######## design 1 ########
### Selected gate families, design 1

(1.5 px per µm)
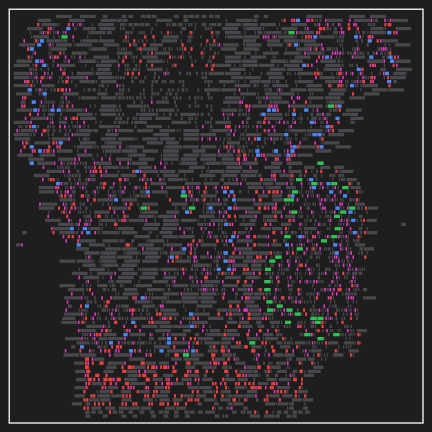

--- src/rtl/perf_stats.sv ---
// Performance statistics block: cycle, retired-instruction and generic event counters,
// with snapshot capture and a serial restoring divider producing fixed-point IPC.
module perf_stats #(
    parameter int CNT_W    = 32,
    parameter int NUM_EV   = 4,
    parameter int FRAC_W   = 8,
    parameter bit SATURATE = 1'b1
) (
    input  logic                          clk,
    input  logic                          rst_n,
    input  logic                          count_en,
    input  logic                          clear,
    input  logic                          retire,
    input  logic [NUM_EV-1:0]             event_in,
    input  logic                          snap_req,
    input  logic [$clog2(NUM_EV+2)-1:0]   rd_sel,
    output logic [CNT_W-1:0]              rd_data,
    output logic                          snap_busy,
    output logic                          snap_done,
    output logic [CNT_W+FRAC_W-1:0]       ipc_q,
    output logic                          div_zero,
    output logic [NUM_EV+1:0]             ovf
);

    localparam int NCH   = NUM_EV + 2;
    localparam int SEL_W = $clog2(NCH);
    localparam int QW    = CNT_W + FRAC_W;
    localparam int BC_W  = $clog2(QW + 1);

    typedef enum logic [1:0] {
        IDLE,
        DIV,
        DONE
    } state_t;

    state_t state, nextState;

    // Channel layout everywhere: 0 = cycles, 1 = instructions, 2+k = event k
    logic [CNT_W-1:0] liveCnt [NCH];
    logic [CNT_W-1:0] snapCnt [NCH];
    logic [NCH-1:0]   incVec;

    logic [CNT_W-1:0] remR;
    logic [QW-1:0]    quoR;
    logic [CNT_W-1:0] divisorR;
    logic [BC_W-1:0]  bitCnt;
    logic             divZeroR;

    logic [CNT_W:0]   trial;
    logic             qBit;
    logic [CNT_W-1:0] remNext;
    logic [QW-1:0]    quoNext;
    logic             lastStep;

    function automatic logic [CNT_W-1:0] bumpCount(input logic [CNT_W-1:0] cnt);
        if (cnt == '1) begin
            return SATURATE ? '1 : '0;
        end
        return cnt + CNT_W'(1);
    endfunction

    assign incVec = count_en ? {event_in, retire, 1'b1} : '0;

    always_ff @(posedge clk) begin
        if (!rst_n || clear) begin
            for (int i = 0; i < NCH; i++) begin
                liveCnt[i] <= '0;
            end
            ovf <= '0;
        end else begin
            for (int i = 0; i < NCH; i++) begin
                if (incVec[i]) begin
                    liveCnt[i] <= bumpCount(liveCnt[i]);
                    if (liveCnt[i] == '1) begin
                        ovf[i] <= 1'b1;
                    end
                end
            end
        end
    end

    // One restoring-division step: shift in the next dividend bit, subtract if it fits
    always_comb begin
        trial   = {remR, quoR[QW-1]};
        qBit    = (trial >= {1'b0, divisorR});
        remNext = qBit ? (trial[CNT_W-1:0] - divisorR) : trial[CNT_W-1:0];
        quoNext = {quoR[QW-2:0], qBit};
    end

    assign lastStep = (bitCnt == BC_W'(QW - 1));

    always_ff @(posedge clk) begin
        if (!rst_n) begin
            state <= IDLE;
        end else begin
            state <= nextState;
        end
    end

    always_comb begin
        nextState = state;
        snap_busy = 1'b0;
        snap_done = 1'b0;
        case (state)
            IDLE: begin
                if (snap_req) begin
                    nextState = DIV;
                end
            end
            DIV: begin
                snap_busy = 1'b1;
                if (lastStep) begin
                    nextState = DONE;
                end
            end
            DONE: begin
                snap_done = 1'b1;
                nextState = IDLE;
            end
            default: nextState = IDLE;
        endcase
    end

    // Snapshot capture and divider datapath; results land as DONE is entered
    always_ff @(posedge clk) begin
        if (!rst_n) begin
            for (int i = 0; i < NCH; i++) begin
                snapCnt[i] <= '0;
            end
            remR     <= '0;
            quoR     <= '0;
            divisorR <= '0;
            bitCnt   <= '0;
            divZeroR <= 1'b0;
            ipc_q    <= '0;
            div_zero <= 1'b0;
        end else begin
            case (state)
                IDLE: begin
                    if (snap_req) begin
                        for (int i = 0; i < NCH; i++) begin
                            snapCnt[i] <= liveCnt[i];
                        end
                        remR     <= '0;
                        quoR     <= {liveCnt[1], {FRAC_W{1'b0}}};
                        divisorR <= liveCnt[0];
                        bitCnt   <= '0;
                        divZeroR <= (liveCnt[0] == '0);
                    end
                end
                DIV: begin
                    remR   <= remNext;
                    quoR   <= quoNext;
                    bitCnt <= bitCnt + BC_W'(1);
                    if (lastStep) begin
                        ipc_q    <= divZeroR ? '1 : quoNext;
                        div_zero <= divZeroR;
                    end
                end
                default: ;
            endcase
        end
    end

    always_comb begin
        rd_data = '0;
        for (int i = 0; i < NCH; i++) begin
            if (rd_sel == SEL_W'(i)) begin
                rd_data = snapCnt[i];
            end
        end
    end

endmodule
--- config.mk ---
export PLATFORM = sky130hd
export DESIGN_NAME = perf_stats
export DESIGN_NICKNAME = d
export VERILOG_FILES = /design/src/rtl/perf_stats.sv
export SDC_FILE = /design/constraint.sdc
export NUM_CORES = 1
export LEC_CHECK = 0
export ABC_AREA = 1
export ABC_CLOCK_PERIOD_IN_PS = 10800
export CORE_MARGIN = 2
export CORE_UTILIZATION = 40
export DETAILED_ROUTE_END_ITERATION = 16
export SYNTH_ARGS = -nofsm -noshare
export SYNTH_HDL_FRONTEND = slang
export SYNTH_SLANG_ARGS = --single-unit
--- constraint.sdc ---
create_clock -name clk -period 10.8 [get_ports clk]
set_input_delay 2.16 -clock clk [delete_from_list [all_inputs] [get_ports clk]]
set_output_delay 2.16 -clock clk [all_outputs]
set_load 0.005 [all_outputs]
######## design 2 ########
File: src/rtl/leg_core_p_if.sv
`default_nettype none
// ----------------------------------------------------------------------------
// leg_core_p_if : instruction-fetch and byte-I/O handshake bundle of leg_core_p
// Rev 1.0
// ----------------------------------------------------------------------------
interface leg_core_p_if #(
  parameter int DATA_W = 8,
  parameter int PC_W   = 8
);
  logic                pm_req;
  logic [PC_W-1:0]     pm_addr;
  logic                pm_valid;
  logic [4*DATA_W-1:0] pm_data;

  logic                in_valid;
  logic [DATA_W-1:0]   in_data;
  logic                in_ready;

  logic                out_valid;
  logic [DATA_W-1:0]   out_data;
  logic                out_ready;

  // master is the core side; slave is program memory plus the I/O ports
  modport master (
    output pm_req, pm_addr,
    input  pm_valid, pm_data,
    input  in_valid, in_data,
    output in_ready,
    output out_valid, out_data,
    input  out_ready
  );

  modport slave (
    input  pm_req, pm_addr,
    output pm_valid, pm_data,
    output in_valid, in_data,
    input  in_ready,
    input  out_valid, out_data,
    output out_ready
  );
endinterface
`default_nettype wire

File: src/rtl/leg_core_p.sv
`default_nettype none
// ----------------------------------------------------------------------------
// leg_core_p : parametrised multi-cycle LEG core with handshaked fetch and I/O
// Rev 1.0
// ----------------------------------------------------------------------------
module leg_core_p #(
  parameter int DATA_W = 8,
  parameter int NREGS  = 6,
  parameter int PC_W   = 8
) (
  input  logic         clk,
  input  logic         rst_n,
  leg_core_p_if.master core_if,
  output logic         halted_o
);

  localparam logic [3:0] SEL_PC = 4'd14;
  localparam logic [3:0] SEL_IO = 4'd15;

  typedef enum logic [2:0] {
    S_FETCH    = 3'd0,
    S_EXEC     = 3'd1,
    S_IN_WAIT  = 3'd2,
    S_OUT_WAIT = 3'd3,
    S_HALT     = 3'd4
  } state_e;

  state_e              state_q, state_d;
  logic [PC_W-1:0]     pc_q, pc_d;
  logic [4*DATA_W-1:0] instr_q, instr_d;
  logic [DATA_W-1:0]   tok_q, tok_d;
  logic                tok_vld_q, tok_vld_d;
  logic [DATA_W-1:0]   out_q, out_d;
  logic [DATA_W-1:0]   regs_q [NREGS];

  logic [DATA_W-1:0]   opc_f, arg1_f, arg2_f, dest_f;
  logic                arg1_imm, arg2_imm, is_cond, is_halt;
  logic [2:0]          op;
  logic [3:0]          arg1_sel, arg2_sel, dest_sel;
  logic [DATA_W-1:0]   arg1_rd, arg2_rd, a1, a2;
  logic [DATA_W-1:0]   alu_res;
  logic                taken;
  logic                need_in;
  logic                wr_en;
  logic [PC_W-1:0]     pc_inc;

  // Instruction word layout: {dest, arg2, arg1, opcode}, opcode in the LSBs.
  assign opc_f    = instr_q[DATA_W-1:0];
  assign arg1_f   = instr_q[2*DATA_W-1:DATA_W];
  assign arg2_f   = instr_q[3*DATA_W-1:2*DATA_W];
  assign dest_f   = instr_q[4*DATA_W-1:3*DATA_W];

  assign arg1_imm = opc_f[7];
  assign arg2_imm = opc_f[6];
  assign is_cond  = opc_f[5];
  assign is_halt  = opc_f[4];
  assign op       = opc_f[2:0];

  assign arg1_sel = arg1_f[3:0];
  assign arg2_sel = arg2_f[3:0];
  assign dest_sel = dest_f[3:0];

  assign pc_inc   = pc_q + PC_W'(4);

  // Opcode bit 3 is reserved and dest upper bits only matter for jumps.
  logic unused_bits;
  assign unused_bits = ^{opc_f, dest_f};

  // Operand select: registers, the current instruction's PC, or the input token.
  always_comb begin
    arg1_rd = '0;
    arg2_rd = '0;
    for (int i = 0; i < NREGS; i++) begin
      if (arg1_sel == 4'(i)) arg1_rd = regs_q[i];
      if (arg2_sel == 4'(i)) arg2_rd = regs_q[i];
    end
    if (arg1_sel == SEL_PC) arg1_rd = DATA_W'(pc_q);
    if (arg2_sel == SEL_PC) arg2_rd = DATA_W'(pc_q);
    if (arg1_sel == SEL_IO) arg1_rd = tok_q;
    if (arg2_sel == SEL_IO) arg2_rd = tok_q;
  end

  assign a1 = arg1_imm ? arg1_f : arg1_rd;
  assign a2 = arg2_imm ? arg2_f : arg2_rd;

  assign need_in = (!arg1_imm && (arg1_sel == SEL_IO)) ||
                   (!arg2_imm && (arg2_sel == SEL_IO));

  always_comb begin
    alu_res = '0;
    case (op)
      3'd0:    alu_res = a1 + a2;
      3'd1:    alu_res = a1 - a2;
      3'd2:    alu_res = a1 & a2;
      3'd3:    alu_res = a1 | a2;
      3'd4:    alu_res = ~a1;
      3'd5:    alu_res = a1 ^ a2;
      3'd6:    alu_res = a1 << a2[2:0];
      3'd7:    alu_res = a1 >> a2[2:0];
      default: alu_res = '0;
    endcase
  end

  always_comb begin
    taken = 1'b0;
    case (op)
      3'd0:    taken = (a1 == a2);
      3'd1:    taken = (a1 != a2);
      3'd2:    taken = (a1 <  a2);
      3'd3:    taken = (a1 <= a2);
      3'd4:    taken = (a1 >  a2);
      3'd5:    taken = (a1 >= a2);
      3'd6:    taken = 1'b1;
      3'd7:    taken = 1'b0;
      default: taken = 1'b0;
    endcase
  end

  always_comb begin
    state_d   = state_q;
    pc_d      = pc_q;
    instr_d   = instr_q;
    tok_d     = tok_q;
    tok_vld_d = tok_vld_q;
    out_d     = out_q;
    wr_en     = 1'b0;
    case (state_q)
      S_FETCH: begin
        if (core_if.pm_valid) begin
          instr_d = core_if.pm_data;
          state_d = S_EXEC;
        end
      end
      S_EXEC: begin
        if (is_halt) begin
          state_d = S_HALT;
        end else if (need_in && !tok_vld_q) begin
          state_d = S_IN_WAIT;
        end else begin
          // One token serves every operand selecting I/O, then it is spent.
          tok_vld_d = 1'b0;
          state_d   = S_FETCH;
          if (is_cond) begin
            pc_d = taken ? PC_W'(dest_f) : pc_inc;
          end else if (dest_sel == SEL_IO) begin
            out_d   = alu_res;
            state_d = S_OUT_WAIT;
          end else if (dest_sel == SEL_PC) begin
            pc_d = PC_W'(alu_res);
          end else begin
            wr_en = 1'b1;
            pc_d  = pc_inc;
          end
        end
      end
      S_IN_WAIT: begin
        if (core_if.in_valid) begin
          tok_d     = core_if.in_data;
          tok_vld_d = 1'b1;
          state_d   = S_EXEC;
        end
      end
      S_OUT_WAIT: begin
        if (core_if.out_ready) begin
          pc_d    = pc_inc;
          state_d = S_FETCH;
        end
      end
      S_HALT: begin
        state_d = S_HALT;
      end
      default: begin
        state_d = S_FETCH;
      end
    endcase
  end

  always_ff @(posedge clk or negedge rst_n) begin
    if (!rst_n) begin
      state_q   <= S_FETCH;
      pc_q      <= '0;
      instr_q   <= '0;
      tok_q     <= '0;
      tok_vld_q <= 1'b0;
      out_q     <= '0;
    end else begin
      state_q   <= state_d;
      pc_q      <= pc_d;
      instr_q   <= instr_d;
      tok_q     <= tok_d;
      tok_vld_q <= tok_vld_d;
      out_q     <= out_d;
    end
  end

  // Codes NREGS..13 match no register, so those writes fall away.
  always_ff @(posedge clk or negedge rst_n) begin
    if (!rst_n) begin
      for (int i = 0; i < NREGS; i++) regs_q[i] <= '0;
    end else if (wr_en) begin
      for (int i = 0; i < NREGS; i++) begin
        if (dest_sel == 4'(i)) regs_q[i] <= alu_res;
      end
    end
  end

  // Gating with rst_n keeps the request low for the whole reset interval.
  assign core_if.pm_req    = rst_n && (state_q == S_FETCH);
  assign core_if.pm_addr   = pc_q;
  assign core_if.in_ready  = (state_q == S_IN_WAIT) && core_if.in_valid;
  assign core_if.out_valid = (state_q == S_OUT_WAIT);
  assign core_if.out_data  = out_q;
  assign halted_o          = (state_q == S_HALT);

endmodule
`default_nettype wire

File: src/flat_wrapper.sv
// flat-port wrapper written by rule: the top's interface ports become plain ports
module leg_core_p_flat 
#(
  parameter int DATA_W = 8,
  parameter int NREGS  = 6,
  parameter int PC_W   = 8
)
  (clk, rst_n, halted_o, core_if_pm_req, core_if_pm_addr, core_if_pm_valid, core_if_pm_data, core_if_in_valid, core_if_in_data, core_if_in_ready, core_if_out_valid, core_if_out_data, core_if_out_ready);
  leg_core_p_if #(.DATA_W(DATA_W), .PC_W(PC_W)) core_if_i ();
  input  logic clk;
  input  logic rst_n;
  output logic halted_o;
  output wire logic [$bits(core_if_i.pm_req)-1:0] core_if_pm_req;
  output wire logic [$bits(core_if_i.pm_addr)-1:0] core_if_pm_addr;
  input wire logic [$bits(core_if_i.pm_valid)-1:0] core_if_pm_valid;
  input wire logic [$bits(core_if_i.pm_data)-1:0] core_if_pm_data;
  input wire logic [$bits(core_if_i.in_valid)-1:0] core_if_in_valid;
  input wire logic [$bits(core_if_i.in_data)-1:0] core_if_in_data;
  output wire logic [$bits(core_if_i.in_ready)-1:0] core_if_in_ready;
  output wire logic [$bits(core_if_i.out_valid)-1:0] core_if_out_valid;
  output wire logic [$bits(core_if_i.out_data)-1:0] core_if_out_data;
  input wire logic [$bits(core_if_i.out_ready)-1:0] core_if_out_ready;
  assign core_if_pm_req = core_if_i.pm_req;
  assign core_if_pm_addr = core_if_i.pm_addr;
  assign core_if_i.pm_valid = core_if_pm_valid;
  assign core_if_i.pm_data = core_if_pm_data;
  assign core_if_i.in_valid = core_if_in_valid;
  assign core_if_i.in_data = core_if_in_data;
  assign core_if_in_ready = core_if_i.in_ready;
  assign core_if_out_valid = core_if_i.out_valid;
  assign core_if_out_data = core_if_i.out_data;
  assign core_if_i.out_ready = core_if_out_ready;
  leg_core_p #(.DATA_W(DATA_W), .NREGS(NREGS), .PC_W(PC_W)) u_core (.clk(clk), .rst_n(rst_n), .core_if(core_if_i), .halted_o(halted_o));
endmodule
File: config.mk
export PLATFORM = sky130hd
export DESIGN_NAME = leg_core_p_flat
export DESIGN_NICKNAME = d
export VERILOG_FILES = /design/src/rtl/leg_core_p_if.sv /design/src/rtl/leg_core_p.sv /design/src/flat_wrapper.sv
export SDC_FILE = /design/constraint.sdc
export NUM_CORES = 1
export LEC_CHECK = 0
export ABC_CLOCK_PERIOD_IN_PS = 5000
export CAP_MARGIN = 40
export CORE_MARGIN = 2
export CORE_UTILIZATION = 30
export CTS_BUF_LIST = sky130_fd_sc_hd__clkbuf_4 sky130_fd_sc_hd__clkbuf_8
export CTS_CLUSTER_DIAMETER = 60
export CTS_CLUSTER_SIZE = 12
export DETAILED_ROUTE_END_ITERATION = 8
export PLACE_DENSITY = 0.53
export SLEW_MARGIN = 30
export SYNTH_ARGS = -nofsm -noshare
export SYNTH_HDL_FRONTEND = slang
export SYNTH_SLANG_ARGS = --single-unit
File: constraint.sdc
create_clock -name clk -period 5 [get_ports clk]
set_clock_uncertainty 0.2 [all_clocks]
set_input_delay 0.5 -clock clk [delete_from_list [all_inputs] [get_ports clk]]
set_output_delay 0.5 -clock clk [all_outputs]
set_load 0.01 [all_outputs]
######## design 3 ########
--- config.mk ---
export PLATFORM = sky130hd
export DESIGN_NAME = adc_avg
export DESIGN_NICKNAME = d
export VERILOG_FILES = /design/src/rtl/adc_avg.sv
export SDC_FILE = /design/constraint.sdc
export NUM_CORES = 1
export LEC_CHECK = 0
export CAP_MARGIN = 20
export CORE_AREA = 3 3 191 193
export DETAILED_ROUTE_END_ITERATION = 10
export DIE_AREA = 0 0 194 196
export GPL_TIMING_DRIVEN = 0
export REMOVE_ABC_BUFFERS = 1
export SYNTH_ARGS = -nofsm -noshare
export SYNTH_HDL_FRONTEND = slang
export SYNTH_SLANG_ARGS = --single-unit
--- constraint.sdc ---
create_clock -name clk -period 15.42 [get_ports clk]
set_clock_uncertainty 0.2 [all_clocks]
set_input_delay 2.313 -clock clk [delete_from_list [all_inputs] [get_ports clk]]
set_output_delay 2.313 -clock clk [all_outputs]
set_load 0.03 [all_outputs]
--- src/rtl/adc_avg.sv ---
// rtl/adc_avg.sv - per-channel 2^k block averager with threshold flag, downstream of the ADC SPI front end
module adc_avg #(
   parameter int CH_LOG2      = 3,
   parameter int DATA_BITS    = 10,
   parameter int AVG_MAX_LOG2 = 4
) (
   input  logic        clk,
   input  logic        rst_n,
   input  logic [23:0] adc_data,
   input  logic        adc_wr,
   input  logic [23:0] in_data,
   input  logic [3:0]  in_ctrl,
   input  logic        in_wr,
   output logic [23:0] out_data,
   output logic        out_wr
);

   localparam int NCH   = 1 << CH_LOG2;
   localparam int ACC_W = DATA_BITS + AVG_MAX_LOG2;
   localparam int CNT_W = AVG_MAX_LOG2 + 1;
   localparam int SH_W  = (AVG_MAX_LOG2 < 1) ? 1 : $clog2(AVG_MAX_LOG2 + 1);
   localparam int PAD_W = 24 - 8 - 1 - DATA_BITS;
   localparam logic [3:0]           CFG_CODE = 4'd10;
   localparam logic [DATA_BITS-1:0] SAT      = '1;

   logic [ACC_W-1:0]     sum_q [NCH];
   logic [CNT_W-1:0]     cnt_q [NCH];
   logic                 enable_q;
   logic [SH_W-1:0]      shift_q;
   logic [DATA_BITS-1:0] thr_q;

   logic                 cfg_wr;
   logic [CH_LOG2-1:0]   ch;
   logic [DATA_BITS-1:0] sample;
   logic [ACC_W-1:0]     nsum;
   logic [CNT_W-1:0]     ncnt;
   logic [CNT_W-1:0]     target;
   logic                 blk_done;
   logic [ACC_W:0]       half;
   logic [ACC_W:0]       rnd;
   logic [ACC_W:0]       avg_full;
   logic [DATA_BITS-1:0] avg;
   logic [SH_W-1:0]      shift_cfg;
   logic                 unused_bits;

   assign cfg_wr      = in_wr && (in_ctrl == CFG_CODE);
   assign unused_bits = ^{in_data, adc_data};

   // Rounding add is one bit wider than the accumulator so it cannot wrap.
   always_comb begin
      ch        = adc_data[16 +: CH_LOG2];
      sample    = adc_data[DATA_BITS-1:0];
      nsum      = sum_q[ch] + ACC_W'(sample);
      ncnt      = cnt_q[ch] + CNT_W'(1);
      target    = CNT_W'(1) << shift_q;
      blk_done  = (ncnt == target);
      half      = (shift_q == '0) ? '0 : ((ACC_W+1)'(1) << (shift_q - SH_W'(1)));
      rnd       = {1'b0, nsum} + half;
      avg_full  = rnd >> shift_q;
      avg       = (avg_full > (ACC_W+1)'(SAT)) ? SAT : avg_full[DATA_BITS-1:0];
      shift_cfg = (in_data[3:0] > 4'(AVG_MAX_LOG2)) ? SH_W'(AVG_MAX_LOG2) : SH_W'(in_data[3:0]);
   end

   always_ff @(posedge clk) begin
      if (!rst_n) begin
         out_wr   <= 1'b0;
         out_data <= '0;
         enable_q <= 1'b0;
         shift_q  <= '0;
         thr_q    <= '1;
         for (int i = 0; i < NCH; i++) begin
            sum_q[i] <= '0;
            cnt_q[i] <= '0;
         end
      end else begin
         out_wr <= 1'b0;
         if (cfg_wr) begin
            // A colliding sample is dropped: the config write owns this cycle.
            enable_q <= in_data[4];
            shift_q  <= shift_cfg;
            thr_q    <= in_data[12 +: DATA_BITS];
            for (int i = 0; i < NCH; i++) begin
               sum_q[i] <= '0;
               cnt_q[i] <= '0;
            end
         end else if (adc_wr) begin
            if (!enable_q) begin
               out_wr   <= 1'b1;
               out_data <= {adc_data[23:16], {PAD_W{1'b0}}, (sample >= thr_q), sample};
            end else if (blk_done) begin
               out_wr    <= 1'b1;
               out_data  <= {adc_data[23:16], {PAD_W{1'b0}}, (avg >= thr_q), avg};
               sum_q[ch] <= '0;
               cnt_q[ch] <= '0;
            end else begin
               sum_q[ch] <= nsum;
               cnt_q[ch] <= ncnt;
            end
         end
      end
   end

endmodule

### Register map, names as in the netlist, design 3

(2 px per µm) Other sequential cells in the stronger grey, the rest of the logic in the fainter grey.
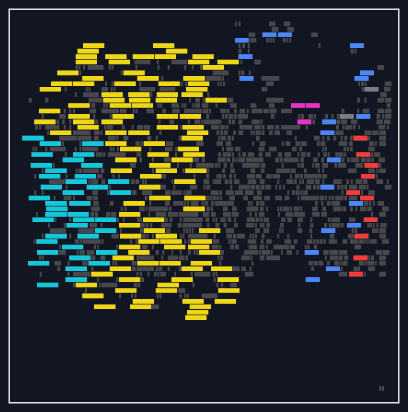
- yellow: sum_q (placed flops 112)
- cyan: cnt_q (placed flops 40; where left middle)
- blue: out_data (placed flops 19)
- magenta: shift_q (placed flops 3)
- red: thr_q (placed flops 10; where right middle)
- not coloured: 2

### Routing congestion map, design 3

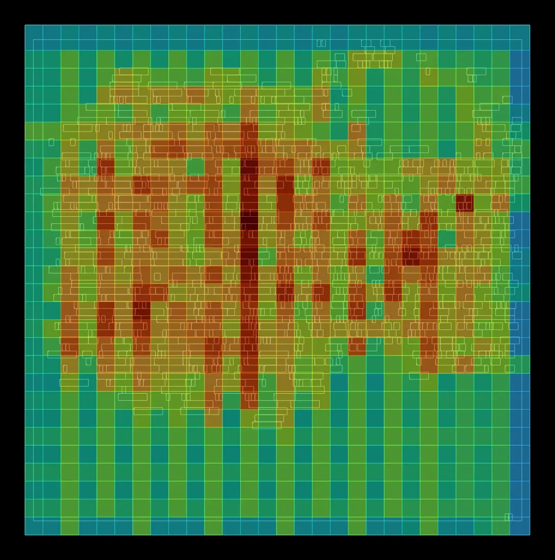
met1 track demand over resource: 21.1%
utilization after layout: 35.1%
post-DR wirelength/cell: 19.5 µm

==> notes.org, design 3 <==
#+TITLE: Flow metrics

** Synth
- Number of flops mapped to enable cells by yosys :: 152
- Counting flops with an async set or reset pin after synthesis yields a share of 0%.
- Yosys attributes the largest share of cell area to edfxtp_1 44%, nor2_1 7.2%, dfxtp_1 6.5%, ha_1 4.9%, nand2_1 3.9%.
- Per the synthesis report, the simple-gate share of the synthesized area is 17.0%.
- Looking at area per cell type in the netlist, the leader is edfxtp_1.

** Outcome
- The run finished with clean final reports.

** Routing
- The detailed router reports a met3 wire length of ~2.0 mm.

** Floorplanning
- For this configuration, the core starts out at a cell density of a little under a third.
- Die height :: 196 µm

** Final layout
- Of the total standard cell area in the layout, the multi-input combinational portion is 39.3%.
- 733 cells are multi-input combinational gates.
- Cells with a size suffix above 1 make up 10.0% of the layout.
- Leading cell types in the layout, fill and taps excluded :: 201 x nor2_1, 152 x edfxtp_1, 109 x nand2_1
- Buffer share of cell area :: 7.60%

** Critical path
- Max fanout on the critical path was recorded as 32.
- Kind of cell adding the most delay to the critical path :: AND-OR/OR-AND gates
- The worst register-to-register path begins at shift_q[1]$_SDFFE_PN0P_.
- Counting both buffers and inverters, the worst setup path holds a total of 3.
- OpenSTA lists the critical path startpoint as adc_data[18].

** Placement
- After detailed placement, the total cell area comes to 11600 µm².

** Power
- In this run the power density over the cells is 101 nW/µm².

** STA
- Hold-check failures listed in the final report amount to 0.
- Adding up every negative setup slack in the final design gives 0 ns.

** Global routing
- Entering global routing, the biggest net connects 41 pins.

** CTS
- Counting along the longest clock path gives a buffer depth of 2.
- Number of hold buffers added after cts :: 0

** Hold path
- Worst min-delay path class :: flop to flop
[design 3: stage by stage]
stage          hold WS, ns  std cells  worst slack [ns]
6_report             0.257       1511              6.00
5_1_grt              0.278       1511              5.47
4_1_cts              0.259       1509              6.00
3_5_place_dp         0.248       1477              5.55
3_3_place_gp         0.246       1462              3.62
2_1_floorplan        0.269        947              7.22
[design 3: flip-flops by register name, summed over array words and instances, names as in the netlist]
signal    flops
out_data     19
sum_q       112
cnt_q        40
enable_q      1
shift_q       3
out_wr        1
thr_q        10
### Routing congestion map, design 1

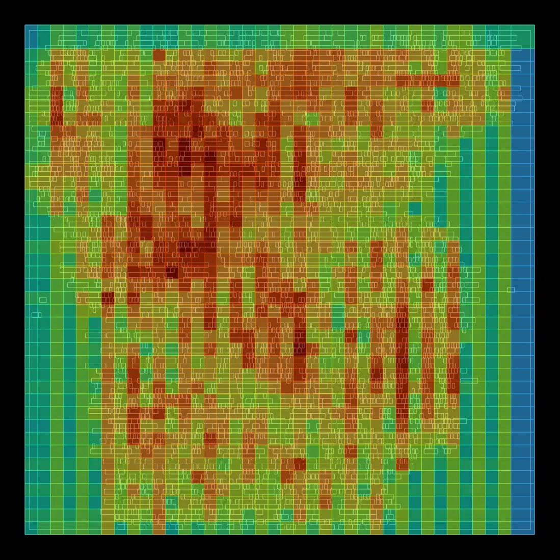
GR Layer Usage met3: 3.59%
busiest grt layer: met2
met1 track demand over resource: 33.1%
post-DR wirelength/cell: 19.6 µm

## Picture notes: 'Selected gate families' of design 1
- red: aoi and oai cells (cells 475; most used a21oi_1)
- green: fa/ha/maj cells (cells 41; most used ha_1)
- magenta: inv cells (cells 586; most used inv_1; where spread over the die)
- blue: xor and xnor cells (cells 103; most used xor2_1; where spread over the die)
dominant logic cell type in the layout: nand2_1
combinational fraction of the cell area: 35.8%
Final Non-Filler Cells: 4653

==> notes.org, design 1 <==
#+TITLE: Flow metrics

** Synth
- The area fraction of the largest cell type after synthesis is 39.3%.
- Area of the synthesized netlist per yosys stat :: 29400 µm²
- Netlist cell types :: about 56

** Power
- Reported net switching power :: 2.06 mW
- Combinational power for this build is between 1.5 and 2 mW.
- Worst-case vdd ir drop :: 0.148 mV
- Per report_power, the Sequential row totals 2.52 mW.

** Outcome
- The run finished with clean final reports.

** CTS
- Worst-case clock buffer depth :: 3
- The H-tree generated during clock tree synthesis spans 2 levels.
- Post-CTS repair changed the size of 0 cells.

** Critical path
- The worst register-to-register path depth is 9.
- The worst setup path is launched from a primary input.

** Final layout
- Registers with the most flip-flops :: liveCnt x192, snapCnt x192
- In the final layout, the fill cell count is approximately 7300.

** Hold path
- In this run the worst hold path is classified as flop to flop.

** Floorplanning
- The die is 275 µm wide.
[design 1: cell type report]
type                       count  area share [%]
sequential                   544            44.3
multi-input combinational   2334            35.8
inverter                     586            6.64
clock buffer                  74            4.86
tap                          959            3.61
timing repair buffer         119            3.41
clock inverter                37            1.37
[design 1: layer usage]
layer	share of wire [%]	global-route usage [%]	wire length, µm
met5	0.012	0	11
met4	5.2	11.6	4780
met3	6.1	3.59	5610
met2	44	36.4	40300
met1	44	33.1	40500
### Routing congestion map, design 2

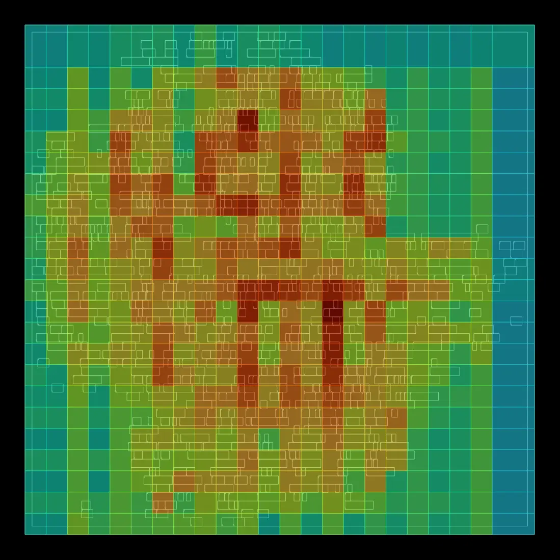
GR Layer Usage met3: 4.17%
gr usage total: 19.6%
busiest grt layer: met2

==> notes.org, design 2 <==
#+TITLE: Flow metrics

** Outcome
- The flow ran to the end, and the final reports show no timing, DRC or antenna violations.

** Final layout
- Leading cell types in the layout, fill and taps excluded :: 102 x dfrtp_1, 101 x nand2_1, 65 x nor2_1
- Sequential cells make up 28.7% of the cell area.
- Seq. cell area :: between 2000 and 3000 µm²
- Utilization after layout :: 36.2%
- The layout report lists the multi-input gate area as 4780 µm².

** Synth
- Of the total synthesized cell area, the portion taken by AND-OR and OR-AND cells is 22.9%.
- Synth Flop Type :: dfrtp_1
- In this run, synthesis produced a sequential element count of between 100 and 150.

** Global routing
- Number of global-route vias before repair :: 6708
- Met1 track demand over resource :: between 20% and 30%

** Hold path
- Worst Hold Launch :: u_core.core_if.out_data[3]$_DFFE_PN0P_

** Power
- Switching share of power :: 52.4%
- Power attributed to combinational cells :: between 5 and 6 mW
- The power report attributes to the sequential group a share of a little over a fifth.

** Routing
- Before antenna repair, the detailed router went through 5 iterations.
- Remaining antenna violation count :: 0
- Per the detail_route report, the via count comes to 6958.

** Placement
- The number of placed instances, taps included, is 1262.

** Critical path
- Maximum fanout along the worst path :: 13
- Looking at the setup timing report, the critical path kind is flop to flop.
- Following the worst setup path forward leads to its endpoint at u_core.core_if.pm_addr[0]$_DFFE_PN0P_.

** CTS
- After clock tree synthesis, the flow added hold-fix buffers numbering 1.
- Clock edge transition at the registers on the reported setup and hold paths :: about 0.13 ns
- The tree is rooted in a clkbuf_8.
- H-tree levels :: 3

** STA
- The max-slew check reports its worst relative slack as 48.4%.
[design 2: stage by stage]
step | instance area, µm² | setup slack [ns] | power [mW]
floorplan | 7830 | 0.0150 | 4.93
global placement | 9020 | 0.151 | 6.83
detailed placement | 9040 | 0.112 | 6.85
CTS | 9270 | 0.101 | 7.48
global route | 9340 | 0.00331 | 8.12
finish | 9340 | 0.228 | 7.55
[design 2: state kept, by name, summed over array words and instances (netlist names)]
register and cells:
u_core.regs_q 48, u_core.tok_vld_q 1, u_core.core_if.out_data 8, u_core.instr_q 31, u_core.tok_q 8, u_core.state_q 3, u_core.core_if.pm_addr 8

==> layout pictures side by side <==
Layout detail.
image #1
Region (63, 96) to (103, 136) µm. Cells in grey, sequential cells in the stronger grey; small squares are vias.
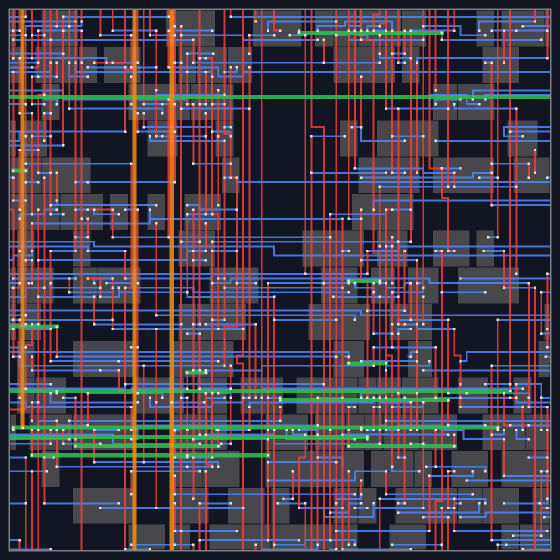
image #2
Region (77, 117) to (117, 157) µm. Cells in grey, sequential cells in the stronger grey; small squares are vias.
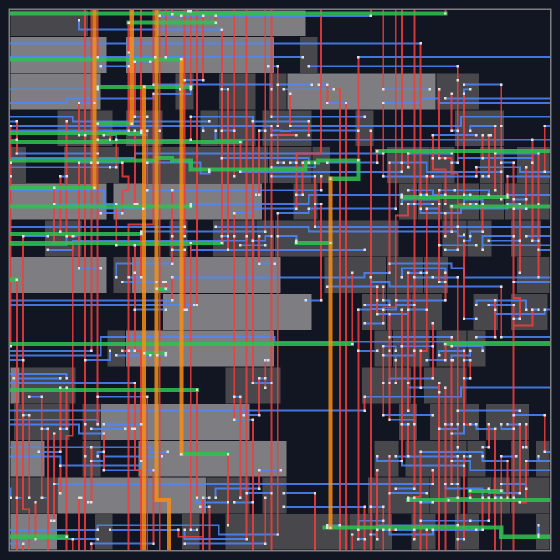
image #3
Region (117, 172) to (157, 212) µm. Cells in grey, sequential cells in the stronger grey; small squares are vias.
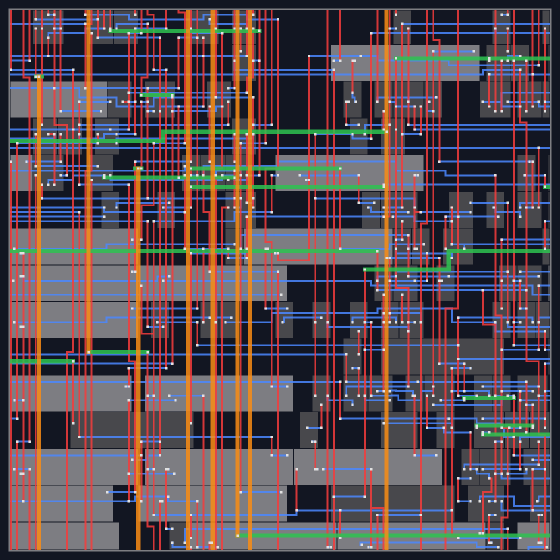
design 2 -> image #1
design 1 -> image #3
design 3 -> image #2

Key to image #2:
- blue: metal 1
- green: metal 3
- orange: metal 4
- red: metal 2
- cells with their middle in the window: 94
- sequential cells in the window: 14
- most frequent: edfxtp_1 (14), nor2_1 (11), nand2_1 (11)
- netlist names of flops here include: sum_q (14)


######## design 4 ########
### Layout detail, design 4

Region (69, 68) to (109, 108) µm. Cells in grey, sequential cells in the stronger grey; small squares are vias.
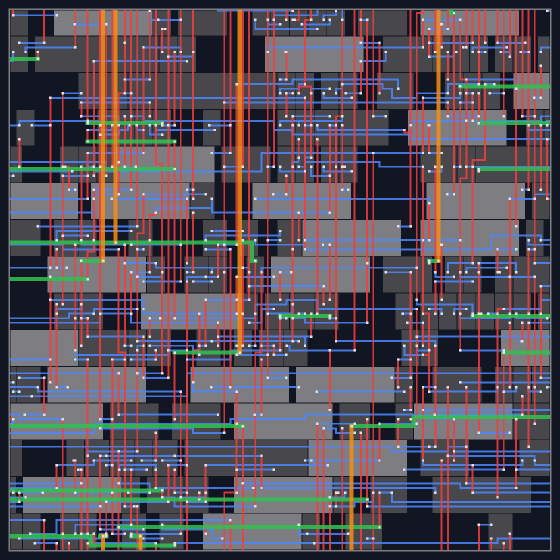

===== config.mk =====
export PLATFORM = sky130hd
export DESIGN_NAME = fosfor_present_hostif
export DESIGN_NICKNAME = d
export VERILOG_FILES = /design/src/rtl/fosfor_present_hostif.sv
export SDC_FILE = /design/constraint.sdc
export NUM_CORES = 1
export LEC_CHECK = 0
export ABC_AREA = 1
export CORE_ASPECT_RATIO = 0.7
export CORE_MARGIN = 2
export CORE_UTILIZATION = 52
export CTS_CLUSTER_DIAMETER = 80
export DETAILED_ROUTE_END_ITERATION = 10
export PLACE_DENSITY = 0.81
export SYNTH_ARGS = -nofsm -noshare
export SYNTH_HDL_FRONTEND = slang
export SYNTH_SLANG_ARGS = --single-unit

===== constraint.sdc =====
create_clock -name Clk_ik -period 3.66 [get_ports Clk_ik]
set_input_delay 0.732 -clock Clk_ik [delete_from_list [all_inputs] [get_ports Clk_ik]]
set_output_delay 0.732 -clock Clk_ik [all_outputs]
set_load 0.005 [all_outputs]

===== src/rtl/fosfor_present_hostif.sv =====
`default_nettype none
// ============================================================================
// Module   : fosfor_present_hostif
// Purpose  : Nibble-bus host interface for a PRESENT core. Provides register
//            address auto-increment, a busy lockout with a sticky error
//            flag, a ciphertext snapshot and an 8-bit completion counter.
// Ports    : Clk_ik        - system clock (rising edge)
//            Reset_ir      - synchronous active-high reset
//            Addr_ib[1:0]  - 00 status, 01 command, 10 data lo, 11 data hi
//            Data_ib[3:0]  - write nibble
//            Data_ob[7:0]  - read data (Addr_ib[1]=1) or status
//            PlainText_ob  - plaintext to the core
//            Key_ob        - key to the core
//            CipherText_ib - ciphertext from the core
//            Start_o       - start request to the core
//            Ready_i       - core ready
// Revision : 1.0 - initial release
// ============================================================================
module fosfor_present_hostif #(
  parameter int unsigned KEY_W       = 80,
  parameter int unsigned AUTO_INC    = 1,
  parameter int unsigned TEST_REG_EN = 1
) (
  input  logic             Clk_ik,
  input  logic             Reset_ir,
  input  logic [1:0]       Addr_ib,
  input  logic [3:0]       Data_ib,
  output logic [7:0]       Data_ob,
  output logic [63:0]      PlainText_ob,
  output logic [KEY_W-1:0] Key_ob,
  input  logic [63:0]      CipherText_ib,
  output logic             Start_o,
  input  logic             Ready_i
);

  localparam int        KB   = KEY_W / 8;
  localparam logic [4:0] KB_L = 5'(KB);

  localparam int CMD_LATCH = 0;
  localparam int CMD_ADV   = 1;
  localparam int CMD_WRITE = 2;
  localparam int CMD_START = 3;

  localparam logic [1:0] S_IDLE = 2'd0;
  localparam logic [1:0] S_REQ  = 2'd1;
  localparam logic [1:0] S_RUN  = 2'd2;
  localparam logic [1:0] S_CAP  = 2'd3;

  logic [3:0]       cmd_q,   cmd_d;
  logic [7:0]       in_q,    in_d;
  logic [7:0]       addr_q,  addr_d;
  logic [63:0]      pt_q,    pt_d;
  logic [KEY_W-1:0] key_q,   key_d;
  logic [7:0]       test_q,  test_d;
  logic [63:0]      snap_q,  snap_d;
  logic [7:0]       cnt_q,   cnt_d;
  logic             done_q,  done_d;
  logic             err_q,   err_d;
  logic [1:0]       state_q, state_d;

  logic       w_busy;
  logic       w_pt_hit;
  logic       w_key_hit;
  logic       w_test_hit;
  logic [7:0] w_rd_data;
  logic [7:0] w_status;

  assign w_busy     = (state_q != S_IDLE);
  assign w_pt_hit   = (addr_q[7:3] == 5'd0);
  assign w_key_hit  = (addr_q[7:4] == 4'h1) && ({1'b0, addr_q[3:0]} < KB_L);
  assign w_test_hit = (addr_q == 8'h08) && (TEST_REG_EN != 0);

  always_comb begin
    cmd_d   = (Addr_ib == 2'b01) ? Data_ib : 4'h0;
    in_d    = in_q;
    if (Addr_ib == 2'b10) in_d[3:0] = Data_ib;
    if (Addr_ib == 2'b11) in_d[7:4] = Data_ib;

    addr_d  = addr_q;
    pt_d    = pt_q;
    key_d   = key_q;
    test_d  = test_q;
    snap_d  = snap_q;
    cnt_d   = cnt_q;
    done_d  = done_q;
    err_d   = err_q;
    state_d = state_q;

    // LATCH wins over auto-increment; a combined WRITE still targets addr_q.
    if (cmd_q[CMD_LATCH]) begin
      addr_d = in_q;
      err_d  = 1'b0;
    end else if ((AUTO_INC != 0) && (cmd_q[CMD_WRITE] || cmd_q[CMD_ADV])) begin
      addr_d = addr_q + 8'd1;
    end

    if (cmd_q[CMD_WRITE]) begin
      if (w_pt_hit) begin
        if (w_busy) err_d = 1'b1;
        else        pt_d[{addr_q[2:0], 3'b000} +: 8] = in_q;
      end
      if (w_key_hit) begin
        if (w_busy) begin
          err_d = 1'b1;
        end else begin
          for (int n = 0; n < KB; n++) begin
            if (addr_q[3:0] == 4'(n)) key_d[8*n +: 8] = in_q;
          end
        end
      end
      if (w_test_hit) test_d = in_q;
    end

    case (state_q)
      S_IDLE: begin
        if (cmd_q[CMD_START]) begin
          state_d = S_REQ;
          done_d  = 1'b0;
          err_d   = 1'b0;
        end
      end
      S_REQ:   if (!Ready_i) state_d = S_RUN;
      S_RUN:   if (Ready_i)  state_d = S_CAP;
      S_CAP: begin
        snap_d  = CipherText_ib;
        cnt_d   = cnt_q + 8'd1;
        done_d  = 1'b1;
        state_d = S_IDLE;
      end
      default: state_d = S_IDLE;
    endcase

    // A rejected START always flags, whatever else the command carried.
    if (w_busy && cmd_q[CMD_START]) err_d = 1'b1;
  end

  always_ff @(posedge Clk_ik) begin
    if (Reset_ir) begin
      cmd_q   <= 4'h0;
      in_q    <= 8'h00;
      addr_q  <= 8'h00;
      pt_q    <= '0;
      key_q   <= '0;
      test_q  <= 8'h00;
      snap_q  <= '0;
      cnt_q   <= 8'h00;
      done_q  <= 1'b0;
      err_q   <= 1'b0;
      state_q <= S_IDLE;
    end else begin
      cmd_q   <= cmd_d;
      in_q    <= in_d;
      addr_q  <= addr_d;
      pt_q    <= pt_d;
      key_q   <= key_d;
      test_q  <= test_d;
      snap_q  <= snap_d;
      cnt_q   <= cnt_d;
      done_q  <= done_d;
      err_q   <= err_d;
      state_q <= state_d;
    end
  end

  always_comb begin
    w_rd_data = 8'h00;
    if (w_pt_hit)                w_rd_data = snap_q[{addr_q[2:0], 3'b000} +: 8];
    else if (w_test_hit)         w_rd_data = test_q;
    else if (addr_q == 8'h20)    w_rd_data = cnt_q;
  end

  assign w_status     = {4'b0000, err_q, w_busy, done_q, Ready_i};
  assign Data_ob      = Addr_ib[1] ? w_rd_data : w_status;
  assign PlainText_ob = pt_q;
  assign Key_ob       = key_q;
  assign Start_o      = (state_q == S_REQ);

endmodule
`default_nettype wire

######## design 5 ########
<file path="src/rtl/pic_pkg.sv">
`default_nettype none
// ============================================================================
// Module : pic_pkg
// Brief  : Shared widths and one-hot state codes for the PIC acknowledge path.
// Rev    : 1.0  initial release
// ============================================================================
package pic_pkg;

   localparam int LEVEL_W  = 3;
   localparam int VECTOR_W = 8;
   localparam int STATE_W  = 6;

   typedef logic [STATE_W-1:0] state_t;

   localparam state_t IDLE  = 6'b000001;
   localparam state_t PEND  = 6'b000010;
   localparam state_t ACK1  = 6'b000100;
   localparam state_t WAIT2 = 6'b001000;
   localparam state_t ACK2  = 6'b010000;
   localparam state_t DONE  = 6'b100000;

endpackage
`default_nettype wire

</file>
<file path="src/rtl/inta_sync.sv">
`default_nettype none
// ============================================================================
// Module : inta_sync
// Brief  : Active-low strobe synchroniser with registered rise/fall detection.
// Rev    : 1.0  initial release
// ============================================================================
module inta_sync #(
   parameter int SYNC_STAGES = 2
) (
   input  logic clk,
   input  logic rst,
   input  logic i_pin_n,
   output logic o_fall,
   output logic o_rise
);

   logic [SYNC_STAGES-1:0] r_chain;
   logic                   r_prev;
   logic                   w_sync;

   assign w_sync = r_chain[SYNC_STAGES-1];

   // Chain and history reset to the inactive (high) level so release of
   // reset never manufactures an edge.
   always_ff @(posedge clk or posedge rst) begin
      if (rst) begin
         r_chain <= '1;
         r_prev  <= 1'b1;
         o_fall  <= 1'b0;
         o_rise  <= 1'b0;
      end else begin
         r_chain <= {r_chain[SYNC_STAGES-2:0], i_pin_n};
         r_prev  <= w_sync;
         o_fall  <= r_prev & ~w_sync;
         o_rise  <= ~r_prev & w_sync;
      end
   end

endmodule
`default_nettype wire

</file>
<file path="src/rtl/inta_sequencer.sv">
`default_nettype none
// ============================================================================
// Module : inta_sequencer
// Brief  : CPU interrupt-acknowledge handshake between resolver and 8086 bus.
// Rev    : 1.0  initial release
// ============================================================================
module inta_sequencer
   import pic_pkg::*;
#(
   parameter int                 SYNC_STAGES    = 2,
   parameter logic [LEVEL_W-1:0] SPURIOUS_LEVEL = 3'd7
) (
   input  logic                         CLK,
   input  logic                         RESET,
   input  logic                         INT_REQ,
   input  logic [LEVEL_W-1:0]           REQ_LEVEL,
   input  logic [VECTOR_W-LEVEL_W-1:0]  ICW2_T,
   input  logic                         AEOI_EN,
   input  logic                         INTA_N,
   output logic                         INT,
   output logic                         LATCH_ISR,
   output logic [LEVEL_W-1:0]           ACK_LEVEL,
   output logic [VECTOR_W-1:0]          DATA_OUT,
   output logic                         DATA_OE,
   output logic                         AEOI_PULSE,
   output logic                         BUSY
);

   state_t r_state;
   logic   r_spurious;
   logic   w_fall;
   logic   w_rise;

   inta_sync #(
      .SYNC_STAGES (SYNC_STAGES)
   ) u_inta_sync (
      .clk     (CLK),
      .rst     (RESET),
      .i_pin_n (INTA_N),
      .o_fall  (w_fall),
      .o_rise  (w_rise)
   );

   always_ff @(posedge CLK or posedge RESET) begin
      if (RESET) begin
         r_state    <= IDLE;
         r_spurious <= 1'b0;
         INT        <= 1'b0;
         LATCH_ISR  <= 1'b0;
         ACK_LEVEL  <= '0;
         DATA_OUT   <= '0;
         DATA_OE    <= 1'b0;
         AEOI_PULSE <= 1'b0;
         BUSY       <= 1'b0;
      end else begin
         LATCH_ISR  <= 1'b0;
         AEOI_PULSE <= 1'b0;
         case (r_state)
            IDLE: begin
               if (INT_REQ) begin
                  r_state <= PEND;
                  INT     <= 1'b1;
                  BUSY    <= 1'b1;
               end
            end
            // INT is held even if the request vanishes; the CPU is owed an ack.
            PEND: begin
               if (w_fall) begin
                  r_state    <= ACK1;
                  INT        <= 1'b0;
                  LATCH_ISR  <= INT_REQ;
                  r_spurious <= ~INT_REQ;
                  ACK_LEVEL  <= INT_REQ ? REQ_LEVEL : SPURIOUS_LEVEL;
               end
            end
            ACK1: begin
               if (w_rise) begin
                  r_state <= WAIT2;
               end
            end
            WAIT2: begin
               if (w_fall) begin
                  r_state  <= ACK2;
                  DATA_OUT <= {ICW2_T, ACK_LEVEL};
               end
            end
            ACK2: begin
               if (w_rise) begin
                  r_state    <= DONE;
                  DATA_OE    <= 1'b0;
                  AEOI_PULSE <= AEOI_EN & ~r_spurious;
               end else begin
                  DATA_OE <= 1'b1;
               end
            end
            DONE: begin
               r_state <= IDLE;
               BUSY    <= 1'b0;
            end
            default: begin
               r_state <= IDLE;
               INT     <= 1'b0;
               DATA_OE <= 1'b0;
               BUSY    <= 1'b0;
            end
         endcase
      end
   end

endmodule
`default_nettype wire

</file>
<file path="config.mk">
export PLATFORM = sky130hd
export DESIGN_NAME = inta_sequencer
export DESIGN_NICKNAME = d
export VERILOG_FILES = /design/src/rtl/pic_pkg.sv /design/src/rtl/inta_sync.sv /design/src/rtl/inta_sequencer.sv
export SDC_FILE = /design/constraint.sdc
export NUM_CORES = 1
export LEC_CHECK = 0
export CORE_UTILIZATION = 43
export DETAILED_ROUTE_END_ITERATION = 7
export PLACE_DENSITY_LB_ADDON = 0.2
export SLEW_MARGIN = 5
export SYNTH_ARGS = -nofsm -noshare
export SYNTH_HDL_FRONTEND = slang
export SYNTH_SLANG_ARGS = --single-unit
</file>
<file path="constraint.sdc">
create_clock -name CLK -period 1.7 [get_ports CLK]
set_clock_uncertainty 0.1 [all_clocks]
set_input_delay 0.255 -clock CLK [delete_from_list [all_inputs] [get_ports CLK]]
set_output_delay 0.255 -clock CLK [all_outputs]
set_load 0.005 [all_outputs]
</file>
######## design 6 ########
--- src/rtl/conv_1st_pkg.sv ---
// Shared sizing for the first conv layer's post-processing stages.
// Defaults match one conv_1st_top output frame.
package conv_1st_pkg;
    localparam int DW         = 8;
    localparam int LANES      = 40;
    localparam int ROWS       = 28;
    localparam int CH_NUM     = 32;
    localparam int POOL_LANES = LANES / 2;
endpackage

--- src/rtl/conv_1st_relu_max2.sv ---
// Lane cell: max(relu(a), relu(b)). Used for both the horizontal and the
// vertical pooling compare.
module conv_1st_relu_max2
    import conv_1st_pkg::*;
#(
    parameter int DW = conv_1st_pkg::DW
) (
    input  logic signed [DW-1:0] i_a,
    input  logic signed [DW-1:0] i_b,
    output logic        [DW-1:0] o_max
);

    function automatic logic [DW-1:0] relu(input logic signed [DW-1:0] x);
        return x[DW-1] ? '0 : x;
    endfunction

    logic [DW-1:0] w_ra;
    logic [DW-1:0] w_rb;

    assign w_ra = relu(i_a);
    assign w_rb = relu(i_b);
    // Both operands are non-negative here, so an unsigned compare is exact.
    assign o_max = (w_ra >= w_rb) ? w_ra : w_rb;

endmodule

--- src/rtl/conv_1st_relu_pool.sv ---
// ReLU + 2x2 max-pool over the conv_1st row stream: lane pairs horizontally,
// consecutive rows of a channel map vertically. One pooled row per two rows.
module conv_1st_relu_pool
    import conv_1st_pkg::*;
#(
    parameter int DW     = conv_1st_pkg::DW,
    parameter int LANES  = conv_1st_pkg::LANES,
    parameter int ROWS   = conv_1st_pkg::ROWS,
    parameter int CH_NUM = conv_1st_pkg::CH_NUM
) (
    input  logic                        clk,
    input  logic                        rst,
    input  logic [LANES*DW-1:0]         conv_i,
    input  logic                        valid_i,
    output logic [(LANES/2)*DW-1:0]     pool_o,
    output logic                        valid_o,
    output logic [$clog2(CH_NUM)-1:0]   ch_o,
    output logic                        frame_done_o
);

    localparam int OUT_LANES = LANES / 2;
    localparam int ROW_W     = (ROWS > 1) ? $clog2(ROWS) : 1;
    localparam int CH_W      = $clog2(CH_NUM);
    localparam bit ODD_ROWS  = (ROWS % 2) == 1;
    localparam logic [ROW_W-1:0] ROW_LAST  = ROW_W'(ROWS - 1);
    localparam logic [ROW_W-1:0] PAIR_LAST = ROW_W'(ROWS - 1 - (ROWS % 2));
    localparam logic [CH_W-1:0]  CH_LAST   = CH_W'(CH_NUM - 1);

    logic [OUT_LANES-1:0][DW-1:0] w_h_p0;
    logic [OUT_LANES-1:0][DW-1:0] w_v_p0;
    logic [OUT_LANES-1:0][DW-1:0] r_buf;
    logic                         r_phase;
    logic [ROW_W-1:0]             r_row;
    logic [CH_W-1:0]              r_ch;
    logic                         w_row_last;
    logic                         w_pair_last;
    logic                         w_ch_last;
    logic                         w_drop;

    logic [OUT_LANES-1:0][DW-1:0] r_pool_p1;
    logic                         r_vld_p1;
    logic [CH_W-1:0]              r_ch_p1;
    logic                         r_done_p1;

    // Stage p0: combinational ReLU + horizontal max, then vertical max vs buffer
    for (genvar j = 0; j < OUT_LANES; j++) begin : g_lane
        conv_1st_relu_max2 #(.DW(DW)) u_hmax (
            .i_a   (conv_i[(2*j)*DW +: DW]),
            .i_b   (conv_i[(2*j+1)*DW +: DW]),
            .o_max (w_h_p0[j])
        );
        conv_1st_relu_max2 #(.DW(DW)) u_vmax (
            .i_a   (r_buf[j]),
            .i_b   (w_h_p0[j]),
            .o_max (w_v_p0[j])
        );
    end

    assign w_row_last  = (r_row == ROW_LAST);
    assign w_pair_last = (r_row == PAIR_LAST);
    assign w_ch_last   = (r_ch == CH_LAST);
    // With an odd row count the final row of each map has no partner.
    assign w_drop      = ODD_ROWS && w_row_last;

    // Stage p1: output register
    always_ff @(posedge clk) begin
        if (rst) begin
            r_buf     <= '0;
            r_phase   <= 1'b0;
            r_row     <= '0;
            r_ch      <= '0;
            r_pool_p1 <= '0;
            r_vld_p1  <= 1'b0;
            r_ch_p1   <= '0;
            r_done_p1 <= 1'b0;
        end else begin
            r_vld_p1  <= 1'b0;
            r_done_p1 <= 1'b0;
            if (valid_i) begin
                if (w_row_last) begin
                    r_row <= '0;
                    r_ch  <= w_ch_last ? '0 : r_ch + 1'b1;
                end else begin
                    r_row <= r_row + 1'b1;
                end

                if (w_drop) begin
                    r_phase <= 1'b0;
                end else if (!r_phase) begin
                    r_buf   <= w_h_p0;
                    r_phase <= 1'b1;
                end else begin
                    r_pool_p1 <= w_v_p0;
                    r_vld_p1  <= 1'b1;
                    r_ch_p1   <= r_ch;
                    r_done_p1 <= w_pair_last && w_ch_last;
                    r_phase   <= 1'b0;
                end
            end
        end
    end

    assign pool_o       = r_pool_p1;
    assign valid_o      = r_vld_p1;
    assign ch_o         = r_ch_p1;
    assign frame_done_o = r_done_p1;

endmodule

--- config.mk ---
export PLATFORM = sky130hd
export DESIGN_NAME = conv_1st_relu_pool
export DESIGN_NICKNAME = d
export VERILOG_FILES = /design/src/rtl/conv_1st_pkg.sv /design/src/rtl/conv_1st_relu_max2.sv /design/src/rtl/conv_1st_relu_pool.sv
export SDC_FILE = /design/constraint.sdc
export NUM_CORES = 1
export LEC_CHECK = 0
export ABC_CLOCK_PERIOD_IN_PS = 4600
export CAP_MARGIN = 30
export CORE_MARGIN = 5
export CORE_UTILIZATION = 52
export DETAILED_ROUTE_END_ITERATION = 10
export PLACE_DENSITY = 0.81
export RECOVER_POWER = 25
export SLEW_MARGIN = 0
export SYNTH_ARGS = -nofsm -noshare
export SYNTH_HDL_FRONTEND = slang
export SYNTH_SLANG_ARGS = --single-unit
export TNS_END_PERCENT = 1
--- constraint.sdc ---
create_clock -name clk -period 4.6 [get_ports clk]
set_input_delay 0.46 -clock clk [delete_from_list [all_inputs] [get_ports clk]]
set_output_delay 0.46 -clock clk [all_outputs]
set_load 0.01 [all_outputs]
######## design 7 ########
==> src/rtl/uart_tx_tmr_ctrl.sv <==
// Fault monitor and resync sequencer for a triplicated UART TX path (monitor only, never drives TX).
// Optional saturating fault counter on err_count when UART_TX_TMR_CTRL_STATS_EN is defined.
`timescale 1ns/1ps
module uart_tx_tmr_ctrl #(
  parameter int unsigned MISMATCH_LIMIT = 16,
  parameter int unsigned IDLE_CYCLES    = 160
`ifdef UART_TX_TMR_CTRL_STATS_EN
  ,
  parameter int unsigned CNT_W          = 8
`endif
) (
  input  logic       clk,
  input  logic       rst,
  input  logic       tx_a,
  input  logic       tx_b,
  input  logic       tx_c,
  input  logic       enable,
  input  logic       resync_ack,
  output logic       resync_req,
  output logic [2:0] lane_fault,
  output logic       double_fault,
  output logic       fault_irq,
  output logic [1:0] state
`ifdef UART_TX_TMR_CTRL_STATS_EN
  ,
  output logic [CNT_W-1:0] err_count
`endif
);

  typedef enum logic [1:0] {
    ST_MONITOR   = 2'b00,
    ST_WAIT_IDLE = 2'b01,
    ST_RESYNC    = 2'b10
  } state_t;

  state_t      r_state;
  state_t      w_state_nxt;
  logic [7:0]  r_run [3];
  logic [15:0] r_idle;
  logic        w_vote;
  logic [2:0]  w_dis;
  logic [2:0]  w_hit;
  logic [2:0]  w_fault_nxt;
  logic        w_clear;
  logic        w_rise;
  logic        w_idle_done;

  assign w_vote  = (tx_a & tx_b) | (tx_b & tx_c) | (tx_a & tx_c);
  assign w_dis   = {tx_c, tx_b, tx_a} ^ {3{w_vote}};
  // Ack only counts in RESYNC; the clear it causes beats any fault rising at the same edge.
  assign w_clear = (r_state == ST_RESYNC) && resync_ack;

  always_comb begin
    w_hit = '0;
    for (int i = 0; i < 3; i++) begin
      w_hit[i] = enable && w_dis[i] && (r_run[i] == 8'(MISMATCH_LIMIT - 1));
    end
  end

  assign w_fault_nxt = w_clear ? 3'b000 : (lane_fault | w_hit);
  assign w_rise      = |(w_fault_nxt & ~lane_fault);
  assign w_idle_done = (r_state == ST_WAIT_IDLE) && w_vote && (r_idle == 16'(IDLE_CYCLES - 1));

  always_comb begin
    w_state_nxt = r_state;
    case (r_state)
      ST_MONITOR:   if (|lane_fault) w_state_nxt = ST_WAIT_IDLE;
      ST_WAIT_IDLE: if (w_idle_done) w_state_nxt = ST_RESYNC;
      ST_RESYNC:    if (resync_ack)  w_state_nxt = ST_MONITOR;
      default:      w_state_nxt = ST_MONITOR;
    endcase
  end

  always_ff @(posedge clk) begin
    if (rst) begin
      r_state      <= ST_MONITOR;
      resync_req   <= 1'b0;
      lane_fault   <= 3'b000;
      double_fault <= 1'b0;
      fault_irq    <= 1'b0;
      r_idle       <= '0;
      for (int i = 0; i < 3; i++) r_run[i] <= '0;
    end else begin
      r_state      <= w_state_nxt;
      resync_req   <= (w_state_nxt == ST_RESYNC);
      lane_fault   <= w_fault_nxt;
      double_fault <= !w_clear && (double_fault ||
                      (w_fault_nxt[0] & w_fault_nxt[1]) ||
                      (w_fault_nxt[1] & w_fault_nxt[2]) ||
                      (w_fault_nxt[0] & w_fault_nxt[2]));
      fault_irq    <= w_rise;
      if (r_state == ST_WAIT_IDLE && w_vote) r_idle <= r_idle + 16'd1;
      else                                   r_idle <= '0;
      for (int i = 0; i < 3; i++) begin
        if (w_clear || !enable || !w_dis[i])          r_run[i] <= '0;
        else if (r_run[i] != 8'(MISMATCH_LIMIT))      r_run[i] <= r_run[i] + 8'd1;
      end
    end
  end

  assign state = r_state;

`ifdef UART_TX_TMR_CTRL_STATS_EN
  logic [CNT_W-1:0] r_err_count;
  always_ff @(posedge clk) begin
    if (rst)                             r_err_count <= '0;
    else if (w_rise && r_err_count != '1) r_err_count <= r_err_count + 1'b1;
  end
  assign err_count = r_err_count;
`endif

endmodule

==> config.mk <==
export PLATFORM = sky130hd
export DESIGN_NAME = uart_tx_tmr_ctrl
export DESIGN_NICKNAME = d
export VERILOG_FILES = /design/src/rtl/uart_tx_tmr_ctrl.sv
export SDC_FILE = /design/constraint.sdc
export NUM_CORES = 1
export LEC_CHECK = 0
export ABC_AREA = 1
export CORE_MARGIN = 2
export CORE_UTILIZATION = 50
export DETAILED_ROUTE_END_ITERATION = 12
export PLACE_DENSITY = 0.71
export SLEW_MARGIN = 20
export SYNTH_ARGS = -nofsm -noshare
export SYNTH_HDL_FRONTEND = slang
export SYNTH_SLANG_ARGS = --single-unit
==> constraint.sdc <==
create_clock -name clk -period 1.88 [get_ports clk]
set_clock_uncertainty 0.15 [all_clocks]
set_input_delay 0.282 -clock clk [delete_from_list [all_inputs] [get_ports clk]]
set_output_delay 0.282 -clock clk [all_outputs]
set_load 0.1 [all_outputs]
######## design 8 ########
<file path="src/rtl/sha256_job_ctrl.sv">
// sha256_job_ctrl: deserialises 80-byte jobs for sha256_double, launches a search, streams back a 37-byte result frame
module sha256_job_ctrl #(
  parameter logic [31:0] TIMEOUT_CYCLES = 32'd1048576
) (
  input  logic                  clk,
  input  logic                  rst,
  input  logic                  s_valid,
  input  logic [7:0]            s_data,
  output logic                  s_ready,
  output logic                  m_valid,
  output logic [7:0]            m_data,
  input  logic                  m_ready,
  output logic                  hash_in_valid,
  output logic [11:0][7:0]      hash_in_data,
  output logic [7:0][31:0]      hash_in_state,
  output logic [31:0]           hash_in_nonce_base,
  output logic [31:0][7:0]      hash_in_target,
  output logic [31:0]           hash_in_position,
  input  logic                  hash_out_valid,
  input  logic [31:0][7:0]      hash_out_result,
  input  logic [31:0]           hash_out_nonce
);
  typedef enum logic [1:0] {RX, LAUNCH, SEARCH, TX} state_t;
  state_t           state;
  logic [6:0]       idx;
  logic [5:0]       tx_idx;
  logic [31:0]      cnt;
  logic             first;
  logic [7:0]       status;
  logic [31:0]      nonce;
  logic [31:0][7:0] result;
  logic [6:0]       so;
  logic [5:0]       tn;
  logic [7:0]       nxt_byte;
  logic             take;
  assign hash_in_position = '0;
  // frame byte tn: 1..4 are nonce bytes MSB first, 5..36 are result[31]..result[0]
  always_comb begin
    so = idx - 7'd12;
    tn = tx_idx + 6'd1;
    take = s_valid && s_ready;
    nxt_byte = tn < 6'd5 ? nonce[{2'(3'd4 - tn[2:0]), 3'b000} +: 8] : result[5'(6'd36 - tn)];
  end
  always_ff @(posedge clk) begin
    if (rst) begin
      state <= RX;
      s_ready <= 1'b0;
      m_valid <= 1'b0;
      m_data <= '0;
      hash_in_valid <= 1'b0;
      hash_in_data <= '0;
      hash_in_state <= '0;
      hash_in_nonce_base <= '0;
      hash_in_target <= '0;
      idx <= '0;
      tx_idx <= '0;
      cnt <= '0;
      first <= 1'b0;
      status <= '0;
      nonce <= '0;
      result <= '0;
    end else begin
      case (state)
        RX: begin
          s_ready <= 1'b1;
          if (take) begin
            if (idx < 7'd12) hash_in_data[idx[3:0]] <= s_data;
            else if (idx < 7'd44) hash_in_state[so[4:2]][{2'd3 - so[1:0], 3'b000} +: 8] <= s_data;
            else if (idx < 7'd48) hash_in_nonce_base[{2'd3 - idx[1:0], 3'b000} +: 8] <= s_data;
            else hash_in_target[5'(7'd79 - idx)] <= s_data;
            idx <= idx == 7'd79 ? 7'd0 : idx + 7'd1;
            if (idx == 7'd79) begin
              state <= LAUNCH;
              s_ready <= 1'b0;
              hash_in_valid <= 1'b1;
            end
          end
        end
        LAUNCH: begin
          hash_in_valid <= 1'b0;
          cnt <= '0;
          first <= 1'b1;
          state <= SEARCH;
        end
        SEARCH: begin
          first <= 1'b0;
          // first cycle ignores found so a level held over from the previous job is not captured
          if (hash_out_valid && !first) begin
            status <= 8'h01;
            nonce <= hash_out_nonce;
            result <= hash_out_result;
            m_data <= 8'h01;
            m_valid <= 1'b1;
            tx_idx <= '0;
            state <= TX;
          end else if (cnt == TIMEOUT_CYCLES - 32'd1) begin
            status <= 8'h00;
            nonce <= '0;
            result <= '0;
            m_data <= 8'h00;
            m_valid <= 1'b1;
            tx_idx <= '0;
            state <= TX;
          end else cnt <= cnt + 32'd1;
        end
        TX: begin
          if (m_ready) begin
            if (tx_idx == 6'd36) begin
              m_valid <= 1'b0;
              s_ready <= 1'b1;
              state <= RX;
            end else begin
              tx_idx <= tn;
              m_data <= nxt_byte;
            end
          end
        end
        default: state <= RX;
      endcase
    end
  end
endmodule

</file>
<file path="config.mk">
export PLATFORM = sky130hd
export DESIGN_NAME = sha256_job_ctrl
export DESIGN_NICKNAME = d
export VERILOG_FILES = /design/src/rtl/sha256_job_ctrl.sv
export SDC_FILE = /design/constraint.sdc
export NUM_CORES = 2
export LEC_CHECK = 0
export CORE_AREA = 4 4 376 378
export DETAILED_ROUTE_END_ITERATION = 6
export DIE_AREA = 0 0 380 382
export GPL_TIMING_DRIVEN = 0
export PLACE_DENSITY_LB_ADDON = 0.2
export SYNTH_ARGS = -nofsm -noshare
export SYNTH_HDL_FRONTEND = slang
export SYNTH_SLANG_ARGS = --single-unit
</file>
<file path="constraint.sdc">
create_clock -name clk -period 10.49 [get_ports clk]
set_clock_uncertainty 0.1 [all_clocks]
set_input_delay 1.049 -clock clk [delete_from_list [all_inputs] [get_ports clk]]
set_output_delay 1.049 -clock clk [all_outputs]
set_load 0.05 [all_outputs]
</file>

==> screenshots <==
Metal 2.
shot_01.png
(4 px per µm) Cells faint in the background.
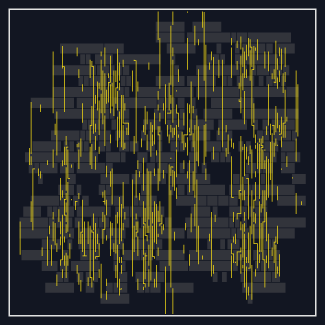
shot_02.png
(1 px per µm) Cells faint in the background.
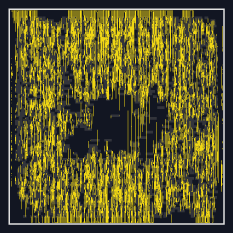
shot_03.png
(1 px per µm) Cells faint in the background.
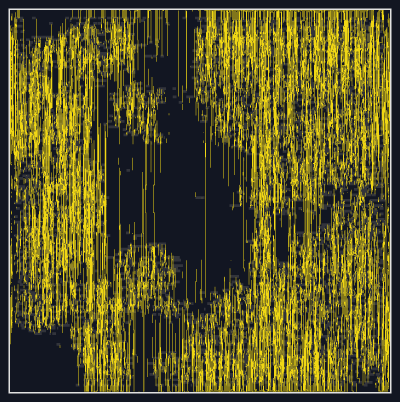
shot_04.png
(4 px per µm) Cells faint in the background.
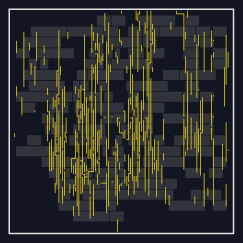
shot_05.png
(1.5 px per µm) Cells faint in the background.
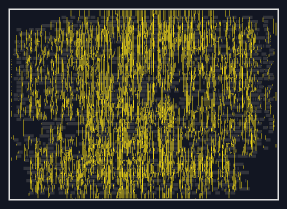
- smallest die: shot_04.png
- largest die: shot_03.png
For design 8, see shot_03.png.
For design 4, see shot_05.png.
For design 7, see shot_01.png.
For design 6, see shot_02.png.
For design 5, see shot_04.png.

### Register map, names as in the netlist, design 7

(6 px per µm) Other sequential cells in the stronger grey, the rest of the logic in the fainter grey.
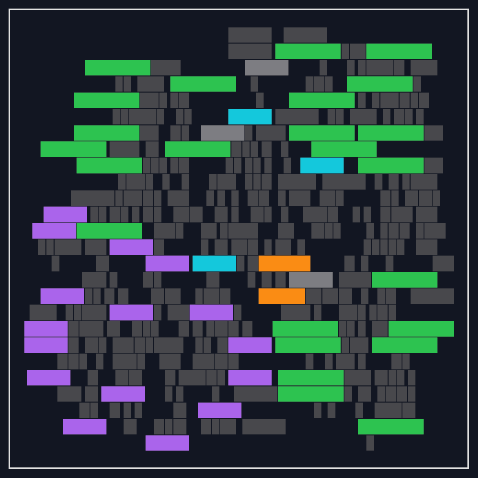
- orange: state (placed flops 2)
- cyan: lane_fault (placed flops 3)
- purple: r_idle (placed flops 16)
- green: r_run (placed flops 24; where spread over the die)
Seq. cell area: 1210 µm²
utilization after layout: 60.9%
sequential-cell power consumption: 1.09 mW
flip-flop and latch share of the layout cell area: 39.0%

==> notes.org, design 7 <==
#+TITLE: Flow metrics

** Outcome
- The run finished with clean final reports.

** Synth
- The synthesized design contains 24 enable-type register cells.
- In this run, the synthesized area fraction spent on xor and xnor cells is recorded as between 3 and 4%.
- A synthesized cell averages about 8.3 µm².
- Synth Flop Type :: edfxtp_1
- Synthesis produced a netlist with a net count of 327.
- Biggest area consumer among synthesized cells :: edfxtp_1

** Critical path
- STA puts the critical path data arrival time at 1.65 ns.
- Logic depth along the worst register-to-register path is recorded as 7.
- The critical path runs through a total of 7 cells.
- The worst-case reg-to-reg setup slack stands at approximately 0.15 ns.
- The worst setup path is launched from a flop.

** Final layout
- Post-synthesis to final-layout area growth :: 18.5%
- In the final layout, the registers with the most flip-flops are r_run x24, r_idle x16, lane_fault x3.

** Routing
- The post-route report lists met1 wire length as approximately 2.4 mm.
- Routed met3 length :: 173 µm
- Summed over all nets, wire length on met2 after detailed routing comes to about 2.2 mm.
- After detailed routing, the total wire length is roughly 4.8 mm.

** Hold path
- Along the worst hold path, the cell count comes to 1.
- The endpoint of the worst hold path is reported as r_idle[0]$_SDFF_PP0_.
- STA lists the startpoint of the worst hold path as r_idle[0]$_SDFF_PP0_.

** Placement
- Placement-stage worst setup slack :: -0.0371 ns
- Weighted congestion reported at the end of routability-driven placement :: 0.764
- Once placement completed, the tool counted placed cells totaling slightly above 400.

** STA
- Setup TNS Final :: 0 ns
- Once routing completed, OpenROAD measured the worst setup slack at roughly 0.15 ns.

** Global routing
- Global routing used about 18% of the available tracks.
- GR Layer Usage met3 :: approximately 4.6%
- Busiest grt layer :: met2
- Wire length of the first global-routing pass :: ~8.5 mm
- The number of global-route vias before repair is 1959.
- The initial antenna violation count was 0.

** CTS
- Clock latency of the later-clocked register in the worst-skew pair :: roughly 0.30 ns
- CTS tree :: yes
- Buffer count from post-CTS setup fixing :: 0

** Floorplanning
- The die is 76.3 µm wide.
[design 7: where the power goes]
| group | switching (mW) | internal [mW] | leakage, nW |
|---|---|---|---|
| combinational | 0.0378 | 0.0246 | 0.609 |
| sequential | 0.00243 | 1.09 | 0.490 |
| clock | 0.326 | 0.300 | 0.0455 |
[design 7: cell type report]
type	instances	area, µm²	share of cell area, %
multi-input combinational	212	1210	39.1
tap	70	87.6	2.83
sequential	48	1210	39.0
timing repair buffer	24	308	9.96
clock buffer	8	90.1	2.91
inverter	51	191	6.19
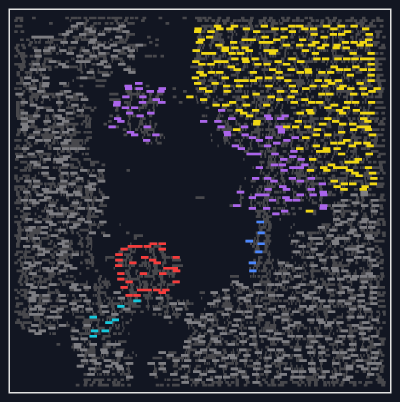
*Register map, names as in the netlist, design 8*
(1 px per µm) Other sequential cells in the stronger grey, the rest of the logic in the fainter grey.
- red: cnt (placed flops 32)
- yellow: hash_in_target (placed flops 256; where top right)
- cyan: m_data (placed flops 8; where bottom left)
- blue: idx (placed flops 7)
- purple: hash_in_data (placed flops 96)
- not coloured: 588

==> notes.org, design 8 <==
#+TITLE: Flow metrics

** Power
- The script computed a power per unit cell area of 156 nW/µm².
- Sum of internal, switching and leakage power :: between 8 and 9 mW

** STA
- Setup TNS Final :: 0 ns
- Final Hold Fails :: 0
- Final cycle utilization of the critical path :: 58.3%

** CTS
- Gates resized during post-CTS repair numbered 0.
- Buffer count from post-CTS setup fixing :: 0

** Global routing
- Global-route congestion overflow total :: 0

** Final layout
- Post-synthesis to final-layout area growth :: 41.4%
- The number of antenna diodes in the final layout is 7.
- Inverter tally of the final layout excluding the clock network :: 16

** Critical path
- Arrival time at the worst endpoint :: around 6.7 ns
- Worst reg2reg path depth :: 15
- Logic depth of the worst path, buffers included :: 15

** Flow run
- Max capacitance violation total :: 0

** Synth
- Dominant cell by count in the synthesized netlist :: dfxtp_1
- Counting the warning lines in the Yosys log gives 0.
- Post-Synth Adder-Cell Area :: 0.562%
- In the Yosys report the total cell count is 4510.
- Synth Flop Type :: dfxtp_1

** Routing
- WL final :: 196 mm

** Outcome
- Outcome :: finished clean
## design 8: report_power, final
part	leakage (nW)	switching (mW)	internal (mW)	total [mW]
registers	7.95	0.0125	3.76	3.78
clock network	1.84	1.69	2.30	3.99
logic	8.16	0.396	0.173	0.569
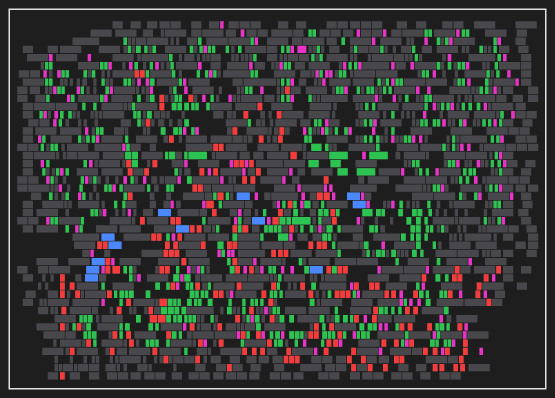
*Selected gate families, design 4*
(3 px per µm)
- green: nand cells (cells 479; most used nand2_1; where spread over the die)
- blue: fa/ha/maj cells (cells 12; most used ha_1)
- red: aoi and oai cells (cells 194; most used o21ai_0)
- magenta: inv cells (cells 201; most used inv_1; where spread over the die)
Final Non-Filler Cells: 2120
dominant logic cell type in the layout: nor2_1
combinational fraction of the cell area: 34.9%

About 'Layout detail' of design 4:
- blue: metal 1
- green: metal 3
- orange: metal 4
- red: metal 2
- sequential cells in the window: 25
- netlist names of flops here include: PlainText_ob (11), Key_ob (8), in_q (5)
- cells with their middle in the window: 152
- most frequent: nor2_1 (37), dfxtp_1 (25), nand2_1 (21)

==> notes.org, design 4 <==
#+TITLE: Flow metrics

** CTS
- Number of hold buffers added after cts :: 0
- Num CTS Buffers :: 24
- Gates resized during post-CTS repair numbered 1.
- Clock latency on the worst-skew pair, taken at its later pin, is 0.52 ns.
- Clock edge transition at the registers on the reported setup and hold paths :: about 0.060 ns
- TritonCTS built the clock tree.

** Routing
- Post-DR wirelength/cell :: 15.5 µm
- Total length of routed met2 wires :: 14.0 mm

** Final layout
- Filler cells :: 1842
- Flip-flop and latch share of the layout cell area :: 35.1%
- Clock network share of area :: 5.19%

** Synth
- The area fraction of the largest cell type after synthesis is 44.9%.
- After technology mapping, the gate count stands at 1649.
- Top cell types by occurrence after synthesis :: 383 x nor2_1, 374 x nand2_1, 248 x dfxtp_1
- The area recorded from the Yosys report for this design is 11100 µm².
- Number of cell instances after yosys synthesis :: about 1600

** Placement
- According to the dpl log, the detail-placed design has an HPWL of 22.6 mm.

** Floorplanning
- Top-level I/O count :: 226
- The horizontal die dimension reported for this design is 178 µm.
- In this run the vertical extent of the chip is around 130 µm.

** STA
- Minimum setup slack in the final design :: 0.100 ns
- In the final report, the number of endpoints failing setup comes to 0.
- Final hold analysis gives a worst-case slack of 0.457 ns.

** Power
- Switching share of power :: 26.6%
- Dividing total power by cell area gives a power density of 432 nW/µm².
- The power report lists the sequential group at 2.91 mW.

** Flow run
- Count of warning messages emitted by the tools :: 36
- The run reported a max-capacitance violation count of 0.

** Critical path
- FF-to-FF End :: PlainText_ob[4]$_SDFFE_PP0P_
- The critical path endpoint has a required time of 2.93 ns.
- Per the timing report, the biggest fanout along the worst path comes to 18.
- The worst setup path is of the flop to output pin kind.
- Per STA, the startpoint of the critical path is addr_q[2]$_SDFFE_PP0P_.

** Global routing
- Antenna violations before repair :: 0
- Number of global-route vias before repair :: 9601
- Busiest grt layer :: met2
- The global routing report lists met2 layer usage as 42.4%.
- Global-route congestion overflow total :: 0

** Outcome
- The flow ran to the end, and the final reports show no timing, DRC or antenna violations.
## design 4: sequential cells by signal (all words and copies together) (netlist names), 2 cells and up
signal and flops:
Key_ob 80, snap_q 64, cnt_q 8, cmd_q 4
PlainText_ob 64, state_q 2, in_q 8, test_q 8
addr_q 8
## design 4: cell families after synthesis
| kind of cell | after synthesis | synth area share, % |
|---|---|---|
| AND-OR/OR-AND | 195 | 9.03 |
| XOR/XNOR | 2 | 0.158 |
| adder cells (fa/ha/maj) | 12 | 1.36 |
| buffers and inverters | 285 | 10.4 |
| flip-flops | 248 | 44.9 |
| AND/OR/NAND/NOR | 907 | 34.2 |
### Nets reached from selected ports, design 5

(8 px per µm)
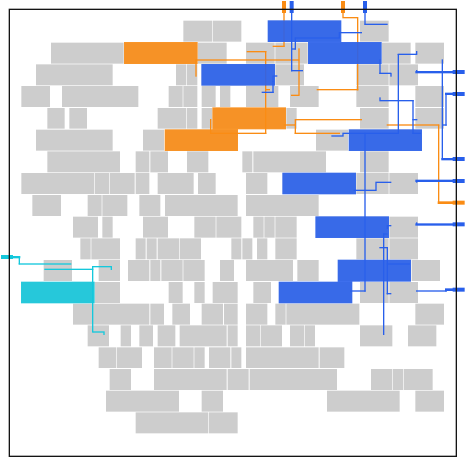
- blue: DATA_OUT (direction output; edge 6 right, 2 top; end cells 8; buffers 8; wire 150 µm)
- cyan: DATA_OE (direction output; edge left; end cells 1; buffers 1; wire 26.5 µm)
- orange: ACK_LEVEL (direction output; edge 2 top, 1 right; end cells 3; buffers 3; wire 100 µm)

==> notes.org, design 5 <==
#+TITLE: Flow metrics

** STA
- Count of final max-slew check failures :: 0
- For this run, the top clock speed supported by timing is 0.609 GHz.

** Critical path
- At the worst endpoint, the required time is 1.83 ns.
- Per the STA report, the cell with the highest stage delay on the worst path is dfrtp_1.
- The timing report notes that buffer and inverter cells on the critical path total 1.
- Start-to-end type of the worst setup path :: flop to flop
- Crit Reg-Reg Startpoint :: r_state[3]$_DFFE_PP0P_
- Kind of cell adding the most delay to the critical path :: flip-flops
- Sort of element at the end of the critical path :: flop

** Floorplanning
- Overall chip area :: 3100 µm²
- Top-level I/O count :: 29

** Final layout
- Multi-input gates :: 73
- Leaving out filler cells and counting taps, the final layout contains roughly 180.
- Post-synthesis to final-layout area growth :: 36.2%
- Measured on the final layout, the clock distribution area share stands at approximately 3.1%.
- Ratio of cells with drive above 1 in the final layout :: a little under a quarter
- Counting the inverters off the clock network in the layout gives 5.
- The layout report gives the register share of total cell area as 41.8%.
- Combinational fraction of the cell area :: 29.3%

** Synth
- Flops out of synthesis :: 28
- Area of the synthesized netlist per yosys stat :: 1240 µm²
- For this run the top cell type by instance count after synthesis was dfrtp_1.
- Syn Std Cell Area :: roughly 1200 µm²

** Placement
- Weighted congestion reported at the end of routability-driven placement :: 0.871
- Placed cell areas :: 1620 µm²

** CTS
- Counting every sink on the clock net gives 28.
- Clock root cell :: clkbuf_4
- H-tree levels :: 1
- After clock tree synthesis, the repair step resized 0 gates.

** Global routing
- Global-route congestion overflow total :: 0
- Met1 track demand over resource :: a little over a quarter

** Outcome
- The flow ran to the end, and the final reports show no timing, DRC or antenna violations.

** Routing
- For this run, the detailed router reports a per-instance via density of 5.39.
- Post-DR wirelength/cell :: 14.7 µm
- Length of routed wiring on met1 :: 1.25 mm
- The routed layout has 981 vias.
[design 5: power breakdown]
group	internal [mW]	switching, mW	leakage, nW	total, mW
combinational	0.325	0.247	0.377	0.572
clock	0.238	0.192	0.0279	0.431
sequential	0.783	0.0894	0.360	0.873
[design 5: kinds of logic after synthesis]
family                 share of synthesized area, %
XOR/XNOR                                       2.12
buffers and inverters                          3.53
AND-OR/OR-AND                                  12.8
multiplexers                                   8.07
flip-flops                                     56.9
AND/OR/NAND/NOR                                16.5
### Register map, names as in the netlist, design 6

(2 px per µm) Other sequential cells in the stronger grey, the rest of the logic in the fainter grey.
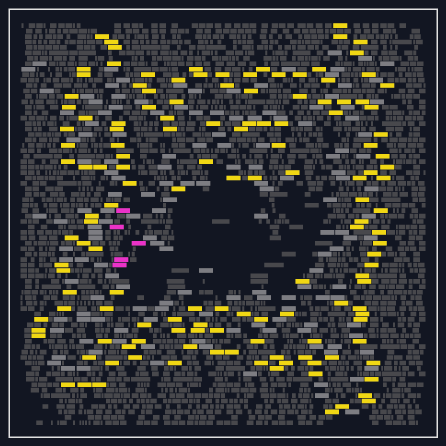
- yellow: pool_o (placed flops 140; where spread over the die)
- magenta: r_ch (placed flops 5; where left middle)
- not coloured: 153
utilization after layout: 67.7%
Seq. cell area: 5970 µm²
flip-flop and latch share of the layout cell area: 21.6%

==> notes.org, design 6 <==
#+TITLE: Flow metrics

** Outcome
- Outcome :: finished, violations left
- Violations in the final reports :: capacitance limit, slew limit

** STA
- Pins over their slew limit in the final report were tallied at around 43.

** Placement
- Sum of net half-perimeters after detailed placement :: approximately 46 mm

** Final layout
- The plain and repair buffers instantiated in the layout total 479.
- Multi-input gates :: 1714
- There are between 200 and 300 flip-flops and latches.

** Global routing
- Met2 track demand over resource in global routing :: 45.6%
- The initial antenna violation count came to 2.
- Met1 track demand over resource :: approximately 30%

** CTS
- Clock tree synthesis found a total of 298 sinks.

** Flow run
- In this run the maximum-capacitance check reported violations numbering 1.

** Critical path
- Maximum fanout along the worst path :: 7

** Routing
- The detailed router used layers up to and including met5.

** Power
- The internal portion of the total power is 5.48 mW.
[design 6: critical path: cells and delay by family]
family,cells,cell delay [ns]
adder cells (fa/ha/maj),2,0.63
AND/OR/NAND/NOR,3,0.79
multiplexers,1,0.39
AND-OR/OR-AND,6,1.26
buffers and inverters,2,0.64
[design 6: through the flow]
step / setup slack (ns) / std cells / cell area (µm²)
after CTS: 0.818 / 3365 / 27600
after global placement: 0.452 / 3303 / 26500
after floorplan: 1.18 / 2403 / 21500
after detailed placement: 0.319 / 3304 / 26500
final: 0.817 / 3366 / 27600
after global routing: 0.615 / 3365 / 27600

######## design 9 ########
$ cat src/rtl/riscv_structures_pkg.sv
// riscv_structures: types shared by the instruction-memory loader.
// Build option: LOADER_CHECKSUM_EN adds a trailing checksum byte and the CHK state.
package riscv_structures;

    typedef enum logic [2:0] {
        LEN0 = 3'd0,
        LEN1 = 3'd1,
        DATA = 3'd2,
`ifdef LOADER_CHECKSUM_EN
        CHK  = 3'd3,
`endif
        DONE = 3'd4,
        ERR  = 3'd5
    } loader_state_t;

    // Byte address of word idx in a word-addressed image starting at base.
    function automatic logic [31:0] word_addr(input logic [31:0] base, input logic [15:0] idx);
        return base + {14'd0, idx, 2'b00};
    endfunction

endpackage

$ cat src/rtl/imem_word_packer.sv
// imem_word_packer: assembles four little-endian bytes into one 32-bit word
// and raises word_valid for one cycle after the fourth byte.
module imem_word_packer (
    input  logic        clk,
    input  logic        rst_n,
    input  logic        clear,
    input  logic        byte_valid,
    input  logic [7:0]  byte_data,
    output logic        word_last,
    output logic        word_valid,
    output logic [31:0] word_data
);

    logic [1:0]  byte_idx;
    logic [23:0] low_bytes;

    // Fourth byte of the current word is being accepted this cycle.
    assign word_last = byte_valid && (byte_idx == 2'd3);

    // Shift the first three bytes in from the top; the fourth completes the word.
    always_ff @(posedge clk or negedge rst_n) begin
        if (!rst_n) begin
            byte_idx   <= 2'd0;
            low_bytes  <= 24'd0;
            word_valid <= 1'b0;
            word_data  <= 32'd0;
        end else begin
            word_valid <= word_last;
            if (clear) begin
                byte_idx <= 2'd0;
            end else if (byte_valid) begin
                byte_idx <= byte_idx + 2'd1;
                if (word_last) begin
                    word_data <= {byte_data, low_bytes};
                end else begin
                    low_bytes <= {byte_data, low_bytes[23:8]};
                end
            end
        end
    end

endmodule

$ cat src/rtl/imem_loader.sv
// imem_loader: loads a length-prefixed byte stream into instruction memory
// while holding the core stalled.
// Build option: LOADER_CHECKSUM_EN expects an XOR checksum byte after the payload.
//
// Handshake: a byte is transferred on a rising edge where in_valid && in_ready;
// the sender keeps in_data stable while in_valid is high and not yet accepted.
// in_ready depends only on the state, never on in_valid.
module imem_loader
    import riscv_structures::*;
#(
    parameter int          MAX_WORDS = 256,
    parameter logic [31:0] BASE_ADDR = 32'h0
) (
    input  logic          clk,
    input  logic          rst_n,
    input  logic          in_valid,
    input  logic [7:0]    in_data,
    output logic          in_ready,
    input  logic          start,
    output logic          mem_we,
    output logic [31:0]   mem_addr,
    output logic [31:0]   mem_wdata,
    output logic          cpu_hold,
    output logic          done,
    output logic          error,
    output loader_state_t dbg_state
);

    localparam logic [31:0] MAX_N = 32'(MAX_WORDS);

    loader_state_t state_q, state_d;
    logic [15:0]   len_q;
    logic [15:0]   word_idx;
    logic [15:0]   len_full;
    logic          accept;
    logic          restart;
    logic          data_byte;
    logic          word_last;
    logic          last_word;

    assign in_ready  = (state_q != DONE) && (state_q != ERR);
    assign accept    = in_valid && in_ready;
    assign restart   = start && ((state_q == DONE) || (state_q == ERR));
    assign data_byte = accept && (state_q == DATA);
    assign len_full  = {in_data, len_q[7:0]};
    assign last_word = (word_idx == len_q - 16'd1);

    assign cpu_hold  = (state_q != DONE);
    assign done      = (state_q == DONE);
    assign error     = (state_q == ERR);
    assign dbg_state = state_q;

    imem_word_packer u_packer (
        .clk        (clk),
        .rst_n      (rst_n),
        .clear      (restart),
        .byte_valid (data_byte),
        .byte_data  (in_data),
        .word_last  (word_last),
        .word_valid (mem_we),
        .word_data  (mem_wdata)
    );

`ifdef LOADER_CHECKSUM_EN
    logic [7:0] chk_q;

    // Running XOR over every payload byte of the frame.
    always_ff @(posedge clk or negedge rst_n) begin
        if (!rst_n) begin
            chk_q <= 8'd0;
        end else if (restart) begin
            chk_q <= 8'd0;
        end else if (data_byte) begin
            chk_q <= chk_q ^ in_data;
        end
    end
`endif

    // State register.
    always_ff @(posedge clk or negedge rst_n) begin
        if (!rst_n) begin
            state_q <= LEN0;
        end else begin
            state_q <= state_d;
        end
    end

    // Next state; the frame leaves DATA on its final byte, so the last write
    // strobe lands in the first cycle of the following state.
    always_comb begin
        state_d = state_q;
        case (state_q)
            LEN0: begin
                if (in_valid) state_d = LEN1;
            end
            LEN1: begin
                if (in_valid) begin
                    if ({16'd0, len_full} > MAX_N) begin
                        state_d = ERR;
                    end else if (len_full == 16'd0) begin
`ifdef LOADER_CHECKSUM_EN
                        state_d = CHK;
`else
                        state_d = DONE;
`endif
                    end else begin
                        state_d = DATA;
                    end
                end
            end
            DATA: begin
                if (word_last && last_word) begin
`ifdef LOADER_CHECKSUM_EN
                    state_d = CHK;
`else
                    state_d = DONE;
`endif
                end
            end
`ifdef LOADER_CHECKSUM_EN
            CHK: begin
                if (in_valid) state_d = (in_data == chk_q) ? DONE : ERR;
            end
`endif
            DONE, ERR: begin
                if (start) state_d = LEN0;
            end
            default: state_d = LEN0;
        endcase
    end

    // Capture the 16-bit word count, low byte first.
    always_ff @(posedge clk or negedge rst_n) begin
        if (!rst_n) begin
            len_q <= 16'd0;
        end else if (accept && (state_q == LEN0)) begin
            len_q[7:0] <= in_data;
        end else if (accept && (state_q == LEN1)) begin
            len_q[15:8] <= in_data;
        end
    end

    // Word counter and write address; the address is registered alongside
    // the packer's word so both change together with mem_we.
    always_ff @(posedge clk or negedge rst_n) begin
        if (!rst_n) begin
            word_idx <= 16'd0;
            mem_addr <= BASE_ADDR;
        end else if (restart) begin
            word_idx <= 16'd0;
        end else if (word_last) begin
            mem_addr <= word_addr(BASE_ADDR, word_idx);
            word_idx <= word_idx + 16'd1;
        end
    end

endmodule
$ cat config.mk
export PLATFORM = sky130hd
export DESIGN_NAME = imem_loader
export DESIGN_NICKNAME = d
export VERILOG_FILES = /design/src/rtl/riscv_structures_pkg.sv /design/src/rtl/imem_word_packer.sv /design/src/rtl/imem_loader.sv
export SDC_FILE = /design/constraint.sdc
export NUM_CORES = 1
export LEC_CHECK = 0
export ABC_AREA = 0
export ABC_CLOCK_PERIOD_IN_PS = 5100
export CELL_PAD_IN_SITES_DETAIL_PLACEMENT = 0
export CELL_PAD_IN_SITES_GLOBAL_PLACEMENT = 1
export CORE_UTILIZATION = 46
export DETAILED_ROUTE_END_ITERATION = 8
export PLACE_DENSITY = 0.87
export REMOVE_ABC_BUFFERS = 1
export SYNTH_ARGS = -nofsm -noshare
export SYNTH_HDL_FRONTEND = slang
export SYNTH_HIERARCHICAL = 1
export SYNTH_SLANG_ARGS = --single-unit
$ cat constraint.sdc
create_clock -name clk -period 5.1 [get_ports clk]
set_input_delay 1.02 -clock clk [delete_from_list [all_inputs] [get_ports clk]]
set_output_delay 1.02 -clock clk [all_outputs]
set_load 0.02 [all_outputs]
######## design 10 ########
### src/rtl/n1_msagu.sv
// Multi-stack address generation unit: stacks are paired, one pair per memory region.
// Even stacks grow up from the region base and odd stacks grow down from the region top.
module n1_msagu #(
  parameter int SP_WIDTH  = 12,
  parameter int STACK_CNT = 2,
  parameter int SAFE_DIST = 22,
  localparam int IDX_W    = $clog2(STACK_CNT)
) (
  input  logic                          clk_i,
  input  logic                          sync_rst_i,
  input  logic                          req_i,
  input  logic [IDX_W-1:0]              req_stack_i,
  input  logic [1:0]                    req_op_i,
  input  logic [SP_WIDTH-1:0]           req_load_val_i,
  output logic                          rdy_o,
  output logic                          done_o,
  output logic [1:0]                    err_o,
  output logic                          sbus_stb_o,
  output logic                          sbus_we_o,
  output logic [SP_WIDTH-1:0]           sbus_adr_o,
  output logic [IDX_W-1:0]              sbus_tga_o,
  input  logic                          sbus_ack_i,
  output logic [STACK_CNT*SP_WIDTH-1:0] depth_o
);

  // Handshake: a request is taken on any rising edge where req_i=1 and rdy_o=1;
  // the requester holds req_i until then. The stack bus completes on the first
  // rising edge with sbus_stb_o=1 and sbus_ack_i=1; ack is ignored otherwise.

  // Headroom so pair sums plus SAFE_DIST never wrap during the legality checks.
  localparam int CW = SP_WIDTH + 8;
  localparam logic [CW-1:0] RS   = (CW'(1) << SP_WIDTH) / CW'(STACK_CNT / 2);
  localparam logic [CW-1:0] SAFE = CW'(SAFE_DIST);

  localparam logic [1:0] OP_PUSH  = 2'b00;
  localparam logic [1:0] OP_PULL  = 2'b01;
  localparam logic [1:0] OP_LOAD  = 2'b10;
  localparam logic [1:0] ERR_OK   = 2'b00;
  localparam logic [1:0] ERR_OVF  = 2'b01;
  localparam logic [1:0] ERR_UNF  = 2'b10;

  typedef enum logic [1:0] {S_IDLE, S_BUS, S_RESP} state_t;

  state_t               state_q, state_d;
  logic [IDX_W-1:0]     stk_q, stk_d;
  logic                 we_q, we_d;
  logic [SP_WIDTH-1:0]  adr_q, adr_d;
  logic [1:0]           err_q, err_d;
  logic [SP_WIDTH-1:0]  depth_q [STACK_CNT];
  logic [SP_WIDTH-1:0]  depth_d [STACK_CNT];

  logic [IDX_W-1:0]     mate;
  logic [CW-1:0]        cur, oth, base, top, load_w;
  logic                 push_ok, load_ok;

  always_comb begin
    mate    = req_stack_i ^ IDX_W'(1);
    cur     = CW'(depth_q[req_stack_i]);
    oth     = CW'(depth_q[mate]);
    base    = CW'(req_stack_i >> 1) * RS;
    top     = base + RS - CW'(1);
    load_w  = CW'(req_load_val_i);
    push_ok = (cur + oth + CW'(1) + SAFE) <= RS;
    load_ok = (load_w < RS) && ((load_w + oth + SAFE) <= RS);
  end

  always_comb begin
    state_d = state_q;
    stk_d   = stk_q;
    we_d    = we_q;
    adr_d   = adr_q;
    err_d   = err_q;
    depth_d = depth_q;
    case (state_q)
      S_IDLE: begin
        err_d = ERR_OK;
        if (req_i) begin
          stk_d   = req_stack_i;
          state_d = S_RESP;
          case (req_op_i)
            OP_PUSH: begin
              if (push_ok) begin
                state_d = S_BUS;
                we_d    = 1'b1;
                adr_d   = SP_WIDTH'(req_stack_i[0] ? top - cur : base + cur);
              end else begin
                err_d = ERR_OVF;
              end
            end
            OP_PULL: begin
              if (cur != '0) begin
                state_d = S_BUS;
                we_d    = 1'b0;
                adr_d   = SP_WIDTH'(req_stack_i[0] ? top - cur + CW'(1) : base + cur - CW'(1));
              end else begin
                err_d = ERR_UNF;
              end
            end
            OP_LOAD: begin
              if (load_ok) depth_d[req_stack_i] = req_load_val_i;
              else         err_d = ERR_OVF;
            end
            default: depth_d[req_stack_i] = '0;
          endcase
        end
      end
      S_BUS: begin
        if (sbus_ack_i) begin
          // we_q distinguishes PUSH from PULL; both were checked legal at acceptance.
          depth_d[stk_q] = we_q ? depth_q[stk_q] + SP_WIDTH'(1)
                                : depth_q[stk_q] - SP_WIDTH'(1);
          err_d   = ERR_OK;
          state_d = S_RESP;
        end
      end
      default: state_d = S_IDLE;
    endcase
  end

  always_ff @(posedge clk_i) begin
    if (sync_rst_i) begin
      state_q <= S_IDLE;
      stk_q   <= '0;
      we_q    <= 1'b0;
      adr_q   <= '0;
      err_q   <= ERR_OK;
      for (int k = 0; k < STACK_CNT; k++) depth_q[k] <= '0;
    end else begin
      state_q <= state_d;
      stk_q   <= stk_d;
      we_q    <= we_d;
      adr_q   <= adr_d;
      err_q   <= err_d;
      for (int k = 0; k < STACK_CNT; k++) depth_q[k] <= depth_d[k];
    end
  end

  assign rdy_o      = (state_q == S_IDLE);
  assign done_o     = (state_q == S_RESP);
  assign err_o      = (state_q == S_RESP) ? err_q : ERR_OK;
  assign sbus_stb_o = (state_q == S_BUS);
  assign sbus_we_o  = we_q;
  assign sbus_adr_o = adr_q;
  assign sbus_tga_o = stk_q;

  for (genvar k = 0; k < STACK_CNT; k++) begin : g_depth
    assign depth_o[k*SP_WIDTH +: SP_WIDTH] = depth_q[k];
  end

endmodule

### config.mk
export PLATFORM = sky130hd
export DESIGN_NAME = n1_msagu
export DESIGN_NICKNAME = d
export VERILOG_FILES = /design/src/rtl/n1_msagu.sv
export SDC_FILE = /design/constraint.sdc
export NUM_CORES = 1
export LEC_CHECK = 0
export ABC_AREA = 1
export CAP_MARGIN = 25
export CORE_UTILIZATION = 49
export CTS_CLUSTER_DIAMETER = 60
export DETAILED_ROUTE_END_ITERATION = 12
export PLACE_DENSITY = 0.71
export RECOVER_POWER = 25
export SLEW_MARGIN = 15
export SYNTH_ARGS = -nofsm -noshare
export SYNTH_HDL_FRONTEND = slang
export SYNTH_SLANG_ARGS = --single-unit
### constraint.sdc
create_clock -name clk_i -period 5.02 [get_ports clk_i]
set_input_delay 1.255 -clock clk_i [delete_from_list [all_inputs] [get_ports clk_i]]
set_output_delay 1.255 -clock clk_i [all_outputs]
set_load 0.02 [all_outputs]
######## design 11 ########
**src/rtl/config_pkg.sv**
```systemverilog
// Shared configuration for the operand collector: default data types, the
// collector FSM state encoding and the upper bound on C operand words.
package config_pkg;

  localparam int DATA_W_DEF  = 32;
  localparam int C_WORDS_DEF = 2;
  localparam int C_WORDS_MAX = 4;

  typedef logic [DATA_W_DEF-1:0]             data_t;
  typedef logic [C_WORDS_DEF*DATA_W_DEF-1:0] w_data_t;

  typedef enum logic [1:0] {
    ST_A,
    ST_B,
    ST_C
  } collector_state_t;

endpackage

```
**src/rtl/operand_out_slot.sv**
```systemverilog
// One-entry valid/ready holding register. It loads a full payload on load_i
// and drops valid when the consumer takes the entry without a refill.
module operand_out_slot #(
  parameter int W = 64
) (
  input  logic         clk,
  input  logic         arst_ni,
  input  logic         load_i,
  input  logic [W-1:0] data_i,
  input  logic         take_i,
  output logic         valid_o,
  output logic [W-1:0] data_o
);

  logic         valid_q, valid_d;
  logic [W-1:0] data_q;

  // A load in the same cycle as a take keeps the slot full with new data.
  assign valid_d = load_i | (valid_q & ~take_i);

  always_ff @(posedge clk or negedge arst_ni) begin
    if (!arst_ni) begin
      valid_q <= 1'b0;
      data_q  <= '0;
    end else begin
      valid_q <= valid_d;
      if (load_i) data_q <= data_i;
    end
  end

  assign valid_o = valid_q;
  assign data_o  = data_q;

endmodule

```
**src/rtl/operand_collector.sv**
```systemverilog
// Assembles A, B and a multi-word C from a valid/ready word stream and hands
// the finished packet to a registered output slot.
module operand_collector
  import config_pkg::*;
#(
  parameter int DATA_W  = 32,
  parameter int C_WORDS = 2
) (
  input  logic                        clk,
  input  logic                        arst_ni,
  input  logic                        rd_data_valid_i,
  input  logic [DATA_W-1:0]           rd_data_i,
  output logic                        rd_data_ready_o,
  input  logic                        c_single_i,
  input  logic                        flush_i,
  output logic [DATA_W-1:0]           operand_a_o,
  output logic [DATA_W-1:0]           operand_b_o,
  output logic [C_WORDS*DATA_W-1:0]   operand_c_o,
  output logic                        operation_valid_o,
  input  logic                        operation_ready_i
);

  localparam int  CW      = C_WORDS * DATA_W;
  localparam int  PW      = 2 * DATA_W + CW;
  localparam int  CNT_W   = $clog2(C_WORDS_MAX);
  localparam bit  MULTI_C = (C_WORDS > 1);

  if ((C_WORDS < 1) || (C_WORDS > C_WORDS_MAX)) begin : g_bad_cfg
    $error("operand_collector: C_WORDS must be in 1..4");
  end

  collector_state_t   state_q, state_d;
  logic [CNT_W-1:0]   c_cnt_q, c_cnt_d;
  logic               single_q, single_d;
  logic [DATA_W-1:0]  a_q, a_d;
  logic [DATA_W-1:0]  b_q, b_d;
  logic [CW-1:0]      stage_c_q, stage_c_d;

  logic               single_eff;
  logic [CNT_W-1:0]   c_last;
  logic               last_word_pos;
  logic               accept;
  logic               transfer;
  logic               slot_valid;
  logic [CW-1:0]      word_ext;
  logic [CW-1:0]      c_shift;
  logic [CW-1:0]      c_final;
  logic [PW-1:0]      slot_data;

  assign single_eff    = MULTI_C & single_q;
  assign c_last        = single_eff ? '0 : CNT_W'(C_WORDS - 1);
  assign last_word_pos = (state_q == ST_C) && (c_cnt_q == c_last);

  // Only the closing word of a packet waits for the slot; flush blocks all.
  assign rd_data_ready_o = ~flush_i & ~(last_word_pos & slot_valid & ~operation_ready_i);
  assign accept          = rd_data_valid_i & rd_data_ready_o;
  assign transfer        = accept & last_word_pos;

  assign word_ext = CW'(rd_data_i);
  assign c_shift  = (stage_c_q << DATA_W) | word_ext;
  assign c_final  = single_eff ? word_ext : c_shift;

  always_comb begin
    state_d   = state_q;
    c_cnt_d   = c_cnt_q;
    single_d  = single_q;
    a_d       = a_q;
    b_d       = b_q;
    stage_c_d = stage_c_q;
    if (flush_i) begin
      state_d   = ST_A;
      c_cnt_d   = '0;
      single_d  = 1'b0;
      a_d       = '0;
      b_d       = '0;
      stage_c_d = '0;
    end else if (accept) begin
      unique case (state_q)
        ST_A: begin
          a_d      = rd_data_i;
          single_d = c_single_i;
          state_d  = ST_B;
        end
        ST_B: begin
          b_d     = rd_data_i;
          c_cnt_d = '0;
          state_d = ST_C;
        end
        ST_C: begin
          if (last_word_pos) begin
            c_cnt_d   = '0;
            stage_c_d = '0;
            state_d   = ST_A;
          end else begin
            stage_c_d = c_shift;
            c_cnt_d   = c_cnt_q + 1'b1;
          end
        end
        default: state_d = ST_A;
      endcase
    end
  end

  always_ff @(posedge clk or negedge arst_ni) begin
    if (!arst_ni) begin
      state_q   <= ST_A;
      c_cnt_q   <= '0;
      single_q  <= 1'b0;
      a_q       <= '0;
      b_q       <= '0;
      stage_c_q <= '0;
    end else begin
      state_q   <= state_d;
      c_cnt_q   <= c_cnt_d;
      single_q  <= single_d;
      a_q       <= a_d;
      b_q       <= b_d;
      stage_c_q <= stage_c_d;
    end
  end

  operand_out_slot #(
    .W (PW)
  ) u_slot (
    .clk     (clk),
    .arst_ni (arst_ni),
    .load_i  (transfer),
    .data_i  ({a_q, b_q, c_final}),
    .take_i  (operation_ready_i),
    .valid_o (slot_valid),
    .data_o  (slot_data)
  );

  assign operation_valid_o = slot_valid;
  assign operand_a_o       = slot_data[PW-1 -: DATA_W];
  assign operand_b_o       = slot_data[CW+DATA_W-1 -: DATA_W];
  assign operand_c_o       = slot_data[CW-1:0];

endmodule
```
**config.mk**
```make
export PLATFORM = sky130hd
export DESIGN_NAME = operand_collector
export DESIGN_NICKNAME = d
export VERILOG_FILES = /design/src/rtl/config_pkg.sv /design/src/rtl/operand_out_slot.sv /design/src/rtl/operand_collector.sv
export SDC_FILE = /design/constraint.sdc
export NUM_CORES = 1
export LEC_CHECK = 0
export CAP_MARGIN = 10
export CELL_PAD_IN_SITES_DETAIL_PLACEMENT = 0
export CELL_PAD_IN_SITES_GLOBAL_PLACEMENT = 1
export CORE_ASPECT_RATIO = 0.5
export CORE_MARGIN = 8
export CORE_UTILIZATION = 40
export CTS_CLUSTER_SIZE = 40
export DETAILED_ROUTE_END_ITERATION = 8
export PLACE_DENSITY_LB_ADDON = 0.12
export SLEW_MARGIN = 15
export SYNTH_ARGS = -nofsm -noshare
export SYNTH_HDL_FRONTEND = slang
export SYNTH_SLANG_ARGS = --single-unit
```
**constraint.sdc**
```tcl
create_clock -name clk -period 2.8 [get_ports clk]
set_input_delay 0.7 -clock clk [delete_from_list [all_inputs] [get_ports clk]]
set_output_delay 0.7 -clock clk [all_outputs]
set_load 0.03 [all_outputs]
```
######## design 12 ########
==> config.mk <==
export PLATFORM = sky130hd
export DESIGN_NAME = multiplexor_display_bcd
export DESIGN_NICKNAME = d
export VERILOG_FILES = /design/src/rtl/multiplexor_display_bcd_pkg.sv /design/src/rtl/multiplexor_display_bcd_digito.sv /design/src/rtl/multiplexor_display_bcd.sv
export SDC_FILE = /design/constraint.sdc
export NUM_CORES = 1
export LEC_CHECK = 0
export CORE_ASPECT_RATIO = 1.4
export CORE_MARGIN = 4
export CORE_UTILIZATION = 50
export CTS_CLUSTER_DIAMETER = 40
export DETAILED_ROUTE_END_ITERATION = 16
export PLACE_DENSITY = 0.74
export RECOVER_POWER = 25
export SLEW_MARGIN = 20
export SYNTH_ARGS = -nofsm -noshare
export SYNTH_HDL_FRONTEND = slang
export SYNTH_SLANG_ARGS = --single-unit
==> constraint.sdc <==
create_clock -name clk -period 1.8 [get_ports clk]
set_input_delay 0.54 -clock clk [delete_from_list [all_inputs] [get_ports clk]]
set_output_delay 0.54 -clock clk [all_outputs]
set_load 0.05 [all_outputs]
==> src/rtl/multiplexor_display_bcd_pkg.sv <==
`default_nettype none
// ============================================================================
// Module      : multiplexor_display_bcd_pkg
// Description : Shared constants and types for the four-digit BCD counter
//               with multiplexed seven-segment scan.
// Revision    : 1.0 - initial release
// ============================================================================
package multiplexor_display_bcd_pkg;

  // One BCD decade digit, legal values 0..9
  typedef logic [3:0] bcd_t;

  // Packed four-digit count, index 3 = thousands, index 0 = units
  typedef bcd_t [3:0] cuenta_t;

  // Highest legal BCD digit value
  localparam bcd_t BCD_MAX = 4'd9;

  // All digit-select lines inactive (active-low select)
  localparam logic [3:0] AN_OFF = 4'b1111;

endpackage : multiplexor_display_bcd_pkg
`default_nettype wire

==> src/rtl/multiplexor_display_bcd_digito.sv <==
`default_nettype none
// ============================================================================
// Module      : contador_bcd_digito
// Description : One decade of a BCD counter. Increments on carry-in, wraps
//               9 -> 0 and raises carry-out in the same cycle.
// Revision    : 1.0 - initial release
// ============================================================================
module contador_bcd_digito
  import multiplexor_display_bcd_pkg::*;
(
  input  logic clk,
  input  logic rst_n,
  input  logic clr,
  input  logic cin,
  output bcd_t valor,
  output logic cout
);

  bcd_t r_valor;

  // Decade register: reset and clear win over carry-in
  always_ff @(posedge clk) begin
    if (!rst_n) begin
      r_valor <= '0;
    end else if (clr) begin
      r_valor <= '0;
    end else if (cin) begin
      r_valor <= (r_valor == BCD_MAX) ? bcd_t'(4'd0) : r_valor + 4'd1;
    end
  end

  // Ripple carry into the next decade happens in the same cycle
  assign cout  = (r_valor == BCD_MAX) && cin;
  assign valor = r_valor;

endmodule : contador_bcd_digito
`default_nettype wire

==> src/rtl/multiplexor_display_bcd.sv <==
`default_nettype none
// ============================================================================
// Module      : multiplexor_display_bcd
// Description : Four-digit BCD event counter (0000..9999, wrapping) with a
//               time-multiplexed scan driving one shared BCD-to-7-segment
//               decoder and active-low digit selects, leading-zero blanked.
// Revision    : 1.0 - initial release
// ============================================================================
module multiplexor_display_bcd
  import multiplexor_display_bcd_pkg::*;
#(
  parameter int PRESC = 50000
)(
  input  logic        clk,
  input  logic        rst_n,
  input  logic        inc,
  input  logic        clr,
  output logic [15:0] cuenta,
  output logic [3:0]  digito,
  output logic [3:0]  an,
  output logic        desborde
);

  // Prescaler width; kept at least one bit so PRESC=1 still elaborates
  localparam int c_presc_w = (PRESC > 1) ? $clog2(PRESC) : 1;
  localparam logic [c_presc_w-1:0] c_presc_tc = c_presc_w'(PRESC - 1);

  cuenta_t              w_cuenta;
  logic [4:0]           w_carry;
  logic [3:0]           w_zero;
  logic [3:0]           w_blank;
  logic [3:0]           w_sel;
  logic                 w_tc;

  logic [c_presc_w-1:0] r_presc;
  logic [1:0]           r_idx;
  bcd_t                 r_digito;
  logic [3:0]           r_an;
  logic                 r_desborde;

  // Units digit counts on inc; each higher digit counts on the carry below it
  assign w_carry[0] = inc;

  generate
    for (genvar k = 0; k < 4; k++) begin : g_digito
      contador_bcd_digito u_digito (
        .clk   (clk),
        .rst_n (rst_n),
        .clr   (clr),
        .cin   (w_carry[k]),
        .valor (w_cuenta[k]),
        .cout  (w_carry[k+1])
      );
    end
  endgenerate

  // Wrap flag: carry out of thousands means 9999 -> 0000 this edge
  always_ff @(posedge clk) begin
    if (!rst_n) begin
      r_desborde <= 1'b0;
    end else if (clr) begin
      r_desborde <= 1'b0;
    end else begin
      r_desborde <= w_carry[4];
    end
  end

  // Leading-zero detection: a digit is blank only if it and all above are 0;
  // the units digit always shows so an all-zero count reads "0"
  assign w_zero[0] = (w_cuenta[0] == 4'd0);
  assign w_zero[1] = (w_cuenta[1] == 4'd0);
  assign w_zero[2] = (w_cuenta[2] == 4'd0);
  assign w_zero[3] = (w_cuenta[3] == 4'd0);

  assign w_blank[3] = w_zero[3];
  assign w_blank[2] = w_zero[3] & w_zero[2];
  assign w_blank[1] = w_zero[3] & w_zero[2] & w_zero[1];
  assign w_blank[0] = 1'b0;

  assign w_tc  = (r_presc == c_presc_tc);
  assign w_sel = 4'b0001 << r_idx;

  // Prescaler and scan index: one slot per PRESC cycles, reset restarts slot
  always_ff @(posedge clk) begin
    if (!rst_n) begin
      r_presc <= '0;
      r_idx   <= 2'd0;
    end else if (w_tc) begin
      r_presc <= '0;
      r_idx   <= r_idx + 2'd1;
    end else begin
      r_presc <= r_presc + 1'b1;
    end
  end

  // Display outputs registered from the live count, so count changes and
  // blanking changes show on the next edge without waiting for slot end
  always_ff @(posedge clk) begin
    if (!rst_n) begin
      r_digito <= 4'h0;
      r_an     <= 4'b1110;
    end else begin
      r_digito <= w_cuenta[r_idx];
      r_an     <= w_blank[r_idx] ? AN_OFF : ~w_sel;
    end
  end

  assign cuenta   = w_cuenta;
  assign digito   = r_digito;
  assign an       = r_an;
  assign desborde = r_desborde;

endmodule : multiplexor_display_bcd
`default_nettype wire


==> notes/layouts.md <==
Pictures saved along the way, in no particular order.

Routing congestion map.
picture 1
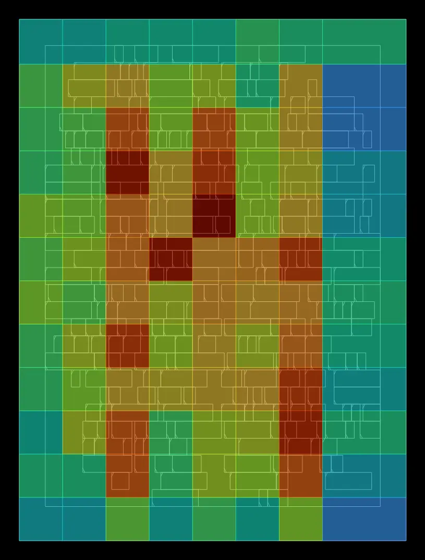
picture 2
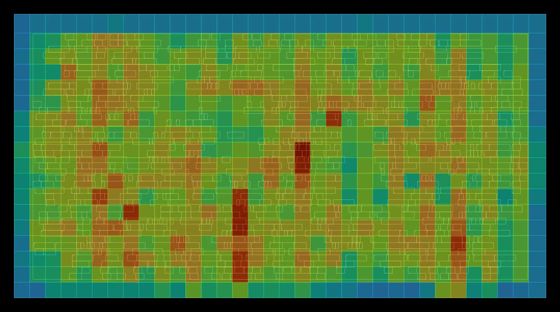
picture 3
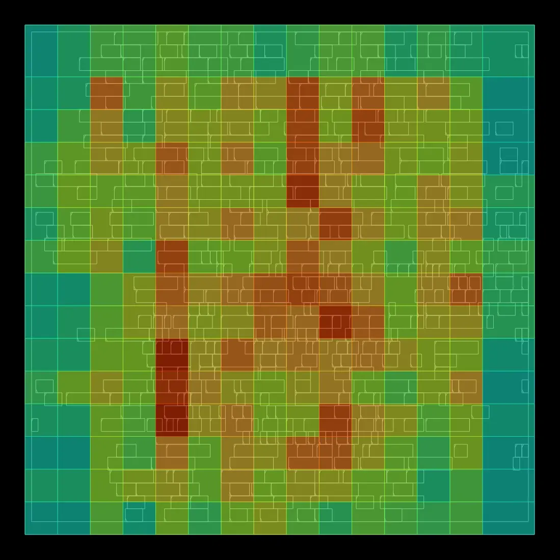
picture 4
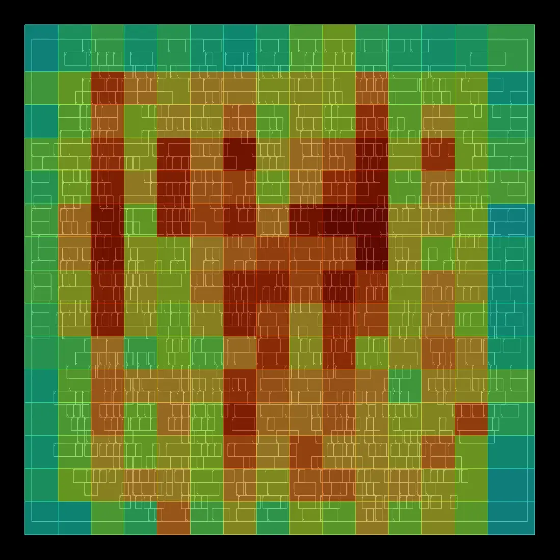
- picture 1 = design 12
- picture 4 = design 10
- picture 3 = design 9
- picture 2 = design 11
Of these, most wire per cell: picture 2
Of these, highest utilization: picture 1

### Register map, names as in the netlist, design 9

(4 px per µm) Other sequential cells in the stronger grey, the rest of the logic in the fainter grey.
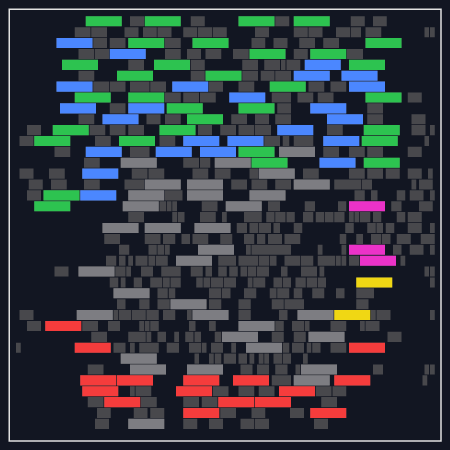
- blue: u_packer/low_bytes (placed flops 24)
- yellow: u_packer/byte_idx (placed flops 2)
- magenta: dbg_state (placed flops 3)
- red: mem_addr (placed flops 16)
- green: u_packer/word_data (placed flops 32)
- not coloured: 33
Seq. cell area: 2750 µm²
sequential-cell power consumption: 1.06 mW
flip-flop and latch share of the layout cell area: 45.8%

### Layout detail, design 9

Region (34, 55) to (74, 95) µm. Cells in grey, sequential cells in the stronger grey; small squares are vias.
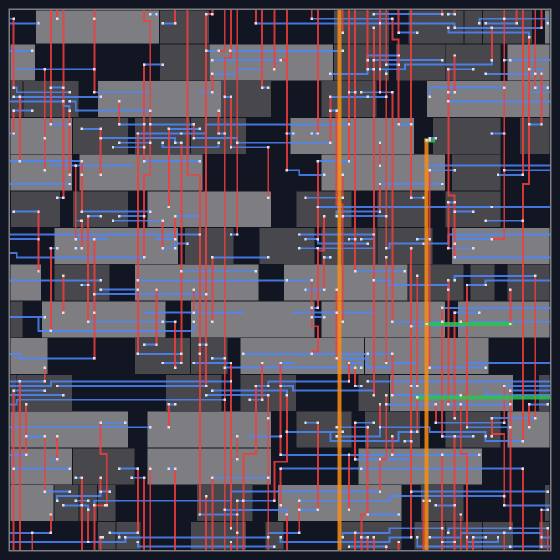
- red: metal 2
- green: metal 3
- blue: metal 1
- orange: metal 4
- sequential cells in the window: 27
- netlist names of flops here include: u_packer/word_data (10), len_q (9), u_packer/low_bytes (8)
- most frequent: mux2_2 (27), dfrtp_1 (27), clkdlybuf4s50_1 (9)
- cells with their middle in the window: 81

==> notes.org, design 9 <==
#+TITLE: Flow metrics

** Routing
- After the first detailed-routing iteration, the DRC count stood at 100.

** Global routing
- The first global-routing pass estimated ~16 mm of wire.
- Pin count of the biggest net entering global routing :: 86
- The initial antenna violation count was 0.
- Per the GRT congestion report, total overflow comes to 0.
- Busiest grt layer :: met2
- Global routing used 18.0% of the available tracks.

** Synth
- For reference, the mux area share after synthesis is 19.3%.
- Compound Share, Synth :: between 4 and 5%
- Dominant cell by count in the synthesized netlist :: dfrtp_1

** Final layout
- The clock network takes up 3.04% of total cell area after layout.
- The area taken by multi-input combinational cells is reported as 2190 µm².

** Outcome
- The run finished with clean final reports.

** Critical path
- Sort of element at the end of the critical path :: flop
- Maximum fanout along the worst path :: 24
- The endpoint identified for the worst register-to-register timing path is word_idx[7]$_DFFE_PN0P_.
- Crit Reg-Reg Startpoint :: dbg_state[0]$_DFFE_PN0P_
- Arrival time at the worst endpoint :: between 3 and 4 ns

** Placement
- Summed over all nets, the half-perimeter wirelength after detailed placement is around 6.7 mm.

** Hold path
- STA shows the worst min-delay path finishing at mem_addr[13]$_DFFE_PN0P_.

** CTS
- Number of hold buffers added after cts :: 0
- Looking at the clock tree report, the root buffer type is clkbuf_8.
- Num CTS Buffers :: 9

** STA
- Transition time at the pin with the least slew margin :: 1.13 ns
- Per the final report, max-transition violations number 0.

** Power
- In this run the VDD rail shows a maximum IR drop of 0.160 mV.
[design 9: power by group]
part	total, mW	internal [mW]	leakage, nW	switching [mW]
Combinational	0.508	0.238	1.21	0.270
Clock	0.496	0.197	0.0918	0.300
Sequential	1.06	0.945	1.50	0.114
Total	2.06	1.38	2.80	0.684
[design 9: cells by family (layout without fill, tap and decap cells)]
kind of cell | after synthesis | after routing
compound gates | 31 | 31
xor+xnor | 32 | 32
fa+ha+maj | 3 | 3
buf+inv | 40 | 93
flops | 110 | 110
mux | 88 | 88
other cells | 1 | 16
simple gates | 101 | 101
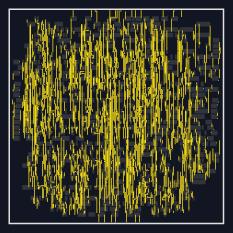
*Metal 2, design 10*
(2 px per µm) Cells faint in the background.
- share of all routed wire: 43%
- wire length on this layer: 6710 µm
- nets with wire on the layer: 770
number of vias after detailed routing: 5810
met2 track demand over resource in global routing: 45.1%

### Register map, names as in the netlist, design 10

(4 px per µm) Other sequential cells in the stronger grey, the rest of the logic in the fainter grey.
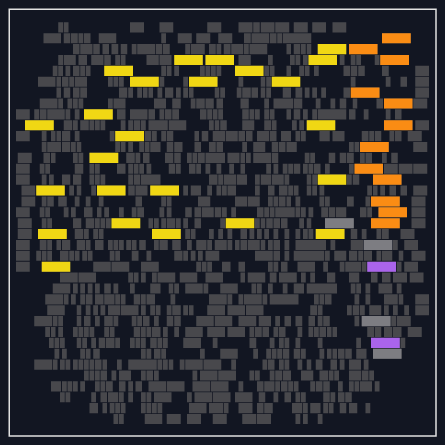
- orange: sbus_adr_o (placed flops 12)
- purple: state_q (placed flops 2)
- yellow: depth_o (placed flops 24)
flip-flop and latch share of the layout cell area: 13.8%
sequential-cell power consumption: 0.401 mW

==> notes.org, design 10 <==
#+TITLE: Flow metrics

** Final layout
- Footprint of the multi-input gates :: 3790 µm²
- Clk_buf instances :: 5
- After filler insertion, the fill cell instance count of the layout stands at 1059.
- Ranked by total area, the top cell class in this layout is logic gates.
- Dominant logic cell type in the layout :: nand2_1

** Floorplanning
- Die extent in x :: 106 µm

** Synth
- Share of the synthesized area in the top cell type :: 16.9%
- In this run, the synthesized area fraction spent on adder and majority cells is recorded as 14.5%.

** Flow run
- Per the run summary, max-cap violations total 1.

** Critical path
- The timing report lists the critical path depth as 22 cells.
- Critical-path top delay cell :: ha_1
- Sort of element at the end of the critical path :: flop
- Crit Reg-Reg Startpoint :: depth_o[13]$_SDFFE_PP0P_
- Worst path cell trace :: buf_2 > buf_12 > inv_1 > buf_4 > nand2_1 > nand2_1 > ha_1 > ha_1 > a21oi_1 > inv_1 > o21ai_0 > nand3_1 > nand2_1 > nand3_1 > nor2_1 > nand3_1 > nand2_1 > nand2_1 > nand2_4 > nand3_1 > nand2_1 > nor2_1
- CP required :: 5.22 ns
- For the worst reg-to-reg path, the endpoint reported by OpenROAD is depth_o[11]$_SDFFE_PP0P_.
- Kind of cell adding the most delay to the critical path :: simple AND/OR/NAND/NOR gates

** Global routing
- The initial antenna violation count came to 0.
- The first global-routing pass estimated about 25 mm of wire.

** Routing
- Post-DR wirelength/cell :: about 14 µm
- The detail route stage leaves a number of antenna-violating nets equal to 0.

** Power
- Of the total power, the share spent switching nets is 49.4%.
- Cell Pwr Density :: 273 nW/µm²
- Ranked by power, first place goes to combinational cells.

** CTS
- The registers of the reported paths see a clock transition of 0.09 ns.
- Num CTS Buffers :: 5

** STA
- The worst path in the final design needs a cycle of 4.38 ns, including I/O delays and setup.
- Count of final max-slew check failures :: 40
- The final layout reports a setup TNS of 0 ns.
- Unrepaired setup endpoints after global routing :: false

** Hold path
- Endpoint with the worst hold slack :: err_q[1]$_SDFFE_PP0P_
- The worst hold path begins at err_q[1]$_SDFFE_PP0P_.

** Outcome
- The checks that failed: capacitance limit, slew limit.
- Outcome :: finished, violations left

** Placement
- Placement-stage worst setup slack :: 0.392 ns
-- design 10: stage by stage --
stage                     instance area [µm²]  cells
after floorplan                          5330    907
after global placement                   6000   1081
after detailed placement                 6000   1081
after CTS                                6100   1089
after global routing                     6090   1089
final                                    6090   1089
-- design 10: per-layer routing --
| metal | vias to the layer above | share of wire [%] | wire (µm) |
|---|---|---|---|
| li1 | 3015 | - | - |
| met1 | 2545 | 46 | 7120 |
| met2 | 208 | 43 | 6710 |
| met3 | 42 | 6.6 | 1030 |
| met4 | 0 | 4.5 | 695 |
| met5 | - | 0 | 0 |
### Register map, names as in the netlist, design 12

(6 px per µm) Other sequential cells in the stronger grey, the rest of the logic in the fainter grey.
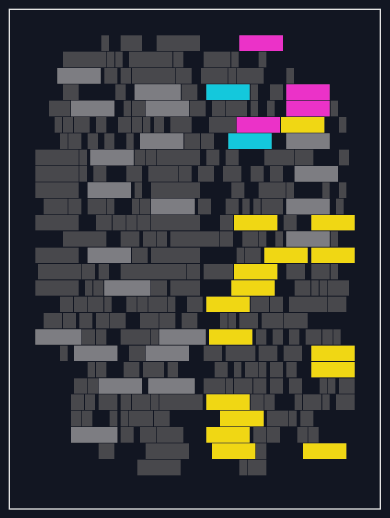
- cyan: r_idx (placed flops 2)
- magenta: an (placed flops 4; where top right)
- yellow: r_presc (placed flops 16)
- not coloured: 21
Seq. cell area: 868 µm²
utilization after layout: 69.5%
flip-flop and latch share of the layout cell area: 31.9%
sequential-cell power consumption: 0.967 mW

### Selected gate families, design 12

(6 px per µm)
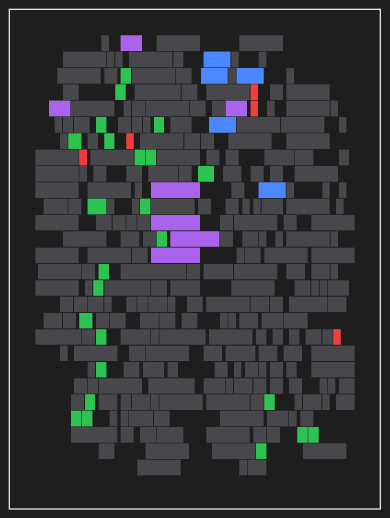
- purple: mux cells (cells 7; most used mux4_2)
- blue: fa/ha/maj cells (cells 5; most used ha_1; where top middle)
- green: aoi and oai cells (cells 24; most used a21oi_1)
- red: inv cells (cells 5; most used inv_1)
dominant logic cell type in the layout: dfxtp_1
combinational fraction of the cell area: 40.5%
Final Non-Filler Cells: 317

==> notes.org, design 12 <==
#+TITLE: Flow metrics

** Outcome
- The flow ran to the end, and the final reports show no timing, DRC or antenna violations.

** Critical path
- Critical Path Max Stage Delay :: 0.54 ns
- Critical Path Sink :: r_presc[15]$_SDFF_PP0_

** Synth
- Flops out of synthesis :: 43
- Share of cell area taken by muxes after synthesis :: 5.97%
- Xor and xnor area share after synthesis :: 7.84%
- Top comb family, area :: simple AND/OR/NAND/NOR gates

** Power
- Top pwr grp :: registers
- In this run the static leakage power is just under 1 nW.
- Net switching is 20.3% of the power.

** Final layout
- The fraction of final cell area spent on clock buffers and inverters in this run is 4.32%.
- Inverter tally of the final layout excluding the clock network :: 5
- After layout the signal buffers, clock cells excluded, come to between 20% and 30% of cell area.
- The number of sequential cells reported for the layout is 43.

** Routing
- Highest routed metal layer :: met4
- In the post-route report, total wirelength is listed as ~4.7 mm.

** Flow run
- Count of warning messages emitted by the tools :: 29

** Placement
- After detailed placement, the design holds a cell count of 309.

** Floorplanning
- Number of placement rows :: 27

** Hold path
- The endpoint of the worst hold path is reported as r_presc[0]$_SDFF_PP0_.

** CTS
- CTS tree :: yes

** STA
- Count of final max-slew check failures :: 0
- Endpoints failing setup :: 0
[design 12: layout by cell type (no fill, tap or decap), types with 7 or more instances in the layout]
| master | n |
|---|---|
| a21oi_1 | 11 |
| o21ai_0 | 9 |
| xnor2_1 | 11 |
| nor2_1 | 24 |
| xor2_1 | 7 |
| nand4_1 | 8 |
| dfxtp_1 | 37 |
| nand3_1 | 8 |
| clkbuf_1 | 9 |
| nor2b_1 | 10 |
| buf_4 | 22 |
| nand2_1 | 18 |
| buf_12 | 16 |
### Selected gate families, design 11

(3 px per µm)
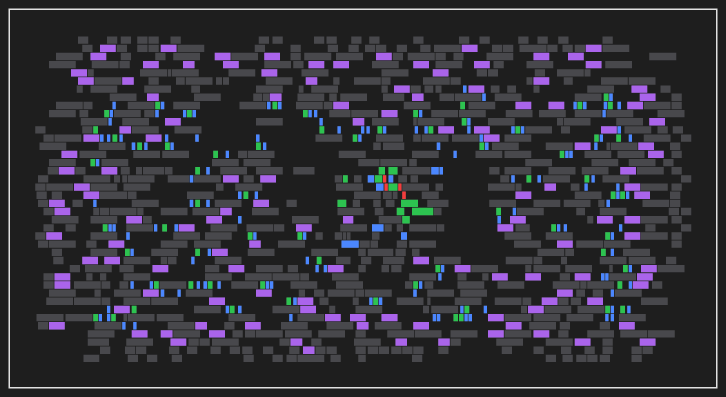
- blue: nand cells (cells 137; most used nand2_1)
- purple: mux cells (cells 129; most used mux2_4; where spread over the die)
- red: inv cells (cells 4; most used inv_1; where middle)
- green: aoi and oai cells (cells 74; most used a21oi_1)
dominant logic cell type in the layout: dfrtp_1
Final Non-Filler Cells: 1204
combinational fraction of the cell area: 28.1%

==> notes.org, design 11 <==
#+TITLE: Flow metrics

** Floorplanning
- Starting utilization of the core area :: 40.4%
- The die is between 100 and 150 µm tall.
- Die extent in x :: 235 µm
- The initialized floorplan defines 40 standard-cell rows.

** Power
- Lkg Pwr :: between 5 and 6 nW
- Power in the clock group :: just under 3 mW
- Sequential-cell power consumption :: 3.51 mW
- The flow reported a cell area power density of approximately 580 nW/µm².
- After layout, the design draws a total of 7.22 mW.
- Looking at the power breakdown, combinational cells take 11.1% of the total.

** Critical path
- For the worst flop-to-flop path, the logic depth is 4.
- The critical path goes through clkdlybuf4s50_1 > nand2b_1 > nor3_1 > a31oi_1 > buf_12.
- Sort of element at the end of the critical path :: output pin

** Placement
- Weighted congestion reported at the end of routability-driven placement :: between 0.7 and 0.8
- Input and output buffers added on the ports amount to 167.
- Prior to clock tree synthesis, the placed netlist has a worst setup slack of 0.156 ns.
- According to the dpl log, the detail-placed design has an HPWL of approximately 15 mm.

** Routing
- Dividing the detail-routed wire length by the instance count gives 19.8 µm.
- Remaining antenna violation count :: 0
- The pre-antenna-repair detailed-routing pass consisted of 4 iterations.
- Per the detail_route report, the via count comes to 5994.
- In the routed design, unresolved DRC markers number 0.

** Synth
- Post-Synth Adder-Cell Area :: 0%
- The synthesis report gives the async set-or-reset register share as 100%.
- In the post-synthesis netlist, the biggest area contributors are dfrtp_1 60%, mux2_4 17%, nand2_1 5.1%, a21oi_1 3.4%, a22o_1 3.0%.
- The cell area that synthesis handed to floorplanning was 9620 µm².
- After synthesis, the largest area contributor takes up 59.8% of total cell area.

** Final layout
- Filler cells :: 2077
- The repair_antennas step left the layout with diodes totalling 0.
- The register with the most flip-flops in the layout has 128 of them.

** CTS
- Per the CTS log, the maximum H-tree level is 1.

** Global routing
- Global routing used 15.8% of the available tracks across all layers.

** Outcome
- The run finished with clean final reports.
-- design 11: per-layer routing --
| metal | up-vias | GRT usage (%) | routed length [µm] |
|---|---|---|---|
| met3 | 29 | 3.59 | 1070 |
| met4 | 0 | 3.13 | 330 |
| met2 | 120 | 24.7 | 10900 |
| li1 | 2748 | - | - |
| met1 | 3097 | 22.4 | 11500 |
| met5 | - | 0 | 0 |
-- design 11: layout make-up --
class | instances | area share, %
clock buffer | 34 | 5.39
multi-input combinational | 418 | 28.1
timing repair buffer | 200 | 16.5
inverter | 4 | 0.121
clock inverter | 3 | 0.152
tap | 315 | 3.19
sequential | 230 | 46.6

######## design 13 ########
$ cat src/rtl/axi_s_if.sv
// Slave-side R/B response demux to two masters via 2-entry in-order FIFOs, ID[4] selects master.
// Latency: one cycle from push to Mx_*_VALID; READY low when FIFO full, heads wait for their master.
// Optional outstanding-transaction tracking under `AXI_S_IF_OTC_EN (stall at 7, sticky ERR_o).
`ifndef AXI_IDS_BITS
`define AXI_IDS_BITS 8
`endif
`ifndef AXI_DATA_BITS
`define AXI_DATA_BITS 32
`endif

module axi_s_if (
    input  logic                      AXI_CLK_i,
    input  logic                      AXI_RST_i,
    input  logic [`AXI_IDS_BITS-1:0]  RID_i,
    input  logic [`AXI_DATA_BITS-1:0] RDATA_i,
    input  logic [1:0]                RRESP_i,
    input  logic                      RLAST_i,
    input  logic                      RVALID_i,
    output logic                      RREADY_o,
    input  logic [`AXI_IDS_BITS-1:0]  BID_i,
    input  logic [1:0]                BRESP_i,
    input  logic                      BVALID_i,
    output logic                      BREADY_o,
    output logic                      M0_R_VALID,
    output logic [38:0]               M0_R_DATA,
    output logic                      M0_B_VALID,
    output logic [5:0]                M0_B_DATA,
    output logic                      M1_R_VALID,
    output logic [38:0]               M1_R_DATA,
    output logic                      M1_B_VALID,
    output logic [5:0]                M1_B_DATA,
    input  logic                      M0_R_READY,
    input  logic                      M0_B_READY,
    input  logic                      M0_AR_ACC,
    input  logic                      M0_AW_ACC,
    input  logic                      M1_R_READY,
    input  logic                      M1_B_READY,
    input  logic                      M1_AR_ACC,
    input  logic                      M1_AW_ACC,
    output logic                      M0_AR_STALL,
    output logic                      M0_AW_STALL,
    output logic                      M1_AR_STALL,
    output logic                      M1_AW_STALL,
    output logic                      ERR_o
);

    // Entries carry the route bit on top of the forwarded payload.
    logic [39:0] r_mem [0:1];
    logic        r_wr_ptr;
    logic        r_rd_ptr;
    logic [1:0]  r_cnt;
    logic [39:0] r_head;
    logic        r_push;
    logic        r_pop;
    logic        r_nonempty;

    logic [6:0]  b_mem [0:1];
    logic        b_wr_ptr;
    logic        b_rd_ptr;
    logic [1:0]  b_cnt;
    logic [6:0]  b_head;
    logic        b_push;
    logic        b_pop;
    logic        b_nonempty;

    assign RREADY_o   = (r_cnt < 2'd2);
    assign r_push     = RVALID_i & RREADY_o;
    assign r_head     = r_mem[r_rd_ptr];
    assign r_nonempty = (r_cnt != 2'd0);
    assign M0_R_VALID = r_nonempty & ~r_head[39];
    assign M1_R_VALID = r_nonempty &  r_head[39];
    assign M0_R_DATA  = M0_R_VALID ? r_head[38:0] : 39'd0;
    assign M1_R_DATA  = M1_R_VALID ? r_head[38:0] : 39'd0;
    assign r_pop      = (M0_R_VALID & M0_R_READY) | (M1_R_VALID & M1_R_READY);

    assign BREADY_o   = (b_cnt < 2'd2);
    assign b_push     = BVALID_i & BREADY_o;
    assign b_head     = b_mem[b_rd_ptr];
    assign b_nonempty = (b_cnt != 2'd0);
    assign M0_B_VALID = b_nonempty & ~b_head[6];
    assign M1_B_VALID = b_nonempty &  b_head[6];
    assign M0_B_DATA  = M0_B_VALID ? b_head[5:0] : 6'd0;
    assign M1_B_DATA  = M1_B_VALID ? b_head[5:0] : 6'd0;
    assign b_pop      = (M0_B_VALID & M0_B_READY) | (M1_B_VALID & M1_B_READY);

    // Storage needs no reset: outputs are gated by the count.
    always_ff @(posedge AXI_CLK_i) begin
        if (r_push)
            r_mem[r_wr_ptr] <= {RID_i[4], RID_i[3:0], RDATA_i, RRESP_i, RLAST_i};
        if (b_push)
            b_mem[b_wr_ptr] <= {BID_i[4], BID_i[3:0], BRESP_i};
    end

    always_ff @(posedge AXI_CLK_i) begin
        if (AXI_RST_i) begin
            r_wr_ptr <= 1'b0;
            r_rd_ptr <= 1'b0;
            r_cnt    <= 2'd0;
            b_wr_ptr <= 1'b0;
            b_rd_ptr <= 1'b0;
            b_cnt    <= 2'd0;
        end else begin
            if (r_push) r_wr_ptr <= ~r_wr_ptr;
            if (r_pop)  r_rd_ptr <= ~r_rd_ptr;
            if (r_push && !r_pop)      r_cnt <= r_cnt + 2'd1;
            else if (!r_push && r_pop) r_cnt <= r_cnt - 2'd1;
            if (b_push) b_wr_ptr <= ~b_wr_ptr;
            if (b_pop)  b_rd_ptr <= ~b_rd_ptr;
            if (b_push && !b_pop)      b_cnt <= b_cnt + 2'd1;
            else if (!b_push && b_pop) b_cnt <= b_cnt - 2'd1;
        end
    end

`ifdef AXI_S_IF_OTC_EN
    logic [2:0] rd_cnt0, rd_cnt1, wr_cnt0, wr_cnt1;
    logic [3:0] rd_nxt0, rd_nxt1, wr_nxt0, wr_nxt1;
    logic       err;

    // Returns {error, next_count}; saturates at both ends.
    function automatic logic [3:0] cnt_next(input logic [2:0] c, input logic inc, input logic dec);
        logic [3:0] res;
        res = {1'b0, c};
        if (inc && !dec) begin
            if (c == 3'd7) res = {1'b1, c};
            else           res = {1'b0, c + 3'd1};
        end else if (dec && !inc) begin
            if (c == 3'd0) res = {1'b1, c};
            else           res = {1'b0, c - 3'd1};
        end
        return res;
    endfunction

    assign rd_nxt0 = cnt_next(rd_cnt0, M0_AR_ACC, r_push & RLAST_i & ~RID_i[4]);
    assign rd_nxt1 = cnt_next(rd_cnt1, M1_AR_ACC, r_push & RLAST_i &  RID_i[4]);
    assign wr_nxt0 = cnt_next(wr_cnt0, M0_AW_ACC, b_push & ~BID_i[4]);
    assign wr_nxt1 = cnt_next(wr_cnt1, M1_AW_ACC, b_push &  BID_i[4]);

    always_ff @(posedge AXI_CLK_i) begin
        if (AXI_RST_i) begin
            rd_cnt0 <= 3'd0;
            rd_cnt1 <= 3'd0;
            wr_cnt0 <= 3'd0;
            wr_cnt1 <= 3'd0;
            err     <= 1'b0;
        end else begin
            rd_cnt0 <= rd_nxt0[2:0];
            rd_cnt1 <= rd_nxt1[2:0];
            wr_cnt0 <= wr_nxt0[2:0];
            wr_cnt1 <= wr_nxt1[2:0];
            err     <= err | rd_nxt0[3] | rd_nxt1[3] | wr_nxt0[3] | wr_nxt1[3];
        end
    end

    assign M0_AR_STALL = (rd_cnt0 == 3'd7);
    assign M1_AR_STALL = (rd_cnt1 == 3'd7);
    assign M0_AW_STALL = (wr_cnt0 == 3'd7);
    assign M1_AW_STALL = (wr_cnt1 == 3'd7);
    assign ERR_o       = err;

    logic unused;
    assign unused = ^{RID_i[7:5], BID_i[7:5]};
`else
    assign M0_AR_STALL = 1'b0;
    assign M1_AR_STALL = 1'b0;
    assign M0_AW_STALL = 1'b0;
    assign M1_AW_STALL = 1'b0;
    assign ERR_o       = 1'b0;

    logic unused;
    assign unused = ^{RID_i[7:5], BID_i[7:5], M0_AR_ACC, M0_AW_ACC, M1_AR_ACC, M1_AW_ACC};
`endif

endmodule

$ cat config.mk
export PLATFORM = sky130hd
export DESIGN_NAME = axi_s_if
export DESIGN_NICKNAME = d
export VERILOG_FILES = /design/src/rtl/axi_s_if.sv
export SDC_FILE = /design/constraint.sdc
export NUM_CORES = 1
export LEC_CHECK = 0
export ABC_AREA = 1
export CORE_MARGIN = 8
export CORE_UTILIZATION = 25
export CTS_CLUSTER_DIAMETER = 40
export CTS_CLUSTER_SIZE = 28
export DETAILED_ROUTE_END_ITERATION = 8
export MAX_ROUTING_LAYER = met4
export PLACE_DENSITY_LB_ADDON = 0.12
export SLEW_MARGIN = 20
export SYNTH_ARGS = -nofsm -noshare
export SYNTH_HDL_FRONTEND = slang
export SYNTH_SLANG_ARGS = --single-unit
$ cat constraint.sdc
create_clock -name AXI_CLK_i -period 5.6 [get_ports AXI_CLK_i]
set_input_delay 1.12 -clock AXI_CLK_i [delete_from_list [all_inputs] [get_ports AXI_CLK_i]]
set_output_delay 1.12 -clock AXI_CLK_i [all_outputs]
set_load 0.02 [all_outputs]
######## design 14 ########
--- src/rtl/pconv_sched.sv ---
// ----------------------------------------------------------------------------
// pconv_sched
//   Sequencer for one pointwise (1x1) convolution layer built on pconv_unit.
//   On start it walks the output channels. For each channel it loads the
//   packed weights, bias and shift once, streams every input pixel (one per
//   cycle) into the unit, and writes each 8-bit result to the output buffer
//   in channel-major order.
//
// Build option:
//   PCONV_SCHED_PERF_EN  adds cycle_cnt (busy cycles of the last layer) and
//                        stall_cnt (DRAIN cycles of the last layer).
//
// Ports:
//   clk, rst_n                  clock, async active-low reset
//   start / busy / done / err   layer control and status (err is sticky)
//   pix_rd, pix_addr, pix_din   pixel RAM, 1-cycle read latency
//   par_rd, par_addr            parameter RAM, indexed by output channel
//   w_din, b_din, s_din         weights / bias / shift, 1-cycle read latency
//   unit_*                      to/from pconv_unit
//   out_we, out_addr, out_data  output RAM write port
// ----------------------------------------------------------------------------
module pconv_sched #(
  parameter int N              = 16,
  parameter int INPUT_CHANNEL  = 3,
  parameter int OUTPUT_CHANNEL = 8,
  parameter int FMAP_SIZE      = 28,
  parameter int UNIT_LAT       = 1
) (
  input  logic                                             clk,
  input  logic                                             rst_n,
  input  logic                                             start,
  output logic                                             busy,
  output logic                                             done,
  output logic                                             err,
`ifdef PCONV_SCHED_PERF_EN
  output logic [31:0]                                      cycle_cnt,
  output logic [31:0]                                      stall_cnt,
`endif
  output logic                                             pix_rd,
  output logic [$clog2(FMAP_SIZE*FMAP_SIZE)-1:0]           pix_addr,
  input  logic [INPUT_CHANNEL*N-1:0]                       pix_din,
  output logic                                             par_rd,
  output logic [$clog2(OUTPUT_CHANNEL)-1:0]                par_addr,
  input  logic [INPUT_CHANNEL*N-1:0]                       w_din,
  input  logic [31:0]                                      b_din,
  input  logic [4:0]                                       s_din,
  output logic                                             unit_vld,
  output logic [INPUT_CHANNEL*N-1:0]                       unit_input,
  output logic [INPUT_CHANNEL*N-1:0]                       unit_weight,
  output logic [31:0]                                      unit_bias,
  output logic [4:0]                                       unit_shift,
  input  logic [N-1:0]                                     unit_dout,
  input  logic                                             unit_dout_vld,
  output logic                                             out_we,
  output logic [$clog2(OUTPUT_CHANNEL*FMAP_SIZE*FMAP_SIZE)-1:0] out_addr,
  output logic [7:0]                                       out_data
);

  localparam int PIX = FMAP_SIZE * FMAP_SIZE;
  localparam int PW  = $clog2(PIX);
  localparam int CW  = $clog2(OUTPUT_CHANNEL);
  localparam int AW  = $clog2(OUTPUT_CHANNEL * PIX);
  localparam int RW  = $clog2(PIX + 1);
  localparam int OW  = $clog2(UNIT_LAT + 2) + 1;
  localparam int DW  = INPUT_CHANNEL * N;

  localparam logic [PW-1:0] P_LAST = PW'(PIX - 1);
  localparam logic [CW-1:0] C_LAST = CW'(OUTPUT_CHANNEL - 1);
  localparam logic [RW-1:0] R_FULL = RW'(PIX);

  typedef enum logic [2:0] {
    S_IDLE  = 3'd0,
    S_LOAD  = 3'd1,
    S_LATCH = 3'd2,
    S_RUN   = 3'd3,
    S_DRAIN = 3'd4,
    S_DONE  = 3'd5
  } state_t;

  state_t          state_r;
  logic            busy_r;
  logic            done_r;
  logic            err_r;
  logic            pix_rd_r;
  logic [PW-1:0]   pix_addr_r;
  logic            par_rd_r;
  logic [CW-1:0]   par_addr_r;
  logic            unit_vld_r;
  logic [DW-1:0]   weight_r;
  logic [31:0]     bias_r;
  logic [4:0]      shift_r;
  logic [AW-1:0]   out_addr_r;
  logic [RW-1:0]   returned_r;
  logic [OW-1:0]   outstanding_r;

  logic            start_ok_s;
  logic            result_ok_s;
  logic            wr_s;
  logic            bad_s;
  logic [RW-1:0]   returned_nxt_s;
  logic            drain_done_s;
  logic            unused_s;

  assign start_ok_s     = (state_r == S_IDLE) & start;
  // A result is legal only if an issue is outstanding (or issued this cycle,
  // which matters for a zero-latency unit).
  assign result_ok_s    = (outstanding_r != {OW{1'b0}}) | unit_vld_r;
  assign wr_s           = unit_dout_vld & busy_r & result_ok_s;
  assign bad_s          = unit_dout_vld & ~wr_s;
  assign returned_nxt_s = returned_r + RW'(wr_s);
  // Counting the write of this cycle lets DRAIN end on the last return.
  assign drain_done_s   = (returned_nxt_s == R_FULL);
  assign unused_s       = &{1'b0, unit_dout[N-1:8]};

  // Layer FSM with its registered control outputs and parameter hold registers.
  always_ff @(posedge clk or negedge rst_n) begin
    if (!rst_n) begin
      state_r    <= S_IDLE;
      busy_r     <= 1'b0;
      done_r     <= 1'b0;
      pix_rd_r   <= 1'b0;
      pix_addr_r <= {PW{1'b0}};
      par_rd_r   <= 1'b0;
      par_addr_r <= {CW{1'b0}};
      weight_r   <= {DW{1'b0}};
      bias_r     <= 32'd0;
      shift_r    <= 5'd0;
    end else begin
      case (state_r)
        S_IDLE: begin
          if (start) begin
            state_r    <= S_LOAD;
            busy_r     <= 1'b1;
            par_rd_r   <= 1'b1;
            par_addr_r <= {CW{1'b0}};
            pix_addr_r <= {PW{1'b0}};
          end
        end
        S_LOAD: begin
          par_rd_r <= 1'b0;
          state_r  <= S_LATCH;
        end
        S_LATCH: begin
          weight_r   <= w_din;
          bias_r     <= b_din;
          shift_r    <= s_din;
          pix_rd_r   <= 1'b1;
          pix_addr_r <= {PW{1'b0}};
          state_r    <= S_RUN;
        end
        S_RUN: begin
          if (pix_addr_r == P_LAST) begin
            pix_rd_r   <= 1'b0;
            pix_addr_r <= {PW{1'b0}};
            state_r    <= S_DRAIN;
          end else begin
            pix_addr_r <= pix_addr_r + 1'b1;
          end
        end
        S_DRAIN: begin
          // Bias/shift are applied at the unit output, so the next channel's
          // parameters may only be fetched once every result is back.
          if (drain_done_s) begin
            if (par_addr_r != C_LAST) begin
              par_addr_r <= par_addr_r + 1'b1;
              par_rd_r   <= 1'b1;
              state_r    <= S_LOAD;
            end else begin
              done_r     <= 1'b1;
              state_r    <= S_DONE;
            end
          end
        end
        S_DONE: begin
          done_r     <= 1'b0;
          busy_r     <= 1'b0;
          par_addr_r <= {CW{1'b0}};
          state_r    <= S_IDLE;
        end
        default: begin
          state_r  <= S_IDLE;
          busy_r   <= 1'b0;
          done_r   <= 1'b0;
          pix_rd_r <= 1'b0;
          par_rd_r <= 1'b0;
        end
      endcase
    end
  end

  // Issue valid follows the pixel read by the RAM latency.
  always_ff @(posedge clk or negedge rst_n) begin
    if (!rst_n) begin
      unit_vld_r <= 1'b0;
    end else begin
      unit_vld_r <= pix_rd_r;
    end
  end

  // Result bookkeeping: per-channel return count, in-flight count, write address.
  always_ff @(posedge clk or negedge rst_n) begin
    if (!rst_n) begin
      returned_r    <= {RW{1'b0}};
      outstanding_r <= {OW{1'b0}};
      out_addr_r    <= {AW{1'b0}};
    end else begin
      if (state_r == S_LOAD) begin
        returned_r <= {RW{1'b0}};
      end else if (wr_s) begin
        returned_r <= returned_nxt_s;
      end else begin
        returned_r <= returned_r;
      end

      if (start_ok_s) begin
        outstanding_r <= {OW{1'b0}};
      end else if (unit_vld_r & ~wr_s) begin
        outstanding_r <= outstanding_r + 1'b1;
      end else if (~unit_vld_r & wr_s) begin
        outstanding_r <= outstanding_r - 1'b1;
      end else begin
        outstanding_r <= outstanding_r;
      end

      if (start_ok_s) begin
        out_addr_r <= {AW{1'b0}};
      end else if (wr_s) begin
        out_addr_r <= out_addr_r + 1'b1;
      end else begin
        out_addr_r <= out_addr_r;
      end
    end
  end

  // Sticky flag for a unit result nobody asked for; only reset clears it.
  always_ff @(posedge clk or negedge rst_n) begin
    if (!rst_n) begin
      err_r <= 1'b0;
    end else if (bad_s) begin
      err_r <= 1'b1;
    end else begin
      err_r <= err_r;
    end
  end

`ifdef PCONV_SCHED_PERF_EN
  logic [31:0] cycle_cnt_r;
  logic [31:0] stall_cnt_r;

  // Busy-cycle and drain-cycle counters, restarted by an accepted start.
  always_ff @(posedge clk or negedge rst_n) begin
    if (!rst_n) begin
      cycle_cnt_r <= 32'd0;
      stall_cnt_r <= 32'd0;
    end else if (start_ok_s) begin
      cycle_cnt_r <= 32'd0;
      stall_cnt_r <= 32'd0;
    end else begin
      cycle_cnt_r <= busy_r ? (cycle_cnt_r + 32'd1) : cycle_cnt_r;
      stall_cnt_r <= (state_r == S_DRAIN) ? (stall_cnt_r + 32'd1) : stall_cnt_r;
    end
  end

  assign cycle_cnt = cycle_cnt_r;
  assign stall_cnt = stall_cnt_r;
`endif

  assign busy        = busy_r;
  assign done        = done_r;
  assign err         = err_r;
  assign pix_rd      = pix_rd_r;
  assign pix_addr    = pix_addr_r;
  assign par_rd      = par_rd_r;
  assign par_addr    = par_addr_r;
  assign unit_vld    = unit_vld_r;
  // Pixel data arrives in the same cycle as the delayed valid.
  assign unit_input  = unit_vld_r ? pix_din : {DW{1'b0}};
  assign unit_weight = weight_r;
  assign unit_bias   = bias_r;
  assign unit_shift  = shift_r;
  assign out_we      = wr_s;
  assign out_addr    = out_addr_r;
  assign out_data    = wr_s ? unit_dout[7:0] : 8'd0;

endmodule
--- config.mk ---
export PLATFORM = sky130hd
export DESIGN_NAME = pconv_sched
export DESIGN_NICKNAME = d
export VERILOG_FILES = /design/src/rtl/pconv_sched.sv
export SDC_FILE = /design/constraint.sdc
export NUM_CORES = 1
export LEC_CHECK = 0
export CORE_MARGIN = 10
export CORE_UTILIZATION = 39
export DETAILED_ROUTE_END_ITERATION = 10
export PLACE_DENSITY = 0.83
export SETUP_SLACK_MARGIN = 0.05
export SYNTH_ARGS = -nofsm -noshare
export SYNTH_HDL_FRONTEND = slang
export SYNTH_SLANG_ARGS = --single-unit
--- constraint.sdc ---
create_clock -name clk -period 4.2 [get_ports clk]
set_clock_uncertainty 0.15 [all_clocks]
set_input_delay 1.05 -clock clk [delete_from_list [all_inputs] [get_ports clk]]
set_output_delay 1.05 -clock clk [all_outputs]
set_load 0.01 [all_outputs]
######## design 15 ########
===== src/rtl/sdram_param.sv =====
// Shared SDRAM controller definitions: init/work state codes and default timing constants.
// Both the core FSMs and sdram_timer import this package so state codes have one definition.
package sdram_param;

  typedef logic [4:0] state_code_t;

  // Default timings for a 133 MHz clock
  localparam int unsigned DEF_T200US_CYC       = 26600;
  localparam int unsigned DEF_TRP_CYC          = 3;
  localparam int unsigned DEF_TRFC_CYC         = 9;
  localparam int unsigned DEF_TMRD_CYC         = 2;
  localparam int unsigned DEF_TRCD_CYC         = 3;
  localparam int unsigned DEF_CL_CYC           = 3;
  localparam int unsigned DEF_BURST_LEN        = 8;
  localparam int unsigned DEF_TWAIT_CYC        = 3;
  localparam int unsigned DEF_TDAL_CYC         = 5;
  localparam int unsigned DEF_REF_INTERVAL_CYC = 1040;
  localparam int unsigned DEF_REF_GUARD_CYC    = 64;

  localparam int unsigned CNT_W = 8;

  // Init FSM codes
  localparam state_code_t I_NOP      = 5'd0;
  localparam state_code_t I_PRE_CMD  = 5'd1;
  localparam state_code_t I_PRE_TRP  = 5'd2;
  localparam state_code_t I_AR0      = 5'd3;
  localparam state_code_t I_AR0_TRFC = 5'd4;
  localparam state_code_t I_AR1      = 5'd5;
  localparam state_code_t I_AR1_TRFC = 5'd6;
  localparam state_code_t I_MRS      = 5'd7;
  localparam state_code_t I_MRS_TMRD = 5'd8;
  localparam state_code_t I_DONE     = 5'd9;

  // Work FSM codes; disjoint from init codes so the hand-over always restarts the hold count
  localparam state_code_t S_IDLE    = 5'd16;
  localparam state_code_t S_AR      = 5'd17;
  localparam state_code_t S_TRFC    = 5'd18;
  localparam state_code_t S_TRFC1   = 5'd19;
  localparam state_code_t S_ACT     = 5'd20;
  localparam state_code_t S_TRCD    = 5'd21;
  localparam state_code_t S_RD_CMD  = 5'd22;
  localparam state_code_t S_CL      = 5'd23;
  localparam state_code_t S_RD_DATA = 5'd24;
  localparam state_code_t S_RWAIT   = 5'd25;
  localparam state_code_t S_WR_CMD  = 5'd26;
  localparam state_code_t S_WR_DATA = 5'd27;
  localparam state_code_t S_TDAL    = 5'd28;

  function automatic logic is_trfc_state(input state_code_t code);
    return (code == I_AR0_TRFC) || (code == I_AR1_TRFC) ||
           (code == S_TRFC) || (code == S_TRFC1);
  endfunction

endpackage


===== src/rtl/sdram_ref_timer.sv =====
// Auto-refresh interval timer, owed-refresh tracking, refresh request and ref_domain warning.
// SDRAM_REF_DEBT_EN selects a saturating 3-bit owed counter instead of a single sticky flag.
module sdram_ref_timer
  import sdram_param::*;
#(
  parameter int unsigned REF_INTERVAL_CYC = DEF_REF_INTERVAL_CYC,
  parameter int unsigned REF_GUARD_CYC    = DEF_REF_GUARD_CYC
) (
  input  logic clk,
  input  logic rst,
  input  logic sdram_init_done,
  input  logic sdram_ref_ack,
  output logic sdram_ref_req,
  output logic ref_domain
);

  localparam int unsigned TMR_W = $clog2(REF_INTERVAL_CYC);
  localparam logic [TMR_W-1:0] TMR_LAST    = TMR_W'(REF_INTERVAL_CYC - 1);
  localparam logic [TMR_W-1:0] GUARD_START = TMR_W'(REF_INTERVAL_CYC - REF_GUARD_CYC);

  logic [TMR_W-1:0] tmr_q;
  logic [TMR_W-1:0] tmr_n;
  logic             wrap;
  logic             req_n;

  // Interval timer: parked at 0 until init completes, then free-running with wrap
  always_comb begin
    wrap  = sdram_init_done && (tmr_q == TMR_LAST);
    tmr_n = '0;
    if (sdram_init_done && !wrap) begin
      tmr_n = tmr_q + TMR_W'(1);
    end
  end

`ifdef SDRAM_REF_DEBT_EN
  logic [2:0] owed_q;
  logic [2:0] owed_n;

  // Owed-refresh counter; a coincident wrap and ack cancel each other
  always_comb begin
    owed_n = owed_q;
    if (wrap && !sdram_ref_ack) begin
      if (owed_q != 3'd7) begin
        owed_n = owed_q + 3'd1;
      end
    end else if (sdram_ref_ack && !wrap && (owed_q != 3'd0)) begin
      owed_n = owed_q - 3'd1;
    end
  end

  always_ff @(posedge clk or posedge rst) begin
    if (rst) begin
      owed_q <= '0;
    end else begin
      owed_q <= owed_n;
    end
  end

  assign req_n = (owed_n != 3'd0);
`else
  // Single sticky flag held in the request register itself; a wrap beats an ack
  assign req_n = wrap || (sdram_ref_req && !sdram_ref_ack);
`endif

  always_ff @(posedge clk or posedge rst) begin
    if (rst) begin
      tmr_q         <= '0;
      sdram_ref_req <= 1'b0;
      ref_domain    <= 1'b0;
    end else begin
      tmr_q         <= tmr_n;
      sdram_ref_req <= req_n;
      ref_domain    <= req_n || (tmr_n >= GUARD_START);
    end
  end

endmodule


===== src/rtl/sdram_timer.sv =====
// SDRAM timing stage: power-up wait, state-hold counter, end_* wait-release strobes and refresh timing.
// Optional macro SDRAM_REF_DEBT_EN (in sdram_ref_timer) queues up to 7 owed refreshes.
module sdram_timer
  import sdram_param::*;
#(
  parameter int unsigned T200US_CYC       = DEF_T200US_CYC,
  parameter int unsigned TRP_CYC          = DEF_TRP_CYC,
  parameter int unsigned TRFC_CYC         = DEF_TRFC_CYC,
  parameter int unsigned TMRD_CYC         = DEF_TMRD_CYC,
  parameter int unsigned TRCD_CYC         = DEF_TRCD_CYC,
  parameter int unsigned CL_CYC           = DEF_CL_CYC,
  parameter int unsigned BURST_LEN        = DEF_BURST_LEN,
  parameter int unsigned TWAIT_CYC        = DEF_TWAIT_CYC,
  parameter int unsigned TDAL_CYC         = DEF_TDAL_CYC,
  parameter int unsigned REF_INTERVAL_CYC = DEF_REF_INTERVAL_CYC,
  parameter int unsigned REF_GUARD_CYC    = DEF_REF_GUARD_CYC
) (
  input  logic        clk,
  input  logic        rst,
  input  logic [4:0]  init_state,
  input  logic [4:0]  work_state,
  input  logic        sdram_init_done,
  input  logic        sdram_ref_ack,
  output logic        done_200us,
  output logic        end_trp,
  output logic        end_trfc,
  output logic        end_tmrd,
  output logic        end_trcd,
  output logic        end_tcl,
  output logic        end_tread,
  output logic        end_twait,
  output logic        end_twrite,
  output logic        end_tdal,
  output logic        sdram_ref_req,
  output logic        ref_domain
);

  if (T200US_CYC < 2 || TRP_CYC < 2 || TRFC_CYC < 2 || TMRD_CYC < 2 ||
      TRCD_CYC < 2 || CL_CYC < 2 || BURST_LEN < 2 || TWAIT_CYC < 2 ||
      TDAL_CYC < 2 || REF_INTERVAL_CYC < 2 || REF_GUARD_CYC < 2) begin : g_bad_timing
    $error("sdram_timer: all timing parameters and BURST_LEN must be >= 2");
  end

  if (REF_GUARD_CYC >= REF_INTERVAL_CYC) begin : g_bad_guard
    $error("sdram_timer: REF_GUARD_CYC must be smaller than REF_INTERVAL_CYC");
  end

  localparam int unsigned PU_W = $clog2(T200US_CYC);
  localparam logic [PU_W-1:0] PU_LAST = PU_W'(T200US_CYC - 1);
  localparam logic [PU_W-1:0] PU_PRE  = PU_W'(T200US_CYC - 2);

  logic [PU_W-1:0] pu_cnt;

  // Power-up wait: counter parks at its terminal value, flag is sticky until reset
  always_ff @(posedge clk or posedge rst) begin
    if (rst) begin
      pu_cnt     <= '0;
      done_200us <= 1'b0;
    end else if (pu_cnt != PU_LAST) begin
      pu_cnt <= pu_cnt + PU_W'(1);
      if (pu_cnt == PU_PRE) begin
        done_200us <= 1'b1;
      end
    end
  end

  state_code_t      trk_code;
  state_code_t      prev_code;
  logic             prev_vld;
  logic [CNT_W-1:0] cnt_q;
  logic [CNT_W-1:0] cnt;

  assign trk_code = sdram_init_done ? work_state : init_state;

  // Hold count of the code seen this cycle; a new code reads 0 without waiting for an edge
  always_comb begin
    cnt = '0;
    if (prev_vld && (trk_code == prev_code)) begin
      cnt = (cnt_q == '1) ? cnt_q : cnt_q + CNT_W'(1);
    end
  end

  always_ff @(posedge clk or posedge rst) begin
    if (rst) begin
      prev_code <= '0;
      prev_vld  <= 1'b0;
      cnt_q     <= '0;
    end else begin
      prev_code <= trk_code;
      prev_vld  <= 1'b1;
      cnt_q     <= cnt;
    end
  end

  // Release strobes: the wait states end so the next command lands exactly *_CYC after its command
  assign end_trp    = (trk_code == I_PRE_TRP)  && (cnt == CNT_W'(TRP_CYC - 2));
  assign end_trfc   = is_trfc_state(trk_code)  && (cnt == CNT_W'(TRFC_CYC - 2));
  assign end_tmrd   = (trk_code == I_MRS_TMRD) && (cnt == CNT_W'(TMRD_CYC - 2));
  assign end_trcd   = (trk_code == S_TRCD)     && (cnt == CNT_W'(TRCD_CYC - 2));
  assign end_tcl    = (trk_code == S_CL)       && (cnt == CNT_W'(CL_CYC - 2));
  assign end_tread  = (trk_code == S_RD_DATA)  && (cnt == CNT_W'(BURST_LEN - 1));
  assign end_twrite = (trk_code == S_WR_DATA)  && (cnt == CNT_W'(BURST_LEN - 2));
  assign end_twait  = (trk_code == S_RWAIT)    && (cnt == CNT_W'(TWAIT_CYC - 1));
  assign end_tdal   = (trk_code == S_TDAL)     && (cnt == CNT_W'(TDAL_CYC - 1));

  sdram_ref_timer #(
    .REF_INTERVAL_CYC (REF_INTERVAL_CYC),
    .REF_GUARD_CYC    (REF_GUARD_CYC)
  ) u_ref_timer (
    .clk             (clk),
    .rst             (rst),
    .sdram_init_done (sdram_init_done),
    .sdram_ref_ack   (sdram_ref_ack),
    .sdram_ref_req   (sdram_ref_req),
    .ref_domain      (ref_domain)
  );

endmodule


===== config.mk =====
export PLATFORM = sky130hd
export DESIGN_NAME = sdram_timer
export DESIGN_NICKNAME = d
export VERILOG_FILES = /design/src/rtl/sdram_param.sv /design/src/rtl/sdram_ref_timer.sv /design/src/rtl/sdram_timer.sv
export SDC_FILE = /design/constraint.sdc
export NUM_CORES = 1
export LEC_CHECK = 0
export ABC_AREA = 1
export CORE_MARGIN = 3
export CORE_UTILIZATION = 57
export DETAILED_ROUTE_END_ITERATION = 10
export PLACE_DENSITY = 0.86
export SYNTH_ARGS = -nofsm -noshare
export SYNTH_HDL_FRONTEND = slang
export SYNTH_SLANG_ARGS = --single-unit

===== constraint.sdc =====
create_clock -name clk -period 1.9 [get_ports clk]
set_input_delay 0.19 -clock clk [delete_from_list [all_inputs] [get_ports clk]]
set_output_delay 0.19 -clock clk [all_outputs]
set_load 0.01 [all_outputs]


==> gallery <==
Layout detail.
(a)
Region (17, 32) to (57, 72) µm. Cells in grey, sequential cells in the stronger grey; small squares are vias.
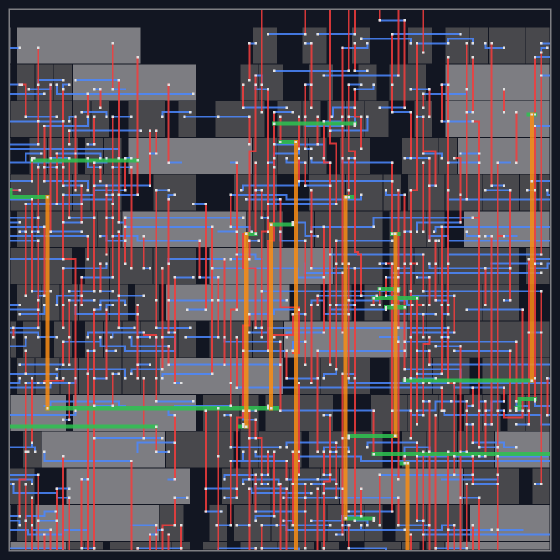
(b)
Region (54, 83) to (94, 123) µm. Cells in grey, sequential cells in the stronger grey; small squares are vias.
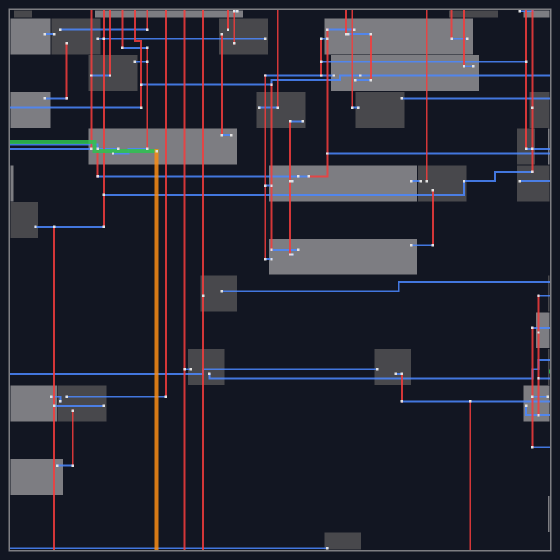
(c)
Region (52, 81) to (92, 121) µm. Cells in grey, sequential cells in the stronger grey; small squares are vias.
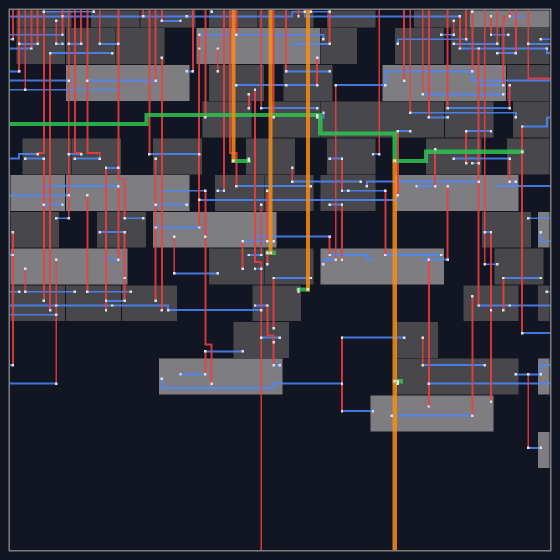
- (b) = design 13
- (c) = design 14
- (a) = design 15

### Routing congestion map, design 14

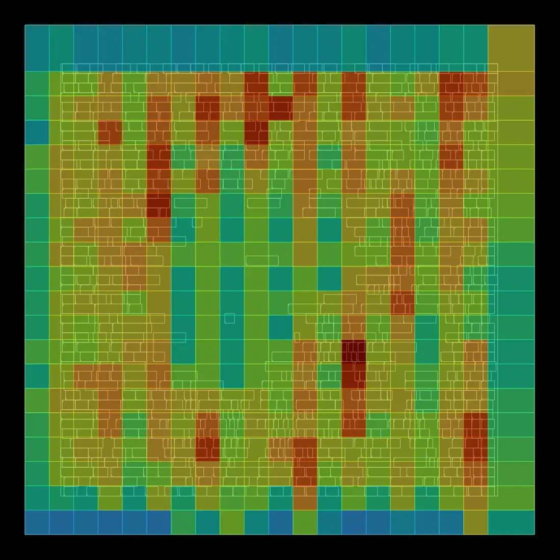
GR Layer Usage met3: 11.2%
utilization after layout: 66.1%
post-DR wirelength/cell: 19.7 µm
met1 track demand over resource: 19.5%
gr usage total: 18.7%

### Register map, names as in the netlist, design 14

(3 px per µm) Other sequential cells in the stronger grey, the rest of the logic in the fainter grey.
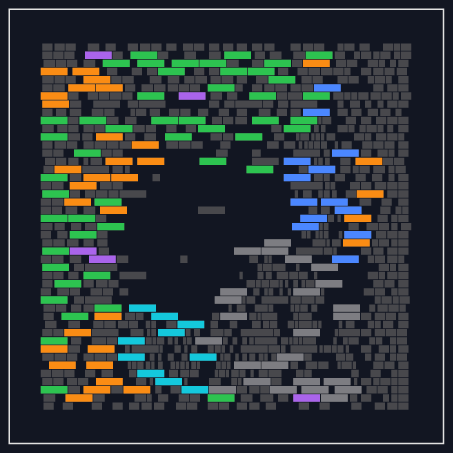
- orange: unit_bias (placed flops 32; where spread over the die)
- purple: unit_shift (placed flops 5)
- cyan: pix_addr (placed flops 10)
- green: unit_weight (placed flops 48)
- blue: out_addr (placed flops 13; where right middle)
flip-flop and latch share of the layout cell area: 33.2%
Seq. cell area: 3330 µm²
sequential-cell power consumption: 2.14 mW

==> notes.org, design 14 <==
#+TITLE: Flow metrics

** CTS
- CTS tree :: yes
- Num CTS Buffers :: 17
- Clock sinks :: 133
- Clock edge transition at the registers on the reported setup and hold paths :: approximately 0.060 ns
- CTS reports a maximum clock tree buffer depth of 2.
- Resize count post-CTS :: 0

** Floorplanning
- The die is around 140 µm wide.
- Starting utilization of the core area :: roughly two fifths

** Synth
- Gate count after technology mapping :: 506
- Synth Flop Type :: dfrtp_1
- After synthesis, flip-flops and latches occupy 55.3% of the total area.

** Global routing
- Wire length of the first global-routing pass :: approximately 30 mm

** Routing
- Post-route DRC violation count :: 0
- The iteration count recorded for the first detailed-route pass is 4.

** Hold path
- Worst min-delay path class :: flop to flop
- Hold analysis shows the worst path with a depth of 0.

** Outcome
- Outcome :: finished clean

** Critical path
- The timing report attributes the biggest portion of critical-path delay to buffers and inverters.
- The worst register-to-register path ends at par_addr[0]$_DFFE_PN0P_.

** Final layout
- Net count of the finished layout :: 988

** STA
- Final Hold Fails :: 0
-- design 14: power breakdown --
part / switching, mW / leakage, nW / internal [mW]
logic: 1.29 / 2.24 / 1.84
registers: 0.341 / 1.63 / 1.80
clock network: 0.557 / 0.295 / 0.961
-- design 14: layout make-up --
cell class,instances,area (µm²)
multi-input combinational,342,2570
sequential,133,3330
clock inverter,13,155
clock buffer,19,453
fill,1157,5130
inverter,6,22.5
tap,188,235
timing repair buffer,327,3250
-- design 14: routing by layer --
metal	track usage (%)	wire [µm]
met5	0	0
met4	6.06	324
met3	11.2	2760
met2	30.9	9750
met1	19.5	7370
### Register map, names as in the netlist, design 15

(6 px per µm) Other sequential cells in the stronger grey, the rest of the logic in the fainter grey.
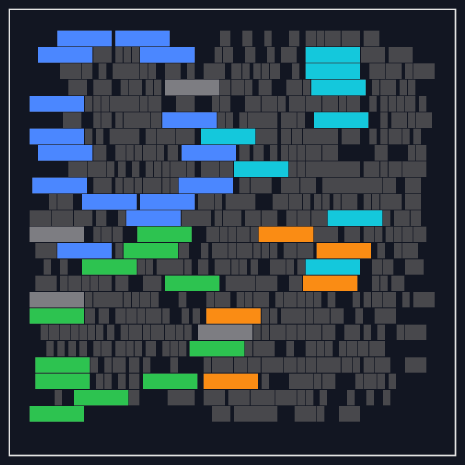
- blue: pu_cnt (placed flops 15)
- green: u_ref_timer.tmr_q (placed flops 11)
- cyan: cnt_q (placed flops 8)
- orange: prev_code (placed flops 5)
- not coloured: 4
flip-flop and latch share of the layout cell area: 31.2%
Seq. cell area: 1080 µm²
utilization after layout: 78.1%

==> notes.org, design 15 <==
#+TITLE: Flow metrics

** Synth
- Per the synth stats, the flop cell with the highest instance count is dfrtp_1.
- Per the synthesis report, the number of distinct cell types is 30.
- Compound Share, Synth :: 3.78%
- Post-Synth Adder-Cell Area :: about 1.9%

** Routing
- WL final :: 6.29 mm
- In the per-layer breakdown of the detailed-route log, met1 shows 2.53 mm.
- The routed design uses 3.36 mm of met2 wire.
- In this run the remaining antenna-violating nets after routing total 0.

** Critical path
- The worst register-to-register path has a setup slack of 0.14 ns.
- Counting cells, the worst reg-to-reg path comes to 8.
- STA lists the maximum fanout along the critical path as 8.
- FF-to-FF End :: pu_cnt[12]$_DFFE_PP0P_

** CTS
- Buffer count from post-CTS setup fixing :: 1
- Clock sinks :: 43

** Outcome
- The checks that failed: setup timing.
- Outcome :: finished, violations left

** Power
- Top pwr grp :: registers

** Global routing
- Met2 track demand over resource in global routing :: between 40% and 50%
- Gr usage total :: about a quarter
- The number of global-route vias before repair came to 2495.

** Final layout
- Net count of the finished layout :: 456
- The post-route netlist has 24.4% of its cells at a drive strength greater than 1.
- The class occupying the most area after layout is reported as logic gates.
- Leading cell types in the layout, fill and taps excluded :: 76 x nand2_1, 56 x inv_1, 54 x nor2_1

** STA
- Endpoints failing setup :: 9
- Across all hold checks on the routed design, the worst slack comes to 0.325 ns.
- Minimum setup slack in the final design :: -0.316 ns
- Based on the critical path, the design can be clocked at up to roughly 0.45 GHz.

** Floorplanning
- Die extent in x :: 74.1 µm

** Placement
- Placed cell areas :: 3260 µm²
## design 15: per-stage QoR
stage	setup TNS (ns)	instances	setup slack (ns)	util, %
4_1_cts	-2.48	490	-0.336	76.9
3_5_place_dp	-6.79	481	-0.794	73.8
6_report	-2.54	491	-0.316	78.1
5_1_grt	-4.10	491	-0.509	78.1
2_1_floorplan	0	365	0.105	-
3_3_place_gp	-5.97	481	-0.703	73.8
### Selected gate families, design 13

(3 px per µm)
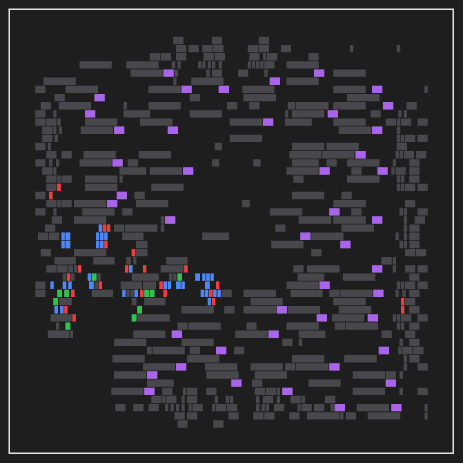
- red: inv cells (cells 23; most used inv_1)
- blue: nand cells (cells 34; most used nand2_1)
- green: aoi and oai cells (cells 10; most used a21oi_1)
- purple: mux cells (cells 45; most used mux2i_1)
Final Non-Filler Cells: 725
combinational fraction of the cell area: 17.4%

==> notes.org, design 13 <==
#+TITLE: Flow metrics

** Outcome
- Outcome :: finished clean

** Routing
- Post-route DRC violation count :: 0
- DR vias/cell :: 4.02
- For this block, the routed nets add up to 10.8 mm of wire.

** Critical path
- Logic depth of the worst path, buffers included :: 6
- STA lists the maximum fanout along the critical path as 31.

** Placement
- Number of placed cells counting well taps :: 709

** Global routing
- The number of global-route vias before repair was 3010.
- For met2 alone, demand over resource in global routing was 15.9%.
- Entering global routing, the biggest net connects 32 pins.

** Final layout
- The library cell used most frequently in the layout, excluding fill and tap cells, is clkdlybuf4s50_1.

** Synth
- Area share of and/or/nand/nor cells after synthesis :: approximately 12%
- Yosys reports that the most numerous cell types are 104 x nor2_1, 94 x edfxtp_1, 45 x mux2i_1.
- In this run, the synthesized area fraction spent on AND-OR/OR-AND gates is recorded as 1.16%.
- In this run, synthesis produced a sequential element count of 104.

** STA
- Headroom to the max-slew limit came out at 54.6%.

** Floorplanning
- The die covers 21800 µm².

** CTS
- In this run the number of H-tree levels came out at 3.

** Power
- Sequential Power Share :: 34.2%
design 13: worst reg2reg max path: stages (launching register included):
cell,delay (ns)
dfxtp_1,0.60
nand2_1,0.09
nand2_1,0.11
nand3_1,0.13
nand2_1,0.10
inv_1,0.04
ha_1,0.29
a21oi_1,0.13
o21ai_0,0.13
nor2_1,0.11
nor2_1,0.05
design 13: kinds of logic after synthesis:
| logic type | Yosys count |
|---|---|
| muxes | 45 |
| DFF | 104 |
| adders and majority gates | 2 |
| other | 1 |
| and+or+nand+nor | 140 |
| buffers and inverters | 42 |
| AOI/OAI and AO/OA | 10 |

######## design 16 ########
### Layout detail, design 16

Region (63, 96) to (103, 136) µm. Cells in grey, sequential cells in the stronger grey; small squares are vias.
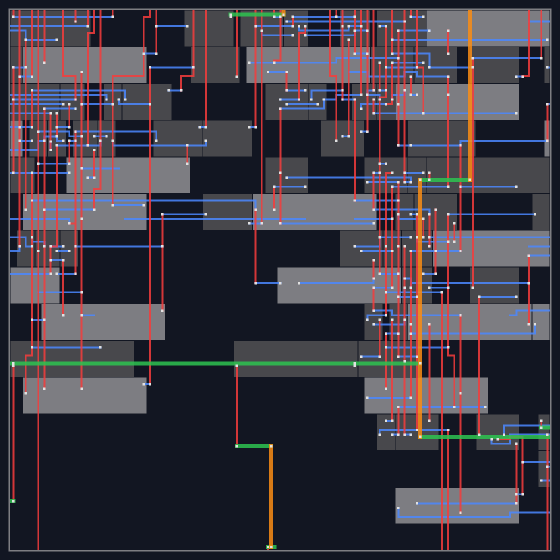

==> config.mk <==
export PLATFORM = sky130hd
export DESIGN_NAME = aes_stream_sequencer
export DESIGN_NICKNAME = d
export VERILOG_FILES = /design/src/rtl/aes_stream_sequencer.sv
export SDC_FILE = /design/constraint.sdc
export NUM_CORES = 1
export LEC_CHECK = 0
export ABC_AREA = 0
export CORE_MARGIN = 4
export CORE_UTILIZATION = 48
export DETAILED_ROUTE_END_ITERATION = 10
export GPL_TIMING_DRIVEN = 0
export PLACE_DENSITY = 0.81
export SLEW_MARGIN = 10
export SYNTH_ARGS = -nofsm -noshare
export SYNTH_HDL_FRONTEND = slang
export SYNTH_SLANG_ARGS = --single-unit
export TNS_END_PERCENT = 30
==> constraint.sdc <==
create_clock -name clk -period 2.8 [get_ports clk]
set_input_delay 0.56 -clock clk [delete_from_list [all_inputs] [get_ports clk]]
set_output_delay 0.56 -clock clk [all_outputs]
set_load 0.05 [all_outputs]
==> src/rtl/aes_stream_sequencer.sv <==
// aes_stream_sequencer
// Word-serial valid/ready front end for a 128-bit AES block core. Collects
// BLK_W/WORD_W input words MS-first, launches the core, waits for its done
// pulse and streams the result back out MS word first.
// Optional feature macro: AES_CBC_EN adds iv_in/iv_we and a CBC chain register.
//
//   state     | meaning
//   ----------+-------------------------------------------------------------
//   ST_LOAD   | accepting input words into the block image (s_ready=1)
//   ST_START  | one-cycle core_start pulse
//   ST_WAIT   | waiting for core_done; core_din held stable
//   ST_UNLOAD | presenting result words on m_data (m_valid=1)
module aes_stream_sequencer #(
    parameter int WORD_W = 32,
    parameter int BLK_W  = 128,
    parameter int CNT_W  = 16
) (
    input  logic              clk,
    input  logic              rst_n,
    input  logic              clr,
    input  logic [WORD_W-1:0] s_data,
    input  logic              s_decrypt,
    input  logic              s_valid,
    output logic              s_ready,
    output logic [WORD_W-1:0] m_data,
    output logic              m_valid,
    input  logic              m_ready,
`ifdef AES_CBC_EN
    input  logic [BLK_W-1:0]  iv_in,
    input  logic              iv_we,
`endif
    output logic              core_start,
    output logic              core_decrypt,
    output logic [BLK_W-1:0]  core_din,
    input  logic              core_done,
    input  logic [BLK_W-1:0]  core_dout,
    output logic [CNT_W-1:0]  blk_count
);

    localparam int N     = BLK_W / WORD_W;
    localparam int IDX_W = (N > 1) ? $clog2(N) : 1;
    localparam logic [IDX_W-1:0] LAST_IDX = IDX_W'(N - 1);

    typedef enum logic [1:0] {
        ST_LOAD   = 2'd0,
        ST_START  = 2'd1,
        ST_WAIT   = 2'd2,
        ST_UNLOAD = 2'd3
    } state_t;

    state_t             state_q, state_d;
    logic [IDX_W-1:0]   idx_q, idx_d;
    logic [BLK_W-1:0]   din_q, din_d;
    logic [BLK_W-1:0]   out_q, out_d;
    logic [CNT_W-1:0]   cnt_q, cnt_d;
    logic               dec_q, dec_d;
    logic [1:0]         flush_q, flush_d;
    logic [BLK_W-1:0]   blk_word;
    logic               s_fire;
    logic               m_fire;
    logic               drop_done;
    logic               word_mode;
`ifdef AES_CBC_EN
    logic [BLK_W-1:0]   chain_q, chain_d;
`endif

    // handshake qualifiers and the block image with the incoming word merged in
    always_comb begin
        s_fire    = s_valid && (state_q == ST_LOAD);
        m_fire    = m_ready && (state_q == ST_UNLOAD);
        drop_done = core_done && (flush_q != 2'd0);
        word_mode = (idx_q == '0) ? s_decrypt : dec_q;
        blk_word  = din_q;
        blk_word[BLK_W-1-int'(idx_q)*WORD_W -: WORD_W] = s_data;
    end

    // count of results still owed by the core for launches that were aborted;
    // each one swallows the next core_done so it cannot complete a later block
    always_comb begin
        flush_d = flush_q;
        if (drop_done) begin
            flush_d = flush_q - 2'd1;
        end
        if (clr && ((state_q == ST_START) ||
                    ((state_q == ST_WAIT) && !(core_done && !drop_done)))) begin
            if (flush_d != 2'd3) begin
                flush_d = flush_d + 2'd1;
            end
        end
    end

    // next state and datapath updates; clr overrides everything else
    always_comb begin
        state_d = state_q;
        idx_d   = idx_q;
        din_d   = din_q;
        out_d   = out_q;
        cnt_d   = cnt_q;
        dec_d   = dec_q;
`ifdef AES_CBC_EN
        chain_d = chain_q;
`endif
        if (clr) begin
            state_d = ST_LOAD;
            idx_d   = '0;
        end else begin
            unique case (state_q)
                ST_LOAD: begin
`ifdef AES_CBC_EN
                    if (iv_we && (idx_q == '0)) begin
                        chain_d = iv_in;
                    end
`endif
                    if (s_fire) begin
                        din_d = blk_word;
                        dec_d = word_mode;
                        if (idx_q == LAST_IDX) begin
                            idx_d   = '0;
                            state_d = ST_START;
`ifdef AES_CBC_EN
                            // encrypt whitens the plaintext with the previous ciphertext
                            if (!word_mode) begin
                                din_d = blk_word ^ chain_q;
                            end
`endif
                        end else begin
                            idx_d = idx_q + IDX_W'(1);
                        end
                    end
                end
                ST_START: begin
                    state_d = ST_WAIT;
                end
                ST_WAIT: begin
                    if (core_done && !drop_done) begin
`ifdef AES_CBC_EN
                        if (dec_q) begin
                            out_d   = core_dout ^ chain_q;
                            chain_d = din_q;
                        end else begin
                            out_d   = core_dout;
                            chain_d = core_dout;
                        end
`else
                        out_d = core_dout;
`endif
                        state_d = ST_UNLOAD;
                    end
                end
                ST_UNLOAD: begin
                    if (m_fire) begin
                        out_d = out_q << WORD_W;
                        if (idx_q == LAST_IDX) begin
                            idx_d   = '0;
                            cnt_d   = cnt_q + CNT_W'(1);
                            state_d = ST_LOAD;
                        end else begin
                            idx_d = idx_q + IDX_W'(1);
                        end
                    end
                end
                default: begin
                    state_d = ST_LOAD;
                end
            endcase
        end
    end

    // state and datapath registers
    always_ff @(posedge clk or negedge rst_n) begin
        if (!rst_n) begin
            state_q <= ST_LOAD;
            idx_q   <= '0;
            din_q   <= '0;
            out_q   <= '0;
            cnt_q   <= '0;
            dec_q   <= 1'b0;
            flush_q <= 2'd0;
`ifdef AES_CBC_EN
            chain_q <= '0;
`endif
        end else begin
            state_q <= state_d;
            idx_q   <= idx_d;
            din_q   <= din_d;
            out_q   <= out_d;
            cnt_q   <= cnt_d;
            dec_q   <= dec_d;
            flush_q <= flush_d;
`ifdef AES_CBC_EN
            chain_q <= chain_d;
`endif
        end
    end

    assign s_ready      = (state_q == ST_LOAD);
    assign m_valid      = (state_q == ST_UNLOAD);
    assign core_start   = (state_q == ST_START);
    assign m_data       = out_q[BLK_W-1 -: WORD_W];
    assign core_decrypt = dec_q;
    assign core_din     = din_q;
    assign blk_count    = cnt_q;

endmodule

######## design 17 ########
`config.mk`:
```
export PLATFORM = sky130hd
export DESIGN_NAME = riscv_writeback
export DESIGN_NICKNAME = d
export VERILOG_FILES = /design/src/rtl/riscv_writeback.sv
export SDC_FILE = /design/constraint.sdc
export NUM_CORES = 1
export LEC_CHECK = 0
export CORE_MARGIN = 2
export CORE_UTILIZATION = 44
export CTS_CLUSTER_SIZE = 24
export DETAILED_ROUTE_END_ITERATION = 10
export GPL_ROUTABILITY_DRIVEN = 1
export HOLD_SLACK_MARGIN = 0.02
export PLACE_DENSITY = 0.91
export REMOVE_ABC_BUFFERS = 1
export SYNTH_ARGS = -nofsm -noshare
export SYNTH_HDL_FRONTEND = slang
export SYNTH_SLANG_ARGS = --single-unit
```
`constraint.sdc`:
```
create_clock -name clk_i -period 5.7 [get_ports clk_i]
set_clock_uncertainty 0.2 [all_clocks]
set_input_delay 0.855 -clock clk_i [delete_from_list [all_inputs] [get_ports clk_i]]
set_output_delay 0.855 -clock clk_i [all_outputs]
set_load 0.05 [all_outputs]
```
`src/rtl/riscv_writeback.sv`:
```
// riscv_writeback -- writeback stage of the RISC-V core pipeline.
//
// Registers the MEM-stage result, extracts load data (byte/halfword/word
// with sign or zero extension), selects the write-back source and drives
// the regfile write port. Also exports a forwarding tap that mirrors the
// write port and a retired-instruction counter.
//
// Ports:
//   clk_i, rst_i        clock, asynchronous active-high reset
//   valid_i             MEM stage holds a real instruction
//   stall_i, flush_i    either one turns this cycle into a bubble
//   RegWEn_i, AddrD_i   destination write request and register index
//   WBSel_i             00 load, 01 ALU, 10 PC+4, 11 reserved (zero)
//   Funct3_i            load type (LB/LH/LW/LBU/LHU, others act as LW)
//   ALURes_i            ALU result, also the load byte address
//   MemData_i           aligned 32-bit word read from data memory
//   PC_i                instruction PC
//   AddrD_o/DataD_o/RegWEn_o   regfile write port (registered)
//   FwdValid_o/FwdAddr_o/FwdData_o  forwarding tap, copies of the write port
//   InstRet_o           retired-instruction count, wraps silently
module riscv_writeback #(
  parameter int XLEN = 32
) (
  input  logic            clk_i,
  input  logic            rst_i,
  input  logic            valid_i,
  input  logic            stall_i,
  input  logic            flush_i,
  input  logic            RegWEn_i,
  input  logic [4:0]      AddrD_i,
  input  logic [1:0]      WBSel_i,
  input  logic [2:0]      Funct3_i,
  input  logic [XLEN-1:0] ALURes_i,
  input  logic [XLEN-1:0] MemData_i,
  input  logic [XLEN-1:0] PC_i,
  output logic [4:0]      AddrD_o,
  output logic [XLEN-1:0] DataD_o,
  output logic            RegWEn_o,
  output logic            FwdValid_o,
  output logic [4:0]      FwdAddr_o,
  output logic [XLEN-1:0] FwdData_o,
  output logic [XLEN-1:0] InstRet_o
);

  // Pick the addressed byte/halfword lane and extend it to a full word.
  // The word is shifted down so the addressed lane sits at bit 0.
  function automatic logic [XLEN-1:0] extractLoad(
    input logic [2:0]      funct3,
    input logic [1:0]      lane,
    input logic [XLEN-1:0] word
  );
    logic [XLEN-1:0]   byteShift;
    logic [XLEN-1:0]   halfShift;
    logic signed [7:0]  byteVal;
    logic signed [15:0] halfVal;
    byteShift = word >> {lane, 3'b000};
    halfShift = word >> {lane[1], 4'b0000};
    byteVal   = byteShift[7:0];
    halfVal   = halfShift[15:0];
    case (funct3)
      3'b000:  extractLoad = {{(XLEN-8){byteVal[7]}}, byteVal};
      3'b100:  extractLoad = {{(XLEN-8){1'b0}}, byteVal};
      3'b001:  extractLoad = {{(XLEN-16){halfVal[15]}}, halfVal};
      3'b101:  extractLoad = {{(XLEN-16){1'b0}}, halfVal};
      default: extractLoad = word;
    endcase
  endfunction

  logic            capture;
  logic [XLEN-1:0] loadData;
  logic [XLEN-1:0] selData;

  logic            regWEn_p0;
  logic [4:0]      addrD_p0;
  logic [XLEN-1:0] dataD_p0;
  logic [XLEN-1:0] instRet_p0;

  // Stage 0: source selection (combinational, feeds the output register)
  assign capture  = valid_i & ~stall_i & ~flush_i;
  assign loadData = extractLoad(Funct3_i, ALURes_i[1:0], MemData_i);

  always_comb begin
    selData = '0;
    case (WBSel_i)
      2'b00:   selData = loadData;
      2'b01:   selData = ALURes_i;
      2'b10:   selData = PC_i + XLEN'(4);
      default: selData = '0;
    endcase
  end

  // Stage 0 -> outputs: write-port register; bubbles only drop the enable
  always_ff @(posedge clk_i or posedge rst_i) begin
    if (rst_i) begin
      regWEn_p0  <= 1'b0;
      addrD_p0   <= '0;
      dataD_p0   <= '0;
      instRet_p0 <= '0;
    end else if (capture) begin
      regWEn_p0  <= RegWEn_i & (AddrD_i != 5'd0);
      addrD_p0   <= AddrD_i;
      dataD_p0   <= selData;
      instRet_p0 <= instRet_p0 + XLEN'(1);
    end else begin
      regWEn_p0  <= 1'b0;
    end
  end

  assign RegWEn_o   = regWEn_p0;
  assign AddrD_o    = addrD_p0;
  assign DataD_o    = dataD_p0;
  assign InstRet_o  = instRet_p0;
  assign FwdValid_o = regWEn_p0;
  assign FwdAddr_o  = addrD_p0;
  assign FwdData_o  = dataD_p0;

endmodule

```
######## design 18 ########
--- src/rtl/fp16_shift_arbiter.sv ---
// Two-requester round-robin arbiter feeding one shared 11-bit mantissa left shifter
// (explicit or leading-zero shift amount) into a single-entry registered output stage.
module fp16_shift_arbiter (
  input  logic        clk,
  input  logic        rst_n,
  input  logic        req0_valid,
  output logic        req0_ready,
  input  logic [10:0] req0_data,
  input  logic [3:0]  req0_shamt,
  input  logic        req0_auto,
  input  logic        req1_valid,
  output logic        req1_ready,
  input  logic [10:0] req1_data,
  input  logic [3:0]  req1_shamt,
  input  logic        req1_auto,
  output logic        out_valid,
  input  logic        out_ready,
  output logic [10:0] out_data,
  output logic [3:0]  out_shamt,
  output logic        out_src,
  output logic        out_zero,
  output logic [7:0]  grant_cnt0,
  output logic [7:0]  grant_cnt1
);

  localparam int unsigned DW = 11;
  localparam int unsigned SW = 4;
  localparam int unsigned CW = 8;

  typedef enum logic {EMPTY = 1'b0, FULL = 1'b1} state_e;

  state_e          state_q, state_d;
  logic            ptr_q, ptr_d;
  logic [DW-1:0]   out_data_q, out_data_d;
  logic [SW-1:0]   out_shamt_q, out_shamt_d;
  logic            out_src_q, out_src_d;
  logic            out_zero_q, out_zero_d;
  logic [CW-1:0]   cnt0_q, cnt0_d, cnt1_q, cnt1_d;

  logic            accept_c, grant_c, gnt_src_c;
  logic [DW-1:0]   sel_data_c, shifted_c;
  logic [SW-1:0]   sel_shamt_c, lzc_c, shamt_c;
  logic            sel_auto_c;

  // Arbitration, shifter, next-state and output-register updates
  always_comb begin
    state_d     = state_q;
    ptr_d       = ptr_q;
    out_data_d  = out_data_q;
    out_shamt_d = out_shamt_q;
    out_src_d   = out_src_q;
    out_zero_d  = out_zero_q;
    cnt0_d      = cnt0_q;
    cnt1_d      = cnt1_q;
    req0_ready  = 1'b0;
    req1_ready  = 1'b0;
    lzc_c       = SW'(DW);

    accept_c  = (state_q == EMPTY) || out_ready;
    grant_c   = rst_n && accept_c && (req0_valid || req1_valid);
    gnt_src_c = (req0_valid && req1_valid) ? ptr_q : req1_valid;

    sel_data_c  = gnt_src_c ? req1_data  : req0_data;
    sel_shamt_c = gnt_src_c ? req1_shamt : req0_shamt;
    sel_auto_c  = gnt_src_c ? req1_auto  : req0_auto;

    // Ascending scan: the highest set bit is the last to write the count
    for (int i = 0; i < DW; i++) begin
      if (sel_data_c[i]) lzc_c = SW'(DW - 1 - i);
    end
    shamt_c   = sel_auto_c ? lzc_c : sel_shamt_c;
    shifted_c = (shamt_c >= SW'(DW)) ? '0 : (sel_data_c << shamt_c);

    case (state_q)
      EMPTY:   if (grant_c) state_d = FULL;
      FULL:    if (grant_c) state_d = FULL;
               else if (out_ready) state_d = EMPTY;
      default: state_d = EMPTY;
    endcase

    if (grant_c) begin
      req0_ready  = !gnt_src_c;
      req1_ready  = gnt_src_c;
      ptr_d       = !gnt_src_c;
      out_data_d  = shifted_c;
      out_shamt_d = shamt_c;
      out_src_d   = gnt_src_c;
      out_zero_d  = (shifted_c == '0);
      if (!gnt_src_c && cnt0_q != '1) cnt0_d = cnt0_q + CW'(1);
      if (gnt_src_c && cnt1_q != '1)  cnt1_d = cnt1_q + CW'(1);
    end
  end

  always_ff @(posedge clk) begin
    if (!rst_n) begin
      state_q     <= EMPTY;
      ptr_q       <= 1'b0;
      out_data_q  <= '0;
      out_shamt_q <= '0;
      out_src_q   <= 1'b0;
      out_zero_q  <= 1'b0;
      cnt0_q      <= '0;
      cnt1_q      <= '0;
    end else begin
      state_q     <= state_d;
      ptr_q       <= ptr_d;
      out_data_q  <= out_data_d;
      out_shamt_q <= out_shamt_d;
      out_src_q   <= out_src_d;
      out_zero_q  <= out_zero_d;
      cnt0_q      <= cnt0_d;
      cnt1_q      <= cnt1_d;
    end
  end

  assign out_valid  = (state_q == FULL);
  assign out_data   = out_data_q;
  assign out_shamt  = out_shamt_q;
  assign out_src    = out_src_q;
  assign out_zero   = out_zero_q;
  assign grant_cnt0 = cnt0_q;
  assign grant_cnt1 = cnt1_q;

endmodule

--- config.mk ---
export PLATFORM = sky130hd
export DESIGN_NAME = fp16_shift_arbiter
export DESIGN_NICKNAME = d
export VERILOG_FILES = /design/src/rtl/fp16_shift_arbiter.sv
export SDC_FILE = /design/constraint.sdc
export NUM_CORES = 1
export LEC_CHECK = 0
export ABC_CLOCK_PERIOD_IN_PS = 2760
export CAP_MARGIN = 20
export CELL_PAD_IN_SITES_DETAIL_PLACEMENT = 1
export CELL_PAD_IN_SITES_GLOBAL_PLACEMENT = 1
export CORE_UTILIZATION = 36
export CTS_BUF_LIST = sky130_fd_sc_hd__clkbuf_8
export DETAILED_ROUTE_END_ITERATION = 8
export HOLD_SLACK_MARGIN = 0.05
export PLACE_DENSITY = 0.82
export SLEW_MARGIN = 20
export SYNTH_ARGS = -nofsm -noshare
export SYNTH_HDL_FRONTEND = slang
export SYNTH_SLANG_ARGS = --single-unit
--- constraint.sdc ---
create_clock -name clk -period 2.76 [get_ports clk]
set_input_delay 0.414 -clock clk [delete_from_list [all_inputs] [get_ports clk]]
set_output_delay 0.414 -clock clk [all_outputs]
set_load 0.05 [all_outputs]

==> notes/layouts.md <==
Pictures saved along the way, in no particular order.

Register map, names as in the netlist.
panel A
(3 px per µm) Other sequential cells in the stronger grey, the rest of the logic in the fainter grey.
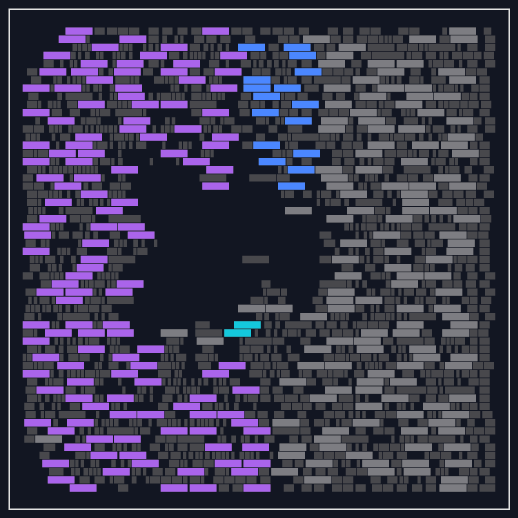
panel B
(6 px per µm) Other sequential cells in the stronger grey, the rest of the logic in the fainter grey.
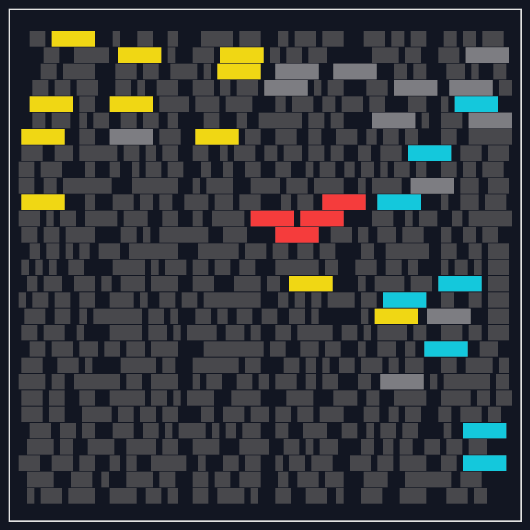
panel C
(4 px per µm) Other sequential cells in the stronger grey, the rest of the logic in the fainter grey.
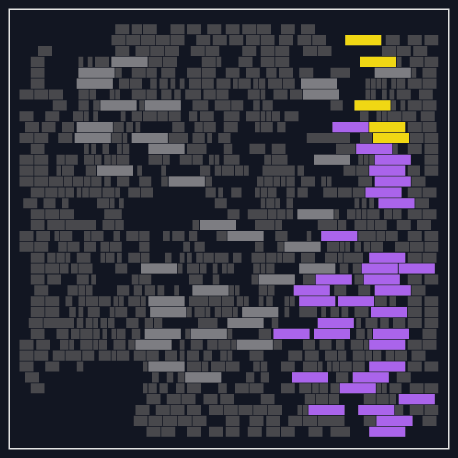
For design 18, see panel B.
For design 16, see panel A.
For design 17, see panel C.

### Routing congestion map, design 17

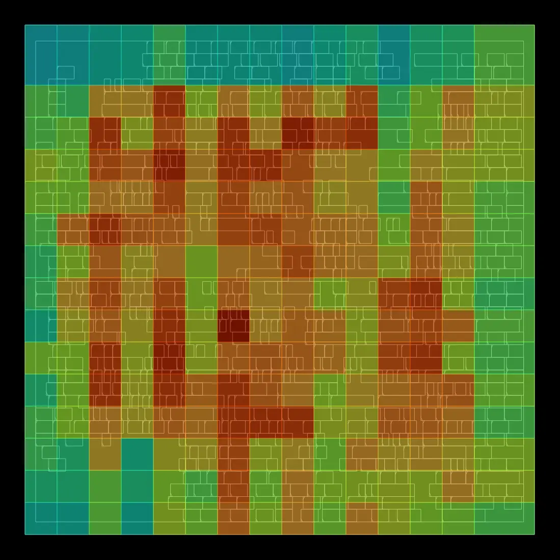
GR Layer Usage met3: 5.33%
met1 track demand over resource: 35.2%
busiest grt layer: met2
post-DR wirelength/cell: 19.8 µm

==> notes.org, design 17 <==
#+TITLE: Flow metrics

** Critical path
- The OpenROAD report gives the critical path a required time of 5.76 ns.
- The capture point of the worst register-to-register path is recorded as InstRet_o[27]$_DFFE_PP0P_.
- Worst reg2reg path depth :: 5
- Crit Reg-Reg Startpoint :: InstRet_o[9]$_DFFE_PP0P_
- STA classifies the critical path endpoint as a flop.

** Power
- In this run the power density over the cells is between 200 and 300 nW/µm².
- After layout, the design draws a total of 1.93 mW.
- The power report attributes to the clock group a share of 22.4%.
- Sequential-cell power consumption :: 0.624 mW
- Power in the clock group :: 0.432 mW
- Worst-case vdd ir drop :: 0.189 mV

** Synth
- Compound Share, Synth :: 18.3%
- Of the total synthesized cell area, the portion taken by XOR and XNOR cells is 9.65%.
- Area share of and/or/nand/nor cells after synthesis :: approximately 23%
- The synthesis run shows multiplexers occupying between 3 and 4% of the cell area.
- Sequential-to-total area share from yosys stat :: between 30% and 40%

** Floorplanning
- Core area :: approximately 11000 µm²
- Number of placement rows :: 38
- The floorplan step records an initial core utilization of 45.2%.

** Outcome
- Outcome :: finished clean

** STA
- Transition time at the pin with the least slew margin :: 1.34 ns
- The most critical hold endpoint after final layout shows a slack of 0.288 ns.
- In this build the clock could be raised as far as 0.288 GHz.
- The final hold violation count recorded for this run is 0.

** CTS
- As reported, the later end of the worst-skew pair has a clock insertion delay of 0.36 ns.
- Number of hold buffers added after cts :: 0
- CTS tree :: yes

** Final layout
- Cells fill 65.7% of the core in the end.
- Final antenna diode count :: 0

** Routing
- Highest routed metal layer :: met4
- Detailed routing placed a total of 1.53 mm of wire on met3.
==> design 17: routing by layer <==
layer  track usage [%]  up-vias
met5                 0        -
met4              10.9        0
met3              5.33       27
met2              51.4      302
met1              35.2     2507
li1                  -     2362
==> design 17: final cells by class <==
cell class | count | area, µm² | share of cell area (%)
sequential | 70 | 1750 | 24.6
tap | 140 | 175 | 2.46
inverter | 14 | 52.6 | 0.738
timing repair buffer | 224 | 2230 | 31.3
clock inverter | 5 | 65.1 | 0.914
clock buffer | 11 | 151 | 2.13
multi-input combinational | 415 | 2700 | 37.9
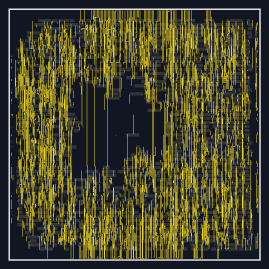
*Metal 2, design 16*
(1.5 px per µm) Cells faint in the background.
- longest straight run: 85.3 µm
- wire length on this layer: 18400 µm
met2 track demand over resource in global routing: 45.3%
number of vias after detailed routing: 10197
WL final: 37.3 mm

### Routing congestion map, design 16

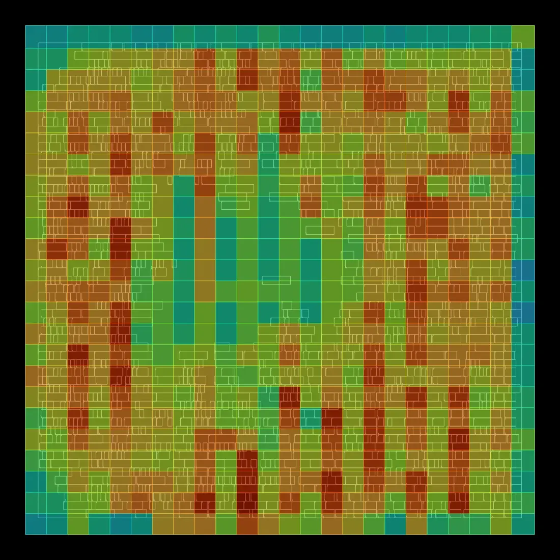
utilization after layout: 69.1%
busiest grt layer: met2
met1 track demand over resource: 33.1%
GR Layer Usage met3: 8.02%

About 'Layout detail' of design 16:
- green: metal 3
- orange: metal 4
- red: metal 2
- blue: metal 1
- sequential cells in the window: 14
- most frequent: dfrtp_1 (14), nand2_1 (12), clkdlybuf4s50_1 (10)
- cells with their middle in the window: 66
- netlist names of flops here include: blk_count (8), core_din (5)

==> notes.org, design 16 <==
#+TITLE: Flow metrics

** Outcome
- The flow ran to the end, and the final reports show no timing, DRC or antenna violations.

** Synth
- Of the total synthesized cell area, the portion taken by XOR and XNOR cells is between 1 and 1.5%.
- Biggest area consumer among synthesized cells :: dfrtp_1
- Synthesis produced a netlist with a net count of 1374.
- Number of cell instances after yosys synthesis :: 1196
- Area share of and/or/nand/nor cells after synthesis :: 13.3%
- Summing all multiplexer cells gives an area fraction of 8.53%.

** CTS
- Clock latency of the later-clocked register in the worst-skew pair :: about 0.53 ns

** Final layout
- Filler cells :: between 1500 and 2000
- Cell group occupying the most layout area :: flip-flops and latches
- Net count of the finished layout :: about 1800

** Power
- The switching portion of total power comes to 41.7%.
- Sequential-cell power consumption :: approximately 6.3 mW
- Sequential Power Share :: 34.8%
- Lkg Pwr :: 7.26 nW

** Hold path
- The tightest min-delay check is of the primary input to async pin type.

** Critical path
- Worst reg2reg path depth :: 9
- STA classifies the critical path startpoint as a flop.

** STA
- Counting I/O delays and the setup requirement, the final critical path takes around 2.7 ns.
- Counting endpoints that fail hold in the final report gives 0.

** Placement
- Weighted congestion reported at the end of routability-driven placement :: 0.869

** Global routing
- Total global-route track usage over all layers is 26.2%.

** Floorplanning
- Number of placement rows :: about 57

** Routing
- Remaining antenna violation count :: 0
-- design 16: critical path, delay by kind of cell, from the launching register on --
family | cells | cell delay [ns]
fa+ha+maj | 1 | 0.24
flops | 1 | 0.42
buf+inv | 2 | 0.96
-- design 16: metrics by stage --
step                util [%]  instance area (µm²)  hold WS (ns)  cells
CTS                     69.1                16900        0.0743   1921
detailed placement      65.1                15900         0.469   1868
finish                  69.1                16900        0.0488   1921
global route            69.1                16900        0.0938   1921
global placement        64.9                15900         0.460   1866
floorplan                  -                12000         0.264   1196
### Metal 2, design 18

(3 px per µm) Cells faint in the background.
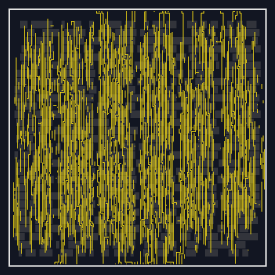
- share of all routed wire: 48%
- longest straight run: 42.5 µm

==> notes.org, design 18 <==
#+TITLE: Flow metrics

** Outcome
- Outcome :: finished, violations left
- Violations in the final reports :: setup timing

** STA
- Setup slack on the critical path of the routed design comes to -0.263 ns.
- Endpoints failing setup :: 7
- On the final layout, the worst hold slack is just under 0.5 ns.

** Routing
- For this run, design rule violations remaining after detail routing come to 0.
- WL final :: roughly 15 mm
- The detailed router finished its first iteration with between 200 and 300 violations.

** CTS
- On the worst setup and hold paths after CTS, the clock-pin slew comes to 0.07 ns.
- TritonCTS built the clock tree.
- Worst-case clock buffer depth :: 2
- Once the clock tree was built, the resizer swapped 29 gates to a different size.
- The clock drives 35 sinks.

** Critical path
- The timing report gives the biggest stage delay along the critical path as 0.58 ns.
- Library cell appearing most often on the critical path :: mux2i_1
- Worst path cell trace :: clkdlybuf4s50_1 > inv_1 > a21oi_2 > a32oi_2 > a22oi_4 > buf_6 > mux2i_1 > mux2i_1 > a21oi_1 > o22ai_2 > a32o_1
- The timing report lists the critical path depth as 11 cells.

** Placement
- Setup slack on the worst path after placement came out at -0.602 ns.
- Placed cell areas :: 3940 µm²
- In this run the tool buffered the top-level ports with 72 buffer cells.

** Synth
- For reference, the top cells by count after synthesis are 35 x dfxtp_1, 28 x nand2_1, 25 x nor2_1.
- Sequential-to-total area share from yosys stat :: 28.2%
- In the post-synthesis netlist, the cell with the most instances is dfxtp_1.
- Share of cell area taken by muxes after synthesis :: between 10% and 20%
- Post-synth area hogs :: dfxtp_1 28%, mux2i_1 9.7%, nand2_1 4.2%, nor2_1 3.8%, o21ai_0 3.4%
- Post-Synth Adder-Cell Area :: 1.01%

** Final layout
- The library cells used most frequently in the layout, excluding fill and tap cells, are 96 x buf_4, 53 x clkdlybuf4s50_1, 35 x dfxtp_1.
- Buffer share of cell area :: 34.7%
- Of the total standard cell area in the layout, the sequential portion is 15.7%.
- Utilization after layout :: 68.8%
- Clock network share of area :: 1.90%
- Filler cells :: 734

** Power
- Worst-case vdd ir drop :: 0.396 mV
- Cell Pwr Density :: 440 nW/µm²

** Flow run
- Count of warning messages emitted by the tools :: 26

** Floorplanning
- Tap insertion was completed with 77 tapcells.

** Hold path
- Hold analysis shows the worst path with a depth of 1.
- Worst Hold Launch :: out_data[3]$_SDFFE_PN0P_
[design 18: power by group]
part | switching, mW | internal (mW)
clock network | 0.215 | 0.173
logic | 0.572 | 0.446
registers | 0.0263 | 0.537
[design 18: routing by layer]
metal,global-route usage [%],share of wire (%)
met2,60.6,48
met3,5.06,6.8
met1,37.4,37
met5,0,0
met4,12.8,8.2
[design 18: state kept, by name, indices dropped and copies added (netlist names)]
register and flops:
out_zero 1, grant_cnt1 8, out_shamt 4, out_data 11, grant_cnt0 8, ptr_q 1
out_src 1, out_valid 1

######## design 19 ########
### Selected gate families, design 19

(6 px per µm)
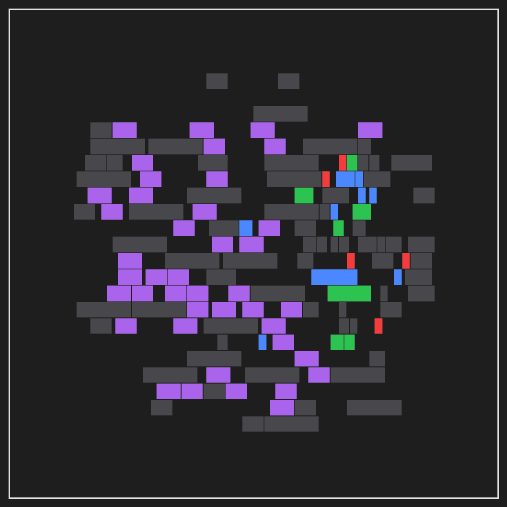

`config.mk`:
```
export PLATFORM = sky130hd
export DESIGN_NAME = piso_stream
export DESIGN_NICKNAME = d
export VERILOG_FILES = /design/src/rtl/piso_stream.sv
export SDC_FILE = /design/constraint.sdc
export NUM_CORES = 1
export LEC_CHECK = 0
export CAP_MARGIN = 10
export CORE_MARGIN = 10
export CORE_UTILIZATION = 35
export CTS_CLUSTER_DIAMETER = 30
export DETAILED_ROUTE_END_ITERATION = 12
export PLACE_DENSITY = 0.56
export SLEW_MARGIN = 20
export SYNTH_ARGS = -nofsm -noshare
export SYNTH_HDL_FRONTEND = slang
export SYNTH_SLANG_ARGS = --single-unit
```
`constraint.sdc`:
```
create_clock -name clk -period 2.85 [get_ports clk]
set_input_delay 0.57 -clock clk [delete_from_list [all_inputs] [get_ports clk]]
set_output_delay 0.57 -clock clk [all_outputs]
set_load 0.05 [all_outputs]
```
`src/rtl/piso_stream.sv`:
```
// piso_stream: parallel-in / serial-out serializer with valid/ready on both
// sides. A one-entry holding buffer (hb) sits in front of the shifter so the
// next word can be taken while the current one shifts, giving gap-free
// streaming. Direction (LSB/MSB first) is captured with each word.
module piso_stream #(
  parameter  int DATA_WIDTH = 8,
  localparam int CNT_W      = $clog2(DATA_WIDTH + 1)
) (
  input  logic                  clk,
  input  logic                  resetn,
  input  logic                  abort,
  input  logic                  in_valid,
  output logic                  in_ready,
  input  logic [DATA_WIDTH-1:0] in_data,
  input  logic                  in_msb_first,
  output logic                  sout_valid,
  input  logic                  sout_ready,
  output logic                  sout,
  output logic                  sout_last,
  output logic                  busy
);

  logic [DATA_WIDTH-1:0] sr_q, sr_d;
  logic                  dir_q, dir_d;
  logic [CNT_W-1:0]      cnt_q, cnt_d;
  logic [DATA_WIDTH-1:0] hb_q, hb_d;
  logic                  hb_dir_q, hb_dir_d;
  logic                  hb_full_q, hb_full_d;

  logic active;
  logic accept;
  logic xfer;
  logic shifter_free;

  // Handshake decode and registered-only outputs (no ready->valid paths)
  always_comb begin
    active       = (cnt_q != '0);
    accept       = in_valid & ~hb_full_q;
    xfer         = active & sout_ready;
    // Shifter can take a new word next cycle: idle now, or last bit leaving
    shifter_free = ~active | (xfer & (cnt_q == CNT_W'(1)));

    in_ready   = ~hb_full_q;
    sout_valid = active;
    sout       = active ? (dir_q ? sr_q[DATA_WIDTH-1] : sr_q[0]) : 1'b0;
    sout_last  = active & (cnt_q == CNT_W'(1));
    busy       = active | hb_full_q;
  end

  // Next-state: abort > reload from hb > direct load > shift / buffer
  always_comb begin
    sr_d      = sr_q;
    dir_d     = dir_q;
    cnt_d     = cnt_q;
    hb_d      = hb_q;
    hb_dir_d  = hb_dir_q;
    hb_full_d = hb_full_q;

    if (abort) begin
      cnt_d     = '0;
      hb_full_d = 1'b0;
    end else if (shifter_free) begin
      if (hb_full_q) begin
        sr_d      = hb_q;
        dir_d     = hb_dir_q;
        cnt_d     = CNT_W'(DATA_WIDTH);
        hb_full_d = accept;
        if (accept) begin
          hb_d     = in_data;
          hb_dir_d = in_msb_first;
        end
      end else if (accept) begin
        sr_d  = in_data;
        dir_d = in_msb_first;
        cnt_d = CNT_W'(DATA_WIDTH);
      end else begin
        cnt_d = '0;
      end
    end else begin
      if (xfer) begin
        sr_d  = dir_q ? {sr_q[DATA_WIDTH-2:0], 1'b0} : {1'b0, sr_q[DATA_WIDTH-1:1]};
        cnt_d = cnt_q - CNT_W'(1);
      end
      if (accept) begin
        hb_d      = in_data;
        hb_dir_d  = in_msb_first;
        hb_full_d = 1'b1;
      end
    end
  end

  // State registers, cleared asynchronously so outputs drop without a clock
  always_ff @(posedge clk or negedge resetn) begin
    if (!resetn) begin
      sr_q      <= '0;
      dir_q     <= 1'b0;
      cnt_q     <= '0;
      hb_q      <= '0;
      hb_dir_q  <= 1'b0;
      hb_full_q <= 1'b0;
    end else begin
      sr_q      <= sr_d;
      dir_q     <= dir_d;
      cnt_q     <= cnt_d;
      hb_q      <= hb_d;
      hb_dir_q  <= hb_dir_d;
      hb_full_q <= hb_full_d;
    end
  end

endmodule

```
######## design 20 ########
## config.mk

```make
export PLATFORM = sky130hd
export DESIGN_NAME = sqrt_calculator
export DESIGN_NICKNAME = d
export VERILOG_FILES = /design/src/rtl/sqrt_pkg.sv /design/src/rtl/sqrt_step.sv /design/src/rtl/sqrt_calculator.sv
export SDC_FILE = /design/constraint.sdc
export NUM_CORES = 1
export LEC_CHECK = 0
export CAP_MARGIN = 10
export CORE_MARGIN = 2
export CORE_UTILIZATION = 30
export DETAILED_ROUTE_END_ITERATION = 6
export GPL_TIMING_DRIVEN = 0
export PLACE_DENSITY_LB_ADDON = 0.12
export SLEW_MARGIN = 20
export SYNTH_ARGS = -nofsm -noshare
export SYNTH_HDL_FRONTEND = slang
export SYNTH_SLANG_ARGS = --single-unit
```

## constraint.sdc

```tcl
create_clock -name clk -period 50.7 [get_ports clk]
set_clock_uncertainty 0.1 [all_clocks]
set_input_delay 12.675 -clock clk [delete_from_list [all_inputs] [get_ports clk]]
set_output_delay 12.675 -clock clk [all_outputs]
set_load 0.1 [all_outputs]
```

## src/rtl/sqrt_pkg.sv

```systemverilog
// Shared widths and FSM state encoding for the sequential integer square-root unit.
package sqrt_pkg;
    localparam int RADICAND_W = 64;
    localparam int ROOT_W     = 32;
    localparam int REM_W      = 34;
    localparam int RESULT_W   = 128;
    localparam int CNT_W      = 6;

    typedef enum logic {
        IDLE = 1'b0,
        CALC = 1'b1
    } state_t;
endpackage

```

## src/rtl/sqrt_step.sv

```systemverilog
// One combinational restoring square-root iteration: consumes two radicand bits, resolves one root bit.
module sqrt_step
    import sqrt_pkg::*;
(
    input  logic [REM_W-1:0]  i_rem,
    input  logic [ROOT_W-1:0] i_root,
    input  logic [1:0]        i_bits,
    output logic [REM_W-1:0]  o_rem,
    output logic [ROOT_W-1:0] o_root
);
    logic [REM_W-1:0] w_rem_sh;
    logic [REM_W-1:0] w_trial;
    logic             w_ge;

    // The remainder never exceeds 2*root, so dropping its top two bits on the shift loses nothing.
    assign w_rem_sh = {i_rem[REM_W-3:0], i_bits};
    assign w_trial  = {i_root, 2'b01};
    assign w_ge     = (w_rem_sh >= w_trial);
    assign o_rem    = w_ge ? (w_rem_sh - w_trial) : w_rem_sh;
    assign o_root   = {i_root[ROOT_W-2:0], w_ge};
endmodule

```

## src/rtl/sqrt_calculator.sv

```systemverilog
// Self-triggering floor(sqrt(num)) unit; recomputes whenever num differs from the last captured operand.
module sqrt_calculator
    import sqrt_pkg::*;
#(
    parameter int BITS_PER_CYCLE = 8
) (
    input  logic                  clk,
    input  logic                  rst,
    input  logic [RADICAND_W-1:0] num,
    output logic [RESULT_W-1:0]   sqrt,
    output logic                  done
);
    localparam int N_ITER = ROOT_W / BITS_PER_CYCLE;

    state_t                r_state;
    state_t                w_state_nxt;
    logic [RADICAND_W-1:0] r_op;
    logic                  r_have_op;
    logic [RADICAND_W-1:0] r_rad;
    logic [REM_W-1:0]      r_rem;
    logic [ROOT_W-1:0]     r_root;
    logic [CNT_W-1:0]      r_cnt;
    logic [RESULT_W-1:0]   r_sqrt;
    logic                  r_done;

    logic                  w_capture;
    logic                  w_last;

    logic [BITS_PER_CYCLE:0][REM_W-1:0]  w_rem;
    logic [BITS_PER_CYCLE:0][ROOT_W-1:0] w_root;

    assign w_rem[0]  = r_rem;
    assign w_root[0] = r_root;

    for (genvar g = 0; g < BITS_PER_CYCLE; g++) begin : g_step
        sqrt_step u_step (
            .i_rem  (w_rem[g]),
            .i_root (w_root[g]),
            .i_bits (r_rad[RADICAND_W-1-2*g -: 2]),
            .o_rem  (w_rem[g+1]),
            .o_root (w_root[g+1])
        );
    end

    assign w_capture = !r_have_op || (num != r_op);
    assign w_last    = (r_cnt == CNT_W'(N_ITER - 1));

    always_ff @(posedge clk or posedge rst) begin
        if (rst) r_state <= IDLE;
        else     r_state <= w_state_nxt;
    end

    always_comb begin
        w_state_nxt = r_state;
        case (r_state)
            IDLE:    if (w_capture) w_state_nxt = CALC;
            CALC:    if (w_last)    w_state_nxt = IDLE;
            default: w_state_nxt = IDLE;
        endcase
    end

    always_ff @(posedge clk or posedge rst) begin
        if (rst) begin
            r_op      <= '0;
            r_have_op <= 1'b0;
            r_rad     <= '0;
            r_rem     <= '0;
            r_root    <= '0;
            r_cnt     <= '0;
            r_sqrt    <= '0;
            r_done    <= 1'b0;
        end else begin
            case (r_state)
                IDLE: begin
                    if (w_capture) begin
                        r_op      <= num;
                        r_have_op <= 1'b1;
                        r_done    <= 1'b0;
                        r_rad     <= num;
                        r_rem     <= '0;
                        r_root    <= '0;
                        r_cnt     <= '0;
                    end
                end
                CALC: begin
                    r_rem  <= w_rem[BITS_PER_CYCLE];
                    r_root <= w_root[BITS_PER_CYCLE];
                    r_rad  <= r_rad << (2 * BITS_PER_CYCLE);
                    r_cnt  <= r_cnt + 1'b1;
                    if (w_last) begin
                        r_sqrt <= {{(RESULT_W-ROOT_W){1'b0}}, w_root[BITS_PER_CYCLE]};
                        r_done <= 1'b1;
                    end
                end
                default: ;
            endcase
        end
    end

    assign sqrt = r_sqrt;
    assign done = r_done;
endmodule

```

######## design 21 ########
--- config.mk ---
export PLATFORM = sky130hd
export DESIGN_NAME = muldiv_seq
export DESIGN_NICKNAME = d
export VERILOG_FILES = /design/src/rtl/muldiv_seq.sv
export SDC_FILE = /design/constraint.sdc
export NUM_CORES = 1
export LEC_CHECK = 0
export ABC_AREA = 0
export CAP_MARGIN = 15
export CORE_MARGIN = 4
export CORE_UTILIZATION = 40
export CTS_BUF_LIST = sky130_fd_sc_hd__clkbuf_8 sky130_fd_sc_hd__clkbuf_16
export CTS_CLUSTER_DIAMETER = 50
export DETAILED_ROUTE_END_ITERATION = 10
export PLACE_DENSITY = 0.54
export SLEW_MARGIN = 30
export SYNTH_ARGS = -nofsm -noshare
export SYNTH_HDL_FRONTEND = slang
export SYNTH_SLANG_ARGS = --single-unit
export TNS_END_PERCENT = 10
--- constraint.sdc ---
create_clock -name clk -period 10.56 [get_ports clk]
set_clock_uncertainty 0.05 [all_clocks]
set_input_delay 2.64 -clock clk [delete_from_list [all_inputs] [get_ports clk]]
set_output_delay 2.64 -clock clk [all_outputs]
set_load 0.005 [all_outputs]
--- src/rtl/muldiv_seq.sv ---
// Iterative RV32M multiply/divide unit: shift-add multiply and restoring divide,
// one bit per cycle, with valid/ready request and response ports.
module muldiv_seq #(
  parameter int unsigned DWIDTH = 32
) (
  input  logic              clk,
  input  logic              rst,
  input  logic              req_valid,
  output logic              req_ready,
  input  logic [2:0]        req_funct3,
  input  logic [DWIDTH-1:0] req_a,
  input  logic [DWIDTH-1:0] req_b,
  output logic              resp_valid,
  input  logic              resp_ready,
  output logic [DWIDTH-1:0] resp_data,
  output logic              busy,
  input  logic              kill
);

  localparam int unsigned CW = $clog2(DWIDTH);
  localparam int unsigned PW = 2 * DWIDTH;

  localparam logic [1:0] S_IDLE  = 2'd0;
  localparam logic [1:0] S_CALC  = 2'd1;
  localparam logic [1:0] S_FIXUP = 2'd2;
  localparam logic [1:0] S_DONE  = 2'd3;

  logic [1:0]        state, state_d;
  logic [CW-1:0]     cnt, cnt_d;
  logic [DWIDTH-1:0] hi, hi_d;
  logic [DWIDTH-1:0] lo, lo_d;
  logic [DWIDTH-1:0] opb, opb_d;
  logic [2:0]        f3, f3_d;
  logic              sa, sa_d;
  logic              sb, sb_d;
  logic [DWIDTH-1:0] resp_data_d;

  // Request decode: operand signedness, magnitudes and RISC-V special cases
  logic              req_is_div, req_a_signed, req_b_signed;
  logic              req_neg_a, req_neg_b, div_zero, div_ovf;
  logic [DWIDTH-1:0] a_mag, b_mag;

  assign req_is_div   = req_funct3[2];
  assign req_a_signed = req_is_div ? ~req_funct3[0] : (req_funct3[1:0] != 2'b11);
  assign req_b_signed = req_is_div ? ~req_funct3[0] : ~req_funct3[1];
  assign req_neg_a    = req_a_signed & req_a[DWIDTH-1];
  assign req_neg_b    = req_b_signed & req_b[DWIDTH-1];
  assign a_mag        = req_neg_a ? (~req_a + DWIDTH'(1)) : req_a;
  assign b_mag        = req_neg_b ? (~req_b + DWIDTH'(1)) : req_b;
  assign div_zero     = req_is_div && (req_b == '0);
  assign div_ovf      = req_is_div && !req_funct3[0] &&
                        (req_a == {1'b1, {(DWIDTH-1){1'b0}}}) && (req_b == '1);

  // One iteration of each algorithm on the shared hi/lo accumulator
  logic [DWIDTH:0]   mul_sum, div_shift, div_diff;
  logic [PW-1:0]     prod_fix;
  logic [DWIDTH-1:0] q_fix, r_fix, fix_word;

  always_comb begin
    mul_sum   = {1'b0, hi} + (lo[0] ? {1'b0, opb} : '0);
    div_shift = {hi, lo[DWIDTH-1]};
    div_diff  = div_shift - {1'b0, opb};
    prod_fix  = (sa ^ sb) ? (~{hi, lo} + PW'(1)) : {hi, lo};
    q_fix     = (sa ^ sb) ? (~lo + DWIDTH'(1)) : lo;
    r_fix     = sa ? (~hi + DWIDTH'(1)) : hi;
    if (!f3[2])
      fix_word = (f3[1:0] == 2'b00) ? prod_fix[DWIDTH-1:0] : prod_fix[PW-1:DWIDTH];
    else
      fix_word = f3[1] ? r_fix : q_fix;
  end

  // Next-state and datapath update
  always_comb begin
    state_d     = state;
    cnt_d       = cnt;
    hi_d        = hi;
    lo_d        = lo;
    opb_d       = opb;
    f3_d        = f3;
    sa_d        = sa;
    sb_d        = sb;
    resp_data_d = resp_data;

    case (state)
      S_IDLE: begin
        if (req_valid && !kill) begin
          f3_d  = req_funct3;
          sa_d  = req_neg_a;
          sb_d  = req_neg_b;
          cnt_d = '0;
          hi_d  = '0;
          if (div_zero) begin
            resp_data_d = req_funct3[1] ? req_a : '1;
            state_d     = S_DONE;
          end else if (div_ovf) begin
            resp_data_d = req_funct3[1] ? '0 : req_a;
            state_d     = S_DONE;
          end else begin
            lo_d    = req_is_div ? a_mag : b_mag;
            opb_d   = req_is_div ? b_mag : a_mag;
            state_d = S_CALC;
          end
        end
      end
      S_CALC: begin
        cnt_d = cnt + CW'(1);
        if (!f3[2]) begin
          hi_d = mul_sum[DWIDTH:1];
          lo_d = {mul_sum[0], lo[DWIDTH-1:1]};
        end else if (!div_diff[DWIDTH]) begin
          hi_d = div_diff[DWIDTH-1:0];
          lo_d = {lo[DWIDTH-2:0], 1'b1};
        end else begin
          hi_d = div_shift[DWIDTH-1:0];
          lo_d = {lo[DWIDTH-2:0], 1'b0};
        end
        if (cnt == CW'(DWIDTH - 1))
          state_d = S_FIXUP;
      end
      S_FIXUP: begin
        resp_data_d = fix_word;
        state_d     = S_DONE;
      end
      S_DONE: begin
        if (resp_ready)
          state_d = S_IDLE;
      end
      default: state_d = S_IDLE;
    endcase

    // Flush wins over everything, including a DONE handshake
    if (kill)
      state_d = S_IDLE;
  end

  always_ff @(posedge clk or posedge rst) begin
    if (rst) begin
      state     <= S_IDLE;
      cnt       <= '0;
      hi        <= '0;
      lo        <= '0;
      opb       <= '0;
      f3        <= '0;
      sa        <= 1'b0;
      sb        <= 1'b0;
      resp_data <= '0;
    end else begin
      state     <= state_d;
      cnt       <= cnt_d;
      hi        <= hi_d;
      lo        <= lo_d;
      opb       <= opb_d;
      f3        <= f3_d;
      sa        <= sa_d;
      sb        <= sb_d;
      resp_data <= resp_data_d;
    end
  end

  // Handshake flags decode straight from the state register
  assign req_ready  = (state == S_IDLE);
  assign resp_valid = (state == S_DONE);
  assign busy       = (state != S_IDLE);

endmodule

######## design 22 ########
==> src/rtl/anubis_pkg.sv <==
// rtl/anubis_pkg.sv - shared tables, mode and state encodings for the ANUBIS mini-box layer
package anubis_pkg;

  localparam logic MODE_P = 1'b0;
  localparam logic MODE_Q = 1'b1;

  // Packed so that TABLE[n] is the image of nibble n.
  localparam logic [15:0][3:0] P_TABLE = 64'h128769ADCB450EF3;
  localparam logic [15:0][3:0] Q_TABLE = 64'h81B7D40FC32A65E9;

  typedef enum logic [1:0] {
    IDLE = 2'd0,
    BUSY = 2'd1,
    DONE = 2'd2
  } state_e;

endpackage

==> src/rtl/anubis_minibox.sv <==
// rtl/anubis_minibox.sv - single 4-bit P/Q mini-box lookup
module anubis_minibox
  import anubis_pkg::*;
(
  input  logic       mode_i,
  input  logic [3:0] nib_i,
  output logic [3:0] nib_o
);

  assign nib_o = (mode_i == MODE_Q) ? Q_TABLE[nib_i] : P_TABLE[nib_i];

endmodule

==> src/rtl/anubis_minibox_layer.sv <==
// rtl/anubis_minibox_layer.sv - iterative nibble-substitution layer, LANES nibbles per clock
module anubis_minibox_layer
  import anubis_pkg::*;
#(
  parameter int WIDTH = 64,
  parameter int LANES = 4
) (
  input  logic             clk,
  input  logic             rst_n,
  input  logic             in_valid,
  output logic             in_ready,
  input  logic [WIDTH-1:0] in_data,
  input  logic             in_mode,
  output logic             out_valid,
  input  logic             out_ready,
  output logic [WIDTH-1:0] out_data,
  output logic             busy
);

  localparam int LN   = (LANES < 1) ? 1 : LANES;
  localparam int SW   = 4 * LN;
  localparam int ITER = WIDTH / SW;
  localparam int CW   = (ITER > 1) ? $clog2(ITER) : 1;

  if ((LANES < 1) || (WIDTH % SW != 0)) begin : g_bad_params
    $error("anubis_minibox_layer: WIDTH must be a multiple of 4*LANES and LANES >= 1");
  end

  state_e           state_q;
  logic [WIDTH-1:0] data_q;
  logic             mode_q;
  logic [CW-1:0]    cnt_q;
  logic [SW-1:0]    sub;
  logic [WIDTH-1:0] shifted;

  for (genvar i = 0; i < LN; i++) begin : g_lane
    anubis_minibox u_box (
      .mode_i (mode_q),
      .nib_i  (data_q[4*i +: 4]),
      .nib_o  (sub[4*i +: 4])
    );
  end

  // Results enter at the top, so after ITER rotations every nibble is back in place.
  if (ITER == 1) begin : g_single
    assign shifted = sub;
  end else begin : g_multi
    assign shifted = {sub, data_q[WIDTH-1:SW]};
  end

  assign in_ready  = (state_q == IDLE) || ((state_q == DONE) && out_ready);
  assign out_valid = (state_q == DONE);
  assign busy      = (state_q == BUSY);
  assign out_data  = data_q;

  always_ff @(posedge clk or negedge rst_n) begin
    if (!rst_n) begin
      state_q <= IDLE;
      data_q  <= '0;
      mode_q  <= MODE_P;
      cnt_q   <= '0;
    end else begin
      case (state_q)
        IDLE: begin
          if (in_valid) begin
            data_q  <= in_data;
            mode_q  <= in_mode;
            cnt_q   <= '0;
            state_q <= BUSY;
          end
        end
        BUSY: begin
          data_q <= shifted;
          if (cnt_q == CW'(ITER - 1)) begin
            state_q <= DONE;
          end else begin
            cnt_q <= cnt_q + 1'b1;
          end
        end
        DONE: begin
          if (out_ready) begin
            if (in_valid) begin
              data_q  <= in_data;
              mode_q  <= in_mode;
              cnt_q   <= '0;
              state_q <= BUSY;
            end else begin
              state_q <= IDLE;
            end
          end
        end
        default: state_q <= IDLE;
      endcase
    end
  end

endmodule

==> config.mk <==
export PLATFORM = sky130hd
export DESIGN_NAME = anubis_minibox_layer
export DESIGN_NICKNAME = d
export VERILOG_FILES = /design/src/rtl/anubis_pkg.sv /design/src/rtl/anubis_minibox.sv /design/src/rtl/anubis_minibox_layer.sv
export SDC_FILE = /design/constraint.sdc
export NUM_CORES = 1
export LEC_CHECK = 0
export CORE_ASPECT_RATIO = 1.2
export CORE_MARGIN = 10
export CORE_UTILIZATION = 50
export CTS_CLUSTER_DIAMETER = 80
export DETAILED_ROUTE_END_ITERATION = 7
export GPL_TIMING_DRIVEN = 0
export PLACE_DENSITY = 0.85
export SETUP_SLACK_MARGIN = 0.2
export SYNTH_ARGS = -nofsm -noshare
export SYNTH_HDL_FRONTEND = slang
export SYNTH_SLANG_ARGS = --single-unit
==> constraint.sdc <==
create_clock -name clk -period 2.7 [get_ports clk]
set_input_delay 0.405 -clock clk [delete_from_list [all_inputs] [get_ports clk]]
set_output_delay 0.405 -clock clk [all_outputs]
set_load 0.05 [all_outputs]
######## design 23 ########
`src/rtl/rob_multi.sv`:
```
// rob_multi: reorder buffer with in-order dispatch, multi-port writeback and wide in-order retire.
// Optional ROB_WB_BYPASS_EN: read ports also see same-cycle wakeup/writeback.
module rob_multi #(
    parameter int N_ENTRIES      = 16,
    parameter int RETIRE_WIDTH   = 2,
    parameter int N_WB_PORTS     = 2,
    parameter int N_RD_PORTS     = 2,
    parameter int REG_DATA_WIDTH = 32,
    parameter int ARF_ID_WIDTH   = 5,
    parameter int ADDR_WIDTH     = 32,
    localparam int ID_W          = $clog2(N_ENTRIES)
) (
    input  logic                                   clk,
    input  logic                                   rst,
    input  logic                                   dispatch_valid,
    output logic                                   dispatch_ready,
    output logic [ID_W-1:0]                        dispatch_rob_id,
    input  logic                                   dispatch_dst_valid,
    input  logic [ARF_ID_WIDTH-1:0]                dispatch_dst_arf_id,
    input  logic [ADDR_WIDTH-1:0]                  dispatch_pc,
    input  logic [N_WB_PORTS-1:0]                  wakeup_valid,
    input  logic [N_WB_PORTS*ID_W-1:0]             wakeup_rob_id,
    input  logic [N_WB_PORTS-1:0]                  wb_valid,
    input  logic [N_WB_PORTS*ID_W-1:0]             wb_rob_id,
    input  logic [N_WB_PORTS*REG_DATA_WIDTH-1:0]   wb_reg_data,
    input  logic [N_WB_PORTS-1:0]                  wb_npc_valid,
    input  logic [N_WB_PORTS-1:0]                  wb_mispred,
    input  logic [N_WB_PORTS*ADDR_WIDTH-1:0]       wb_npc,
    input  logic [N_RD_PORTS*ID_W-1:0]             rd_rob_id,
    output logic [N_RD_PORTS-1:0]                  rd_ready,
    output logic [N_RD_PORTS*REG_DATA_WIDTH-1:0]   rd_data,
    output logic [RETIRE_WIDTH-1:0]                retire_valid,
    output logic [RETIRE_WIDTH*ID_W-1:0]           retire_rob_id,
    output logic [RETIRE_WIDTH-1:0]                retire_dst_valid,
    output logic [RETIRE_WIDTH*ARF_ID_WIDTH-1:0]   retire_arf_id,
    output logic [RETIRE_WIDTH*REG_DATA_WIDTH-1:0] retire_reg_data,
    output logic                                   redirect_valid,
    output logic [ADDR_WIDTH-1:0]                  redirect_pc,
    output logic [ID_W:0]                          occupancy
);

    localparam int PTR_W = ID_W + 1;

    logic [PTR_W-1:0]          head;
    logic [PTR_W-1:0]          tail;
    logic [N_ENTRIES-1:0]      busy;
    logic [N_ENTRIES-1:0]      dst_valid;
    logic [N_ENTRIES-1:0]      reg_ready;
    logic [N_ENTRIES-1:0]      done;
    logic [N_ENTRIES-1:0]      br_mispred;
    logic [ARF_ID_WIDTH-1:0]   arf_id   [N_ENTRIES];
    logic [ADDR_WIDTH-1:0]     pc_npc   [N_ENTRIES];
    logic [REG_DATA_WIDTH-1:0] reg_data [N_ENTRIES];

    logic             full;
    logic             dispatch_fire;
    logic [PTR_W-1:0] n_retired;

    assign full            = (head[ID_W-1:0] == tail[ID_W-1:0]) && (head[ID_W] != tail[ID_W]);
    assign dispatch_ready  = !full && !redirect_valid;
    assign dispatch_fire   = dispatch_valid && dispatch_ready;
    assign dispatch_rob_id = tail[ID_W-1:0];
    assign occupancy       = tail - head;

    // Retire window: a mispredicted branch commits but closes the window behind it.
    always_comb begin
        logic [ID_W-1:0] slot_idx;
        logic            chain;
        retire_valid     = '0;
        retire_rob_id    = '0;
        retire_dst_valid = '0;
        retire_arf_id    = '0;
        retire_reg_data  = '0;
        redirect_valid   = 1'b0;
        redirect_pc      = '0;
        n_retired        = '0;
        slot_idx         = '0;
        chain            = 1'b1;
        for (int k = 0; k < RETIRE_WIDTH; k++) begin
            slot_idx = head[ID_W-1:0] + ID_W'(k);
            retire_rob_id[k*ID_W +: ID_W]                     = slot_idx;
            retire_arf_id[k*ARF_ID_WIDTH +: ARF_ID_WIDTH]     = arf_id[slot_idx];
            retire_reg_data[k*REG_DATA_WIDTH +: REG_DATA_WIDTH] = reg_data[slot_idx];
            if (chain && busy[slot_idx] && done[slot_idx]) begin
                retire_valid[k]     = 1'b1;
                retire_dst_valid[k] = dst_valid[slot_idx];
                n_retired           = n_retired + PTR_W'(1);
                if (br_mispred[slot_idx]) begin
                    redirect_valid = 1'b1;
                    redirect_pc    = pc_npc[slot_idx];
                    chain          = 1'b0;
                end
            end else begin
                chain = 1'b0;
            end
        end
    end

    always_comb begin
        logic [ID_W-1:0] rid;
        rd_ready = '0;
        rd_data  = '0;
        rid      = '0;
        for (int r = 0; r < N_RD_PORTS; r++) begin
            rid         = rd_rob_id[r*ID_W +: ID_W];
            rd_ready[r] = busy[rid] && reg_ready[rid];
            rd_data[r*REG_DATA_WIDTH +: REG_DATA_WIDTH] = reg_data[rid];
`ifdef ROB_WB_BYPASS_EN
            for (int p = 0; p < N_WB_PORTS; p++) begin
                if (wakeup_valid[p] && wakeup_rob_id[p*ID_W +: ID_W] == rid && busy[rid])
                    rd_ready[r] = 1'b1;
            end
            // Later ports override earlier ones, matching the storage priority.
            for (int p = 0; p < N_WB_PORTS; p++) begin
                if (wb_valid[p] && wb_rob_id[p*ID_W +: ID_W] == rid && busy[rid]) begin
                    rd_ready[r] = 1'b1;
                    rd_data[r*REG_DATA_WIDTH +: REG_DATA_WIDTH] =
                        wb_reg_data[p*REG_DATA_WIDTH +: REG_DATA_WIDTH];
                end
            end
`endif
        end
    end

    always_ff @(posedge clk) begin
        if (rst) begin
            head <= '0;
            tail <= '0;
            busy <= '0;
        end else begin
            for (int p = 0; p < N_WB_PORTS; p++) begin
                if (wakeup_valid[p] && busy[wakeup_rob_id[p*ID_W +: ID_W]])
                    reg_ready[wakeup_rob_id[p*ID_W +: ID_W]] <= 1'b1;
            end
            for (int p = 0; p < N_WB_PORTS; p++) begin
                if (wb_valid[p] && busy[wb_rob_id[p*ID_W +: ID_W]]) begin
                    reg_ready[wb_rob_id[p*ID_W +: ID_W]] <= 1'b1;
                    done[wb_rob_id[p*ID_W +: ID_W]]      <= 1'b1;
                    reg_data[wb_rob_id[p*ID_W +: ID_W]]  <=
                        wb_reg_data[p*REG_DATA_WIDTH +: REG_DATA_WIDTH];
                    if (wb_npc_valid[p]) begin
                        pc_npc[wb_rob_id[p*ID_W +: ID_W]]     <= wb_npc[p*ADDR_WIDTH +: ADDR_WIDTH];
                        br_mispred[wb_rob_id[p*ID_W +: ID_W]] <= wb_mispred[p];
                    end
                end
            end
            if (dispatch_fire) begin
                busy[tail[ID_W-1:0]]       <= 1'b1;
                dst_valid[tail[ID_W-1:0]]  <= dispatch_dst_valid;
                arf_id[tail[ID_W-1:0]]     <= dispatch_dst_arf_id;
                reg_ready[tail[ID_W-1:0]]  <= 1'b0;
                done[tail[ID_W-1:0]]       <= 1'b0;
                br_mispred[tail[ID_W-1:0]] <= 1'b0;
                pc_npc[tail[ID_W-1:0]]     <= dispatch_pc;
            end
            for (int k = 0; k < RETIRE_WIDTH; k++) begin
                if (retire_valid[k])
                    busy[retire_rob_id[k*ID_W +: ID_W]] <= 1'b0;
            end
            head <= head + n_retired;
            if (redirect_valid) begin
                busy <= '0;
                tail <= head + n_retired;
            end else if (dispatch_fire) begin
                tail <= tail + PTR_W'(1);
            end
        end
    end

endmodule

```
`config.mk`:
```
export PLATFORM = sky130hd
export DESIGN_NAME = rob_multi
export DESIGN_NICKNAME = d
export VERILOG_FILES = /design/src/rtl/rob_multi.sv
export SDC_FILE = /design/constraint.sdc
export NUM_CORES = 2
export LEC_CHECK = 0
export ABC_AREA = 0
export CORE_MARGIN = 2
export CORE_UTILIZATION = 60
export CTS_BUF_LIST = sky130_fd_sc_hd__clkbuf_4 sky130_fd_sc_hd__clkbuf_8 sky130_fd_sc_hd__clkbuf_16
export CTS_CLUSTER_DIAMETER = 200
export DETAILED_ROUTE_END_ITERATION = 8
export PLACE_DENSITY = 0.79
export SLEW_MARGIN = 0
export SYNTH_ARGS = -nofsm -noshare
export SYNTH_HDL_FRONTEND = slang
export SYNTH_SLANG_ARGS = --single-unit
```
`constraint.sdc`:
```
create_clock -name clk -period 7.7 [get_ports clk]
set_input_delay 2.31 -clock clk [delete_from_list [all_inputs] [get_ports clk]]
set_output_delay 2.31 -clock clk [all_outputs]
set_load 0.05 [all_outputs]
```
### Metal 2, design 23

(1 px per µm) Cells faint in the background.
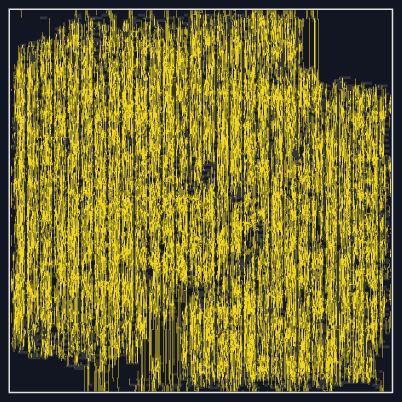
- main direction: vertical
- wire length on this layer: 135 mm
- share of all routed wire: 46%
WL final: 292 mm
met2 track demand over resource in global routing: 60.6%
number of vias after detailed routing: 58010

==> notes.org, design 23 <==
#+TITLE: Flow metrics

** Outcome
- Outcome :: finished clean

** Synth
- Share of cell area taken by muxes after synthesis :: 49.4%
- The area recorded from the Yosys report for this design is 85600 µm².
- After synthesis, the netlist uses around 85 different library cells.
- Synthesis Warnings :: 0
- After technology mapping, the gate count stands at 5126.
- Ranked by instance count, the synthesized netlist is headed by 1168 x edfxtp_1, 1117 x mux2_2, 1054 x mux4_2.
- In the synthesized netlist the async set-or-reset flop fraction comes to 0%.

** Routing
- The first routing iteration left 9152 violations.
- Length of routed wiring on met1 :: 94.9 mm
- Summed over all nets, wire length on met2 after detailed routing comes to 135 mm.

** Global routing
- Gr usage total :: 39.6%
- Entering global routing, the biggest net connects 137 pins.

** STA
- Setup repair after global routing left no endpoint under its margin.
- Timing would allow up to ~0.14 GHz.
- Setup skew after layout :: about 0.019 ns

** Flow run
- The report counts max-capacitance violations totalling 0.

** Floorplanning
- N_taps :: 1890
- Starting utilization of the core area :: 60.5%
- Die extent in x :: between 300 and 400 µm
- The overall die size recorded for this design is 146000 µm².

** Final layout
- roughly 3300 cells are multi-input combinational gates.
- Clk_buf instances :: 171
- After filler insertion, the fill cell instance count of the layout stands at 9306.
- Ratio of cells with drive above 1 in the final layout :: 57.5%
- Buffers excl. clock :: 576
- In the final layout, flip-flops and latches occupy between 30000 and 40000 µm².

** Critical path
- The arrival time of data at the worst endpoint is listed as 4.95 ns.
- Broken down by cell family, the worst path's largest delay share belongs to buffers and inverters.
- Worst path cell trace :: buf_4 > ha_1 > xnor2_4 > buf_4 > a2111oi_4 > o31a_1 > a21oi_4 > inv_1 > clkdlybuf4s50_1
- According to the timing report, the critical path is launched from head[1]$_SDFF_PP0_.
- Looking at the setup timing report, the critical path kind is flop to output pin.

** CTS
- Num CTS Buffers :: 138
- Clock sinks :: between 1000 and 1500
-- design 23: state kept, by name, indices dropped and copies added (netlist names) --
| signal | cells |
|---|---|
| busy | 16 |
| br_mispred | 16 |
| done | 16 |
| arf_id | 80 |
| dst_valid | 16 |
| reg_ready | 16 |
| pc_npc | 512 |
| tail | 5 |
| head | 5 |
| reg_data | 512 |
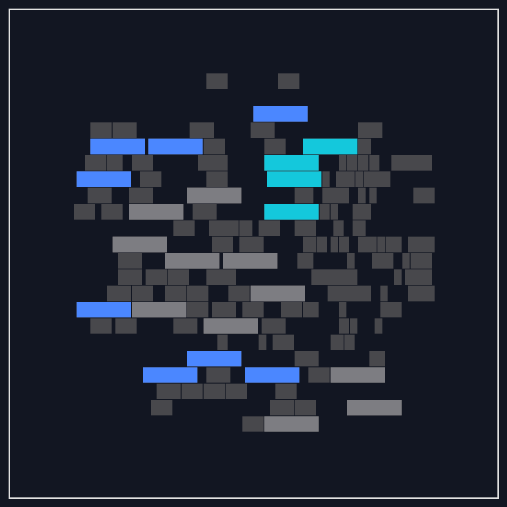
*Register map, names as in the netlist, design 19*
(6 px per µm) Other sequential cells in the stronger grey, the rest of the logic in the fainter grey.
- blue: hb_q (placed flops 8)
- cyan: cnt_q (placed flops 4)
- not coloured: 11
utilization after layout: 44.2%

### Layout detail, design 19

Region (21, 37) to (61, 77) µm. Cells in grey, sequential cells in the stronger grey; small squares are vias.
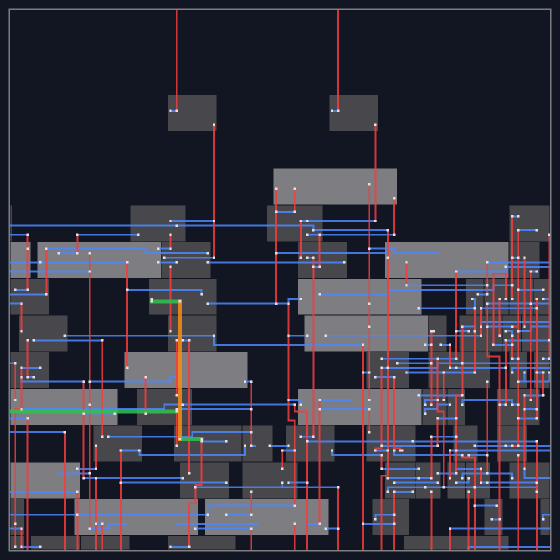
- red: metal 2
- blue: metal 1
- green: metal 3
- orange: metal 4
- cells with their middle in the window: 55
- netlist names of flops here include: sr_q (5), cnt_q (4), hb_q (2)
- most frequent: dfrtp_1 (11), mux2i_1 (8), mux2_2 (6)
- sequential cells in the window: 11

## Picture notes: 'Selected gate families' of design 19
- green: aoi and oai cells (cells 7; most used a21oi_1)
- red: inv cells (cells 5; most used inv_1)
- purple: mux cells (cells 42; most used mux2i_1)
- blue: nand cells (cells 9; most used nand2_1)
combinational fraction of the cell area: 43.0%
Final Non-Filler Cells: 179

==> notes.org, design 19 <==
#+TITLE: Flow metrics

** Floorplanning
- The die is 81.2 µm wide.

** Final layout
- Multi-input gates :: roughly 77
- Post-synthesis to final-layout area growth :: 22.4%
- Buffer share of cell area :: 13.4%
- Leading cell types in the layout, fill and taps excluded :: 24 x mux2i_1, 23 x dfrtp_1, 18 x mux2_2

** Routing
- Routed met3 length :: 96 µm
- Post-route DRC violation count :: 0

** Flow run
- Count of warning messages emitted by the tools :: 27

** Outcome
- Outcome :: finished clean

** Critical path
- CP required :: 2.28 ns
- The launch point of the critical path was reported as cnt_q[0]$_DFFE_PN0P_.
- Critical Path Max Stage Delay :: 0.41 ns

** Synth
- Synthesized net count :: 127
- Number of cell instances after yosys synthesis :: 111
- Per the synthesis report, the dominant area consumer among library cells is dfrtp_1.
- By area, the combinational part of the netlist is dominated by multiplexers.
- Sequential-to-total area share from yosys stat :: 43.9%
- Share of synthesized registers carrying an async set or reset :: 100%
- The synthesized netlist devotes 5.24% of its cell area to compound gates.
- Share of cell area taken by muxes after synthesis :: between 30% and 40%

** STA
- Final Hold Fails :: 0

** Global routing
- met1 track demand over resource after global routing is approximately 9.7%.

** CTS
- Clock root cell :: clkbuf_8
- The clock reaches the later pin of the worst-skew pair after 0.26 ns.
- TritonCTS built the clock tree.
[design 19: what timing repair did]
action / CTS / global route
resized: 0 / 3
endpoints found under the setup margin: 0 / 3
hold buffers: 0 / 0
endpoints found under the hold margin: 0 / 0
[design 19: state kept, by name (all words and copies together) (netlist names)]
signal / count
hb_dir_q: 1
hb_full_q: 1
cnt_q: 4
sr_q: 8
hb_q: 8
dir_q: 1
[design 19: stage by stage]
step	hold WS, ns	std cells
2_1_floorplan	0.274	111
3_3_place_gp	0.487	175
3_5_place_dp	0.494	175
4_1_cts	0.514	179
5_1_grt	0.527	179
6_report	0.510	179
### Metal 2, design 22

(2 px per µm) Cells faint in the background.
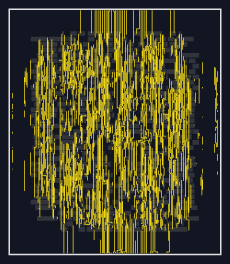
- nets with wire on the layer: 606
- longest straight run: 55.1 µm
- wire length on this layer: 7970 µm

==> notes.org, design 22 <==
#+TITLE: Flow metrics

** Final layout
- Combinational fraction of the cell area :: approximately 39%
- Seq. cell area :: ~1700 µm²
- Post-synthesis to final-layout area growth :: 40.2%
- Final antenna diode count :: 0

** Critical path
- Per the OpenROAD timing report, the critical path contains 4 cells.
- Of all nets on the critical path, the largest fanout is 9.

** Global routing
- Global routing finished with a remaining overflow of 0.

** CTS
- Clock root cell :: clkbuf_8

** STA
- Endpoints failing setup :: 0
- Per the final report, max-transition violations number 0.
- For the finished layout, the period the worst path requires is 2.46 ns.

** Placement
- Weighted congestion reported at the end of routability-driven placement :: 0.928

** Routing
- Per the post-route antenna check, the number of violating nets is 0.

** Outcome
- The run finished with clean final reports.

** Synth
- Per the synthesis report, the number of distinct cell types is 59.
-- design 22: metal layers --
layer	part of all wire, %	vias up	global-route usage [%]
li1	-	2074	-
met1	39	2130	28.0
met2	50	219	42.3
met3	9.0	29	6.76
met4	2.0	0	9.28
met5	0	-	0
-- design 22: cell families after synthesis --
kind of cell | Yosys count | synth area share [%]
flops | 69 | 39.9
simple gates | 191 | 19.8
mux | 9 | 2.46
fa+ha+maj | 25 | 7.23
xor+xnor | 7 | 1.42
buf+inv | 55 | 5.87
compound gates | 146 | 23.4
### Register map, names as in the netlist, design 21

(2 px per µm) Other sequential cells in the stronger grey, the rest of the logic in the fainter grey.
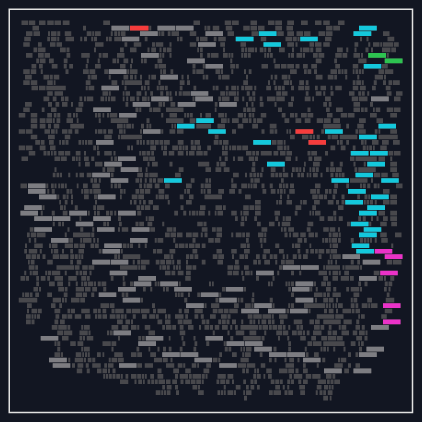
- magenta: cnt (placed flops 5)
- red: f3 (placed flops 3)
- green: state (placed flops 2)
- cyan: resp_data (placed flops 32)

==> notes.org, design 21 <==
#+TITLE: Flow metrics

** Floorplanning
- Die extent in x :: 201 µm
- Die height :: 201 µm
- Number of placement rows :: 70

** Synth
- Mean instance size in the synthesized netlist :: 7.46 µm²
- Counting every net in the synthesized netlist gives 2142.
- Netlist cell types :: 82
- Sequential-to-total area share from yosys stat :: 23.6%

** Routing
- Post-DR wirelength/cell :: around 24 µm
- Post-route DRC violation count :: 0

** Critical path
- Total buffers and inverters traversed by the critical path :: 1
- Worst reg2reg path depth :: 15
- Start-to-end type of the worst setup path :: primary input to flop

** STA
- Hold is met by between 0.4 and 0.5 ns.
- Achievable frequency :: about 0.16 GHz

** Hold path
- Hold path depth :: 2

** Final layout
- Multi-input gates :: 1646
- Dominant logic cell type in the layout :: nor2_1

** Outcome
- The run finished with clean final reports.

** Flow run
- Count of warning messages emitted by the tools :: 32
design 21: routing by layer:
layer / wire length, µm / vias up / track usage, %
met4: 1370 / 0 / 7.18
met3: 4280 / 55 / 4.78
met1: 27700 / 7472 / 41.9
li1: - / 7212 / -
met2: 26900 / 576 / 44.7
met5: 0 / - / 0
design 21: tightest hold or removal path, stage by stage, from the launching register on:
cell and delay, ns:
dfrtp_1 0.34, nand2_1 0.04, o21ai_0 0.06
design 21: registers in the layout, summed over array words and instances, names as in the netlist:
register and count:
hi 32, lo 32, opb 32, cnt 5, resp_data 32, sa 1
f3 3, state 2, sb 1
### Routing congestion map, design 20

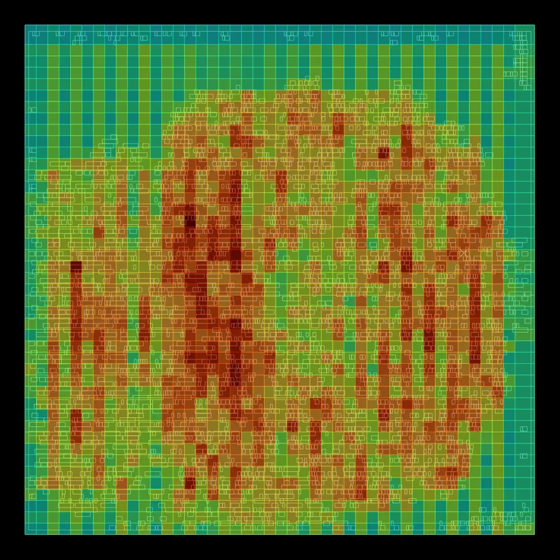
gr usage total: 23.9%
busiest grt layer: met2
GR Layer Usage met3: 1.59%
met1 track demand over resource: 32.8%
post-DR wirelength/cell: 23.2 µm

==> notes.org, design 20 <==
#+TITLE: Flow metrics

** Final layout
- The layout report lists the combined flip-flop and latch area as between 5000 and 6000 µm².
- Multi-input gates :: 3025
- The most common logic cell in the final layout is nand2_1.

** Synth
- For reference, the top cells by area after synthesis are dfrtp_1 21%, ha_1 12%, a21oi_1 6.1%, mux2_2 5.5%, xnor2_1 5.2%.
- Top cell types by occurrence after synthesis :: 368 x nand2_1, 338 x a21oi_1, 288 x o21ai_0
- Sequential-to-total area share from yosys stat :: a little over a fifth

** Critical path
- Beginning of the critical path :: r_root[9]$_DFFE_PP0P_

** Hold path
- Worst min-delay path class :: flop to flop

** Placement
- Placement-stage worst setup slack :: 15.94 ns

** Floorplanning
- Top-level I/O count :: 195
- In this run the core area contains 111 standard-cell rows.

** CTS
- Clock root cell :: clkbuf_16

** Routing
- Summed over all layers, the routed wires come to roughly 120 mm.
- The script parses the final routing iteration and logs DRC violations as 1.

** Outcome
- The final reports fail on DRC.
- The flow ran to the end, but the final reports show violations.
design 20: registers in the layout, summed over array words and instances, names as in the netlist:
signal / count
r_op: 64
r_state: 1
r_have_op: 1
sqrt: 32
r_rem: 32
r_rad: 64
r_cnt: 6
done: 1
r_root: 32
design 20: cells by family after synthesis:
family	after synthesis	share of synthesized area [%]
and+or+nand+nor	1037	17.7
muxes	218	8.46
AOI/OAI and AO/OA	1132	25.4
xor gates and xnor gates	269	8.54
DFF	233	21.0
adders and majority gates	273	12.3
buffers and inverters	386	6.69
other	1	0.0135

==> layout pictures side by side <==
Selected gate families.
Plate I
(4 px per µm)
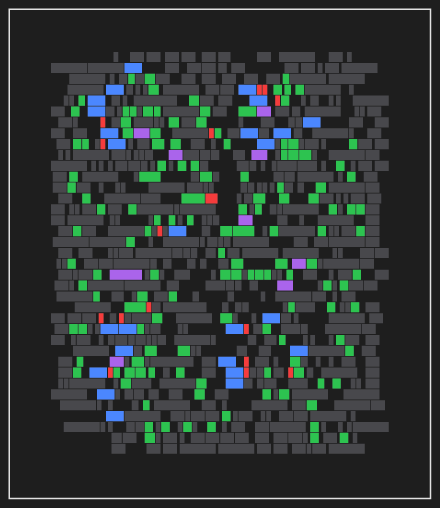
Plate II
(2 px per µm)
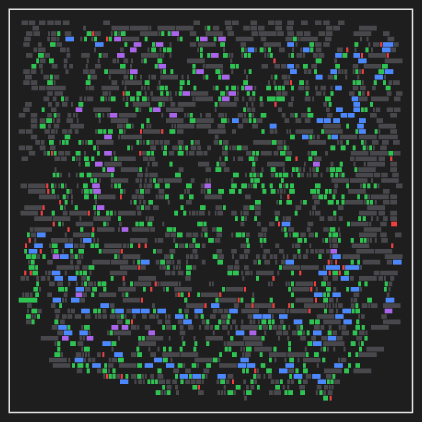
Plate III
(1.5 px per µm)
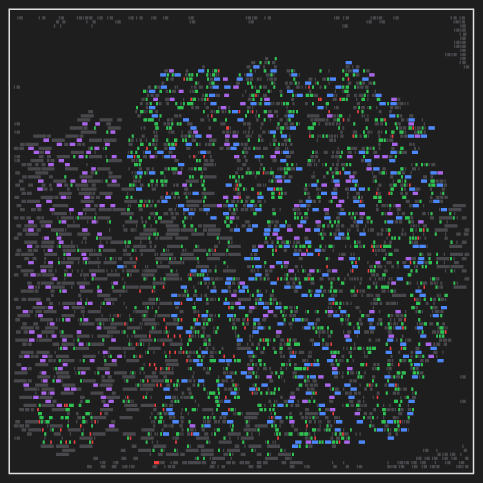
| picture | from |
|---|---|
| Plate III | design 20 |
| Plate II | design 21 |
| Plate I | design 22 |


######## design 24 ########
### config.mk
export PLATFORM = sky130hd
export DESIGN_NAME = adc_frame_packer
export DESIGN_NICKNAME = d
export VERILOG_FILES = /design/src/rtl/adc_frame_packer.sv
export SDC_FILE = /design/constraint.sdc
export NUM_CORES = 1
export LEC_CHECK = 0
export CORE_ASPECT_RATIO = 1.2
export CORE_UTILIZATION = 30
export DETAILED_ROUTE_END_ITERATION = 16
export GPL_ROUTABILITY_DRIVEN = 0
export REMOVE_ABC_BUFFERS = 1
export SETUP_SLACK_MARGIN = 0.1
export SYNTH_ARGS = -nofsm -noshare
export SYNTH_HDL_FRONTEND = slang
export SYNTH_SLANG_ARGS = --single-unit
### constraint.sdc
create_clock -name clk_i -period 1.85 [get_ports clk_i]
set_input_delay 0.185 -clock clk_i [delete_from_list [all_inputs] [get_ports clk_i]]
set_output_delay 0.185 -clock clk_i [all_outputs]
set_load 0.01 [all_outputs]
### src/rtl/adc_frame_packer.sv
// adc_frame_packer
// Packs the free-running 12-bit ADC sample stream into framed 16-bit words
// for the SDRAM controller's user write FIFO. Every frame is:
//   SYNC_WORD, sequence number, FRAME_LEN sample words [, CRC-16 word]
// A full FIFO never stalls the ADC. It aborts the frame in progress, and the
// host resynchronises on the next SYNC_WORD.
//
// Optional feature: define FRAME_CRC_EN to append a CRC-16/CCITT-FALSE word
// (poly 0x1021, init 0xFFFF) covering the sequence word and all sample words.
//
// Parameters:
//   FRAME_LEN   samples per frame (8..1020)
//   SYNC_WORD   first word of every frame
// Ports:
//   clk_i        ADC sample clock, rising edge
//   rst_n_i      asynchronous active-low reset
//   en_i         capture enable, sampled at frame boundaries only
//   ad_data_i    ADC sample, valid every cycle
//   ad_otr_i     ADC out-of-range flag, aligned with ad_data_i
//   full_i       SDRAM write FIFO full
//   wr_en_o      write strobe to the FIFO
//   wr_data_o    write word
//   frame_cnt_o  sequence number of the next frame header
//   drop_cnt_o   aborted-frame count, saturating
//   busy_o       high while not IDLE
module adc_frame_packer #(
    parameter int unsigned FRAME_LEN = 510,
    parameter logic [15:0] SYNC_WORD = 16'hA55A
) (
    input  logic        clk_i,
    input  logic        rst_n_i,
    input  logic        en_i,
    input  logic [11:0] ad_data_i,
    input  logic        ad_otr_i,
    input  logic        full_i,
    output logic        wr_en_o,
    output logic [15:0] wr_data_o,
    output logic [15:0] frame_cnt_o,
    output logic [15:0] drop_cnt_o,
    output logic        busy_o
);

    localparam int unsigned CNT_W = 10;
    localparam logic [CNT_W-1:0] LAST_IDX = CNT_W'(FRAME_LEN - 1);

    typedef enum logic [2:0] {
        S_IDLE = 3'd0,
        S_HDR0 = 3'd1,
        S_HDR1 = 3'd2,
        S_SMP  = 3'd3
`ifdef FRAME_CRC_EN
        , S_CRC = 3'd4
`endif
    } state_t;

    state_t           state_q;
    state_t           state_nx;
    logic [11:0]      data_r;
    logic             otr_r;
    logic [CNT_W-1:0] smp_cnt_q;
    logic             wr_en_c;
    logic [15:0]      wr_data_c;
    logic [15:0]      sample_word_c;
    logic             abort_c;

    // Input stage: sample every cycle, regardless of state.
    always_ff @(posedge clk_i or negedge rst_n_i) begin
        if (!rst_n_i) begin
            data_r <= 12'h000;
            otr_r  <= 1'b0;
        end else begin
            data_r <= ad_data_i;
            otr_r  <= ad_otr_i;
        end
    end

    assign sample_word_c = {otr_r, smp_cnt_q[2:0], data_r};

    // A full FIFO in any framing state kills that cycle's word and the frame.
    assign abort_c = full_i && (state_q != S_IDLE);

    // State register.
    always_ff @(posedge clk_i or negedge rst_n_i) begin
        if (!rst_n_i) begin
            state_q <= S_IDLE;
        end else begin
            state_q <= state_nx;
        end
    end

    // Next-state logic; frame end chains straight into HDR0 when allowed.
    always_comb begin
        state_nx = state_q;
        case (state_q)
            S_IDLE: begin
                if (en_i && !full_i) begin
                    state_nx = S_HDR0;
                end
            end
            S_HDR0: begin
                state_nx = full_i ? S_IDLE : S_HDR1;
            end
            S_HDR1: begin
                state_nx = full_i ? S_IDLE : S_SMP;
            end
            S_SMP: begin
                if (full_i) begin
                    state_nx = S_IDLE;
                end else if (smp_cnt_q == LAST_IDX) begin
`ifdef FRAME_CRC_EN
                    state_nx = S_CRC;
`else
                    state_nx = en_i ? S_HDR0 : S_IDLE;
`endif
                end
            end
`ifdef FRAME_CRC_EN
            S_CRC: begin
                if (full_i) begin
                    state_nx = S_IDLE;
                end else begin
                    state_nx = en_i ? S_HDR0 : S_IDLE;
                end
            end
`endif
            default: begin
                state_nx = S_IDLE;
            end
        endcase
    end

`ifdef FRAME_CRC_EN
    logic [15:0] crc_q;

    // One CRC-16/CCITT-FALSE update over a full 16-bit word, MSB first.
    function automatic logic [15:0] crc16_step(input logic [15:0] crc, input logic [15:0] d);
        logic [15:0] c;
        c = crc;
        for (int i = 15; i >= 0; i--) begin
            if (c[15] ^ d[i]) begin
                c = {c[14:0], 1'b0} ^ 16'h1021;
            end else begin
                c = {c[14:0], 1'b0};
            end
        end
        return c;
    endfunction
`endif

    // Output word selection; the last word is held when nothing is written.
    always_comb begin
        wr_en_c   = 1'b0;
        wr_data_c = wr_data_o;
        case (state_q)
            S_HDR0: begin
                wr_en_c   = !full_i;
                wr_data_c = SYNC_WORD;
            end
            S_HDR1: begin
                wr_en_c   = !full_i;
                wr_data_c = frame_cnt_o;
            end
            S_SMP: begin
                wr_en_c   = !full_i;
                wr_data_c = sample_word_c;
            end
`ifdef FRAME_CRC_EN
            S_CRC: begin
                wr_en_c   = !full_i;
                wr_data_c = crc_q;
            end
`endif
            default: begin
                wr_en_c = 1'b0;
            end
        endcase
    end

    // Registered outputs and counters.
    always_ff @(posedge clk_i or negedge rst_n_i) begin
        if (!rst_n_i) begin
            wr_en_o     <= 1'b0;
            wr_data_o   <= 16'h0000;
            frame_cnt_o <= 16'h0000;
            drop_cnt_o  <= 16'h0000;
            busy_o      <= 1'b0;
            smp_cnt_q   <= '0;
        end else begin
            wr_en_o   <= wr_en_c;
            wr_data_o <= wr_data_c;
            busy_o    <= (state_nx != S_IDLE);
            // The sequence number advances in HDR1 even if that word is lost,
            // so an abort after HDR0 leaves a visible gap for the host.
            if (state_q == S_HDR1) begin
                frame_cnt_o <= frame_cnt_o + 16'd1;
                smp_cnt_q   <= '0;
            end else if (state_q == S_SMP) begin
                smp_cnt_q <= smp_cnt_q + CNT_W'(1);
            end
            if (abort_c && (drop_cnt_o != 16'hFFFF)) begin
                drop_cnt_o <= drop_cnt_o + 16'd1;
            end
        end
    end

`ifdef FRAME_CRC_EN
    // Running CRC over the sequence word and samples; SYNC_WORD is excluded.
    always_ff @(posedge clk_i or negedge rst_n_i) begin
        if (!rst_n_i) begin
            crc_q <= 16'hFFFF;
        end else if (state_q == S_HDR0) begin
            crc_q <= 16'hFFFF;
        end else if ((state_q == S_HDR1) && !full_i) begin
            crc_q <= crc16_step(crc_q, frame_cnt_o);
        end else if ((state_q == S_SMP) && !full_i) begin
            crc_q <= crc16_step(crc_q, sample_word_c);
        end
    end
`endif

endmodule

### Metal 2, design 24

(2 px per µm) Cells faint in the background.
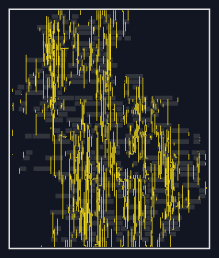
- wire length on this layer: 3950 µm
- nets with wire on the layer: 342
- main direction: vertical

### Layout detail, design 24

Region (30, 63) to (70, 103) µm. Cells in grey, sequential cells in the stronger grey; small squares are vias.
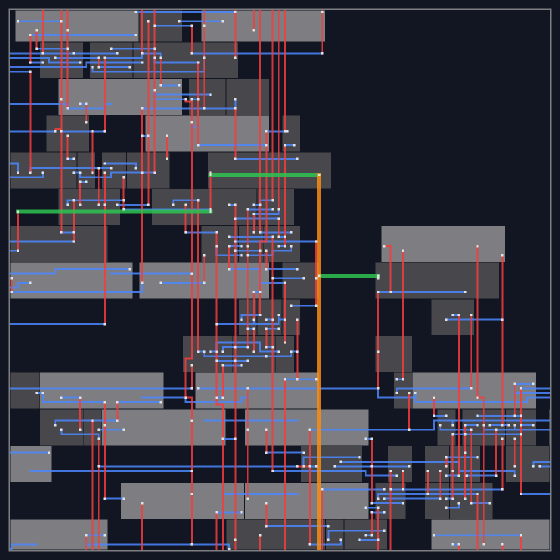
- blue: metal 1
- green: metal 3
- orange: metal 4
- red: metal 2
- cells with their middle in the window: 64
- sequential cells in the window: 16
- netlist names of flops here include: drop_cnt_o (5), smp_cnt_q (5), frame_cnt_o (3)
- most frequent: dfrtp_1 (15), nor2_1 (6), xor2_1 (6)

==> notes.org <==
#+TITLE: Flow metrics

** Outcome
- The flow ran to the end, and the final reports show no timing, DRC or antenna violations.

** Routing
- Remaining antenna violation count :: 0
- Post-route DRC violation count :: 0
- Per the detail_route log, met3 wirelength is 238 µm.

** STA
- Per the final report, max-transition violations number 0.
- The final timing report lists clock skew as 0.0101 ns.
- Transition time at the pin with the least slew margin :: about 0.54 ns
- Post-route period utilization is reported as 87.2%.

** Final layout
- The layout has 11 clock buffers.
- Per the final report, the share of cell area in clock cells is 5.79%.
- Counting only logic cells after layout, the most numerous master is dfrtp_1.
- Multi-input combinational cells in the finished layout were counted as 207.
- In the final layout, flip-flops and latches occupy 1900 µm².
- The net count of the finished layout is 408.

** CTS
- Number of hold buffers added after cts :: 1
- Resize count post-CTS :: 0
- Num CTS Buffers :: 9

** Critical path
- Beginning of the critical path :: drop_cnt_o[0]$_DFFE_PN0P_
- For reference, the critical path cell chain is ha_1 > nand2_1 > or2_2 > nor4_2 > xor2_1.
- Critical-path top delay cell :: dfrtp_1
- All stages included, the depth of the critical timing path comes to 5.
- Maximum fanout along the worst path :: 5
- Sort of element at the end of the critical path :: flop
- Worst reg2reg path depth :: 5

** Synth
- Counting flops with a built-in enable in the synthesized netlist gives 0.
- Yosys reported a register bit count of roughly 76.
- Counting instances in the post-synthesis netlist gives the leading cell types as 76 x dfrtp_1, 22 x a21oi_1, 20 x nand2_1.
- Sequential-to-total area share from yosys stat :: between 50% and 60%
- Warnings reported by Yosys during synthesis add up to 0.

** Power
- Clock network fraction of design power :: between 30% and 40%
- Switching share of power :: 26.5%
- Relative contribution of combinational cells to total power :: 17.2%
- Sequential Power Share :: 46.1%
- In this run, power in combinational logic comes to 0.739 mW.
- Lkg Pwr :: 1.97 nW
- In this run, power in flip-flops and latches comes to 1.98 mW.
- Per report_power, the top consumer among the power groups is registers.

** Global routing
- The first global-routing pass estimated 13.3 mm of wire.
- After global routing the overflow that remains totals 0.
- Busiest grt layer :: met2

** Floorplanning
- For this configuration, the core starts out at a cell density of about 31%.
### Register map, names as in the netlist, design 24

(4 px per µm) Other sequential cells in the stronger grey, the rest of the logic in the fainter grey.
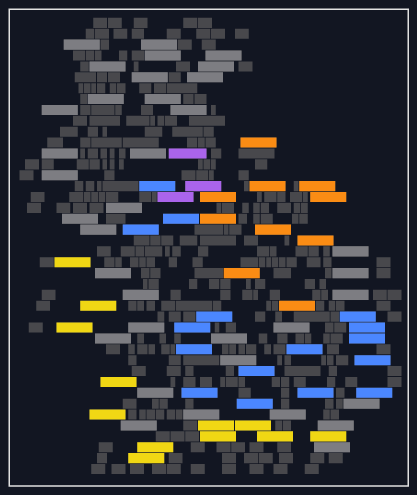
- purple: state_q (placed flops 3)
- blue: frame_cnt_o (placed flops 16)
- orange: smp_cnt_q (placed flops 10)
- yellow: data_r (placed flops 12)
- not coloured: 35

==> metrics by stage <==
step / TNS [ns] / util, % / total power, mW / area [µm²]
after floorplan: -0.0802 / - / 2.29 / 3350
after global placement: 0 / 39.5 / 2.74 / 4350
after detailed placement: 0 / 39.5 / 2.76 / 4350
after CTS: 0 / 42.0 / 4.35 / 4630
after global routing: 0 / 42.1 / 4.52 / 4640
final: 0 / 42.1 / 4.30 / 4640
==> logic make-up after synthesis <==
kind of cell / synth area share [%]
simple gates: 17.1
flops: 55.7
compound gates: 14.0
xor+xnor: 7.19
buf+inv: 2.42
mux: 1.98
fa+ha+maj: 1.47
other cells: 0.110


==> notes/layouts.md <==
Pictures saved along the way, in no particular order.

Layout detail.
shot_01.png
Region (18, 33) to (58, 73) µm. Cells in grey, sequential cells in the stronger grey; small squares are vias.
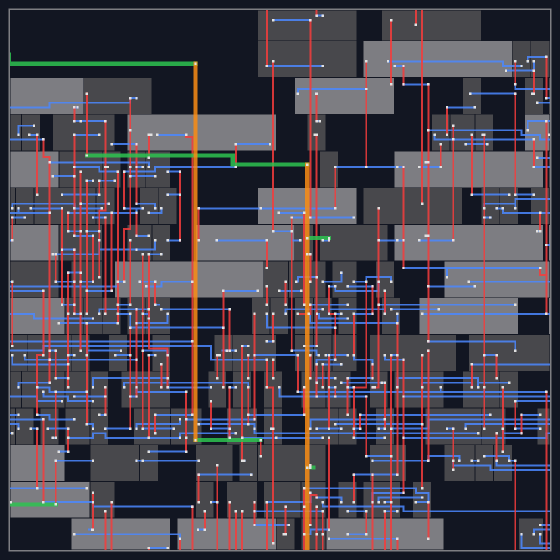
shot_02.png
Region (134, 196) to (174, 236) µm. Cells in grey, sequential cells in the stronger grey; small squares are vias.
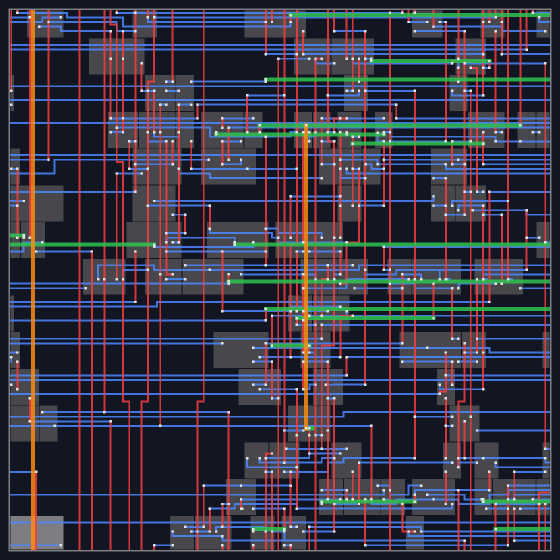
shot_03.png
Region (171, 247) to (211, 287) µm. Cells in grey, sequential cells in the stronger grey; small squares are vias.
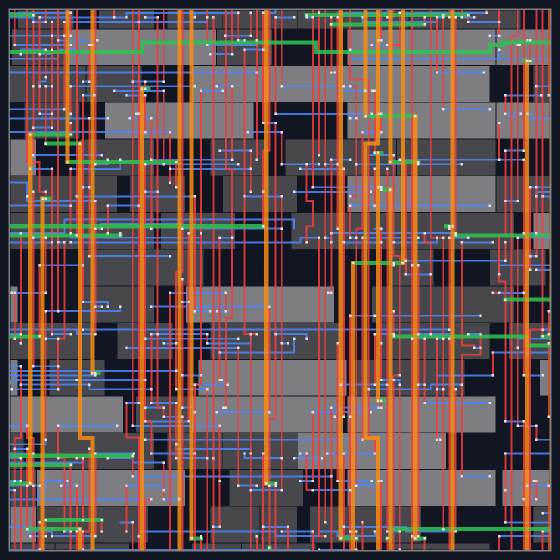
shot_04.png
Region (11, 38) to (51, 78) µm. Cells in grey, sequential cells in the stronger grey; small squares are vias.
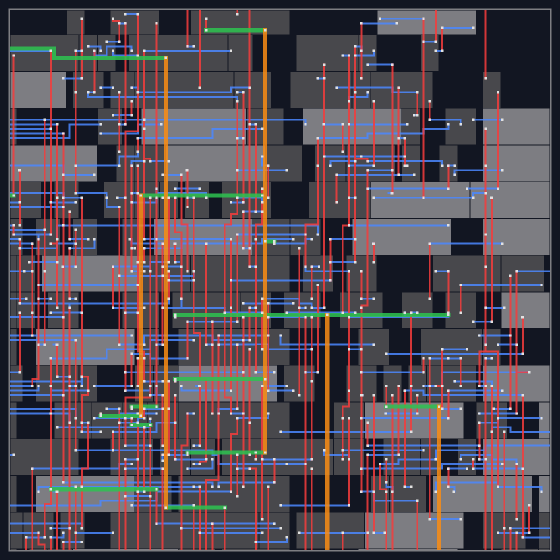
shot_05.png
Region (170, 247) to (210, 287) µm. Cells in grey, sequential cells in the stronger grey; small squares are vias.
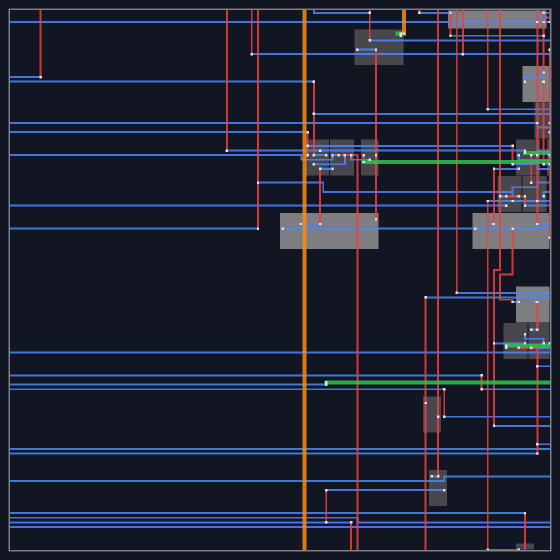
shot_06.png
Region (98, 68) to (138, 108) µm. Cells in grey, sequential cells in the stronger grey; small squares are vias.
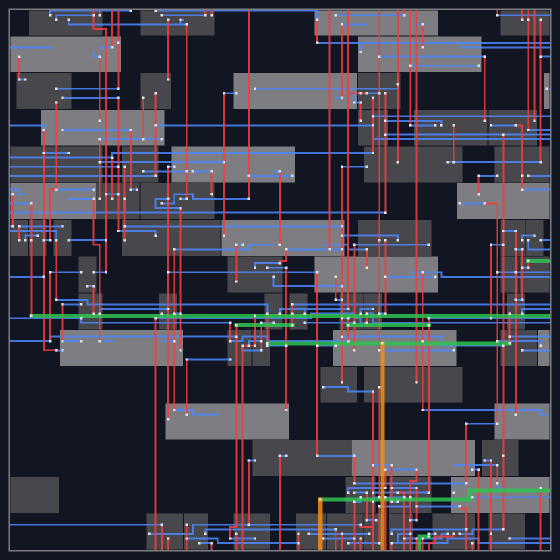
shot_01.png -> design 7
shot_03.png -> design 23
shot_02.png -> design 20
shot_04.png -> design 12
shot_05.png -> design 8
shot_06.png -> design 11


==> layout pictures side by side <==
Metal 2.
shot_01.png
(4 px per µm) Cells faint in the background.
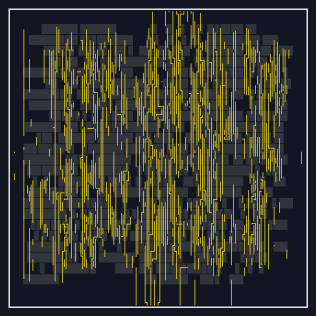
shot_02.png
(1.5 px per µm) Cells faint in the background.
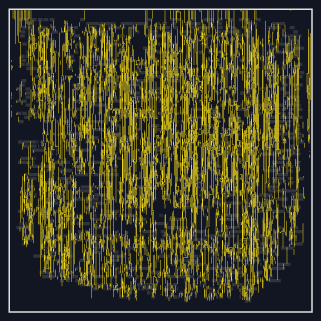
shot_03.png
(1 px per µm) Cells faint in the background.
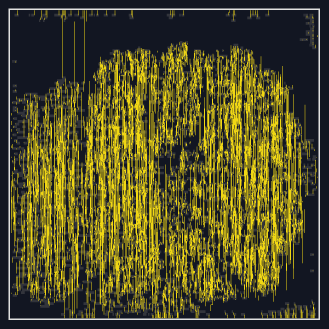
shot_04.png
(1 px per µm) Cells faint in the background.
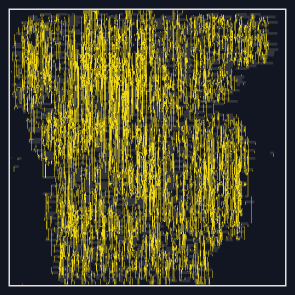
shot_05.png
(1.5 px per µm) Cells faint in the background.
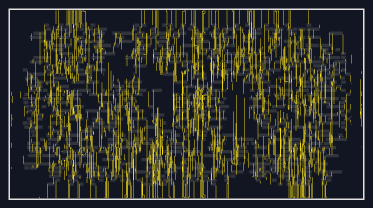
shot_06.png
(1.5 px per µm) Cells faint in the background.
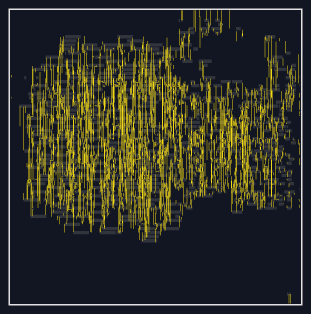
- shot_03.png = design 20
- shot_05.png = design 11
- shot_04.png = design 1
- shot_02.png = design 21
- shot_06.png = design 3
- shot_01.png = design 15

Key to shot_04.png:
- longest straight run: 102 µm
- main direction: vertical
- share of all routed wire: 44%
- nets with wire on the layer: 2925
- wire length on this layer: 40.3 mm

Power is estimated from default activity; no workload was simulated.
